# design 1

**Design 1: track usage over the die**

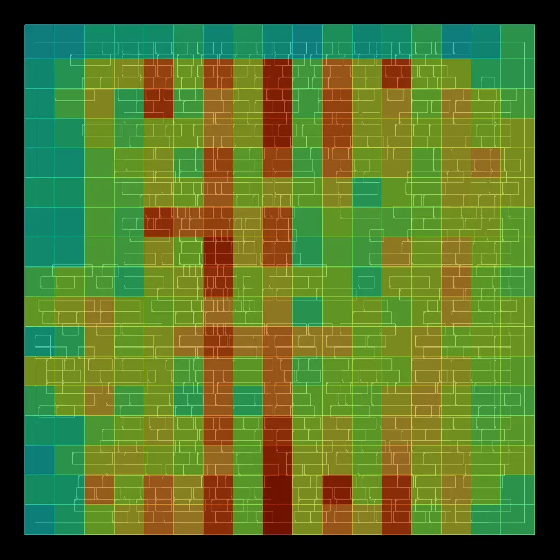

[src/rtl/or1k_vector_router_pkg.sv]
`default_nettype none
// ----------------------------------------------------------------------------
// or1k_vector_router_pkg: shared types and region constants. Revision 1.0
// ----------------------------------------------------------------------------
package or1k_vector_router_pkg;

    typedef enum logic [1:0] {
        IDLE = 2'd0,
        VEC  = 2'd1,
        MEM  = 2'd2,
        DONE = 2'd3
    } router_state_t;

    localparam logic [31:0] VECTOR_REGION_BASE_DEFAULT = 32'h0000_0000;
    localparam int          VECTOR_REGION_LOG2_DEFAULT = 13;

    function automatic logic region_hit(input logic [31:0] adr,
                                        input logic [31:0] base,
                                        input int          log2);
        return (adr >> log2) == (base >> log2);
    endfunction

endpackage
`default_nettype wire

[src/rtl/or1k_bus_timeout.sv]
`default_nettype none
// ----------------------------------------------------------------------------
// or1k_bus_timeout: slave wait-state watchdog for one bus access. Revision 1.0
// ----------------------------------------------------------------------------
module or1k_bus_timeout #(
    parameter int TIMEOUT_CYCLES = 255,
    parameter int TIMEOUT_WIDTH  = 8
) (
    input  logic clk,
    input  logic rst_n,
    input  logic clear,
    input  logic enable,
    output logic expired
);

    logic [TIMEOUT_WIDTH-1:0] count;

    assign expired = (count == TIMEOUT_WIDTH'(TIMEOUT_CYCLES));

    // Holds at the limit so a late exit can never wrap back to zero.
    always_ff @(posedge clk or negedge rst_n) begin
        if (!rst_n) begin
            count <= '0;
        end else if (clear) begin
            count <= '0;
        end else if (enable && !expired) begin
            count <= count + TIMEOUT_WIDTH'(1);
        end
    end

endmodule
`default_nettype wire

[src/rtl/or1k_vector_fetch_router.sv]
`default_nettype none
// ----------------------------------------------------------------------------
// or1k_vector_fetch_router: registered Wishbone router, vector memory / main memory. Revision 1.0
// ----------------------------------------------------------------------------
module or1k_vector_fetch_router
    import or1k_vector_router_pkg::*;
#(
    parameter logic [31:0] VECTOR_REGION_BASE = VECTOR_REGION_BASE_DEFAULT,
    parameter int          VECTOR_REGION_LOG2 = VECTOR_REGION_LOG2_DEFAULT,
    parameter int          TIMEOUT_CYCLES     = 255,
    parameter int          TIMEOUT_WIDTH      = 8
) (
    input  logic        clk_i,
    input  logic        rst_i,
    input  logic [31:0] m_adr_i,
    input  logic        m_cyc_i,
    input  logic        m_stb_i,
    input  logic        m_we_i,
    output logic [31:0] m_dat_o,
    output logic        m_ack_o,
    output logic        m_err_o,
    output logic [12:0] vec_adr_o,
    output logic        vec_cyc_o,
    output logic        vec_stb_o,
    input  logic [31:0] vec_dat_i,
    input  logic        vec_ack_i,
    output logic [31:0] mem_adr_o,
    output logic        mem_cyc_o,
    output logic        mem_stb_o,
    output logic        mem_we_o,
    input  logic [31:0] mem_dat_i,
    input  logic        mem_ack_i,
    input  logic        mem_err_i,
    output logic [31:0] err_adr_o
);

    router_state_t state, state_nxt;
    logic [31:0]   adr_q, adr_nxt;
    logic          we_q, we_nxt;
    logic          wr_fault, wr_fault_nxt;
    logic          vec_cyc_nxt, mem_cyc_nxt, mem_we_nxt;
    logic          ack_nxt, err_nxt;
    logic [31:0]   dat_nxt, err_adr_nxt;
    logic          busy, expired;

    assign busy      = (state == VEC) || (state == MEM);
    assign vec_stb_o = vec_cyc_o;
    assign mem_stb_o = mem_cyc_o;
    assign vec_adr_o = adr_q[12:0];
    assign mem_adr_o = adr_q;

    or1k_bus_timeout #(
        .TIMEOUT_CYCLES (TIMEOUT_CYCLES),
        .TIMEOUT_WIDTH  (TIMEOUT_WIDTH)
    ) u_timeout (
        .clk     (clk_i),
        .rst_n   (rst_i),
        .clear   (!busy),
        .enable  (busy),
        .expired (expired)
    );

    always_comb begin
        state_nxt    = state;
        adr_nxt      = adr_q;
        we_nxt       = we_q;
        wr_fault_nxt = wr_fault;
        vec_cyc_nxt  = 1'b0;
        mem_cyc_nxt  = 1'b0;
        mem_we_nxt   = 1'b0;
        ack_nxt      = 1'b0;
        err_nxt      = 1'b0;
        dat_nxt      = m_dat_o;
        err_adr_nxt  = err_adr_o;

        case (state)
            IDLE: begin
                if (m_cyc_i && m_stb_i) begin
                    adr_nxt = m_adr_i;
                    we_nxt  = m_we_i;
                    if (region_hit(m_adr_i, VECTOR_REGION_BASE, VECTOR_REGION_LOG2)) begin
                        // Writes to the read-only region are answered by an internal
                        // zero-wait error responder, so they keep the 3-cycle cadence.
                        state_nxt    = VEC;
                        wr_fault_nxt = m_we_i;
                        vec_cyc_nxt  = !m_we_i;
                    end else begin
                        state_nxt    = MEM;
                        wr_fault_nxt = 1'b0;
                        mem_cyc_nxt  = 1'b1;
                        mem_we_nxt   = m_we_i;
                    end
                end
            end
            VEC: begin
                vec_cyc_nxt = !wr_fault;
                if (!m_cyc_i) begin
                    state_nxt   = IDLE;
                    vec_cyc_nxt = 1'b0;
                end else if (wr_fault || (vec_ack_i ? 1'b0 : expired)) begin
                    state_nxt   = DONE;
                    vec_cyc_nxt = 1'b0;
                    err_nxt     = 1'b1;
                    dat_nxt     = '0;
                    err_adr_nxt = adr_q;
                end else if (vec_ack_i) begin
                    state_nxt   = DONE;
                    vec_cyc_nxt = 1'b0;
                    ack_nxt     = 1'b1;
                    dat_nxt     = vec_dat_i;
                end
            end
            MEM: begin
                mem_cyc_nxt = 1'b1;
                mem_we_nxt  = we_q;
                if (!m_cyc_i) begin
                    state_nxt   = IDLE;
                    mem_cyc_nxt = 1'b0;
                    mem_we_nxt  = 1'b0;
                end else if (mem_err_i || (!mem_ack_i && expired)) begin
                    state_nxt   = DONE;
                    mem_cyc_nxt = 1'b0;
                    mem_we_nxt  = 1'b0;
                    err_nxt     = 1'b1;
                    dat_nxt     = '0;
                    err_adr_nxt = adr_q;
                end else if (mem_ack_i) begin
                    state_nxt   = DONE;
                    mem_cyc_nxt = 1'b0;
                    mem_we_nxt  = 1'b0;
                    ack_nxt     = 1'b1;
                    dat_nxt     = mem_dat_i;
                end
            end
            DONE: begin
                state_nxt = IDLE;
            end
            default: begin
                state_nxt = IDLE;
            end
        endcase
    end

    always_ff @(posedge clk_i or negedge rst_i) begin
        if (!rst_i) begin
            state     <= IDLE;
            adr_q     <= '0;
            we_q      <= 1'b0;
            wr_fault  <= 1'b0;
            vec_cyc_o <= 1'b0;
            mem_cyc_o <= 1'b0;
            mem_we_o  <= 1'b0;
            m_ack_o   <= 1'b0;
            m_err_o   <= 1'b0;
            m_dat_o   <= '0;
            err_adr_o <= '0;
        end else begin
            state     <= state_nxt;
            adr_q     <= adr_nxt;
            we_q      <= we_nxt;
            wr_fault  <= wr_fault_nxt;
            vec_cyc_o <= vec_cyc_nxt;
            mem_cyc_o <= mem_cyc_nxt;
            mem_we_o  <= mem_we_nxt;
            m_ack_o   <= ack_nxt;
            m_err_o   <= err_nxt;
            m_dat_o   <= dat_nxt;
            err_adr_o <= err_adr_nxt;
        end
    end

endmodule
`default_nettype wire

[config.mk]
export PLATFORM = sky130hd
export DESIGN_NAME = or1k_vector_fetch_router
export DESIGN_NICKNAME = d
export VERILOG_FILES = /design/src/rtl/or1k_vector_router_pkg.sv /design/src/rtl/or1k_bus_timeout.sv /design/src/rtl/or1k_vector_fetch_router.sv
export SDC_FILE = /design/constraint.sdc
export NUM_CORES = 1
export LEC_CHECK = 0
export CORE_MARGIN = 2
export CORE_UTILIZATION = 39
export DETAILED_ROUTE_END_ITERATION = 6
export MAX_ROUTING_LAYER = met4
export PLACE_DENSITY = 0.75
export SLEW_MARGIN = 20
export SYNTH_ARGS = -nofsm -noshare
export SYNTH_HDL_FRONTEND = slang
export SYNTH_SLANG_ARGS = --single-unit
[constraint.sdc]
create_clock -name clk_i -period 3.35 [get_ports clk_i]
set_input_delay 0.67 -clock clk_i [delete_from_list [all_inputs] [get_ports clk_i]]
set_output_delay 0.67 -clock clk_i [all_outputs]
set_load 0.005 [all_outputs]
# design 2

### src/rtl/digit_pkg.sv
// rtl/digit_pkg.sv - shared types, constants and mod-10 helper for the digit-add interface
package digit_pkg;

   localparam int DIGIT_W   = 4;
   localparam int DIGIT_MOD = 10;
   localparam int NUM_CH    = 2;

   typedef enum logic [2:0] {
      IDLE,
      SETUP,
      PULSE,
      GAP,
      DONE
   } state_t;

   // Fold a 4-bit value into 0..9; inputs 10..15 are at most one modulus over.
   function automatic logic [DIGIT_W-1:0] mod10(input logic [DIGIT_W-1:0] v);
      if (v >= DIGIT_W'(DIGIT_MOD)) begin
         return v - DIGIT_W'(DIGIT_MOD);
      end
      return v;
   endfunction

endpackage

### src/rtl/rise_edge_det.sv
// rtl/rise_edge_det.sv - synchronous-reset rising-edge detector
module rise_edge_det (
   input  logic clk,
   input  logic rst,
   input  logic in,
   output logic pulse
);

   logic in_q;

   // Previous sample of the input; cleared so a level held through reset counts as a new edge.
   always_ff @(posedge clk) begin
      if (rst) begin
         in_q <= 1'b0;
      end else begin
         in_q <= in;
      end
   end

   assign pulse = in & ~in_q;

endmodule

### src/rtl/digit_sender.sv
// rtl/digit_sender.sv - replays two staged BCD digits as timed add transactions
module digit_sender
   import digit_pkg::*;
#(
   parameter int SETUP_CYC = 1,
   parameter int HOLD_CYC  = 2,
   parameter int GAP_CYC   = 2
) (
   input  logic               clk,
   input  logic               rst,
   input  logic               wr_en,
   input  logic               wr_sel,
   input  logic [DIGIT_W-1:0] wr_data,
   input  logic               send,
   output logic               select,
   output logic               add,
   output logic [DIGIT_W-1:0] data_out,
   output logic               busy,
   output logic               done
);

   localparam int MAX_SH  = (SETUP_CYC > HOLD_CYC) ? SETUP_CYC : HOLD_CYC;
   localparam int MAX_CYC = (MAX_SH > GAP_CYC) ? MAX_SH : GAP_CYC;
   localparam int CNT_W   = $clog2(MAX_CYC + 1);

   localparam logic [CNT_W-1:0] SETUP_LD = CNT_W'(SETUP_CYC - 1);
   localparam logic [CNT_W-1:0] HOLD_LD  = CNT_W'(HOLD_CYC - 1);
   localparam logic [CNT_W-1:0] GAP_LD   = CNT_W'(GAP_CYC - 1);

   logic [DIGIT_W-1:0] stage  [NUM_CH];
   logic [DIGIT_W-1:0] shadow [NUM_CH];

   state_t             state_q, state_d;
   logic [CNT_W-1:0]   cnt_q, cnt_d;
   logic               ch_q, ch_d;
   logic               load_shadow;
   logic               send_rise;

   logic               sel_d, add_d, busy_d, done_d;
   logic [DIGIT_W-1:0] data_d;

   rise_edge_det u_send_edge (
      .clk   (clk),
      .rst   (rst),
      .in    (send),
      .pulse (send_rise)
   );

   // Host-side staging; digits are normalised on the way in so the shadow copy is always BCD.
   always_ff @(posedge clk) begin
      if (rst) begin
         for (int i = 0; i < NUM_CH; i++) begin
            stage[i] <= '0;
         end
      end else if (wr_en) begin
         stage[wr_sel] <= mod10(wr_data);
      end
   end

   // Snapshot taken at trigger; reads the pre-write stage so a coincident write is deferred.
   always_ff @(posedge clk) begin
      if (rst) begin
         for (int i = 0; i < NUM_CH; i++) begin
            shadow[i] <= '0;
         end
      end else if (load_shadow) begin
         for (int i = 0; i < NUM_CH; i++) begin
            shadow[i] <= stage[i];
         end
      end
   end

   // Sequencer next-state and the output values the state being entered will present.
   always_comb begin
      state_d     = state_q;
      cnt_d       = cnt_q;
      ch_d        = ch_q;
      load_shadow = 1'b0;

      case (state_q)
         IDLE: begin
            if (send_rise) begin
               state_d     = SETUP;
               ch_d        = 1'b0;
               cnt_d       = SETUP_LD;
               load_shadow = 1'b1;
            end
         end
         SETUP: begin
            if (cnt_q == '0) begin
               state_d = PULSE;
               cnt_d   = HOLD_LD;
            end else begin
               cnt_d = cnt_q - 1'b1;
            end
         end
         PULSE: begin
            if (cnt_q == '0) begin
               state_d = GAP;
               cnt_d   = GAP_LD;
            end else begin
               cnt_d = cnt_q - 1'b1;
            end
         end
         GAP: begin
            if (cnt_q == '0) begin
               if (!ch_q) begin
                  state_d = SETUP;
                  ch_d    = 1'b1;
                  cnt_d   = SETUP_LD;
               end else begin
                  state_d = DONE;
                  cnt_d   = '0;
               end
            end else begin
               cnt_d = cnt_q - 1'b1;
            end
         end
         DONE: begin
            state_d = IDLE;
            cnt_d   = '0;
            ch_d    = 1'b0;
         end
         default: begin
            state_d = IDLE;
            cnt_d   = '0;
            ch_d    = 1'b0;
         end
      endcase

      sel_d  = 1'b0;
      add_d  = 1'b0;
      data_d = '0;
      busy_d = 1'b0;
      done_d = 1'b0;

      case (state_d)
         SETUP, PULSE, GAP: begin
            sel_d  = ch_d;
            data_d = load_shadow ? stage[0] : shadow[ch_d];
            add_d  = (state_d == PULSE);
            busy_d = 1'b1;
         end
         DONE: begin
            done_d = 1'b1;
         end
         default: begin
            sel_d = 1'b0;
         end
      endcase
   end

   // State, counter and registered receiver-facing outputs; reset aborts any transfer.
   always_ff @(posedge clk) begin
      if (rst) begin
         state_q  <= IDLE;
         cnt_q    <= '0;
         ch_q     <= 1'b0;
         select   <= 1'b0;
         add      <= 1'b0;
         data_out <= '0;
         busy     <= 1'b0;
         done     <= 1'b0;
      end else begin
         state_q  <= state_d;
         cnt_q    <= cnt_d;
         ch_q     <= ch_d;
         select   <= sel_d;
         add      <= add_d;
         data_out <= data_d;
         busy     <= busy_d;
         done     <= done_d;
      end
   end

endmodule

### config.mk
export PLATFORM = sky130hd
export DESIGN_NAME = digit_sender
export DESIGN_NICKNAME = d
export VERILOG_FILES = /design/src/rtl/digit_pkg.sv /design/src/rtl/rise_edge_det.sv /design/src/rtl/digit_sender.sv
export SDC_FILE = /design/constraint.sdc
export NUM_CORES = 1
export LEC_CHECK = 0
export CORE_MARGIN = 2
export CORE_UTILIZATION = 50
export CTS_BUF_LIST = sky130_fd_sc_hd__clkbuf_2 sky130_fd_sc_hd__clkbuf_4 sky130_fd_sc_hd__clkbuf_8
export DETAILED_ROUTE_END_ITERATION = 10
export MAX_ROUTING_LAYER = met4
export PLACE_DENSITY_LB_ADDON = 0.08
export SLEW_MARGIN = 20
export SYNTH_ARGS = -nofsm -noshare
export SYNTH_HDL_FRONTEND = slang
export SYNTH_SLANG_ARGS = --single-unit
### constraint.sdc
create_clock -name clk -period 2.4 [get_ports clk]
set_clock_uncertainty 0.05 [all_clocks]
set_input_delay 0.36 -clock clk [delete_from_list [all_inputs] [get_ports clk]]
set_output_delay 0.36 -clock clk [all_outputs]
set_load 0.1 [all_outputs]
# design 3

$ cat src/rtl/rdma_stream_arbiter.sv
// rdma_stream_arbiter
//
// Packet-granular two-input round-robin arbiter in front of the RDMA packer.
// One whole packet (header beat through TLAST) is forwarded at a time, and a
// grant is never broken mid-packet. Picking a new source costs one idle
// (ARB) cycle. After that the granted stream is passed straight through to
// the packer with no added latency.
//
// Because the packer needs back-to-back valid beats after the header, any
// TVALID drop from the granted source after its first handshake raises a
// sticky GAP_ERR flag. The packet itself is still forwarded to completion.
//
// Ports:
//   clk, reset          rising-edge clock, synchronous active-high reset
//   S0_AXIS_*           source 0 AXI-Stream slave (TDATA/TKEEP/TVALID/TLAST in, TREADY out)
//   S1_AXIS_*           source 1 AXI-Stream slave
//   M_AXIS_*            master stream to the packer (TREADY in)
//   GRANT               one-hot current grant, 2'b00 while arbitrating
//   PKT_COUNT0/1        completed-packet counters per source, wrap modulo 2^CNT_W
//   GAP_ERR             sticky mid-packet TVALID gap flag
//   GAP_CLR             clears GAP_ERR (a simultaneous new gap keeps it set)

module rdma_stream_arbiter #(
  parameter int STREAM_WB = 64,
  parameter int CNT_W     = 16
) (
  input  logic                   clk,
  input  logic                   reset,

  input  logic [STREAM_WB*8-1:0] S0_AXIS_TDATA,
  input  logic [STREAM_WB-1:0]   S0_AXIS_TKEEP,
  input  logic                   S0_AXIS_TVALID,
  input  logic                   S0_AXIS_TLAST,
  output logic                   S0_AXIS_TREADY,

  input  logic [STREAM_WB*8-1:0] S1_AXIS_TDATA,
  input  logic [STREAM_WB-1:0]   S1_AXIS_TKEEP,
  input  logic                   S1_AXIS_TVALID,
  input  logic                   S1_AXIS_TLAST,
  output logic                   S1_AXIS_TREADY,

  output logic [STREAM_WB*8-1:0] M_AXIS_TDATA,
  output logic [STREAM_WB-1:0]   M_AXIS_TKEEP,
  output logic                   M_AXIS_TVALID,
  output logic                   M_AXIS_TLAST,
  input  logic                   M_AXIS_TREADY,

  output logic [1:0]             GRANT,
  output logic [CNT_W-1:0]       PKT_COUNT0,
  output logic [CNT_W-1:0]       PKT_COUNT1,
  output logic                   GAP_ERR,
  input  logic                   GAP_CLR
);

  localparam int DW = STREAM_WB * 8;

  typedef enum logic {
    ARB  = 1'b0,
    PASS = 1'b1
  } state_t;

  state_t           state_q, state_d;
  logic [1:0]       grant_q, grant_d;
  logic             last_grant_q, last_grant_d;   // 0 = source 0, 1 = source 1
  logic             first_done_q, first_done_d;
  logic             gap_err_q, gap_err_d;
  logic [CNT_W-1:0] count0_q, count0_d;
  logic [CNT_W-1:0] count1_q, count1_d;

  logic [DW-1:0]        sel_data;
  logic [STREAM_WB-1:0] sel_keep;
  logic                 sel_valid;
  logic                 sel_last;
  logic                 in_pass;
  logic                 beat_xfer;

  assign in_pass = (state_q == PASS);

  // Granted-source mux. Everything is gated by in_pass, so the packer sees
  // all-zero data, keep, valid and last while the arbiter is in ARB.
  always_comb begin
    sel_data  = '0;
    sel_keep  = '0;
    sel_valid = 1'b0;
    sel_last  = 1'b0;
    if (in_pass && grant_q[0]) begin
      sel_data  = S0_AXIS_TDATA;
      sel_keep  = S0_AXIS_TKEEP;
      sel_valid = S0_AXIS_TVALID;
      sel_last  = S0_AXIS_TLAST;
    end else if (in_pass && grant_q[1]) begin
      sel_data  = S1_AXIS_TDATA;
      sel_keep  = S1_AXIS_TKEEP;
      sel_valid = S1_AXIS_TVALID;
      sel_last  = S1_AXIS_TLAST;
    end
  end

  assign M_AXIS_TDATA  = sel_data;
  assign M_AXIS_TKEEP  = sel_keep;
  assign M_AXIS_TVALID = sel_valid;
  assign M_AXIS_TLAST  = sel_last;

  // Ready to the sources depends only on the registered grant and the
  // packer's ready. It never depends on a source's own TVALID.
  assign S0_AXIS_TREADY = in_pass & grant_q[0] & M_AXIS_TREADY;
  assign S1_AXIS_TREADY = in_pass & grant_q[1] & M_AXIS_TREADY;

  assign beat_xfer = sel_valid & M_AXIS_TREADY;

  // Next-state logic. In ARB, a tie goes to whichever source did not win the
  // previous packet. In PASS, the grant is held until the TLAST handshake.
  // GAP_CLR is applied first so that a gap seen in the same cycle still sets
  // the flag.
  always_comb begin
    state_d      = state_q;
    grant_d      = grant_q;
    last_grant_d = last_grant_q;
    first_done_d = first_done_q;
    count0_d     = count0_q;
    count1_d     = count1_q;
    gap_err_d    = gap_err_q & ~GAP_CLR;

    case (state_q)
      ARB: begin
        grant_d      = 2'b00;
        first_done_d = 1'b0;
        if (S0_AXIS_TVALID && S1_AXIS_TVALID) begin
          grant_d = last_grant_q ? 2'b01 : 2'b10;
          state_d = PASS;
        end else if (S0_AXIS_TVALID) begin
          grant_d = 2'b01;
          state_d = PASS;
        end else if (S1_AXIS_TVALID) begin
          grant_d = 2'b10;
          state_d = PASS;
        end
      end

      PASS: begin
        if (first_done_q && !sel_valid) begin
          gap_err_d = 1'b1;
        end
        if (beat_xfer) begin
          if (sel_last) begin
            if (grant_q[0]) begin
              count0_d = count0_q + CNT_W'(1);
            end else begin
              count1_d = count1_q + CNT_W'(1);
            end
            last_grant_d = grant_q[1];
            grant_d      = 2'b00;
            first_done_d = 1'b0;
            state_d      = ARB;
          end else begin
            first_done_d = 1'b1;
          end
        end
      end

      default: begin
        state_d = ARB;
        grant_d = 2'b00;
      end
    endcase
  end

  // State register. Reset leaves last_grant pointing at source 1 so that
  // source 0 wins the first tie. A packet cut off by reset is simply dropped
  // and is not counted.
  always_ff @(posedge clk) begin
    if (reset) begin
      state_q      <= ARB;
      grant_q      <= 2'b00;
      last_grant_q <= 1'b1;
      first_done_q <= 1'b0;
      gap_err_q    <= 1'b0;
      count0_q     <= '0;
      count1_q     <= '0;
    end else begin
      state_q      <= state_d;
      grant_q      <= grant_d;
      last_grant_q <= last_grant_d;
      first_done_q <= first_done_d;
      gap_err_q    <= gap_err_d;
      count0_q     <= count0_d;
      count1_q     <= count1_d;
    end
  end

  assign GRANT      = grant_q;
  assign PKT_COUNT0 = count0_q;
  assign PKT_COUNT1 = count1_q;
  assign GAP_ERR    = gap_err_q;

  // Structural invariants of the grant and ready outputs.
  a_grant_not_both : assert property (@(posedge clk) disable iff (reset) grant_q != 2'b11);
  a_grant_idle_arb : assert property (@(posedge clk) disable iff (reset) !in_pass |-> grant_q == 2'b00);
  a_grant_in_pass  : assert property (@(posedge clk) disable iff (reset) in_pass |-> $onehot(grant_q));
  a_ready_exclusive: assert property (@(posedge clk) disable iff (reset) !(S0_AXIS_TREADY && S1_AXIS_TREADY));

endmodule

$ cat config.mk
export PLATFORM = sky130hd
export DESIGN_NAME = rdma_stream_arbiter
export DESIGN_NICKNAME = d
export VERILOG_FILES = /design/src/rtl/rdma_stream_arbiter.sv
export SDC_FILE = /design/constraint.sdc
export NUM_CORES = 1
export LEC_CHECK = 0
export ABC_AREA = 0
export CAP_MARGIN = 5
export CORE_AREA = 2 2 688 690
export CTS_BUF_LIST = sky130_fd_sc_hd__clkbuf_4
export CTS_CLUSTER_SIZE = 16
export DETAILED_ROUTE_END_ITERATION = 12
export DIE_AREA = 0 0 690 692
export PLACE_DENSITY = 0.3
export SYNTH_ARGS = -nofsm -noshare
export SYNTH_HDL_FRONTEND = slang
export SYNTH_SLANG_ARGS = --single-unit
$ cat constraint.sdc
create_clock -name clk -period 1.94 [get_ports clk]
set_input_delay 0.291 -clock clk [delete_from_list [all_inputs] [get_ports clk]]
set_output_delay 0.291 -clock clk [all_outputs]
set_load 0.01 [all_outputs]

==> layout pictures side by side <==
Placed cells, one colour a class.
picture 1
The bar under the picture is 20 um long. Fill, decap, tap and diode cells in grey.
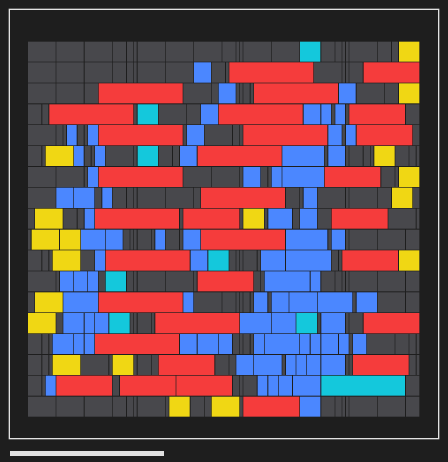
picture 2
The bar under the picture is 200 um long. Fill, decap, tap and diode cells in grey.
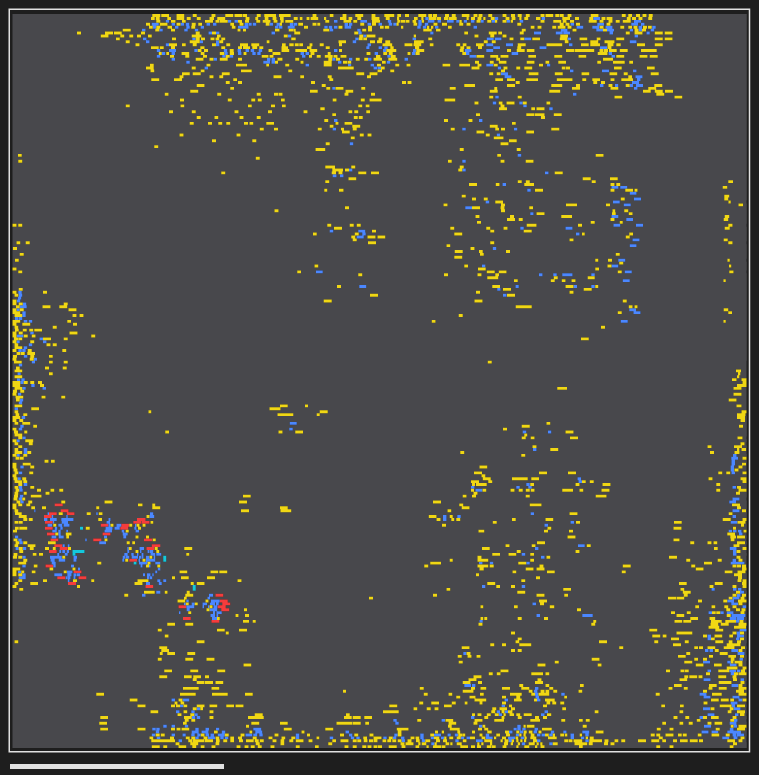
picture 3
The bar under the picture is 20 um long. Fill, decap, tap and diode cells in grey.
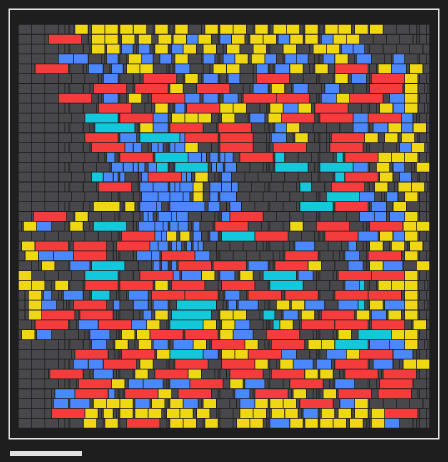
For design 3, see picture 2.
For design 1, see picture 3.
For design 2, see picture 1.
- most sequential cells: picture 3
- smallest die: picture 1

Key to picture 1:
[clock drivers and dummy loads] cyan | cells: 8
[remaining logic cells] blue | cells: 81
[remaining buffers and delay cells] yellow | cells: 18
[sequential cells] red | cells: 31

**Design 1: cell area per tile**

12 x 12 tiles, from white (low) to dark blue (high), 0 to 100% covered.
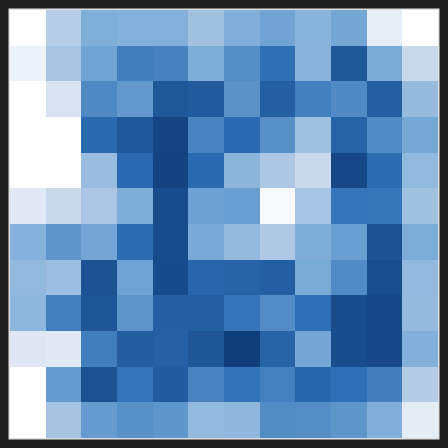
densest ninth of the die: south
emptiest ninth of the die: north-west
tiles over 75% full: 28%
core area: 12700 um^2
Pre-Place Util: 40.2%
final core utilization: 62.7%

**Design 1: the metal 4 layer**

The bar under the picture is 20 um long. Supply wires on this layer in grey. Cells faint in the background.
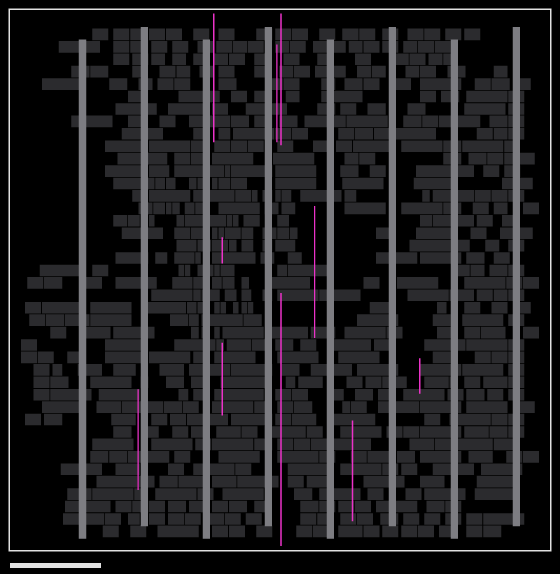
longest straight run: 55.1 um
share of all routed wire: 1.8%
wire length on this layer: 233 um
main direction: vertical

## Picture notes: 'track usage over the die' of design 1
met1 usage: 22.0%
GR Util met2: 33.4%
GR Layer Usage met3: 4.73%

==> flow_metrics.py, design 1 <==
# Generated from Yosys and OpenROAD reports
metrics = {
    "clock_tree": {
        "clock-sinks": 113,
        "cts_made_buffers": 17,
    },
    "final_timing": {
        "hold_violations": 0,
        "fin_skew_ns": 0.00828,
        "tns_ns": 0,
    },
    "synth": {
        "top_area_cell": "dfrtp_1",
        "syn_area_um2": 5090,
        "ys_sh_simple_pct": 5.21,
    },
    "floorplan": {
        "rows": 41,
        "die_y_um": 118,
        "tap_cells": 172,
        "dieWidth_um": 118,
    },
    "drt": {
        "vias_per_cell": 4.95,
        "wl_um": 13100,
    },
    "layout": {
        "fill_cells": 981,
        "fin_nets": 677,
        "seq_share_pct": 35.6,
        "dominant_cells": "flip-flops and latches",
        "buffers": 225,
    },
    "critical_path": {
        "crit_chain": "ha_1, nand3_1, o311a_1, or4b_2, buf_4, mux2_4",
        "crit_start": "u_timeout.count[0]",
        "cp.required_ns": 3.64,
        "critPathTopFamily": "simple AND/OR/NAND/NOR gates",
    },
    "global_routing": {
        "grt_pass1_vias": 3932,
    },
    "placed_design": {
        "dp.cells": 722,
    },
    "outcome": {
        "status": "finished clean",
    },
}
design 1: layer usage:
| metal | share of wire (%) | routed length [um] |
|---|---|---|
| met1 | 40 | 5240 |
| met2 | 53 | 6990 |
| met3 | 4.6 | 606 |
| met4 | 1.8 | 233 |
| met5 | 0 | 0 |
design 1: layout by cell type, fill, tap and decap left out, drive strengths merged, types with 3 or more instances in the layout:
cell and n:
buf 7, o21ai 3, nand4 4, nor3b 3
a22o 32, and2 5, nor4 4, dfrtp 113
bufinv 4, clkinv 6, ha 4, clkdlybuf4s50 218
nor2 7, nand2 11, nand3 8, clkbuf 19
inv 8, mux2 97
design 1: stage by stage:
stage / setup WS [ns] / area, um^2
after detailed placement: 0.325 / 7320
final: 0.672 / 7950
after global placement: 0.347 / 7320
after global routing: 0.561 / 7950
after floorplan: 0.983 / 5090
after CTS: 0.680 / 7950
design 1: power breakdown:
part	switching [mW]	internal, mW	total (mW)	leakage, nW
clock	0.624	1.26	1.89	0.303
sequential	0.410	2.01	2.42	1.39
combinational	1.12	2.29	3.41	1.78
total	2.15	5.56	7.71	3.47
**Design 3: the metal 4 layer**

The bar under the picture is 200 um long. Supply wires on this layer in grey. Cells faint in the background.
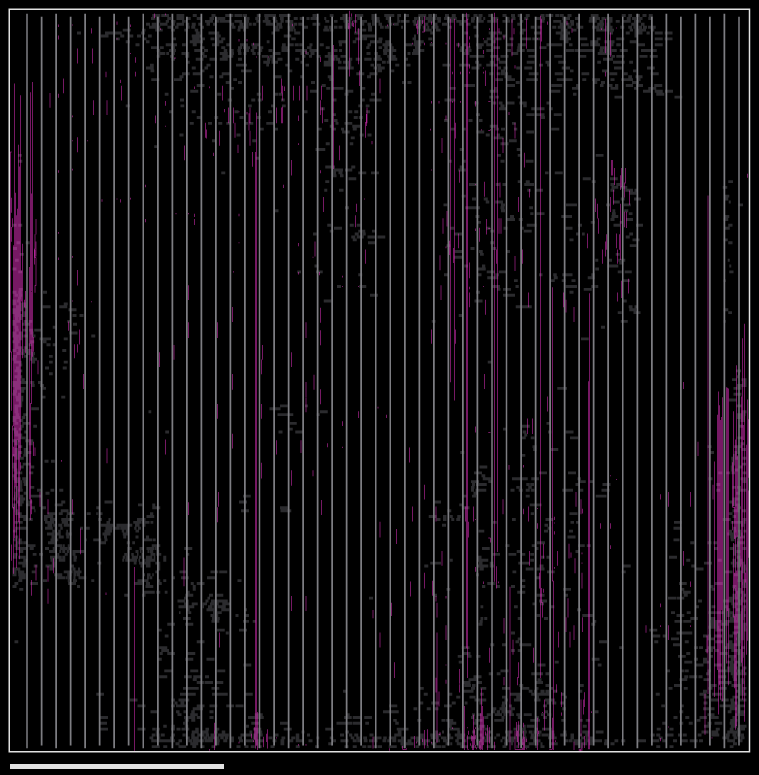
share of all routed wire: 4.6%
wire length on this layer: 20.9 mm
main direction: vertical
nets with wire on the layer: 464

==> flow_metrics.py, design 3 <==
# Generated from Yosys and OpenROAD reports
metrics = {
    "outcome": {
        "status": "complete, but fails checks",
        "violations": "antenna rules, setup timing",
    },
    "layout": {
        "drive_gt1_share_pct": 28.2,
        "clkCellAreaFrac_pct": 0.206,
        "dominant_cells": "non-clock buffers",
        "num-clock-buffers": 5,
        "buffer_area_share_pct": 59.4,
        "ff_count": 38,
        "layout.area.comb_um2": 7030,
        "fin_nets": 3976,
    },
    "clock_tree": {
        "clkSlewWorstSetupHoldPaths_ns": 0.15,
        "htreeDepth": 2,
        "clock-sinks": 38,
    },
    "synth": {
        "synth_seq_share_pct": 10.2,
        "yosys_cells": 931,
        "aoi_share_pct": 72.5,
    },
    "placed_design": {
        "place_congestion": 1.37,
        "dpl-instance-area_um2": 36900,
    },
    "critical_path": {
        "startpoint_type": "flip-flop",
        "cp.required_ns": 1.65,
        "path_depth": 5,
        "reg2reg_slack_ns": -0.25,
        "cp.buffers_inverters": 3,
        "crit_chain": "and3b_4, buf_12, buf_16, a22o_4, clkdlybuf4s50_1",
        "arrival_ns": 2.43,
    },
    "power": {
        "power_mw": 8.46,
        "p_per_area_nw_per_um2": 211,
        "combPwrFrac_pct": 83.2,
        "pwr-share-clk_pct": 7.4,
        "p_seq_uw": 788,
    },
    "drt": {
        "vias": 22600,
        "wl_met2_um": 199000,
        "wl_um": 451000,
        "antenna_left": 1,
    },
    "final_timing": {
        "setup_viol": 604,
        "fin_ws_ns": -0.783,
        "max_freq_mhz": 367,
    },
    "hold_path": {
        "hp-class": "primary input to flip-flop",
    },
    "floorplan": {
        "tap_cells": 6223,
        "rows": 252,
    },
    "global_routing": {
        "met2_usage_pct": 28.1,
    },
    "job": {
        "maxCapViolCount": 0,
    },
}
==> design 3: cells in the mapped netlist, types with 5 or more instances <==
| cell type | n | area (um^2) |
|---|---|---|
| xnor2_1 | 5 | 43.8 |
| o31ai_1 | 18 | 135 |
| nor2_1 | 15 | 56.3 |
| or3_1 | 5 | 31.3 |
| nand2_1 | 14 | 52.6 |
| o21ai_0 | 7 | 35.0 |
| a21oi_1 | 23 | 115 |
| a22o_1 | 577 | 5050 |
| buf_1 | 14 | 52.6 |
| or4_1 | 20 | 150 |
| nand3_1 | 13 | 65.1 |
| dfxtp_1 | 38 | 761 |
| nand4_1 | 10 | 62.6 |
| buf_2 | 29 | 145 |
| and3_1 | 5 | 31.3 |
| clkbuf_1 | 96 | 360 |
| inv_1 | 6 | 22.5 |
==> design 3: what timing repair did <==
action	in CTS	in global routing
setup buffers	16	46
gates cloned	14	28
setup endpoints to repair	595	608
gates resized	230	375
pin swaps	13	13
==> design 3: sequential cells by signal, indices dropped and copies added (netlist names) <==
| name | cells |
|---|---|
| GRANT | 2 |
| in_pass | 1 |
| PKT_COUNT0 | 16 |
| PKT_COUNT1 | 16 |
| last_grant_q | 1 |
| GAP_ERR | 1 |
| first_done_q | 1 |
**Design 2: I/O nets highlighted**

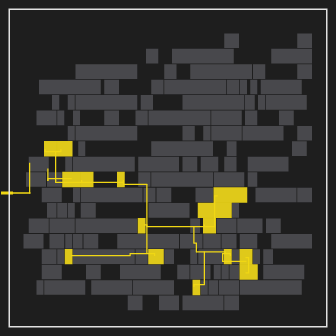
[`rst`] yellow | direction: input | edge: west | end cells: 15 | wire: 117 um

==> flow_metrics.py, design 2 <==
# Generated from Yosys and OpenROAD reports
metrics = {
    "power": {
        "pwr-share-clk_pct": 27.4,
        "swShare_pct": 33.5,
        "p_switching_uw": 513,
        "p_int_mw": 1.02,
        "maxPowerGroup": "sequential cells",
    },
    "final_timing": {
        "rsz0062_at_grt": "false",
        "period_used_pct": 82.5,
        "tns_ns": 0,
    },
    "synth": {
        "top_area_cell": "edfxtp_1",
        "top_area_share_pct": 35.9,
        "ys_sh_simple_pct": 21.2,
        "async_flop_share_pct": 0,
        "ys_sh_adder_pct": 0.935,
        "yosys-top-cells-count": "nor2_1, edfxtp_1, dfxtp_1",
        "synth_seq_share_pct": 58.3,
    },
    "layout": {
        "buffer_area_share_pct": 9.80,
        "syn_to_final_growth_pct": 18.2,
        "largest_registers": "shadow (8), stage (8), data_out (4)",
        "dominant_cells": "flip-flops and latches",
        "buffers": 18,
        "ff_count": 31,
    },
    "outcome": {
        "status": "finished clean",
    },
    "placed_design": {
        "dp_hpwl_um": 1700,
        "place_congestion": 0.792,
        "pre_cts_ws_ns": 0.0995,
    },
    "global_routing": {
        "grt_pass1_vias": 897,
        "grt.total_usage_pct": 17.4,
    },
    "drt": {
        "wl_met2_um": 1140,
        "drt_iter0_drc": 27,
        "first_pass_iters": 4,
        "drc": 0,
        "wl_um": 2350,
        "wl_per_cell_um": 14.0,
    },
    "floorplan": {
        "rows": 18,
        "tap_cells": 30,
    },
    "clock_tree": {
        "cts_root_buffer": "clkbuf_4",
        "cts_tree": "done",
        "cts.path.max_buffers": 2,
        "postCtsHoldBufs": 0,
    },
    "critical_path": {
        "path_class": "primary input to flip-flop",
        "crit_fanout": 7,
    },
}
## design 2: layout by cell type (no fill, tap or decap), types with 2 or more instances in the layout
cell / synthesis / layout
a21oi_1: 5 / 5
a221oi_1: 2 / 2
a221oi_2: 3 / 3
and2_1: 9 / 9
buf_4: 0 / 10
clkbuf_4: 0 / 7
clkdlybuf4s50_1: 0 / 8
dfxtp_1: 15 / 15
edfxtp_1: 16 / 16
inv_1: 7 / 7
nand2b_1: 3 / 3
nand3_1: 2 / 2
nor2_1: 19 / 19
nor4_1: 5 / 5
o21ai_0: 3 / 3
## design 2: per-stage QoR
stage	hold WS, ns	std cells	power, mW	instance area, um^2	util, %
CTS	0.475	168	1.53	1580	63.3
finish	0.481	168	1.53	1580	63.3
global placement	0.445	160	1.11	1500	60.0
global route	0.499	168	1.60	1580	63.3
floorplan	0.423	116	1.03	1340	-
detailed placement	0.462	160	1.12	1500	60.0
## design 2: logic make-up after synthesis
| kind of cell | count (synthesis) |
|---|---|
| AOI/OAI and AO/OA | 21 |
| xor gates and xnor gates | 1 |
| adders and majority gates | 1 |
| buffers and inverters | 12 |
| DFF | 31 |
| muxes | 1 |
| and+or+nand+nor | 49 |

# design 4

**Design 4: cell area per tile**

15 x 14 tiles, from white (low) to dark blue (high), 0 to 100% covered.
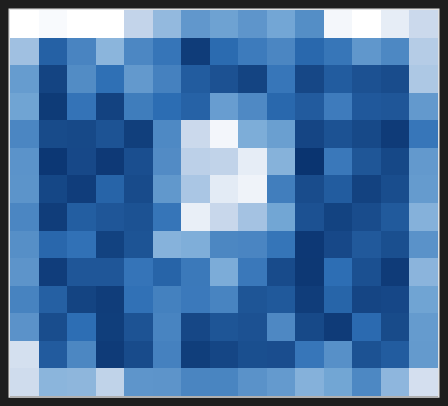

### src/rtl/store_buffer.sv
`default_nettype none
// ============================================================================
//  Module      : store_buffer
//  Description : Circular store FIFO that drains one entry at a time to
//                memory through a req/ack handshake. Optional store-to-load
//                forwarding is built when STORE_BUFFER_FORWARD_EN is defined.
//  Revision    : 1.0 - initial release
// ============================================================================
module store_buffer #(
  parameter int DEPTH = 4,
  parameter int AW    = 32,
  parameter int DW    = 32
) (
  input  logic          clk,
  input  logic          reset_n,
  input  logic          store_buffer_write_en,
  input  logic [AW-1:0] store_buffer_address,
  input  logic [DW-1:0] store_buffer_data,
  input  logic          load_lookup,
  output logic          store_buffer_full,
  output logic          store_buffer_empty,
  output logic [DW-1:0] store_buffer_read_data,
  output logic          store_buffer_read_valid,
  output logic          mem_req,
  output logic [AW-1:0] mem_address,
  output logic [DW-1:0] mem_data,
  input  logic          mem_ack
);

  localparam int IW = $clog2(DEPTH);
  localparam int CW = $clog2(DEPTH + 1);
  localparam logic [CW-1:0] C_DEPTH = CW'(DEPTH);

  typedef enum logic [0:0] {
    IDLE     = 1'b0,
    WAIT_ACK = 1'b1
  } state_t;

  state_t        state_q, state_d;
  logic [IW-1:0] head_q, head_d;
  logic [IW-1:0] tail_q, tail_d;
  logic [CW-1:0] count_q, count_d;
  logic          mem_req_q, mem_req_d;
  logic [AW-1:0] mem_address_q, mem_address_d;
  logic [DW-1:0] mem_data_q, mem_data_d;
  logic [AW-1:0] addr_mem_q [DEPTH];
  logic [AW-1:0] addr_mem_d [DEPTH];
  logic [DW-1:0] data_mem_q [DEPTH];
  logic [DW-1:0] data_mem_d [DEPTH];
  logic          push;
  logic          pop;

  // Flags come from the registered count, so a pop cannot free a slot for a
  // push in the same cycle.
  assign store_buffer_full  = (count_q == C_DEPTH);
  assign store_buffer_empty = (count_q == '0);
  assign push               = store_buffer_write_en && !store_buffer_full;

  // FIFO storage and pointer/count bookkeeping.
  always_comb begin
    head_d     = head_q;
    tail_d     = tail_q;
    count_d    = count_q;
    addr_mem_d = addr_mem_q;
    data_mem_d = data_mem_q;
    if (push) begin
      addr_mem_d[tail_q] = store_buffer_address;
      data_mem_d[tail_q] = store_buffer_data;
      tail_d             = tail_q + IW'(1);
    end
    if (pop) begin
      head_d = head_q + IW'(1);
    end
    case ({push, pop})
      2'b10:   count_d = count_q + CW'(1);
      2'b01:   count_d = count_q - CW'(1);
      default: count_d = count_q;
    endcase
  end

  // Drain FSM: issue the head entry, hold it until acked, then pop it.
  always_comb begin
    state_d       = state_q;
    mem_req_d     = mem_req_q;
    mem_address_d = mem_address_q;
    mem_data_d    = mem_data_q;
    pop           = 1'b0;
    case (state_q)
      IDLE: begin
        if (count_q != '0) begin
          mem_req_d     = 1'b1;
          mem_address_d = addr_mem_q[head_q];
          mem_data_d    = data_mem_q[head_q];
          state_d       = WAIT_ACK;
        end
      end
      WAIT_ACK: begin
        if (mem_ack) begin
          pop       = 1'b1;
          mem_req_d = 1'b0;
          state_d   = IDLE;
        end
      end
      default: state_d = IDLE;
    endcase
  end

  // Storage array needs no reset; only entries between head and tail matter.
  always_ff @(posedge clk) begin
    addr_mem_q <= addr_mem_d;
    data_mem_q <= data_mem_d;
  end

  // Control registers; reset abandons any in-flight drain.
  always_ff @(posedge clk) begin
    if (!reset_n) begin
      state_q       <= IDLE;
      head_q        <= '0;
      tail_q        <= '0;
      count_q       <= '0;
      mem_req_q     <= 1'b0;
      mem_address_q <= '0;
      mem_data_q    <= '0;
    end else begin
      state_q       <= state_d;
      head_q        <= head_d;
      tail_q        <= tail_d;
      count_q       <= count_d;
      mem_req_q     <= mem_req_d;
      mem_address_q <= mem_address_d;
      mem_data_q    <= mem_data_d;
    end
  end

  assign mem_req     = mem_req_q;
  assign mem_address = mem_address_q;
  assign mem_data    = mem_data_q;

`ifdef STORE_BUFFER_FORWARD_EN
  logic          hit;
  logic [DW-1:0] hit_data;
  logic [IW-1:0] idx;
  logic          read_valid_q, read_valid_d;
  logic [DW-1:0] read_data_q, read_data_d;

  // Scan oldest to youngest so the youngest matching entry wins.
  always_comb begin
    hit      = 1'b0;
    hit_data = '0;
    idx      = head_q;
    for (int i = 0; i < DEPTH; i++) begin
      idx = head_q + IW'(i);
      if ((CW'(i) < count_q) && (addr_mem_q[idx] == store_buffer_address)) begin
        hit      = 1'b1;
        hit_data = data_mem_q[idx];
      end
    end
  end

  // Lookup result is registered; read_data holds when no lookup is made.
  always_comb begin
    read_valid_d = load_lookup && hit;
    read_data_d  = load_lookup ? hit_data : read_data_q;
  end

  // Forwarding result registers.
  always_ff @(posedge clk) begin
    if (!reset_n) begin
      read_valid_q <= 1'b0;
      read_data_q  <= '0;
    end else begin
      read_valid_q <= read_valid_d;
      read_data_q  <= read_data_d;
    end
  end

  assign store_buffer_read_valid = read_valid_q;
  assign store_buffer_read_data  = read_data_q;
`else
  logic unused_lookup;

  assign unused_lookup           = load_lookup;
  assign store_buffer_read_valid = 1'b0;
  assign store_buffer_read_data  = '0;
`endif

endmodule
`default_nettype wire
### config.mk
export PLATFORM = sky130hd
export DESIGN_NAME = store_buffer
export DESIGN_NICKNAME = d
export VERILOG_FILES = /design/src/rtl/store_buffer.sv
export SDC_FILE = /design/constraint.sdc
export NUM_CORES = 1
export LEC_CHECK = 0
export CORE_ASPECT_RATIO = 0.9
export CORE_MARGIN = 2
export CORE_UTILIZATION = 61
export CTS_BUF_LIST = sky130_fd_sc_hd__clkbuf_2 sky130_fd_sc_hd__clkbuf_4 sky130_fd_sc_hd__clkbuf_8
export CTS_CLUSTER_SIZE = 20
export DETAILED_ROUTE_END_ITERATION = 10
export PLACE_DENSITY = 0.88
export SLEW_MARGIN = 20
export SYNTH_ARGS = -nofsm -noshare
export SYNTH_HDL_FRONTEND = slang
export SYNTH_SLANG_ARGS = --single-unit
### constraint.sdc
create_clock -name clk -period 7.1 [get_ports clk]
set_input_delay 1.42 -clock clk [delete_from_list [all_inputs] [get_ports clk]]
set_output_delay 1.42 -clock clk [all_outputs]
set_load 0.03 [all_outputs]
# design 5

$ cat src/rtl/board_disp_pkg.sv
// Shared constants for the Basys3 game-board scan driver: glyph bytes,
// cell codes, segment bit positions and the display-mode enum.
// Segment bytes are active-low {A,B,C,D,E,F,G,DP}, bit 7 = A.
package board_disp_pkg;

  localparam logic [7:0] GLY_1     = 8'b10011111;
  localparam logic [7:0] GLY_2     = 8'b00100101;
  localparam logic [7:0] GLY_T     = 8'b11100001;
  localparam logic [7:0] GLY_E     = 8'b01100001;
  localparam logic [7:0] GLY_I     = 8'b10011111;
  localparam logic [7:0] GLY_BLANK = 8'hFF;

  localparam logic [1:0] CELL_OFF   = 2'd0;
  localparam logic [1:0] CELL_ON    = 2'd1;
  localparam logic [1:0] CELL_BLINK = 2'd2;

  localparam int SEG_A  = 7;
  localparam int SEG_B  = 6;
  localparam int SEG_C  = 5;
  localparam int SEG_D  = 4;
  localparam int SEG_E  = 3;
  localparam int SEG_F  = 2;
  localparam int SEG_G  = 1;
  localparam int SEG_DP = 0;

  typedef enum logic [1:0] {
    WIN_GAME = 2'd0,
    WIN_P1   = 2'd1,
    WIN_P2   = 2'd2,
    WIN_TIE  = 2'd3
  } win_mode_e;

  // Active-low segment level for one cell; code 3 is treated as off.
  function automatic logic cell_seg(input logic [1:0] code, input logic blink);
    case (code)
      CELL_ON:    return 1'b0;
      CELL_BLINK: return blink;
      default:    return 1'b1;
    endcase
  endfunction

endpackage

$ cat src/rtl/board_disp_scan_tick_div.sv
// tick_div: free-running prescaler, counts 0..DIV-1 and raises tick
// during the terminal-count cycle. Synchronous active-high reset.
module tick_div #(
  parameter int DIV = 2
) (
  input  logic CLK,
  input  logic RST,
  output logic tick
);

  localparam int CW = (DIV > 1) ? $clog2(DIV) : 1;
  localparam logic [CW-1:0] TERM = CW'(DIV - 1);

  logic [CW-1:0] cnt_q, cnt_d;

  // Terminal count detection and wrap-around of the counter.
  always_comb begin
    tick  = (cnt_q == TERM);
    cnt_d = tick ? '0 : cnt_q + 1'b1;
  end

  // Counter register.
  always_ff @(posedge CLK) begin
    if (RST) cnt_q <= '0;
    else     cnt_q <= cnt_d;
  end

endmodule

$ cat src/rtl/board_disp_scan.sv
// board_disp_scan: multiplexed seven-segment driver. Leftmost digit shows
// the current player, the others show one column of a 3-row cell grid.
// Optional DP cursor indicator enabled by defining DP_CURSOR_EN.
module board_disp_scan
  import board_disp_pkg::*;
#(
  parameter int NUM_DIG   = 4,
  parameter int SCAN_DIV  = 2200,
  parameter int BLINK_DIV = 10000000
) (
  input  logic                         CLK,
  input  logic                         RST,
  input  logic [6*(NUM_DIG-1)-1:0]     cells,
  input  logic                         player,
  input  logic [1:0]                   win,
`ifdef DP_CURSOR_EN
  input  logic                         cursor_vld,
  input  logic [$clog2(NUM_DIG)-1:0]   cursor,
`endif
  output logic [NUM_DIG-1:0]           DISP_EN,
  output logic [7:0]                   SEGMENTS,
  output logic                         frame_tick
);

  localparam int IDXW  = $clog2(NUM_DIG);
  localparam int CELLW = 6*(NUM_DIG-1);
  localparam int SELW  = (CELLW > 2) ? $clog2(CELLW) : 1;
  localparam logic [IDXW-1:0] LAST_IDX = IDXW'(NUM_DIG - 1);

  logic scan_step, blink_step;

  tick_div #(.DIV(SCAN_DIV))  u_scan_div  (.CLK(CLK), .RST(RST), .tick(scan_step));
  tick_div #(.DIV(BLINK_DIV)) u_blink_div (.CLK(CLK), .RST(RST), .tick(blink_step));

  logic [IDXW-1:0]    idx_q, idx_d;
  logic               blink_q, blink_d;
  logic               wrap_q, wrap_d;
  logic               frame_tick_q, frame_tick_d;
  logic [NUM_DIG-1:0] disp_en_q, disp_en_d;
  logic [7:0]         seg_q, seg_d;

  win_mode_e       mode;
  logic [IDXW-1:0] col;
  logic [SELW-1:0] sel_r0, sel_r1, sel_r2;

  // Scan index, blink phase and frame-tick pipeline; frame_tick is delayed
  // one cycle after the wrap so it lines up with digit 0 reaching the pins.
  always_comb begin
    idx_d = idx_q;
    if (scan_step) idx_d = (idx_q == LAST_IDX) ? '0 : idx_q + 1'b1;
    blink_d      = blink_q ^ blink_step;
    wrap_d       = scan_step && (idx_q == LAST_IDX);
    frame_tick_d = wrap_q;
  end

  // Digit enable and segment pattern for the currently selected digit.
  always_comb begin
    mode   = win_mode_e'(win);
    col    = (idx_q == LAST_IDX) ? '0 : idx_q;
    sel_r0 = SELW'(2 * int'(col));
    sel_r1 = SELW'(2 * (NUM_DIG - 1 + int'(col)));
    sel_r2 = SELW'(2 * (2 * (NUM_DIG - 1) + int'(col)));

    disp_en_d         = '1;
    disp_en_d[idx_q]  = 1'b0;
    seg_d             = GLY_BLANK;

    case (mode)
      WIN_GAME: begin
        if (idx_q == LAST_IDX) begin
          seg_d = player ? GLY_2 : GLY_1;
        end else begin
          seg_d[SEG_D] = cell_seg(cells[sel_r0 +: 2], blink_q);
          seg_d[SEG_G] = cell_seg(cells[sel_r1 +: 2], blink_q);
          seg_d[SEG_A] = cell_seg(cells[sel_r2 +: 2], blink_q);
        end
      end
      WIN_P1: seg_d = GLY_1 | {8{blink_q}};
      WIN_P2: seg_d = GLY_2 | {8{blink_q}};
      default: begin
        // Leftmost check first so "t" wins over "E" when NUM_DIG is 2.
        if (idx_q == LAST_IDX)        seg_d = GLY_T;
        else if (idx_q == IDXW'(1))   seg_d = GLY_E;
        else if (idx_q == '0)         seg_d = GLY_I;
        else                          seg_d = GLY_BLANK;
      end
    endcase

`ifdef DP_CURSOR_EN
    if (mode == WIN_GAME && cursor_vld && cursor == idx_q && idx_q != LAST_IDX)
      seg_d[SEG_DP] = ~blink_q;
`endif
  end

  // State and output registers; reset overrides any step/blink on the same edge.
  always_ff @(posedge CLK) begin
    if (RST) begin
      idx_q        <= '0;
      blink_q      <= 1'b0;
      wrap_q       <= 1'b0;
      frame_tick_q <= 1'b0;
      disp_en_q    <= '1;
      seg_q        <= GLY_BLANK;
    end else begin
      idx_q        <= idx_d;
      blink_q      <= blink_d;
      wrap_q       <= wrap_d;
      frame_tick_q <= frame_tick_d;
      disp_en_q    <= disp_en_d;
      seg_q        <= seg_d;
    end
  end

  assign DISP_EN    = disp_en_q;
  assign SEGMENTS   = seg_q;
  assign frame_tick = frame_tick_q;

endmodule
$ cat config.mk
export PLATFORM = sky130hd
export DESIGN_NAME = board_disp_scan
export DESIGN_NICKNAME = d
export VERILOG_FILES = /design/src/rtl/board_disp_pkg.sv /design/src/rtl/board_disp_scan_tick_div.sv /design/src/rtl/board_disp_scan.sv
export SDC_FILE = /design/constraint.sdc
export NUM_CORES = 1
export LEC_CHECK = 0
export CORE_MARGIN = 1
export CORE_UTILIZATION = 45
export CTS_CLUSTER_DIAMETER = 150
export DETAILED_ROUTE_END_ITERATION = 8
export PLACE_DENSITY = 0.68
export SLEW_MARGIN = 25
export SYNTH_ARGS = -nofsm -noshare
export SYNTH_HDL_FRONTEND = slang
export SYNTH_SLANG_ARGS = --single-unit
$ cat constraint.sdc
create_clock -name CLK -period 2.6 [get_ports CLK]
set_clock_uncertainty 0.2 [all_clocks]
set_input_delay 0.39 -clock CLK [delete_from_list [all_inputs] [get_ports CLK]]
set_output_delay 0.39 -clock CLK [all_outputs]
set_load 0.05 [all_outputs]
**Design 5: placed cells, one colour a class**

The bar under the picture is 20 um long. Fill, decap, tap and diode cells in grey.
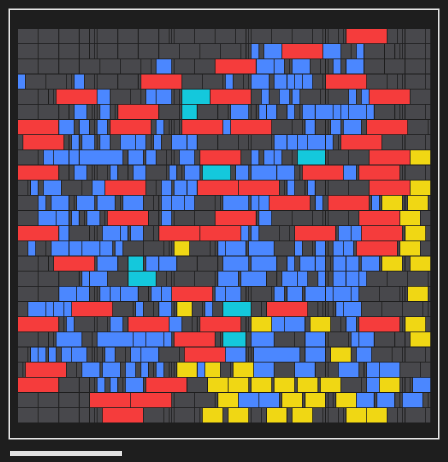
[sequential cells] red | cells: 52
[remaining logic cells] blue | cells: 219
[clock drivers and dummy loads] cyan | cells: 8
[remaining buffers and delay cells] yellow | cells: 37
site row count: 26
flop share of the area: 34.6%
core area: 5240 um^2

==> flow_metrics.py, design 5 <==
# Generated from Yosys and OpenROAD reports
metrics = {
    "outcome": {
        "status": "finished clean",
    },
    "global_routing": {
        "grt_pass1_vias": 1967,
        "antenna_found_initial": 0,
    },
    "synth": {
        "ys_types": 49,
        "edf_count": 0,
        "synth_seq_share_pct": 41.4,
        "synth.avg_cell_area_um2": 8.95,
        "top_logic_kind": "simple AND/OR/NAND/NOR gates",
        "yosysWarnings": 0,
        "aoi_share_pct": 8.66,
        "ys_sh_adder_pct": 3.48,
    },
    "power": {
        "p_comb_uw": 149,
        "ir_drop_mv": 0.247,
        "swShare_pct": 25.4,
        "combPwrFrac_pct": 10.3,
    },
    "drt": {
        "drc": 0,
        "vias": 2044,
        "wl_um": 4840,
        "antenna_left": 0,
        "first_pass_iters": 4,
    },
    "layout": {
        "nNonClkInverters": 7,
        "largest_reg_flops": 24,
        "comb-cell-share_pct": 46.4,
        "layout.area.comb_um2": 1390,
        "clkCellAreaFrac_pct": 3.16,
    },
    "critical_path": {
        "endpoint_kind": "flip-flop",
        "r2r_end": "SEGMENTS[1]",
        "critPathMaxStageDelay_ns": 0.58,
        "path_class": "flip-flop to flip-flop",
        "r2r_cells": 4,
    },
    "placed_design": {
        "pre_cts_ws_ns": 0.445,
    },
    "floorplan": {
        "tap_cells": 70,
        "chipArea_um2": 5890,
        "die_y_um": 76.8,
    },
    "final_timing": {
        "finalCriticalPeriod_ns": 2.08,
        "period_used_pct": 79.8,
        "drv_slew": 0,
        "worstMarginPinSlew_ns": 0.532,
        "maxSlewHeadroom_pct": 64.5,
        "max_freq_mhz": 482,
    },
    "clock_tree": {
        "postCtsHoldBufs": 0,
        "clock_latency_ns": 0.31,
        "cts.path.max_buffers": 2,
    },
}
## design 5: routing by layer
metal,global-route usage (%),vias up,share of wire (%)
met5,0,-,0
met1,20.7,951,46
li1,-,1062,-
met4,5.77,0,1.1
met2,32.0,25,50
met3,4.17,6,2.9
## design 5: worst max path at each step
| stage | cells after the start | slack [ns] | startpoint | end |
|---|---|---|---|---|
| global placement | 5 | 0.47 | win[0] | SEGMENTS[4] |
| global route | 6 | 0.33 | idx_q[1] | SEGMENTS[4] |
| CTS | 4 | 0.49 | idx_q[0] | SEGMENTS[1] |
| floorplan | 6 | 0.81 | u_blink_div.cnt_q[0] | u_blink_div.cnt_q[22] |
| finish | 4 | 0.52 | idx_q[0] | SEGMENTS[1] |
| detailed placement | 5 | 0.45 | win[0] | SEGMENTS[4] |
## design 5: cell usage in the layout, fill, tap and decap left out, types with 6 or more instances in the layout
cell type and count:
dfxtp_1 52, nor2_1 37, clkdlybuf4s50_1 34, nand3_1 20
nand2_1 17, xnor2_1 15, mux2i_1 12, a21oi_1 12
xor2_1 12, o21ai_0 8, nand4_1 8, and3_1 7
ha_1 7, inv_1 6
**Design 4: placed cells, one colour a class**

The bar under the picture is 50 um long. Fill, decap, tap and diode cells in grey.
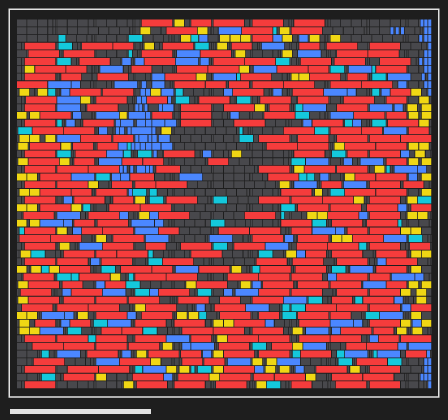
[remaining logic cells] blue | cells: 211
[remaining buffers and delay cells] yellow | cells: 137
[sequential cells] red | cells: 329
[clock drivers and dummy loads] cyan | cells: 90

Notes on 'cell area per tile' of design 4 above:
fullest tile: 98%
tiles over 75% full: 45%
nearly empty tiles: 1.9%

==> flow_metrics.py, design 4 <==
# Generated from Yosys and OpenROAD reports
metrics = {
    "layout": {
        "fin_nets": 802,
        "finish.utilization_pct": 74.4,
        "layout.area.comb_um2": 2440,
        "buffer_area_share_pct": 9.56,
        "fin_area_um2": 14300,
        "buffers": 137,
        "clkCellAreaFrac_pct": 6.62,
        "drive_gt1_share_pct": 20.3,
        "syn_to_final_growth_pct": 19.8,
    },
    "global_routing": {
        "grt_pass1_vias": 6435,
        "grt.total_usage_pct": 22.6,
    },
    "clock_tree": {
        "cts-resized-gates": 0,
    },
    "critical_path": {
        "reg2reg_slack_ns": 4.63,
        "path_class": "flip-flop to output pin",
        "cp-endpoint": "store_buffer_full",
        "path_depth": 3,
    },
    "job": {
        "maxCapViolCount": 0,
    },
    "synth": {
        "syn_inst": 569,
        "flop_cell": "edfxtp_1",
        "aoi_share_pct": 5.14,
        "ys_sh_xor_pct": 0.294,
    },
    "drt": {
        "drt_iter0_drc": 381,
        "first_pass_iters": 5,
        "vias_per_cell": 5.85,
    },
    "power": {
        "swShare_pct": 30.2,
    },
    "floorplan": {
        "tap_cells": 250,
        "fp_util_pct": 62.1,
        "io_pins": 169,
    },
    "final_timing": {
        "setup_viol": 0,
        "finalCriticalPeriod_ns": 3.72,
        "maxSlewHeadroom_pct": 29.0,
    },
    "placed_design": {
        "place_congestion": 0.735,
    },
    "outcome": {
        "status": "finished clean",
    },
}
[design 4: cells in the final DEF (no fill, tap or decap), types with 5 or more instances in the layout]
cell type          n
conb_1            33
clkbuf_8          51
edfxtp_1         256
clkdlybuf4s50_1  134
clkbuf_4          22
dfxtp_1           71
inv_1              9
mux4_2            64
clkinv_1          11
nor2_1             7
a22o_1            64
ha_1               5
[design 4: worst reg2reg max path: cells and delay by family (launching register included)]
kind / cells / cell delay [ns]
flops: 1 / 0.43
simple gates: 3 / 0.85
compound gates: 1 / 0.16
buf+inv: 3 / 0.24
xor+xnor: 1 / 0.16
fa+ha+maj: 2 / 0.54
[design 4: flip-flops by register name, summed over array words and instances, names as in the netlist]
signal / cells
addr_mem_q: 128
mem_address: 32
tail_q: 2
data_mem_q: 128
mem_data: 32
mem_req: 1
count_q: 3
state_q: 1
head_q: 2
[design 4: routing by layer]
layer | wire, um | GRT usage, % | share of wire [%]
met5 | 0 | 0 | 0
met3 | 1770 | 5.87 | 7.8
met2 | 11400 | 37.9 | 51
met1 | 8950 | 29.2 | 40
met4 | 463 | 7.53 | 2.0

==> notes/layouts.md <==
Pictures saved along the way, in no particular order.

Track usage over the die.
image #1
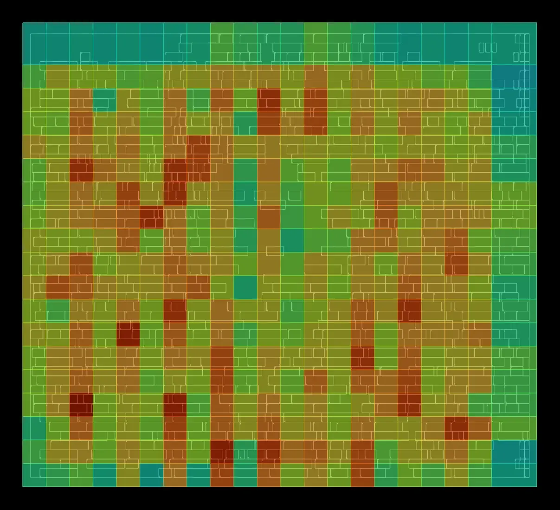
image #2
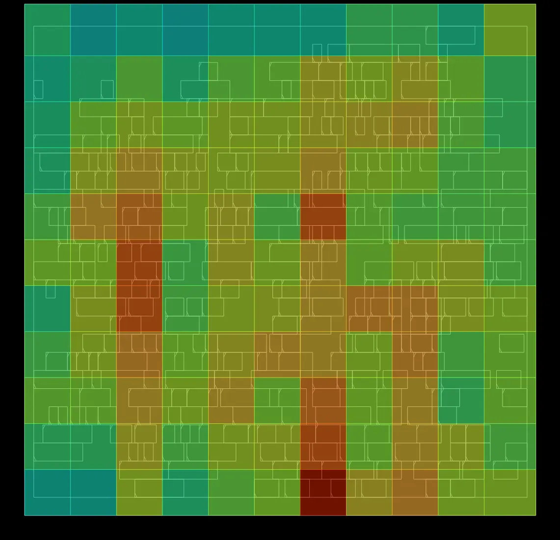
For design 5, see image #2.
For design 4, see image #1.


# design 6

**Design 6: I/O nets highlighted**

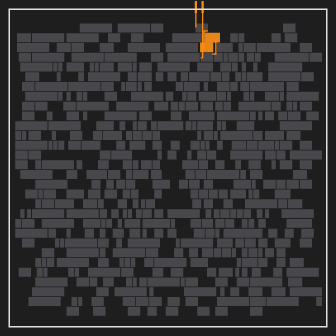

<file path="config.mk">
export PLATFORM = sky130hd
export DESIGN_NAME = r88_pairseq_flat
export DESIGN_NICKNAME = d
export VERILOG_FILES = /design/src/rtl/r88_pairseq_if.sv /design/src/rtl/r88_pairseq.sv /design/src/flat_wrapper.sv
export SDC_FILE = /design/constraint.sdc
export NUM_CORES = 1
export LEC_CHECK = 0
export CAP_MARGIN = 15
export CORE_UTILIZATION = 48
export DETAILED_ROUTE_END_ITERATION = 8
export PLACE_DENSITY_LB_ADDON = 0.08
export SYNTH_ARGS = -nofsm -noshare
export SYNTH_HDL_FRONTEND = slang
export SYNTH_SLANG_ARGS = --single-unit
</file>
<file path="constraint.sdc">
create_clock -name sysClock -period 2.93 [get_ports sysClock]
set_input_delay 0.586 -clock sysClock [delete_from_list [all_inputs] [get_ports sysClock]]
set_output_delay 0.586 -clock sysClock [all_outputs]
set_load 0.05 [all_outputs]
</file>
<file path="src/rtl/r88_pairseq_if.sv">
// r88_pairseq_if: groups the command handshake from instruction decode and the byte-wide
// regblock access signals of r88_pairseq.
//   cmdValid/cmdReady/cmdOp/cmdPair/cmdOperand : command request and operands
//   busIn/busOut/busOutEn                       : intD read data, write data, drive enable
//   regSel/regRead/regWrite                     : regblock access controls
//   done/result/carryOut                        : completion pulse and held results
// modport slave is the sequencer; modport master is the decode/regblock side.
interface r88_pairseq_if;
    logic        cmdValid;
    logic        cmdReady;
    logic [1:0]  cmdOp;
    logic [1:0]  cmdPair;
    logic [15:0] cmdOperand;
    logic [7:0]  busIn;
    logic [7:0]  busOut;
    logic        busOutEn;
    logic [3:0]  regSel;
    logic        regRead;
    logic        regWrite;
    logic        done;
    logic [15:0] result;
    logic        carryOut;

    modport slave (
        input  cmdValid, cmdOp, cmdPair, cmdOperand, busIn,
        output cmdReady, busOut, busOutEn, regSel, regRead, regWrite, done, result, carryOut
    );

    modport master (
        output cmdValid, cmdOp, cmdPair, cmdOperand, busIn,
        input  cmdReady, busOut, busOutEn, regSel, regRead, regWrite, done, result, carryOut
    );
endinterface

</file>
<file path="src/rtl/r88_pairseq.sv">
// r88_pairseq: sequences 16-bit register-pair INC/DEC/ADDS/LOAD16 as byte accesses through
// the regblock's 8-bit port. One command at a time, valid/ready handshake.
//   sysClock  : clock, all state on rising edge
//   sysResetN : asynchronous active-low reset
//   bus       : r88_pairseq_if.slave (command handshake, regblock access, results)
// All regblock-facing outputs are registered and decoded from the next state.
module r88_pairseq #(
    parameter bit         SKIP_HI  = 1'b1,
    parameter logic [3:0] IDLE_SEL = 4'd15
) (
    input logic          sysClock,
    input logic          sysResetN,
    r88_pairseq_if.slave bus
);
    localparam logic [1:0] OpInc    = 2'd0;
    localparam logic [1:0] OpDec    = 2'd1;
    localparam logic [1:0] OpAdds   = 2'd2;
    localparam logic [1:0] OpLoad16 = 2'd3;

    typedef enum logic [2:0] {
        StIdle, StRdLo, StCapLo, StWrLo, StRdHi, StCapHi, StWrHi, StDone
    } state_t;

    state_t      r_state, w_state_next;
    logic [1:0]  r_op, w_op_next;
    logic [1:0]  r_pair, w_pair_next;
    logic [15:0] r_operand, w_operand_next;
    logic [7:0]  r_lo, w_lo_next;
    logic        r_c, w_c_next;
    logic [7:0]  r_hi, w_hi_next;
    logic        r_cy, w_cy_next;
    logic [3:0]  r_sel, w_sel_next;
    logic        r_rd, w_rd_next;
    logic        r_wr, w_wr_next;
    logic [7:0]  r_bus_out, w_bus_out_next;
    logic        r_done, w_done_next;
    logic [15:0] r_result, w_result_next;
    logic        r_carry_out, w_carry_out_next;

    logic [7:0]  w_add_lo, w_add_ext;
    logic [8:0]  w_lo_sum, w_hi_sum;
    logic [7:0]  w_hi_addend;
    logic        w_skip;
    logic [3:0]  w_lo_sel, w_hi_sel;

    always_comb begin
        w_add_lo  = 8'h00;
        w_add_ext = 8'h00;
        case (r_op)
            OpInc:   begin w_add_lo = 8'h01;           w_add_ext = 8'h00;               end
            OpDec:   begin w_add_lo = 8'hFF;           w_add_ext = 8'hFF;               end
            OpAdds:  begin w_add_lo = r_operand[7:0];  w_add_ext = {8{r_operand[7]}};   end
            default: begin w_add_lo = 8'h00;           w_add_ext = 8'h00;               end
        endcase
    end

    assign w_lo_sum    = {1'b0, bus.busIn} + {1'b0, w_add_lo};
    assign w_hi_sum    = {1'b0, bus.busIn} + {1'b0, w_add_ext} + {8'h00, r_c};
    assign w_hi_addend = w_add_ext + {7'h00, r_c};
    // A zero high addend leaves the high byte unchanged, so its write can be dropped.
    assign w_skip      = SKIP_HI && (w_hi_addend == 8'h00);
    // Select follows the pair being latched this cycle so the first access is not delayed.
    assign w_lo_sel    = 4'd3 + {1'b0, w_pair_next, 1'b0};
    assign w_hi_sel    = w_lo_sel + 4'd1;

    always_comb begin
        w_state_next     = r_state;
        w_op_next        = r_op;
        w_pair_next      = r_pair;
        w_operand_next   = r_operand;
        w_lo_next        = r_lo;
        w_c_next         = r_c;
        w_hi_next        = r_hi;
        w_cy_next        = r_cy;
        w_result_next    = r_result;
        w_carry_out_next = r_carry_out;

        unique case (r_state)
            StIdle: begin
                if (bus.cmdValid) begin
                    w_op_next      = bus.cmdOp;
                    w_pair_next    = bus.cmdPair;
                    w_operand_next = bus.cmdOperand;
                    if (bus.cmdOp == OpLoad16) begin
                        w_lo_next    = bus.cmdOperand[7:0];
                        w_hi_next    = bus.cmdOperand[15:8];
                        w_cy_next    = 1'b0;
                        w_state_next = StWrLo;
                    end else begin
                        w_state_next = StRdLo;
                    end
                end
            end
            StRdLo:  w_state_next = StCapLo;
            StCapLo: begin
                w_lo_next    = w_lo_sum[7:0];
                w_c_next     = w_lo_sum[8];
                w_state_next = StWrLo;
            end
            StWrLo:  w_state_next = (r_op == OpLoad16) ? StWrHi : StRdHi;
            StRdHi:  w_state_next = StCapHi;
            StCapHi: begin
                w_hi_next    = w_hi_sum[7:0];
                w_cy_next    = w_hi_sum[8];
                w_state_next = w_skip ? StDone : StWrHi;
            end
            StWrHi:  w_state_next = StDone;
            StDone:  w_state_next = StIdle;
            default: w_state_next = StIdle;
        endcase

        if ((w_state_next == StDone) && (r_state != StDone)) begin
            w_result_next    = {w_hi_next, w_lo_next};
            w_carry_out_next = w_cy_next;
        end
    end

    // Registered regblock controls decoded from the state being entered.
    always_comb begin
        w_sel_next     = IDLE_SEL;
        w_rd_next      = 1'b0;
        w_wr_next      = 1'b0;
        w_bus_out_next = 8'h00;
        w_done_next    = 1'b0;
        unique case (w_state_next)
            StRdLo, StCapLo: begin w_rd_next = 1'b1; w_sel_next = w_lo_sel; end
            StRdHi, StCapHi: begin w_rd_next = 1'b1; w_sel_next = w_hi_sel; end
            StWrLo: begin
                w_wr_next      = 1'b1;
                w_sel_next     = w_lo_sel;
                w_bus_out_next = w_lo_next;
            end
            StWrHi: begin
                w_wr_next      = 1'b1;
                w_sel_next     = w_hi_sel;
                w_bus_out_next = w_hi_next;
            end
            StDone:  w_done_next = 1'b1;
            default: w_done_next = 1'b0;
        endcase
    end

    always_ff @(posedge sysClock or negedge sysResetN) begin
        if (!sysResetN) begin
            r_state     <= StIdle;
            r_op        <= 2'd0;
            r_pair      <= 2'd0;
            r_operand   <= 16'h0000;
            r_lo        <= 8'h00;
            r_c         <= 1'b0;
            r_hi        <= 8'h00;
            r_cy        <= 1'b0;
            r_sel       <= IDLE_SEL;
            r_rd        <= 1'b0;
            r_wr        <= 1'b0;
            r_bus_out   <= 8'h00;
            r_done      <= 1'b0;
            r_result    <= 16'h0000;
            r_carry_out <= 1'b0;
        end else begin
            r_state     <= w_state_next;
            r_op        <= w_op_next;
            r_pair      <= w_pair_next;
            r_operand   <= w_operand_next;
            r_lo        <= w_lo_next;
            r_c         <= w_c_next;
            r_hi        <= w_hi_next;
            r_cy        <= w_cy_next;
            r_sel       <= w_sel_next;
            r_rd        <= w_rd_next;
            r_wr        <= w_wr_next;
            r_bus_out   <= w_bus_out_next;
            r_done      <= w_done_next;
            r_result    <= w_result_next;
            r_carry_out <= w_carry_out_next;
        end
    end

    assign bus.cmdReady = (r_state == StIdle);
    assign bus.busOut   = r_bus_out;
    assign bus.busOutEn = r_wr;
    assign bus.regSel   = r_sel;
    assign bus.regRead  = r_rd;
    assign bus.regWrite = r_wr;
    assign bus.done     = r_done;
    assign bus.result   = r_result;
    assign bus.carryOut = r_carry_out;
endmodule

</file>
<file path="src/flat_wrapper.sv">
// flat-port wrapper written by rule: the top's interface ports become plain ports
module r88_pairseq_flat 
#(
    parameter bit         SKIP_HI  = 1'b1,
    parameter logic [3:0] IDLE_SEL = 4'd15
)
  (sysClock, sysResetN, bus_cmdValid, bus_cmdOp, bus_cmdPair, bus_cmdOperand, bus_busIn, bus_cmdReady, bus_busOut, bus_busOutEn, bus_regSel, bus_regRead, bus_regWrite, bus_done, bus_result, bus_carryOut);
  r88_pairseq_if bus_i ();
  input logic sysClock;
  input logic sysResetN;
  input wire logic [$bits(bus_i.cmdValid)-1:0] bus_cmdValid;
  input wire logic [$bits(bus_i.cmdOp)-1:0] bus_cmdOp;
  input wire logic [$bits(bus_i.cmdPair)-1:0] bus_cmdPair;
  input wire logic [$bits(bus_i.cmdOperand)-1:0] bus_cmdOperand;
  input wire logic [$bits(bus_i.busIn)-1:0] bus_busIn;
  output wire logic [$bits(bus_i.cmdReady)-1:0] bus_cmdReady;
  output wire logic [$bits(bus_i.busOut)-1:0] bus_busOut;
  output wire logic [$bits(bus_i.busOutEn)-1:0] bus_busOutEn;
  output wire logic [$bits(bus_i.regSel)-1:0] bus_regSel;
  output wire logic [$bits(bus_i.regRead)-1:0] bus_regRead;
  output wire logic [$bits(bus_i.regWrite)-1:0] bus_regWrite;
  output wire logic [$bits(bus_i.done)-1:0] bus_done;
  output wire logic [$bits(bus_i.result)-1:0] bus_result;
  output wire logic [$bits(bus_i.carryOut)-1:0] bus_carryOut;
  assign bus_i.cmdValid = bus_cmdValid;
  assign bus_i.cmdOp = bus_cmdOp;
  assign bus_i.cmdPair = bus_cmdPair;
  assign bus_i.cmdOperand = bus_cmdOperand;
  assign bus_i.busIn = bus_busIn;
  assign bus_cmdReady = bus_i.cmdReady;
  assign bus_busOut = bus_i.busOut;
  assign bus_busOutEn = bus_i.busOutEn;
  assign bus_regSel = bus_i.regSel;
  assign bus_regRead = bus_i.regRead;
  assign bus_regWrite = bus_i.regWrite;
  assign bus_done = bus_i.done;
  assign bus_result = bus_i.result;
  assign bus_carryOut = bus_i.carryOut;
  r88_pairseq #(.SKIP_HI(SKIP_HI), .IDLE_SEL(IDLE_SEL)) u_core (.sysClock(sysClock), .sysResetN(sysResetN), .bus(bus_i));
endmodule
</file>
# design 7

### config.mk
export PLATFORM = sky130hd
export DESIGN_NAME = fwd_scoreboard_pipe_flat
export DESIGN_NICKNAME = d
export VERILOG_FILES = /design/src/rtl/fwd_scoreboard_pipe_if.sv /design/src/rtl/fwd_scoreboard_pipe.sv /design/src/flat_wrapper.sv
export SDC_FILE = /design/constraint.sdc
export NUM_CORES = 1
export LEC_CHECK = 0
export CAP_MARGIN = 0
export CORE_MARGIN = 2
export CORE_UTILIZATION = 50
export DETAILED_ROUTE_END_ITERATION = 8
export GPL_TIMING_DRIVEN = 0
export PLACE_DENSITY = 0.93
export SLEW_MARGIN = 40
export SYNTH_ARGS = -nofsm -noshare
export SYNTH_HDL_FRONTEND = slang
export SYNTH_SLANG_ARGS = --single-unit
### constraint.sdc
create_clock -name clk -period 5.1 [get_ports clk]
set_input_delay 0.51 -clock clk [delete_from_list [all_inputs] [get_ports clk]]
set_output_delay 0.51 -clock clk [all_outputs]
set_load 0.01 [all_outputs]
### src/rtl/fwd_scoreboard_pipe_if.sv
// Execute/decode/writeback bundle for the in-flight write tracker.
// master drives the execute and decode side; slave is the tracker itself.
interface fwd_scoreboard_pipe_if #(
  parameter int XLEN  = 32,
  parameter int NREAD = 2
);
  logic                       freeze;
  logic                       flush;
  logic                       ex_valid;
  logic                       ex_we;
  logic                       ex_is_load;
  logic [4:0]                 ex_rd;
  logic [XLEN-1:0]            ex_data;
  logic [XLEN-1:0]            ld_data;
  logic [NREAD-1:0][4:0]      rd_adr;
  logic [NREAD-1:0][XLEN-1:0] rf_data;
  logic [NREAD-1:0][XLEN-1:0] fwd_data;
  logic [NREAD-1:0]           fwd_hit;
  logic                       stall;
  logic                       wb_valid;
  logic [4:0]                 wb_rd;
  logic [XLEN-1:0]            wb_data;

  modport master (
    output freeze, flush, ex_valid, ex_we, ex_is_load, ex_rd, ex_data, ld_data,
           rd_adr, rf_data,
    input  fwd_data, fwd_hit, stall, wb_valid, wb_rd, wb_data
  );
  modport slave (
    input  freeze, flush, ex_valid, ex_we, ex_is_load, ex_rd, ex_data, ld_data,
           rd_adr, rf_data,
    output fwd_data, fwd_hit, stall, wb_valid, wb_rd, wb_data
  );
endinterface

### src/rtl/fwd_scoreboard_pipe.sv
// In-flight register-write tracker: DEPTH-entry shift pipeline of pending writes,
// per-port operand forwarding / load-use stall, and register-file writeback from the oldest entry.

// One decode read port: youngest matching valid entry wins.
module fwd_lookup_port #(
  parameter int XLEN  = 32,
  parameter int DEPTH = 3
) (
  input  logic [4:0]                 adr_i,
  input  logic [XLEN-1:0]            rf_i,
  input  logic [DEPTH-1:0]           vld_i,
  input  logic [DEPTH-1:0]           rdy_i,
  input  logic [DEPTH-1:0][4:0]      rd_i,
  input  logic [DEPTH-1:0][XLEN-1:0] dat_i,
  output logic [XLEN-1:0]            data_o,
  output logic                       hit_o,
  output logic                       stall_o
);
  logic            found;
  logic            win_rdy;
  logic [XLEN-1:0] win_dat;

  always_comb begin
    found   = 1'b0;
    win_rdy = 1'b0;
    win_dat = '0;
    for (int k = 0; k < DEPTH; k++) begin
      if (!found && vld_i[k] && rd_i[k] == adr_i) begin
        found   = 1'b1;
        win_rdy = rdy_i[k];
        win_dat = dat_i[k];
      end
    end
    // x0 never matches because ex_rd==0 is never tracked; the explicit guard keeps it obvious.
    hit_o   = (adr_i != 5'd0) && found && win_rdy;
    stall_o = (adr_i != 5'd0) && found && !win_rdy;
    data_o  = hit_o ? win_dat : rf_i;
  end
endmodule

module fwd_scoreboard_pipe #(
  parameter int XLEN       = 32,
  parameter int DEPTH      = 3,
  parameter int LOAD_STAGE = 1,
  parameter int NREAD      = 2
) (
  input logic                 clk,
  input logic                 reset,
  fwd_scoreboard_pipe_if.slave bus
);
  logic [DEPTH-1:0]           vld_q, vld_d;
  logic [DEPTH-1:0]           rdy_q, rdy_d;
  logic [DEPTH-1:0][4:0]      rd_q,  rd_d;
  logic [DEPTH-1:0][XLEN-1:0] dat_q, dat_d;
  logic [NREAD-1:0]           port_stall;

  always_comb begin
    vld_d = vld_q;
    rdy_d = rdy_q;
    rd_d  = rd_q;
    dat_d = dat_q;
    if (!bus.freeze) begin
      vld_d[0] = bus.ex_valid & bus.ex_we & (bus.ex_rd != 5'd0) & ~bus.flush;
      rdy_d[0] = ~bus.ex_is_load;
      rd_d[0]  = bus.ex_rd;
      dat_d[0] = bus.ex_data;
      for (int k = 1; k < DEPTH; k++) begin
        vld_d[k] = vld_q[k-1];
        rdy_d[k] = rdy_q[k-1];
        rd_d[k]  = rd_q[k-1];
        dat_d[k] = dat_q[k-1];
      end
      // Load data lands on the entry as it shifts into LOAD_STAGE.
      if (vld_q[LOAD_STAGE-1] && !rdy_q[LOAD_STAGE-1]) begin
        rdy_d[LOAD_STAGE] = 1'b1;
        dat_d[LOAD_STAGE] = bus.ld_data;
      end
    end
  end

  always_ff @(posedge clk) begin
    if (reset) begin
      vld_q <= '0;
      rdy_q <= '0;
      rd_q  <= '0;
      dat_q <= '0;
    end else begin
      vld_q <= vld_d;
      rdy_q <= rdy_d;
      rd_q  <= rd_d;
      dat_q <= dat_d;
    end
  end

  for (genvar p = 0; p < NREAD; p++) begin : g_port
    fwd_lookup_port #(.XLEN(XLEN), .DEPTH(DEPTH)) u_port (
      .adr_i   (bus.rd_adr[p]),
      .rf_i    (bus.rf_data[p]),
      .vld_i   (vld_q),
      .rdy_i   (rdy_q),
      .rd_i    (rd_q),
      .dat_i   (dat_q),
      .data_o  (bus.fwd_data[p]),
      .hit_o   (bus.fwd_hit[p]),
      .stall_o (port_stall[p])
    );
  end

  assign bus.stall    = |port_stall;
  assign bus.wb_valid = vld_q[DEPTH-1];
  assign bus.wb_rd    = rd_q[DEPTH-1];
  assign bus.wb_data  = dat_q[DEPTH-1];
endmodule
### src/flat_wrapper.sv
// flat-port wrapper written by rule: the top's interface ports become plain ports
module fwd_scoreboard_pipe_flat 
#(
  parameter int XLEN       = 32,
  parameter int DEPTH      = 3,
  parameter int LOAD_STAGE = 1,
  parameter int NREAD      = 2
)
  (clk, reset, bus_freeze, bus_flush, bus_ex_valid, bus_ex_we, bus_ex_is_load, bus_ex_rd, bus_ex_data, bus_ld_data, bus_rd_adr, bus_rf_data, bus_fwd_data, bus_fwd_hit, bus_stall, bus_wb_valid, bus_wb_rd, bus_wb_data);
  fwd_scoreboard_pipe_if #(.XLEN(XLEN), .NREAD(NREAD)) bus_i ();
  input logic clk;
  input logic reset;
  input wire logic [$bits(bus_i.freeze)-1:0] bus_freeze;
  input wire logic [$bits(bus_i.flush)-1:0] bus_flush;
  input wire logic [$bits(bus_i.ex_valid)-1:0] bus_ex_valid;
  input wire logic [$bits(bus_i.ex_we)-1:0] bus_ex_we;
  input wire logic [$bits(bus_i.ex_is_load)-1:0] bus_ex_is_load;
  input wire logic [$bits(bus_i.ex_rd)-1:0] bus_ex_rd;
  input wire logic [$bits(bus_i.ex_data)-1:0] bus_ex_data;
  input wire logic [$bits(bus_i.ld_data)-1:0] bus_ld_data;
  input wire logic [$bits(bus_i.rd_adr)-1:0] bus_rd_adr;
  input wire logic [$bits(bus_i.rf_data)-1:0] bus_rf_data;
  output wire logic [$bits(bus_i.fwd_data)-1:0] bus_fwd_data;
  output wire logic [$bits(bus_i.fwd_hit)-1:0] bus_fwd_hit;
  output wire logic [$bits(bus_i.stall)-1:0] bus_stall;
  output wire logic [$bits(bus_i.wb_valid)-1:0] bus_wb_valid;
  output wire logic [$bits(bus_i.wb_rd)-1:0] bus_wb_rd;
  output wire logic [$bits(bus_i.wb_data)-1:0] bus_wb_data;
  assign bus_i.freeze = bus_freeze;
  assign bus_i.flush = bus_flush;
  assign bus_i.ex_valid = bus_ex_valid;
  assign bus_i.ex_we = bus_ex_we;
  assign bus_i.ex_is_load = bus_ex_is_load;
  assign bus_i.ex_rd = bus_ex_rd;
  assign bus_i.ex_data = bus_ex_data;
  assign bus_i.ld_data = bus_ld_data;
  assign bus_i.rd_adr = bus_rd_adr;
  assign bus_i.rf_data = bus_rf_data;
  assign bus_fwd_data = bus_i.fwd_data;
  assign bus_fwd_hit = bus_i.fwd_hit;
  assign bus_stall = bus_i.stall;
  assign bus_wb_valid = bus_i.wb_valid;
  assign bus_wb_rd = bus_i.wb_rd;
  assign bus_wb_data = bus_i.wb_data;
  fwd_scoreboard_pipe #(.XLEN(XLEN), .DEPTH(DEPTH), .LOAD_STAGE(LOAD_STAGE), .NREAD(NREAD)) u_core (.clk(clk), .reset(reset), .bus(bus_i));
endmodule
**Design 7: track usage over the die**

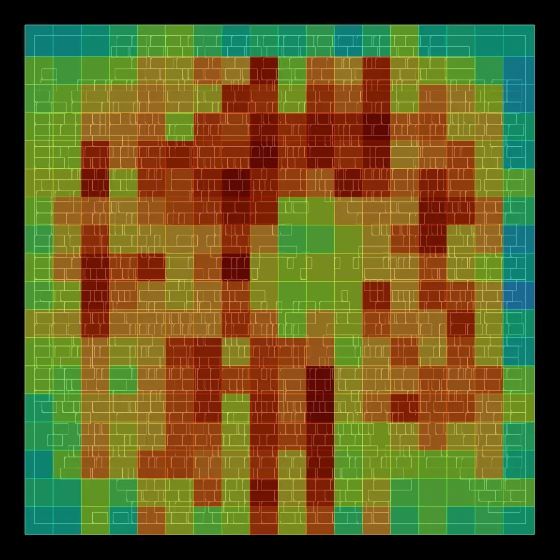
drt wl/cell: 20.2 um
global route hottest layer: met2
final core utilization: 73.9%

==> flow_metrics.py, design 7 <==
# Generated from Yosys and OpenROAD reports
metrics = {
    "outcome": {
        "status": "finished clean",
    },
    "hold_path": {
        "holdPathStages": 2,
    },
    "power": {
        "power_mw": 2.55,
    },
    "final_timing": {
        "rsz0062_at_grt": "false",
        "drv_slew": 0,
        "period_used_pct": 90.9,
        "max_freq_mhz": 216,
    },
    "layout": {
        "syn_to_final_growth_pct": 45.7,
        "fin_nets": 1315,
        "seq_area_um2": 2340,
        "buffer_area_share_pct": 29.4,
        "num-clock-buffers": 22,
    },
    "job": {
        "maxCapViolCount": 0,
        "warnings": 26,
    },
    "clock_tree": {
        "clock-sinks": 117,
        "postCtsHoldBufs": 0,
        "clkSlewWorstSetupHoldPaths_ns": 0.05,
        "cts.path.max_buffers": 2,
        "cts_setup_buffers": 0,
    },
    "floorplan": {
        "io_pins": 255,
        "chipArea_um2": 15600,
    },
    "critical_path": {
        "startpoint_type": "primary input",
        "cp.buffers_inverters": 5,
        "path_depth": 11,
        "crit_fanout": 10,
        "reg2reg_slack_ns": 2.64,
    },
    "synth": {
        "top_cell": "nor2_1",
        "yosys_cells": 892,
        "ys_types": 37,
        "synth.avg_cell_area_um2": 8.21,
        "async_flop_share_pct": 0,
        "ys.flops": 117,
        "top_area_share_pct": 32.0,
    },
    "global_routing": {
        "overflow": 0,
    },
}
design 7: power breakdown:
group          internal [mW]  total [mW]  switching [mW]
Sequential             0.950       0.991          0.0414
Combinational          0.243       0.401           0.157
Clock                  0.726        1.16           0.436
design 7: worst register-to-register path, delay by kind of cell, from the launching register on:
kind	cells	cell delay, ns
buffers and inverters	2	1.07
DFF	1	0.47
and+or+nand+nor	3	0.29
muxes	1	0.28
AOI/OAI and AO/OA	1	0.22
design 7: layer usage:
layer,wire length [um],vias to the layer above,share of wire (%)
met5,0,-,0
met4,1200,0,4.4
met3,2760,94,10
met2,13300,578,48
met1,10300,3811,37
li1,-,3594,-
design 7: stage by stage:
stage	worst slack, ns	area (um^2)
after CTS	0.173	10600
final	0.465	10700
after global routing	0.357	10700
after detailed placement	0.176	10100
after floorplan	1.91	7320
after global placement	0.249	10100
design 7: logic make-up after synthesis:
group	Yosys count	share of synthesized area (%)
buffers and inverters	112	8.21
and+or+nand+nor	326	18.1
muxes	179	27.1
DFF	117	32.0
AOI/OAI and AO/OA	128	11.0
xor gates and xnor gates	30	3.59
**Design 6: placed cells, one colour a class**

The bar under the picture is 20 um long. Fill, decap, tap and diode cells in grey.
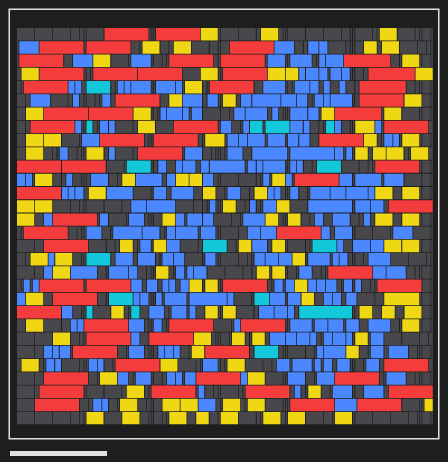
[remaining buffers and delay cells] yellow | cells: 110
[remaining logic cells] blue | cells: 259
[sequential cells] red | cells: 65
[clock drivers and dummy loads] cyan | cells: 16

**Design 6: signal wires on met1**

Supply wires on this layer in grey.
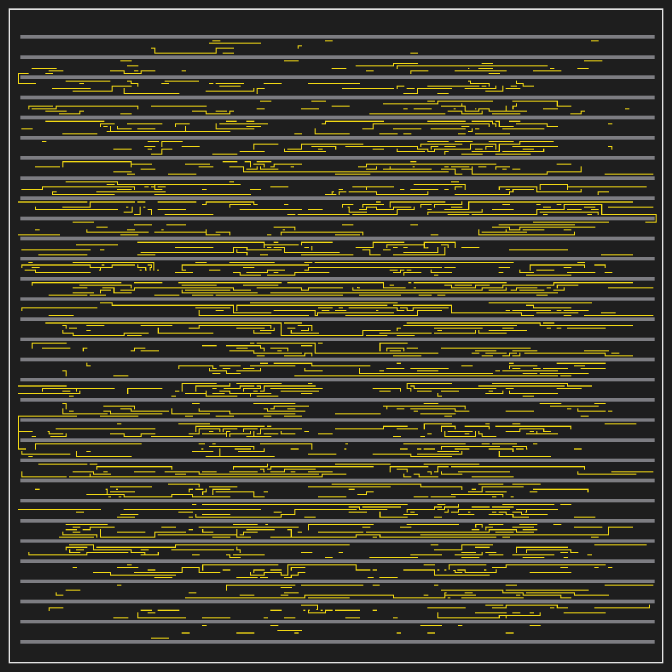
wire length on this layer: 4370 um
longest straight run: 38.6 um

## Picture notes: 'I/O nets highlighted' of design 6
[`bus_cmdPair`] orange | direction: input | edge: north | end cells: 2 | wire: 28.8 um
count of buffers from port buffering: 64
I/O pins: 65

==> flow_metrics.py, design 6 <==
# Generated from Yosys and OpenROAD reports
metrics = {
    "layout": {
        "drive_gt1_share_pct": 24.4,
        "lay_top_cells": "clkdlybuf4s50_1, dfrtp_1, buf_4",
        "largest_reg_flops": 16,
    },
    "drt": {
        "wirelength_met1_um": 4370,
        "drc": 0,
        "wl_um": 9050,
        "top_layer": "met4",
    },
    "critical_path": {
        "crit_fanout": 4,
        "reg2reg_slack_ns": 0.18,
        "cp-endpoint": "u_core.bus.result[15]",
        "arrival_ns": 2.98,
        "cp_slowest_cell": "dfrtp_1",
        "crit_start": "u_core.r_op[0]",
    },
    "synth": {
        "top_area_share_pct": 43.0,
        "top_logic_kind": "AND-OR/OR-AND gates",
        "ys_sh_simple_pct": 12.3,
        "async_flop_share_pct": 100,
    },
    "global_routing": {
        "gr-max-usage-layer": "met2",
        "antenna_found_initial": 0,
    },
    "clock_tree": {
        "cts_made_buffers": 9,
        "cts-resized-gates": 2,
    },
    "power": {
        "swShare_pct": 45.6,
        "p_switching_mw": 2.85,
        "p_per_area_nw_per_um2": 1300,
    },
    "final_timing": {
        "setup_viol": 0,
        "max_freq_mhz": 363,
    },
    "placed_design": {
        "place_congestion": 0.918,
    },
    "outcome": {
        "status": "finished clean",
    },
}
[design 6: synthesized netlist by cell type, drive strengths merged (2+ instances only)]
library cell  instances
a211oi                6
a21o                  9
a21oi                21
a221o                 3
a221oi                3
a222oi                4
a22o                  4
a22oi                 4
a31oi                 6
and2                  4
buf                  14
clkbuf                6
dfrtp                61
dfstp                 4
ha                   17
inv                  25
mux2                 16
mux2i                 4
nand2                34
nand2b                5
nand4                 2
nor2                 14
nor2b                 3
nor3                  5
nor3b                 4
nor4                  4
o21a                  3
o21ai                25
o22ai                 5
o31ai                 2
xnor2                 9
[design 6: layout make-up]
class,count,area (um^2)
well taps,96,120
repair buffers,110,1000
fillers,574,2170
multi-input cells,234,1780
inverters,25,93.8
flip-flops and latches,65,1630
clock inverters,5,56.3
clock buffers,11,131
[design 6: stage by stage]
step | setup WS [ns] | total power [mW] | instances | setup TNS [ns]
floorplan | 0.0594 | 4.17 | 344 | 0
global placement | 0.0215 | 5.27 | 525 | 0
detailed placement | -0.0714 | 5.34 | 525 | -0.366
CTS | 0.000130 | 6.11 | 541 | 0
global route | -0.0129 | 6.69 | 546 | -0.0253
finish | 0.177 | 6.24 | 546 | 0

# design 8

**Design 8: I/O nets highlighted**

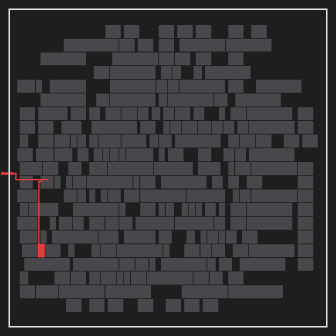

[src/rtl/mips_pkg.sv]
// Shared MIPS pipeline definitions: sequencer state encoding and drain depth.
package mips_pkg;

    typedef enum logic [2:0] {
        PSEQ_IDLE  = 3'd0,
        PSEQ_RUN   = 3'd1,
        PSEQ_STEP  = 3'd2,
        PSEQ_DRAIN = 3'd3,
        PSEQ_DONE  = 3'd4
    } pseq_state_t;

    localparam int PSEQ_DRAIN_CYCLES = 3;

endpackage

[src/rtl/pipe_seq_counter.sv]
// Wrapping cycle counter for the pipeline sequencer; counts while en is high.
module pipe_seq_counter #(
    parameter int CNT_W = 32
) (
    input  logic             CLK,
    input  logic             RESET,
    input  logic             en,
    output logic [CNT_W-1:0] count
);

    logic [CNT_W-1:0] count_reg;

    always_ff @(posedge CLK or posedge RESET) begin
        if (RESET) begin
            count_reg <= '0;
        end else if (en) begin
            count_reg <= count_reg + CNT_W'(1);
        end
    end

    assign count = count_reg;

endmodule

[src/rtl/pipeline_sequencer.sv]
// Run/step/halt controller driving PC and stage-register enables and flushes.
// Optional single-step support is compiled in when PIPE_SEQ_STEP_EN is defined.
module pipeline_sequencer
    import mips_pkg::*;
#(
    parameter int DRAIN_CYCLES = PSEQ_DRAIN_CYCLES,
    parameter int CNT_W        = 32
) (
    input  logic             CLK,
    input  logic             RESET,
    input  logic             I_RUN,
    input  logic             I_STEP,
    input  logic             I_HALT_DECODED,
    input  logic             I_LOAD_USE,
    input  logic             I_BRANCH_TAKEN,
    output logic             O_PC_EN,
    output logic             O_IF_ID_EN,
    output logic             O_ID_EX_EN,
    output logic             O_EX_MEM_EN,
    output logic             O_MEM_WB_EN,
    output logic             O_IF_ID_FLUSH,
    output logic             O_ID_EX_FLUSH,
    output logic [2:0]       O_STATE,
    output logic             O_DONE,
    output logic [CNT_W-1:0] O_CYCLE_COUNT
);

    localparam int DW = (DRAIN_CYCLES > 2) ? $clog2(DRAIN_CYCLES) : 1;

    pseq_state_t   state_reg, state_next;
    logic [DW-1:0] drain_cnt_reg, drain_cnt_next;
    logic          done_reg, done_next;
    logic          advance;

    always_ff @(posedge CLK or posedge RESET) begin
        if (RESET) begin
            state_reg     <= PSEQ_IDLE;
            drain_cnt_reg <= '0;
            done_reg      <= 1'b0;
        end else begin
            state_reg     <= state_next;
            drain_cnt_reg <= drain_cnt_next;
            done_reg      <= done_next;
        end
    end

    always_comb begin
        state_next     = state_reg;
        drain_cnt_next = drain_cnt_reg;
        done_next      = done_reg;
        advance        = 1'b0;
        O_PC_EN        = 1'b0;
        O_IF_ID_EN     = 1'b0;
        O_ID_EX_EN     = 1'b0;
        O_EX_MEM_EN    = 1'b0;
        O_MEM_WB_EN    = 1'b0;
        O_IF_ID_FLUSH  = 1'b0;
        O_ID_EX_FLUSH  = 1'b0;

        case (state_reg)
            PSEQ_IDLE: begin
                if (I_RUN) begin
                    state_next = PSEQ_RUN;
`ifdef PIPE_SEQ_STEP_EN
                end else if (I_STEP) begin
                    state_next = PSEQ_STEP;
`endif
                end
            end

`ifdef PIPE_SEQ_STEP_EN
            PSEQ_RUN, PSEQ_STEP: begin
`else
            PSEQ_RUN: begin
`endif
                advance     = 1'b1;
                O_PC_EN     = 1'b1;
                O_IF_ID_EN  = 1'b1;
                O_ID_EX_EN  = 1'b1;
                O_EX_MEM_EN = 1'b1;
                O_MEM_WB_EN = 1'b1;
                // A single step falls back to IDLE unless a HALT sends it to DRAIN.
                if (state_reg != PSEQ_RUN) begin
                    state_next = PSEQ_IDLE;
                end
                if (I_BRANCH_TAKEN) begin
                    O_IF_ID_FLUSH = 1'b1;
                    O_ID_EX_FLUSH = 1'b1;
                end else if (I_LOAD_USE) begin
                    O_PC_EN       = 1'b0;
                    O_IF_ID_EN    = 1'b0;
                    O_ID_EX_FLUSH = 1'b1;
                end else if (I_HALT_DECODED) begin
                    state_next     = PSEQ_DRAIN;
                    drain_cnt_next = DW'(DRAIN_CYCLES - 1);
                end
            end

            PSEQ_DRAIN: begin
                advance       = 1'b1;
                O_ID_EX_EN    = 1'b1;
                O_ID_EX_FLUSH = 1'b1;
                O_EX_MEM_EN   = 1'b1;
                O_MEM_WB_EN   = 1'b1;
                if (drain_cnt_reg == '0) begin
                    state_next = PSEQ_DONE;
                    done_next  = 1'b1;
                end else begin
                    drain_cnt_next = drain_cnt_reg - DW'(1);
                end
            end

            PSEQ_DONE: begin
                state_next = PSEQ_DONE;
            end

            default: begin
                state_next = PSEQ_IDLE;
            end
        endcase
    end

`ifndef PIPE_SEQ_STEP_EN
    logic unused_step;
    assign unused_step = I_STEP;
`endif

    pipe_seq_counter #(
        .CNT_W (CNT_W)
    ) u_counter (
        .CLK   (CLK),
        .RESET (RESET),
        .en    (advance),
        .count (O_CYCLE_COUNT)
    );

    assign O_STATE = state_reg;
    assign O_DONE  = done_reg;

endmodule

[config.mk]
export PLATFORM = sky130hd
export DESIGN_NAME = pipeline_sequencer
export DESIGN_NICKNAME = d
export VERILOG_FILES = /design/src/rtl/mips_pkg.sv /design/src/rtl/pipe_seq_counter.sv /design/src/rtl/pipeline_sequencer.sv
export SDC_FILE = /design/constraint.sdc
export NUM_CORES = 1
export LEC_CHECK = 0
export CORE_UTILIZATION = 50
export CTS_BUF_LIST = sky130_fd_sc_hd__clkbuf_4
export CTS_CLUSTER_DIAMETER = 150
export DETAILED_ROUTE_END_ITERATION = 6
export PLACE_DENSITY = 0.91
export SLEW_MARGIN = 10
export SYNTH_ARGS = -nofsm -noshare
export SYNTH_HDL_FRONTEND = slang
export SYNTH_SLANG_ARGS = --single-unit
[constraint.sdc]
create_clock -name CLK -period 1.8 [get_ports CLK]
set_input_delay 0.45 -clock CLK [delete_from_list [all_inputs] [get_ports CLK]]
set_output_delay 0.45 -clock CLK [all_outputs]
set_load 0.03 [all_outputs]
# design 9

==> config.mk <==
export PLATFORM = sky130hd
export DESIGN_NAME = lsu_mem_stage_flat
export DESIGN_NICKNAME = d
export VERILOG_FILES = /design/src/rtl/lsu_pkg.sv /design/src/rtl/lsu_mem_stage_if.sv /design/src/rtl/lsu_align_chk.sv /design/src/rtl/lsu_mem_stage.sv /design/src/flat_wrapper.sv
export SDC_FILE = /design/constraint.sdc
export NUM_CORES = 1
export LEC_CHECK = 0
export CAP_MARGIN = 10
export CORE_MARGIN = 3
export CORE_UTILIZATION = 36
export CTS_CLUSTER_DIAMETER = 100
export DETAILED_ROUTE_END_ITERATION = 8
export GPL_ROUTABILITY_DRIVEN = 0
export PLACE_DENSITY = 0.86
export SYNTH_ARGS = -nofsm -noshare
export SYNTH_HDL_FRONTEND = slang
export SYNTH_SLANG_ARGS = --single-unit
==> constraint.sdc <==
create_clock -name clk -period 4 [get_ports clk]
set_input_delay 1 -clock clk [delete_from_list [all_inputs] [get_ports clk]]
set_output_delay 1 -clock clk [all_outputs]
set_load 0.03 [all_outputs]
==> src/rtl/lsu_pkg.sv <==
// Shared definitions for the load/store memory stage: FSM state encoding,
// access-type codes, wait-counter sizing and a legal-type helper.
package lsu_pkg;

  typedef enum logic [1:0] {
    ST_IDLE   = 2'd0,
    ST_ACCESS = 2'd1,
    ST_WAIT   = 2'd2,
    ST_RESP   = 2'd3
  } lsu_state_t;

  localparam logic [2:0] LS_B  = 3'b000;
  localparam logic [2:0] LS_H  = 3'b001;
  localparam logic [2:0] LS_W  = 3'b010;
  localparam logic [2:0] LS_BU = 3'b100;
  localparam logic [2:0] LS_HU = 3'b101;

  // Largest supported RAM read latency; the wait counter is sized for it.
  localparam int LSU_RD_LAT_MAX = 7;
  localparam int LSU_CNT_W      = 3;

  function automatic logic is_legal_type(input logic [2:0] t);
    return (t == LS_B) || (t == LS_H) || (t == LS_W) || (t == LS_BU) || (t == LS_HU);
  endfunction

endpackage

==> src/rtl/lsu_mem_stage_if.sv <==
// Bundle of the three ports of the memory stage: request from execute,
// response to writeback, and the data RAM port.
// Handshake: a transfer happens on a rising edge where valid && ready are
// both high; the sender keeps valid and its payload steady until then, and
// the stage's response payload is stable while resp_valid && !resp_ready.
interface lsu_mem_stage_if;
  logic        req_valid;
  logic        req_ready;
  logic        req_we;
  logic [2:0]  req_type;
  logic [31:0] req_addr;
  logic [31:0] req_wdata;
  logic [4:0]  req_rd;

  logic        resp_valid;
  logic        resp_ready;
  logic [31:0] resp_data;
  logic [4:0]  resp_rd;
  logic        resp_is_load;
  logic        resp_fault;
  logic [31:0] resp_addr;

  logic        mem_wr_en;
  logic        mem_rd_en;
  logic [31:0] mem_addr;
  logic [2:0]  mem_rw_type;
  logic [31:0] mem_wdata;
  logic [31:0] mem_rdata;

  // The memory stage itself.
  modport slave (
    input  req_valid, req_we, req_type, req_addr, req_wdata, req_rd,
    input  resp_ready, mem_rdata,
    output req_ready, resp_valid, resp_data, resp_rd, resp_is_load,
    output resp_fault, resp_addr,
    output mem_wr_en, mem_rd_en, mem_addr, mem_rw_type, mem_wdata
  );

  // The surroundings: execute, writeback and the RAM.
  modport master (
    output req_valid, req_we, req_type, req_addr, req_wdata, req_rd,
    output resp_ready, mem_rdata,
    input  req_ready, resp_valid, resp_data, resp_rd, resp_is_load,
    input  resp_fault, resp_addr,
    input  mem_wr_en, mem_rd_en, mem_addr, mem_rw_type, mem_wdata
  );
endinterface

==> src/rtl/lsu_align_chk.sv <==
// Combinational access checker: flags misaligned halves/words, illegal
// type codes and sign-extending store types.
// Optional macro LSU_RANGE_CHECK_EN adds an out-of-range word index fault.
module lsu_align_chk
  import lsu_pkg::*;
#(
  parameter int DEPTH_WORDS = 256
) (
  input  logic [2:0]  acc_type,
  input  logic [31:0] addr,
  input  logic        we,
  output logic        fault
);

  logic misaligned;
  logic range_bad;

  // Alignment requirement depends only on the access width.
  always_comb begin
    misaligned = 1'b0;
    case (acc_type)
      LS_H, LS_HU: misaligned = addr[0];
      LS_W:        misaligned = (addr[1:0] != 2'b00);
      default:     misaligned = 1'b0;
    endcase
  end

`ifdef LSU_RANGE_CHECK_EN
  // Out-of-range words would alias in the RAM's narrow word index.
  assign range_bad = ({2'b00, addr[31:2]} >= 32'(DEPTH_WORDS));
`else
  logic unused_hi;
  assign unused_hi = ^addr[31:2];
  assign range_bad = 1'b0;
`endif

  assign fault = !is_legal_type(acc_type) || (we && acc_type[2]) || misaligned || range_bad;

endmodule

==> src/rtl/lsu_mem_stage.sv <==
// Load/store memory stage: accepts one request, performs exactly one RAM
// access (or none on a fault), then holds the result for writeback.
// RD_LAT (0..7) is the RAM read latency in extra cycles.
// Optional macro LSU_RANGE_CHECK_EN enables the DEPTH_WORDS range fault.
module lsu_mem_stage
  import lsu_pkg::*;
#(
  parameter int RD_LAT      = 0,
  parameter int DEPTH_WORDS = 256
) (
  input  logic              clk,
  input  logic              rst,
  lsu_mem_stage_if.slave    bus,
  output lsu_state_t        dbg_state
);

  lsu_state_t            state;
  lsu_state_t            state_nxt;
  logic                  fault;
  logic                  lat_is_load;
  logic [2:0]            lat_type;
  logic [31:0]           lat_addr;
  logic [31:0]           lat_wdata;
  logic [4:0]            lat_rd;
  logic                  lat_fault;
  logic [31:0]           lat_data;
  logic [LSU_CNT_W-1:0]  wait_cnt;

  lsu_align_chk #(
    .DEPTH_WORDS (DEPTH_WORDS)
  ) u_align_chk (
    .acc_type (bus.req_type),
    .addr     (bus.req_addr),
    .we       (bus.req_we),
    .fault    (fault)
  );

  // State register; reset aborts any access in flight.
  always_ff @(posedge clk or posedge rst) begin
    if (rst) state <= ST_IDLE;
    else     state <= state_nxt;
  end

  // Next-state: faults skip the RAM, loads with latency pass through WAIT.
  always_comb begin
    state_nxt = state;
    case (state)
      ST_IDLE:   if (bus.req_valid) state_nxt = fault ? ST_RESP : ST_ACCESS;
      ST_ACCESS: state_nxt = (!lat_is_load || (RD_LAT == 0)) ? ST_RESP : ST_WAIT;
      ST_WAIT:   if (wait_cnt == LSU_CNT_W'(1)) state_nxt = ST_RESP;
      ST_RESP:   if (bus.resp_ready) state_nxt = ST_IDLE;
      default:   state_nxt = ST_IDLE;
    endcase
  end

  // Request latch, wait counter and load-data capture.
  always_ff @(posedge clk or posedge rst) begin
    if (rst) begin
      lat_is_load <= 1'b0;
      lat_type    <= '0;
      lat_addr    <= '0;
      lat_wdata   <= '0;
      lat_rd      <= '0;
      lat_fault   <= 1'b0;
      lat_data    <= '0;
      wait_cnt    <= '0;
    end else begin
      case (state)
        ST_IDLE: begin
          if (bus.req_valid) begin
            lat_is_load <= !bus.req_we;
            lat_type    <= bus.req_type;
            lat_addr    <= bus.req_addr;
            lat_wdata   <= bus.req_wdata;
            lat_rd      <= bus.req_rd;
            lat_fault   <= fault;
            lat_data    <= '0;
          end
        end
        ST_ACCESS: begin
          if (lat_is_load) begin
            if (RD_LAT == 0) lat_data <= bus.mem_rdata;
            else             wait_cnt <= LSU_CNT_W'(RD_LAT);
          end
        end
        ST_WAIT: begin
          wait_cnt <= wait_cnt - LSU_CNT_W'(1);
          if (wait_cnt == LSU_CNT_W'(1)) lat_data <= bus.mem_rdata;
        end
        default: ;
      endcase
    end
  end

  // Outputs decoded from state so the RAM enables vanish the moment rst rises.
  always_comb begin
    bus.req_ready    = (state == ST_IDLE);
    bus.resp_valid   = (state == ST_RESP);
    bus.resp_data    = lat_data;
    bus.resp_rd      = lat_rd;
    bus.resp_is_load = lat_is_load;
    bus.resp_fault   = lat_fault;
    bus.resp_addr    = lat_addr;
    bus.mem_wr_en    = 1'b0;
    bus.mem_rd_en    = 1'b0;
    bus.mem_addr     = '0;
    bus.mem_rw_type  = '0;
    bus.mem_wdata    = '0;
    if ((state == ST_ACCESS) || (state == ST_WAIT)) begin
      bus.mem_addr    = lat_addr;
      bus.mem_rw_type = lat_type;
      bus.mem_wdata   = lat_wdata;
      bus.mem_rd_en   = lat_is_load;
      bus.mem_wr_en   = (state == ST_ACCESS) && !lat_is_load;
    end
    dbg_state = state;
  end

endmodule

==> src/flat_wrapper.sv <==
// flat-port wrapper written by rule: the top's interface ports become plain ports
module lsu_mem_stage_flat import lsu_pkg::*;
#(
  parameter int RD_LAT      = 0,
  parameter int DEPTH_WORDS = 256
)
  (clk, rst, dbg_state, bus_req_valid, bus_req_we, bus_req_type, bus_req_addr, bus_req_wdata, bus_req_rd, bus_resp_ready, bus_mem_rdata, bus_req_ready, bus_resp_valid, bus_resp_data, bus_resp_rd, bus_resp_is_load, bus_resp_fault, bus_resp_addr, bus_mem_wr_en, bus_mem_rd_en, bus_mem_addr, bus_mem_rw_type, bus_mem_wdata);
  lsu_mem_stage_if bus_i ();
  input  logic clk;
  input  logic rst;
  output lsu_state_t dbg_state;
  input wire logic [$bits(bus_i.req_valid)-1:0] bus_req_valid;
  input wire logic [$bits(bus_i.req_we)-1:0] bus_req_we;
  input wire logic [$bits(bus_i.req_type)-1:0] bus_req_type;
  input wire logic [$bits(bus_i.req_addr)-1:0] bus_req_addr;
  input wire logic [$bits(bus_i.req_wdata)-1:0] bus_req_wdata;
  input wire logic [$bits(bus_i.req_rd)-1:0] bus_req_rd;
  input wire logic [$bits(bus_i.resp_ready)-1:0] bus_resp_ready;
  input wire logic [$bits(bus_i.mem_rdata)-1:0] bus_mem_rdata;
  output wire logic [$bits(bus_i.req_ready)-1:0] bus_req_ready;
  output wire logic [$bits(bus_i.resp_valid)-1:0] bus_resp_valid;
  output wire logic [$bits(bus_i.resp_data)-1:0] bus_resp_data;
  output wire logic [$bits(bus_i.resp_rd)-1:0] bus_resp_rd;
  output wire logic [$bits(bus_i.resp_is_load)-1:0] bus_resp_is_load;
  output wire logic [$bits(bus_i.resp_fault)-1:0] bus_resp_fault;
  output wire logic [$bits(bus_i.resp_addr)-1:0] bus_resp_addr;
  output wire logic [$bits(bus_i.mem_wr_en)-1:0] bus_mem_wr_en;
  output wire logic [$bits(bus_i.mem_rd_en)-1:0] bus_mem_rd_en;
  output wire logic [$bits(bus_i.mem_addr)-1:0] bus_mem_addr;
  output wire logic [$bits(bus_i.mem_rw_type)-1:0] bus_mem_rw_type;
  output wire logic [$bits(bus_i.mem_wdata)-1:0] bus_mem_wdata;
  assign bus_i.req_valid = bus_req_valid;
  assign bus_i.req_we = bus_req_we;
  assign bus_i.req_type = bus_req_type;
  assign bus_i.req_addr = bus_req_addr;
  assign bus_i.req_wdata = bus_req_wdata;
  assign bus_i.req_rd = bus_req_rd;
  assign bus_i.resp_ready = bus_resp_ready;
  assign bus_i.mem_rdata = bus_mem_rdata;
  assign bus_req_ready = bus_i.req_ready;
  assign bus_resp_valid = bus_i.resp_valid;
  assign bus_resp_data = bus_i.resp_data;
  assign bus_resp_rd = bus_i.resp_rd;
  assign bus_resp_is_load = bus_i.resp_is_load;
  assign bus_resp_fault = bus_i.resp_fault;
  assign bus_resp_addr = bus_i.resp_addr;
  assign bus_mem_wr_en = bus_i.mem_wr_en;
  assign bus_mem_rd_en = bus_i.mem_rd_en;
  assign bus_mem_addr = bus_i.mem_addr;
  assign bus_mem_rw_type = bus_i.mem_rw_type;
  assign bus_mem_wdata = bus_i.mem_wdata;
  lsu_mem_stage #(.RD_LAT(RD_LAT), .DEPTH_WORDS(DEPTH_WORDS)) u_core (.clk(clk), .rst(rst), .bus(bus_i), .dbg_state(dbg_state));
endmodule
# design 10

<file path="config.mk">
export PLATFORM = sky130hd
export DESIGN_NAME = btn_debounce_flat
export DESIGN_NICKNAME = d
export VERILOG_FILES = /design/src/rtl/btn_debounce_if.sv /design/src/rtl/btn_debounce.sv /design/src/flat_wrapper.sv
export SDC_FILE = /design/constraint.sdc
export NUM_CORES = 1
export LEC_CHECK = 0
export CAP_MARGIN = 5
export CORE_UTILIZATION = 50
export CTS_BUF_LIST = sky130_fd_sc_hd__clkbuf_2
export DETAILED_ROUTE_END_ITERATION = 12
export PLACE_DENSITY = 0.68
export SETUP_SLACK_MARGIN = 0.1
export SLEW_MARGIN = 20
export SYNTH_ARGS = -nofsm -noshare
export SYNTH_HDL_FRONTEND = slang
export SYNTH_SLANG_ARGS = --single-unit
</file>
<file path="constraint.sdc">
create_clock -name clk -period 3.12 [get_ports clk]
set_clock_uncertainty 0.2 [all_clocks]
set_input_delay 0.624 -clock clk [delete_from_list [all_inputs] [get_ports clk]]
set_output_delay 0.624 -clock clk [all_outputs]
set_load 0.01 [all_outputs]
</file>
<file path="src/rtl/btn_debounce_if.sv">
// Button-conditioning bus: raw buttons in, debounced level / press pulse / pending status out.
interface btn_debounce_if #(
  parameter int NUM_BTN = 3
);
  logic [NUM_BTN-1:0] btn;
  logic [NUM_BTN-1:0] level;
  logic [NUM_BTN-1:0] trig;
  logic [NUM_BTN-1:0] pend;

  modport master (input btn, output level, trig, pend);
  modport slave  (output btn, input level, trig, pend);
endinterface

</file>
<file path="src/rtl/btn_debounce.sv">
// Synchronise, debounce and serialise push-button presses for the vending FSM.
// Optional macro BTN_AUTOREPEAT_EN adds per-channel auto-repeat while a button is held.
module btn_db_lane #(
  parameter int CNT_W     = 20,
  parameter int DB_CYCLES = 1000000
`ifdef BTN_AUTOREPEAT_EN
  ,
  parameter int RPT_DELAY  = 50000000,
  parameter int RPT_PERIOD = 10000000
`endif
) (
  input  logic i_clk,
  input  logic i_rst,
  input  logic i_btn,
  output logic o_level,
  output logic o_rise
);
  logic             r_s1, r_s2, r_level;
  logic [CNT_W-1:0] r_cnt;
  logic             w_flip, w_press;

  // Level accepts the new value on the DB_CYCLES-th consecutive differing sample.
  assign w_flip  = (r_s2 != r_level) && (r_cnt == CNT_W'(DB_CYCLES - 1));
  assign w_press = w_flip && !r_level;

  always_ff @(posedge i_clk or negedge i_rst) begin
    if (!i_rst) begin
      r_s1    <= 1'b0;
      r_s2    <= 1'b0;
      r_level <= 1'b0;
      r_cnt   <= '0;
    end else begin
      r_s1 <= i_btn;
      r_s2 <= r_s1;
      if ((r_s2 == r_level) || w_flip) r_cnt <= '0;
      else                             r_cnt <= r_cnt + 1'b1;
      if (w_flip) r_level <= ~r_level;
    end
  end

`ifdef BTN_AUTOREPEAT_EN
  logic [31:0] r_rcnt;
  logic        r_first;
  logic        w_rpt;

  // r_first selects the long initial delay, later repeats use the period.
  assign w_rpt = r_level &&
                 (r_rcnt == (r_first ? 32'(RPT_DELAY - 1) : 32'(RPT_PERIOD - 1)));

  always_ff @(posedge i_clk or negedge i_rst) begin
    if (!i_rst) begin
      r_rcnt  <= '0;
      r_first <= 1'b1;
    end else if (!r_level || w_flip) begin
      r_rcnt  <= '0;
      r_first <= 1'b1;
    end else if (w_rpt) begin
      r_rcnt  <= '0;
      r_first <= 1'b0;
    end else begin
      r_rcnt  <= r_rcnt + 32'd1;
    end
  end

  assign o_rise = w_press | w_rpt;
`else
  assign o_rise = w_press;
`endif

  assign o_level = r_level;
endmodule

module btn_debounce #(
  parameter int NUM_BTN    = 3,
  parameter int CNT_W      = 20,
  parameter int DB_CYCLES  = 1000000,
  parameter int RPT_DELAY  = 50000000,
  parameter int RPT_PERIOD = 10000000
) (
  input  logic           clk,
  input  logic           rst,
  btn_debounce_if.master bus
);
  logic [NUM_BTN-1:0] w_level, w_rise, w_grant;
  logic [NUM_BTN-1:0] r_pend, r_trig;

  if (DB_CYCLES < 1 || longint'(DB_CYCLES) > ((64'sd1 <<< CNT_W) - 64'sd1)
      || RPT_DELAY < 1 || RPT_PERIOD < 1) begin : g_param_chk
    $error("btn_debounce: illegal parameter combination");
  end

  for (genvar g = 0; g < NUM_BTN; g++) begin : g_lane
    btn_db_lane #(
      .CNT_W      (CNT_W),
      .DB_CYCLES  (DB_CYCLES)
`ifdef BTN_AUTOREPEAT_EN
      ,
      .RPT_DELAY  (RPT_DELAY),
      .RPT_PERIOD (RPT_PERIOD)
`endif
    ) u_lane (
      .i_clk   (clk),
      .i_rst   (rst),
      .i_btn   (bus.btn[g]),
      .o_level (w_level[g]),
      .o_rise  (w_rise[g])
    );
  end

  // Isolate the lowest set pend bit: index 0 has issue priority.
  assign w_grant = r_pend & (~r_pend + NUM_BTN'(1));

  // A rise on the same edge as the grant wins, so the press is never lost.
  always_ff @(posedge clk or negedge rst) begin
    if (!rst) begin
      r_pend <= '0;
      r_trig <= '0;
    end else begin
      r_pend <= (r_pend & ~w_grant) | w_rise;
      r_trig <= w_grant;
    end
  end

  assign bus.level = w_level;
  assign bus.trig  = r_trig;
  assign bus.pend  = r_pend;
endmodule

</file>
<file path="src/flat_wrapper.sv">
// flat-port wrapper written by rule: the top's interface ports become plain ports
module btn_debounce_flat 
#(
  parameter int NUM_BTN    = 3,
  parameter int CNT_W      = 20,
  parameter int DB_CYCLES  = 1000000,
  parameter int RPT_DELAY  = 50000000,
  parameter int RPT_PERIOD = 10000000
)
  (clk, rst, bus_btn, bus_level, bus_trig, bus_pend);
  btn_debounce_if #(.NUM_BTN(NUM_BTN)) bus_i ();
  input  logic clk;
  input  logic rst;
  input wire logic [$bits(bus_i.btn)-1:0] bus_btn;
  output wire logic [$bits(bus_i.level)-1:0] bus_level;
  output wire logic [$bits(bus_i.trig)-1:0] bus_trig;
  output wire logic [$bits(bus_i.pend)-1:0] bus_pend;
  assign bus_i.btn = bus_btn;
  assign bus_level = bus_i.level;
  assign bus_trig = bus_i.trig;
  assign bus_pend = bus_i.pend;
  btn_debounce #(.NUM_BTN(NUM_BTN), .CNT_W(CNT_W), .DB_CYCLES(DB_CYCLES), .RPT_DELAY(RPT_DELAY), .RPT_PERIOD(RPT_PERIOD)) u_core (.clk(clk), .rst(rst), .bus(bus_i));
endmodule
</file>
# design 11

<file path="config.mk">
export PLATFORM = sky130hd
export DESIGN_NAME = ucode_checkpoint_monitor
export DESIGN_NICKNAME = d
export VERILOG_FILES = /design/src/rtl/ucode_checkpoint_monitor.sv
export SDC_FILE = /design/constraint.sdc
export NUM_CORES = 2
export LEC_CHECK = 0
export ABC_AREA = 0
export CAP_MARGIN = 20
export CORE_ASPECT_RATIO = 1.5
export CORE_UTILIZATION = 40
export CTS_CLUSTER_DIAMETER = 200
export DETAILED_ROUTE_END_ITERATION = 6
export GPL_TIMING_DRIVEN = 0
export MAX_ROUTING_LAYER = met4
export PLACE_DENSITY = 0.58
export SETUP_SLACK_MARGIN = 0.02
export SLEW_MARGIN = 25
export SYNTH_ARGS = -nofsm -noshare
export SYNTH_HDL_FRONTEND = slang
export SYNTH_SLANG_ARGS = --single-unit
</file>
<file path="constraint.sdc">
create_clock -name clk -period 4.8 [get_ports clk]
set_input_delay 0.96 -clock clk [delete_from_list [all_inputs] [get_ports clk]]
set_output_delay 0.96 -clock clk [all_outputs]
set_load 0.05 [all_outputs]
</file>
<file path="src/rtl/ucode_checkpoint_monitor.sv">
// Microcode checkpoint monitor: watches the execute-stage uPC stream against a
// programmable checkpoint table and reports pass/skip/fail/end events, issues
// skip redirects to the sequencer and runs a cycle-limit watchdog.
//
// state | meaning
// IDLE  | out of reset, waiting for the first arm
// RUN   | matching the execute stream, watchdog counting
// PASS  | end label reached; events suppressed until re-armed
// FAIL  | fail label hit or watchdog expired (timeout tells which)
module ucode_checkpoint_monitor #(
  parameter int PC_W      = 12,
  parameter int N_ENTRIES = 16,
  parameter int LIMIT_W   = 24,
  localparam int IDX_W    = $clog2(N_ENTRIES)
) (
  input  logic               clk,
  input  logic               reset,
  input  logic               arm,
  input  logic               x_valid,
  input  logic [PC_W-1:0]    x_pc,
  input  logic               x_cont,
  input  logic [PC_W-1:0]    x_target,
  input  logic [PC_W-1:0]    f_pc,
  input  logic               cfg_we,
  input  logic [IDX_W-1:0]   cfg_idx,
  input  logic [1:0]         cfg_kind,
  input  logic [PC_W-1:0]    cfg_from,
  input  logic [PC_W-1:0]    cfg_to,
  input  logic [PC_W-1:0]    cfg_tgt,
  input  logic [PC_W-1:0]    end_pc,
  input  logic [LIMIT_W-1:0] limit,
  output logic               redir_valid,
  output logic [PC_W-1:0]    redir_pc,
  output logic               ev_valid,
  output logic [IDX_W-1:0]   ev_idx,
  output logic [1:0]         ev_kind,
  output logic [7:0]         pass_cnt,
  output logic [7:0]         skip_cnt,
  output logic [1:0]         state,
  output logic               timeout
);

  localparam logic [1:0] S_IDLE = 2'd0;
  localparam logic [1:0] S_RUN  = 2'd1;
  localparam logic [1:0] S_PASS = 2'd2;
  localparam logic [1:0] S_FAIL = 2'd3;

  localparam logic [1:0] K_PASS = 2'd1;
  localparam logic [1:0] K_SKIP = 2'd2;
  localparam logic [1:0] K_FAIL = 2'd3;

  logic [1:0]         r_kind [N_ENTRIES];
  logic [PC_W-1:0]    r_from [N_ENTRIES];
  logic [PC_W-1:0]    r_to   [N_ENTRIES];
  logic [PC_W-1:0]    r_tgt  [N_ENTRIES];

  logic [1:0]         r_state;
  logic [LIMIT_W-1:0] r_wd;
  logic               r_redir_valid;
  logic [PC_W-1:0]    r_redir_pc;
  logic               r_ev_valid;
  logic [IDX_W-1:0]   r_ev_idx;
  logic [1:0]         r_ev_kind;
  logic [7:0]         r_pass_cnt;
  logic [7:0]         r_skip_cnt;
  logic               r_timeout;

  logic               w_fail_hit, w_skip_hit, w_pass_hit, w_end_hit;
  logic [IDX_W-1:0]   w_fail_idx, w_skip_idx, w_pass_idx;
  logic               w_eval;
  logic               w_wd_hit;

  // Checkpoint table: written any time, kinds cleared on reset
  always_ff @(posedge clk or negedge reset) begin
    if (!reset) begin
      for (int i = 0; i < N_ENTRIES; i++) begin
        r_kind[i] <= '0;
        r_from[i] <= '0;
        r_to[i]   <= '0;
        r_tgt[i]  <= '0;
      end
    end else if (cfg_we) begin
      r_kind[cfg_idx] <= cfg_kind;
      r_from[cfg_idx] <= cfg_from;
      r_to[cfg_idx]   <= cfg_to;
      r_tgt[cfg_idx]  <= cfg_tgt;
    end
  end

  // Per-kind match search; scanning downward leaves the lowest matching index
  always_comb begin
    w_fail_hit = 1'b0;
    w_skip_hit = 1'b0;
    w_pass_hit = 1'b0;
    w_fail_idx = '0;
    w_skip_idx = '0;
    w_pass_idx = '0;
    for (int i = N_ENTRIES - 1; i >= 0; i--) begin
      if (r_kind[i] == K_FAIL && x_pc == r_from[i]) begin
        w_fail_hit = 1'b1;
        w_fail_idx = IDX_W'(i);
      end
      if (r_kind[i] == K_SKIP && x_pc == r_from[i] && f_pc == r_to[i]) begin
        w_skip_hit = 1'b1;
        w_skip_idx = IDX_W'(i);
      end
      if (r_kind[i] == K_PASS && x_cont && x_target == r_from[i]) begin
        w_pass_hit = 1'b1;
        w_pass_idx = IDX_W'(i);
      end
    end
    w_end_hit = (x_pc == end_pc);
    // The instruction retiring while a redirect is out was fetched down the
    // wrong path, so it is never matched; arm also drops any match.
    w_eval    = (r_state == S_RUN) && x_valid && !r_redir_valid && !arm;
    // Fires on the limit-th x_valid (pre-increment count equals limit-1)
    w_wd_hit  = (r_state == S_RUN) && x_valid && !arm && (limit != '0) &&
                (r_wd == limit - LIMIT_W'(1));
  end

  // Sequencing FSM, event pulses, counters and watchdog
  always_ff @(posedge clk or negedge reset) begin
    if (!reset) begin
      r_state       <= S_IDLE;
      r_wd          <= '0;
      r_redir_valid <= 1'b0;
      r_redir_pc    <= '0;
      r_ev_valid    <= 1'b0;
      r_ev_idx      <= '0;
      r_ev_kind     <= '0;
      r_pass_cnt    <= '0;
      r_skip_cnt    <= '0;
      r_timeout     <= 1'b0;
    end else begin
      r_redir_valid <= 1'b0;
      r_ev_valid    <= 1'b0;
      if (arm) begin
        r_state    <= S_RUN;
        r_wd       <= '0;
        r_pass_cnt <= '0;
        r_skip_cnt <= '0;
        r_timeout  <= 1'b0;
      end else if (r_state == S_RUN) begin
        if (x_valid) r_wd <= r_wd + LIMIT_W'(1);
        if (w_eval && w_fail_hit) begin
          r_ev_valid <= 1'b1;
          r_ev_idx   <= w_fail_idx;
          r_ev_kind  <= K_FAIL;
          r_state    <= S_FAIL;
        end else if (w_eval && w_end_hit) begin
          r_ev_valid <= 1'b1;
          r_ev_idx   <= '0;
          r_ev_kind  <= K_PASS;
          r_state    <= S_PASS;
        end else begin
          if (w_eval && w_skip_hit) begin
            r_ev_valid    <= 1'b1;
            r_ev_idx      <= w_skip_idx;
            r_ev_kind     <= K_SKIP;
            r_redir_valid <= 1'b1;
            r_redir_pc    <= r_tgt[w_skip_idx];
            if (r_skip_cnt != 8'hFF) r_skip_cnt <= r_skip_cnt + 8'd1;
          end else if (w_eval && w_pass_hit) begin
            r_ev_valid <= 1'b1;
            r_ev_idx   <= w_pass_idx;
            r_ev_kind  <= K_PASS;
            if (r_pass_cnt != 8'hFF) r_pass_cnt <= r_pass_cnt + 8'd1;
          end
          if (w_wd_hit) begin
            r_state   <= S_FAIL;
            r_timeout <= 1'b1;
          end
        end
      end
    end
  end

  assign redir_valid = r_redir_valid;
  assign redir_pc    = r_redir_pc;
  assign ev_valid    = r_ev_valid;
  assign ev_idx      = r_ev_idx;
  assign ev_kind     = r_ev_kind;
  assign pass_cnt    = r_pass_cnt;
  assign skip_cnt    = r_skip_cnt;
  assign state       = r_state;
  assign timeout     = r_timeout;

endmodule

</file>
**Design 11: cell area per tile**

25 x 37 tiles, from white (low) to dark blue (high), 0 to 100% covered.
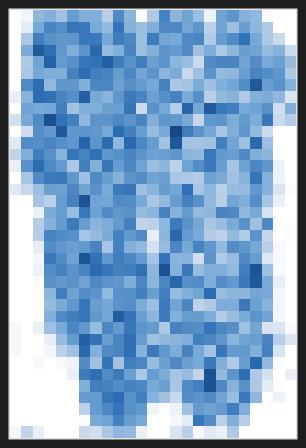
tiles over 75% full: 4.1%
nearly empty tiles: 14%
fullest tile: 90%
mean over tiles: 44%
emptiest ninth of the die: south-west

**Design 11: track usage over the die**

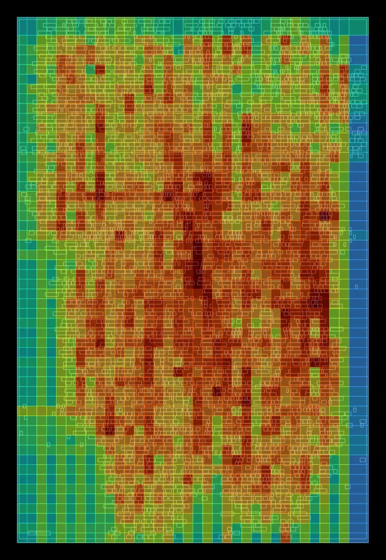
GR Layer Usage met3: 3.96%
GR Util met2: 48.0%
Overall Global Routing Usage: 28.6%

==> flow_metrics.py, design 11 <==
# Generated from Yosys and OpenROAD reports
metrics = {
    "floorplan": {
        "dieWidth_um": 248,
    },
    "synth": {
        "syn_inst": 3049,
    },
    "layout": {
        "drive_gt1_share_pct": 26.7,
        "num-clock-buffers": 95,
        "dominant_cells": "combinational gates",
    },
    "drt": {
        "antenna_left": 0,
    },
    "global_routing": {
        "overflow": 0,
    },
    "critical_path": {
        "critPathTopFamily": "simple AND/OR/NAND/NOR gates",
        "critPathMaxStageDelay_ns": 0.67,
        "cp.required_ns": 5.32,
    },
    "final_timing": {
        "setup_viol": 1,
        "max_freq_mhz": 206,
        "rsz0062_at_grt": "false",
        "fin_ws_ns": -0.0508,
    },
    "clock_tree": {
        "cts_setup_buffers": 0,
        "cts_tree": "done",
    },
    "outcome": {
        "violations": "setup timing",
        "status": "complete, but fails checks",
    },
    "placed_design": {
        "place_congestion": 0.957,
    },
}
==> design 11: cell families after synthesis <==
group	after synthesis	synth area share [%]
XOR/XNOR	648	15.6
adder cells (fa/ha/maj)	5	0.172
multiplexers	672	21.8
buffers and inverters	226	2.88
flip-flops	671	46.1
AND-OR/OR-AND	158	3.38
AND/OR/NAND/NOR	669	9.99
==> design 11: power breakdown <==
part	total [mW]	internal [mW]	switching (mW)
combinational	3.54	1.92	1.62
sequential	7.83	6.86	0.977
clock	5.49	2.99	2.51
total	16.9	11.8	5.10
==> design 11: path summary, 6_finish.rpt <==
path | start | endpoint | slack [ns] | cells past startpoint
worst max-delay path | x_target[5] | ev_idx[0] | -0.05 | 12
worst min-delay path | reset | r_to[31] | 0.31 | 2
worst max register to register | state[1] | redir_pc[5] | 0.43 | 12
worst min register to register | ev_idx[1] | ev_idx[1] | 0.50 | 1
max in group asynchronous | reset | r_wd[23] | 2.82 | 5
min in group clk | ev_idx[1] | ev_idx[1] | 0.50 | 1
==> design 11: layer usage <==
| metal | vias up | share of wire, % |
|---|---|---|
| met3 | 288 | 4.7 |
| li1 | 11200 | - |
| met2 | 715 | 50 |
| met1 | 13200 | 39 |
| met4 | 0 | 5.9 |
| met5 | - | 0 |
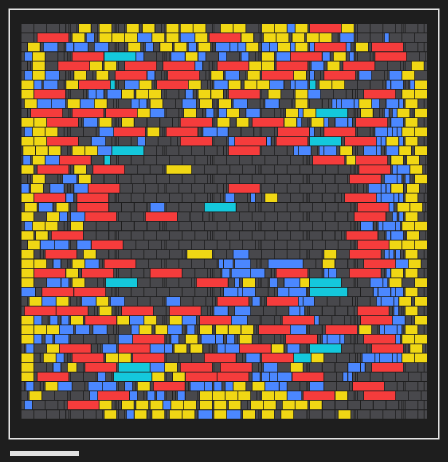
**Above:** design 9 (placed cells, one colour a class).
The bar under the picture is 20 um long. Fill, decap, tap and diode cells in grey.
[remaining buffers and delay cells] yellow | cells: 257
[sequential cells] red | cells: 111
[clock drivers and dummy loads] cyan | cells: 15
[remaining logic cells] blue | cells: 271
core area: 13400 um^2
final core utilization: 59.6%
site row count: 42
flop share of the area: 34.8%

**Design 9: the metal 4 layer**

The bar under the picture is 20 um long. Supply wires on this layer in grey. Cells faint in the background.
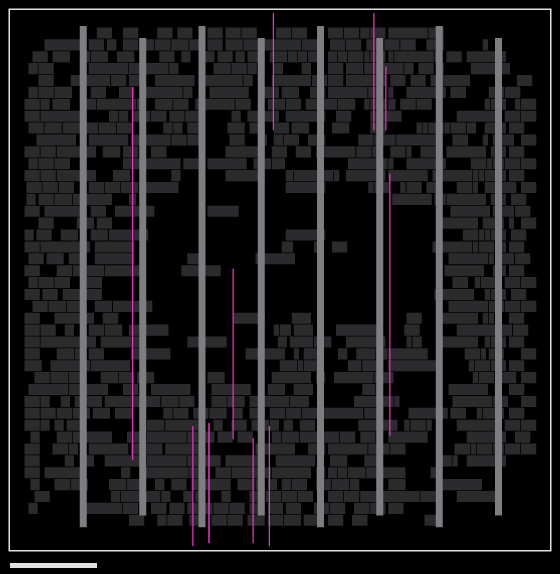
nets with wire on the layer: 9
wire length on this layer: 356 um
longest straight run: 85.0 um
share of all routed wire: 2.6%
main direction: vertical

==> flow_metrics.py, design 9 <==
# Generated from Yosys and OpenROAD reports
metrics = {
    "hold_path": {
        "hp-class": "flip-flop to flip-flop",
        "holdPathStages": 2,
        "worst_hold_path.endpoint": "u_core.bus.resp_fault",
    },
    "clock_tree": {
        "clkSlewWorstSetupHoldPaths_ns": 0.07,
        "cts_made_buffers": 9,
        "cts_root_buffer": "clkbuf_16",
        "postCtsHoldBufs": 0,
        "clock-sinks": 111,
    },
    "layout": {
        "layout.area.comb_um2": 1950,
        "layout_top_cell": "clkdlybuf4s50_1",
        "seq_area_um2": 2780,
        "drive_gt1_share_pct": 13.6,
        "lay_top_cells": "clkdlybuf4s50_1, dfrtp_1, and2_1",
    },
    "power": {
        "leakage_nw": 3.48,
        "combPwrFrac_pct": 64.8,
    },
    "synth": {
        "syn_area_um2": 4980,
        "flop_cell": "dfrtp_1",
        "edf_count": 0,
        "ys.flops": 111,
        "async_flop_share_pct": 100,
        "syn_inst": 405,
        "synth_seq_share_pct": 55.8,
        "syn_nets": 521,
    },
    "drt": {
        "vias_per_cell": 4.60,
        "wl_per_cell_um": 16.6,
        "top_layer": "met4",
    },
    "critical_path": {
        "r2r_cells": 6,
        "path_class": "flip-flop to output pin",
        "reg2reg_slack_ns": 1.84,
        "critPathTopFamily": "buffers and inverters",
        "crit_chain": "inv_1, ha_2, buf_4, and2_1, clkdlybuf4s50_1",
    },
    "final_timing": {
        "finalCriticalPeriod_ns": 3.68,
        "maxSlewHeadroom_pct": 31.4,
        "tns_ns": 0,
    },
    "global_routing": {
        "gr-max-usage-layer": "met2",
        "met2_usage_pct": 31.5,
    },
    "outcome": {
        "status": "finished clean",
    },
    "placed_design": {
        "dpl-instance-area_um2": 7680,
    },
}
==> design 9: sequential cells by signal (all words and copies together) (netlist names) <==
name	cells
u_core.lat_wdata	32
u_core.wait_cnt	3
u_core.bus.resp_rd	5
u_core.bus.resp_addr	32
u_core.bus.resp_fault	1
u_core.lat_type	3
u_core.bus.resp_is_load	1
u_core.bus.resp_data	32
u_core.dbg_state	2
==> design 9: power by group through the flow <==
stage	Sequential, mW	Clock (mW)	Combinational, mW
final	2.01	0.948	5.45
after global routing	2.08	1.01	5.80
after detailed placement	2.03	0	5.49
after CTS	2.02	0.976	5.51
after floorplan	2.60	0	2.69
after global placement	1.99	0	5.38
==> design 9: cells by family after synthesis <==
group                    share of synthesized area [%]
flip-flops                                        55.8
AND-OR/OR-AND                                     1.31
adder cells (fa/ha/maj)                           1.76
buffers and inverters                             5.25
AND/OR/NAND/NOR                                   12.2
XOR/XNOR                                         0.352
multiplexers                                      23.4
==> design 9: final cells by class <==
class / count / area share [%]
multi-input cells: 232 / 24.4
flip-flops and latches: 111 / 34.8
repair buffers: 257 / 32.3
well taps: 176 / 2.76
clock inverters: 4 / 0.877
clock buffers: 11 / 3.04
inverters: 39 / 1.86
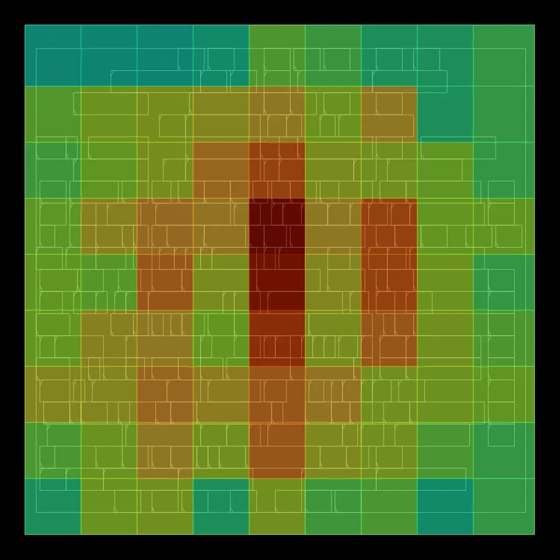
**Above:** design 8 (track usage over the die).
Overall Global Routing Usage: 21.3%
GR Util met2: 33.6%

About 'I/O nets highlighted' of design 8:
[`O_ID_EX_FLUSH`] red | direction: output | edge: west | end cells: 1 | wire: 22.0 um

==> flow_metrics.py, design 8 <==
# Generated from Yosys and OpenROAD reports
metrics = {
    "outcome": {
        "violations": "setup timing",
        "status": "complete, but fails checks",
    },
    "clock_tree": {
        "cts_tree": "done",
        "postCtsHoldBufs": 0,
        "cts-resized-gates": 61,
        "clock-sinks": 38,
        "cts_made_buffers": 5,
    },
    "synth": {
        "topCellsByArea": "dfrtp_1, xnor2_1, nand4_1",
        "synth_seq_share_pct": 51.6,
        "ys_sh_simple_pct": 25.2,
        "top_area_cell": "dfrtp_1",
        "ys_sh_mux_pct": 0,
        "edf_count": 0,
    },
    "power": {
        "ir_drop_mv": 1.22,
        "seqPwrFrac_pct": 33.4,
    },
    "drt": {
        "antenna_left": 0,
        "top_layer": "met4",
        "wirelength_met1_um": 1630,
        "drt_iter0_drc": 58,
        "drc": 0,
        "wl_met2_um": 1830,
    },
    "global_routing": {
        "antenna_found_initial": 0,
        "overflow": 0,
        "grt_pass1_vias": 1374,
        "met1_usage_pct": 28.6,
    },
    "final_timing": {
        "finalCriticalPeriod_ns": 1.81,
        "setup_viol": 3,
        "fin_ws_ns": -0.0108,
        "hold_slack_ns": 0.432,
        "hold_violations": 0,
        "worstMarginPinSlew_ns": 0.447,
    },
    "hold_path": {
        "hp-class": "primary input to asynchronous set/reset pin",
    },
    "layout": {
        "largest_reg_flops": 32,
        "layout.area.comb_um2": 853,
        "clkCellAreaFrac_pct": 3.99,
    },
    "job": {
        "maxCapViolCount": 0,
    },
    "critical_path": {
        "startpoint_type": "flip-flop",
    },
}
-- design 8: cells by family (layout without fill, tap and decap cells) --
| kind of cell | Yosys count | in the layout |
|---|---|---|
| buffers and inverters | 15 | 78 |
| AND/OR/NAND/NOR | 72 | 72 |
| AND-OR/OR-AND | 7 | 7 |
| adder cells (fa/ha/maj) | 2 | 2 |
| flip-flops | 38 | 38 |
| XOR/XNOR | 31 | 31 |
-- design 8: placed cells by master, fill, tap and decap left out, drive strengths merged, types with 7 or more instances in the layout --
master        n
dfrtp        38
dlygate4sd2  37
xnor2        28
nand4        18
nor2          7
nand3        10
nand2        14
inv           7
buf          21
-- design 8: path summary, 6_finish.rpt --
| kind | from | to | slack, ns | cells after the start |
|---|---|---|---|---|
| worst max-delay path | O_STATE[2] | O_IF_ID_FLUSH | -0.01 | 4 |
| worst min-delay path | RESET | O_STATE[2] | 0.43 | 3 |
| worst max register to register | O_STATE[2] | u_counter.count[23] | 0.07 | 6 |
| worst min register to register | u_counter.count[31] | u_counter.count[31] | 0.47 | 1 |
| max in group asynchronous | RESET | u_counter.count[10] | 1.17 | 3 |
| min in group CLK | u_counter.count[31] | u_counter.count[31] | 0.47 | 1 |
**Design 10: I/O nets highlighted**

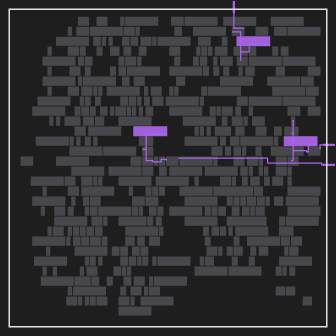
[`bus_level`] purple | direction: output | edge: 2 east, 1 north | end cells: 3 | wire: 113 um
I/O pins: 14
count of buffers from port buffering: 13

==> flow_metrics.py, design 10 <==
# Generated from Yosys and OpenROAD reports
metrics = {
    "synth": {
        "yosysWarnings": 0,
        "synth.avg_cell_area_um2": 10.1,
        "top_cell": "dfrtp_1",
        "top_area_cell": "dfrtp_1",
        "syn_area_um2": 3530,
        "yosys-top-cells-count": "dfrtp_1, nor2_1, xnor2_1",
    },
    "final_timing": {
        "hold_slack_ns": -0.0123,
        "hold_violations": 2,
        "tns_ns": 0,
        "period_used_pct": 77.5,
    },
    "critical_path": {
        "endpoint_kind": "output pin",
        "critPathTopFamily": "buffers and inverters",
        "r2r_cells": 5,
        "crit_chain": "clkdlybuf4s50_1",
        "path_depth": 1,
        "r2r_end": "u_core.g_lane[1].u_lane.r_cnt[14]",
        "critPathMaxStageDelay_ns": 0.58,
        "path_class": "flip-flop to output pin",
    },
    "outcome": {
        "violations": "hold timing",
        "status": "complete, but fails checks",
    },
    "layout": {
        "drive_gt1_share_pct": 9.51,
        "finish.utilization_pct": 56.8,
        "layout_top_cell": "dfrtp_1",
        "syn_to_final_growth_pct": 9.36,
        "lay_top_cells": "dfrtp_1, nor2_1, xnor2_1",
    },
    "clock_tree": {
        "clock-sinks": 75,
        "postCtsHoldBufs": 0,
    },
    "drt": {
        "first_pass_iters": 5,
        "vias": 2509,
        "drt_iter0_drc": 97,
    },
    "global_routing": {
        "grt_max_degree": 76,
    },
    "placed_design": {
        "dp_hpwl_um": 4070,
    },
    "power": {
        "combPwrFrac_pct": 3.3,
        "seqPwrFrac_pct": 59.3,
        "powerClk_uw": 631,
    },
    "hold_path": {
        "hp-class": "primary input to asynchronous set/reset pin",
    },
    "floorplan": {
        "rows": 30,
    },
}
==> design 10: area by class of cell <==
type                       count  area [um^2]  share of cell area [%]
timing repair buffer          14          135                    3.50
clock inverter                 7          100                    2.59
multi-input combinational    245         1520                    39.3
tap                           96          120                    3.11
sequential                    75         1880                    48.6
clock buffer                   9         45.0                    1.17
inverter                      18         67.6                    1.75
==> design 10: per-layer routing <==
metal  track usage [%]  vias up  wire length [um]
li1                  -     1246                 -
met1              24.3     1213              2940
met2              28.9       41              2920
met3              4.62        9               194
met4              6.67        0                94
met5                 0        -                 0
==> design 10: flip-flops by register name, summed over array words and instances, names as in the netlist <==
name and flops:
u_core.g_lane.u_lane.r_s2 3, u_core.bus.pend 3, u_core.g_lane.u_lane.o_level 3, u_core.bus.trig 3
u_core.g_lane.u_lane.r_cnt 60, u_core.g_lane.u_lane.r_s1 3
==> design 10: metrics by stage <==
stage | area [um^2] | instances
2_1_floorplan | 3530 | 350
3_3_place_gp | 3710 | 448
3_5_place_dp | 3710 | 448
4_1_cts | 3860 | 464
5_1_grt | 3860 | 464
6_report | 3860 | 464


==> notes/layouts.md <==
Pictures saved along the way, in no particular order.

Signal wires on met1.
Supply wires on this layer in grey.
panel A
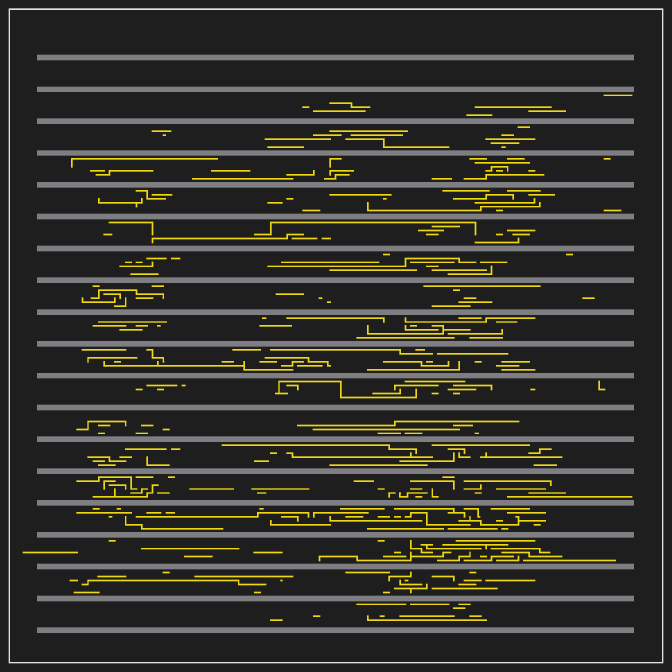
panel B
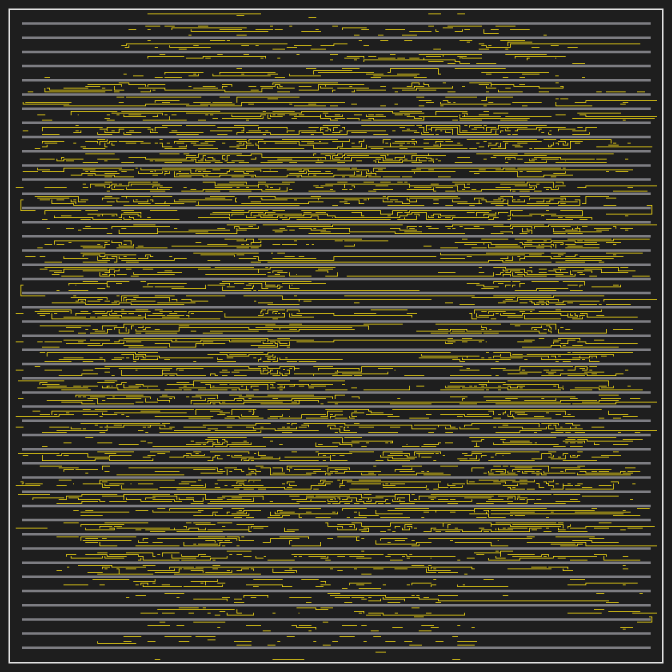
panel C
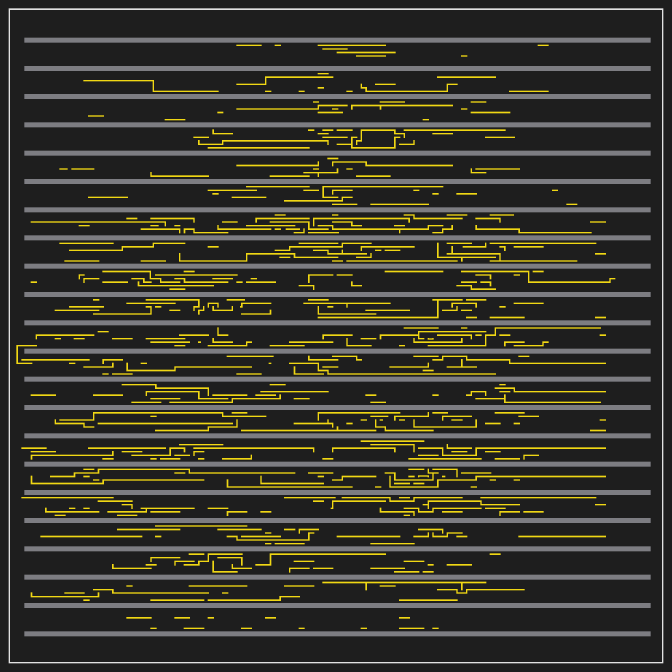
panel D
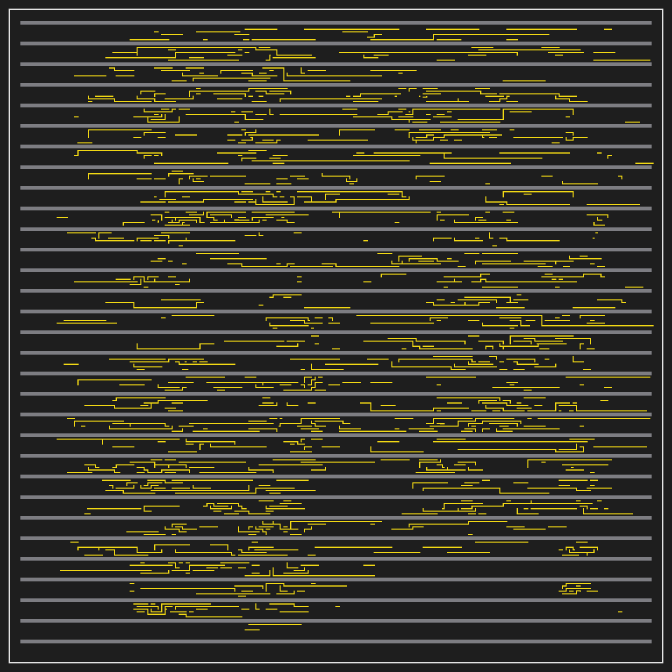
panel E
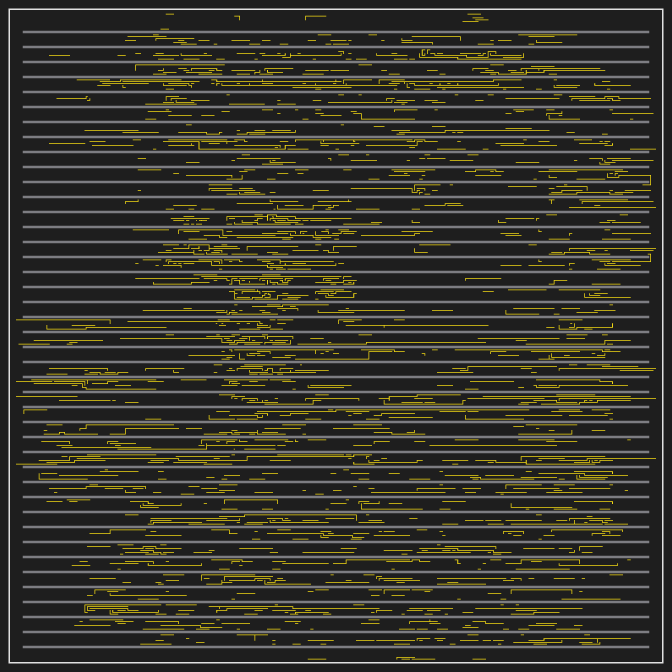
panel F
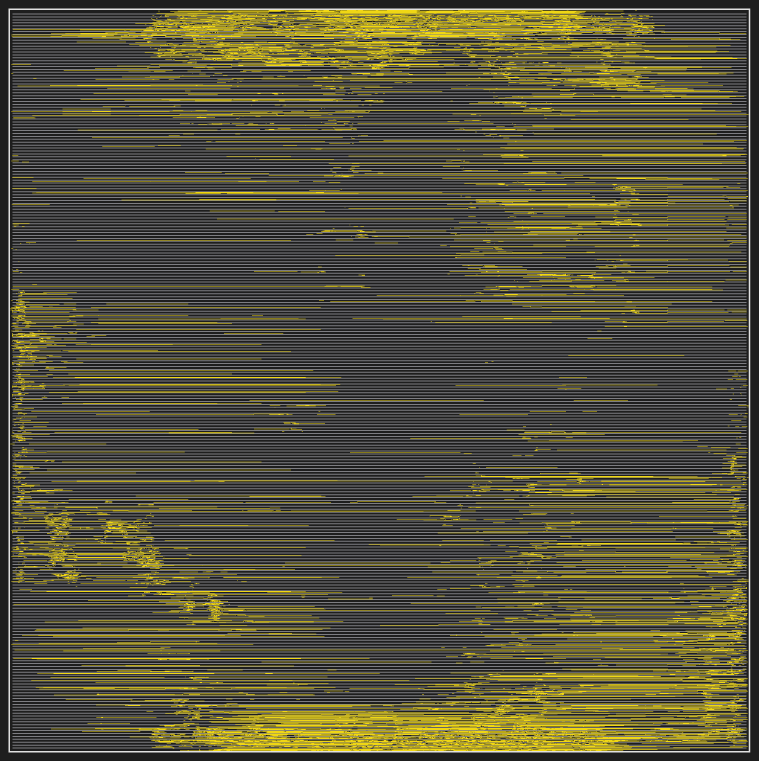
| from | picture |
|---|---|
| design 2 | panel A |
| design 7 | panel B |
| design 10 | panel D |
| design 3 | panel F |
| design 1 | panel E |
| design 8 | panel C |


==> screenshots <==
The metal 4 layer.
Plate I
The bar under the picture is 50 um long. Supply wires on this layer in grey. Cells faint in the background.
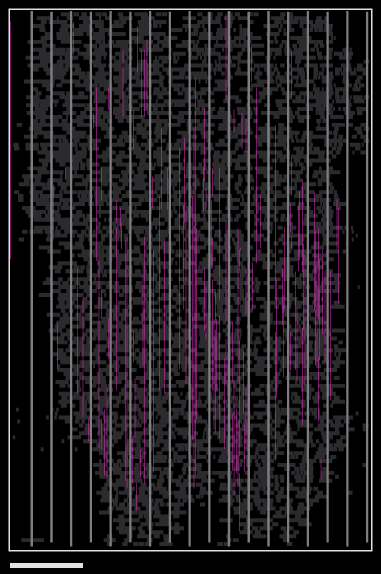
Plate II
The bar under the picture is 20 um long. Supply wires on this layer in grey. Cells faint in the background.
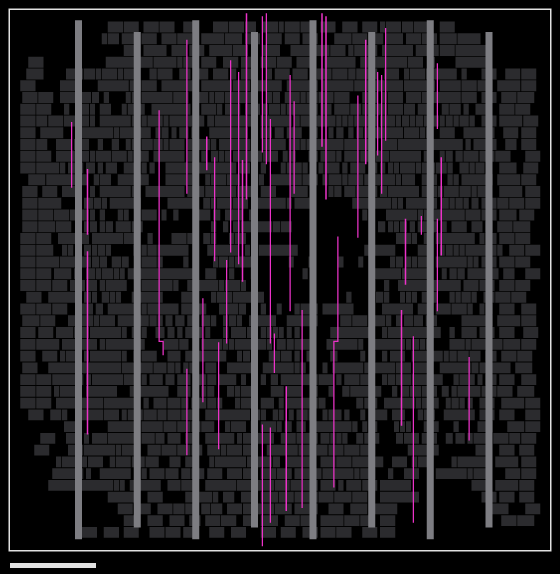
Plate III
The bar under the picture is 50 um long. Supply wires on this layer in grey. Cells faint in the background.
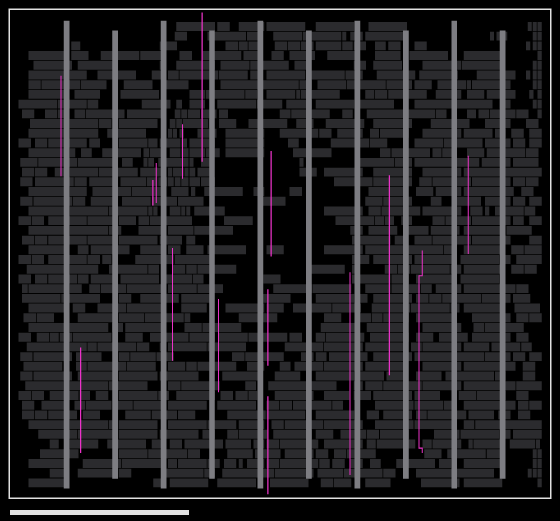
Plate I is design 11.
Plate II is design 7.
Plate III is design 4.
Of these, smallest die: Plate II

Power figures rest on the tool's default switching activity, not on a simulated workload.
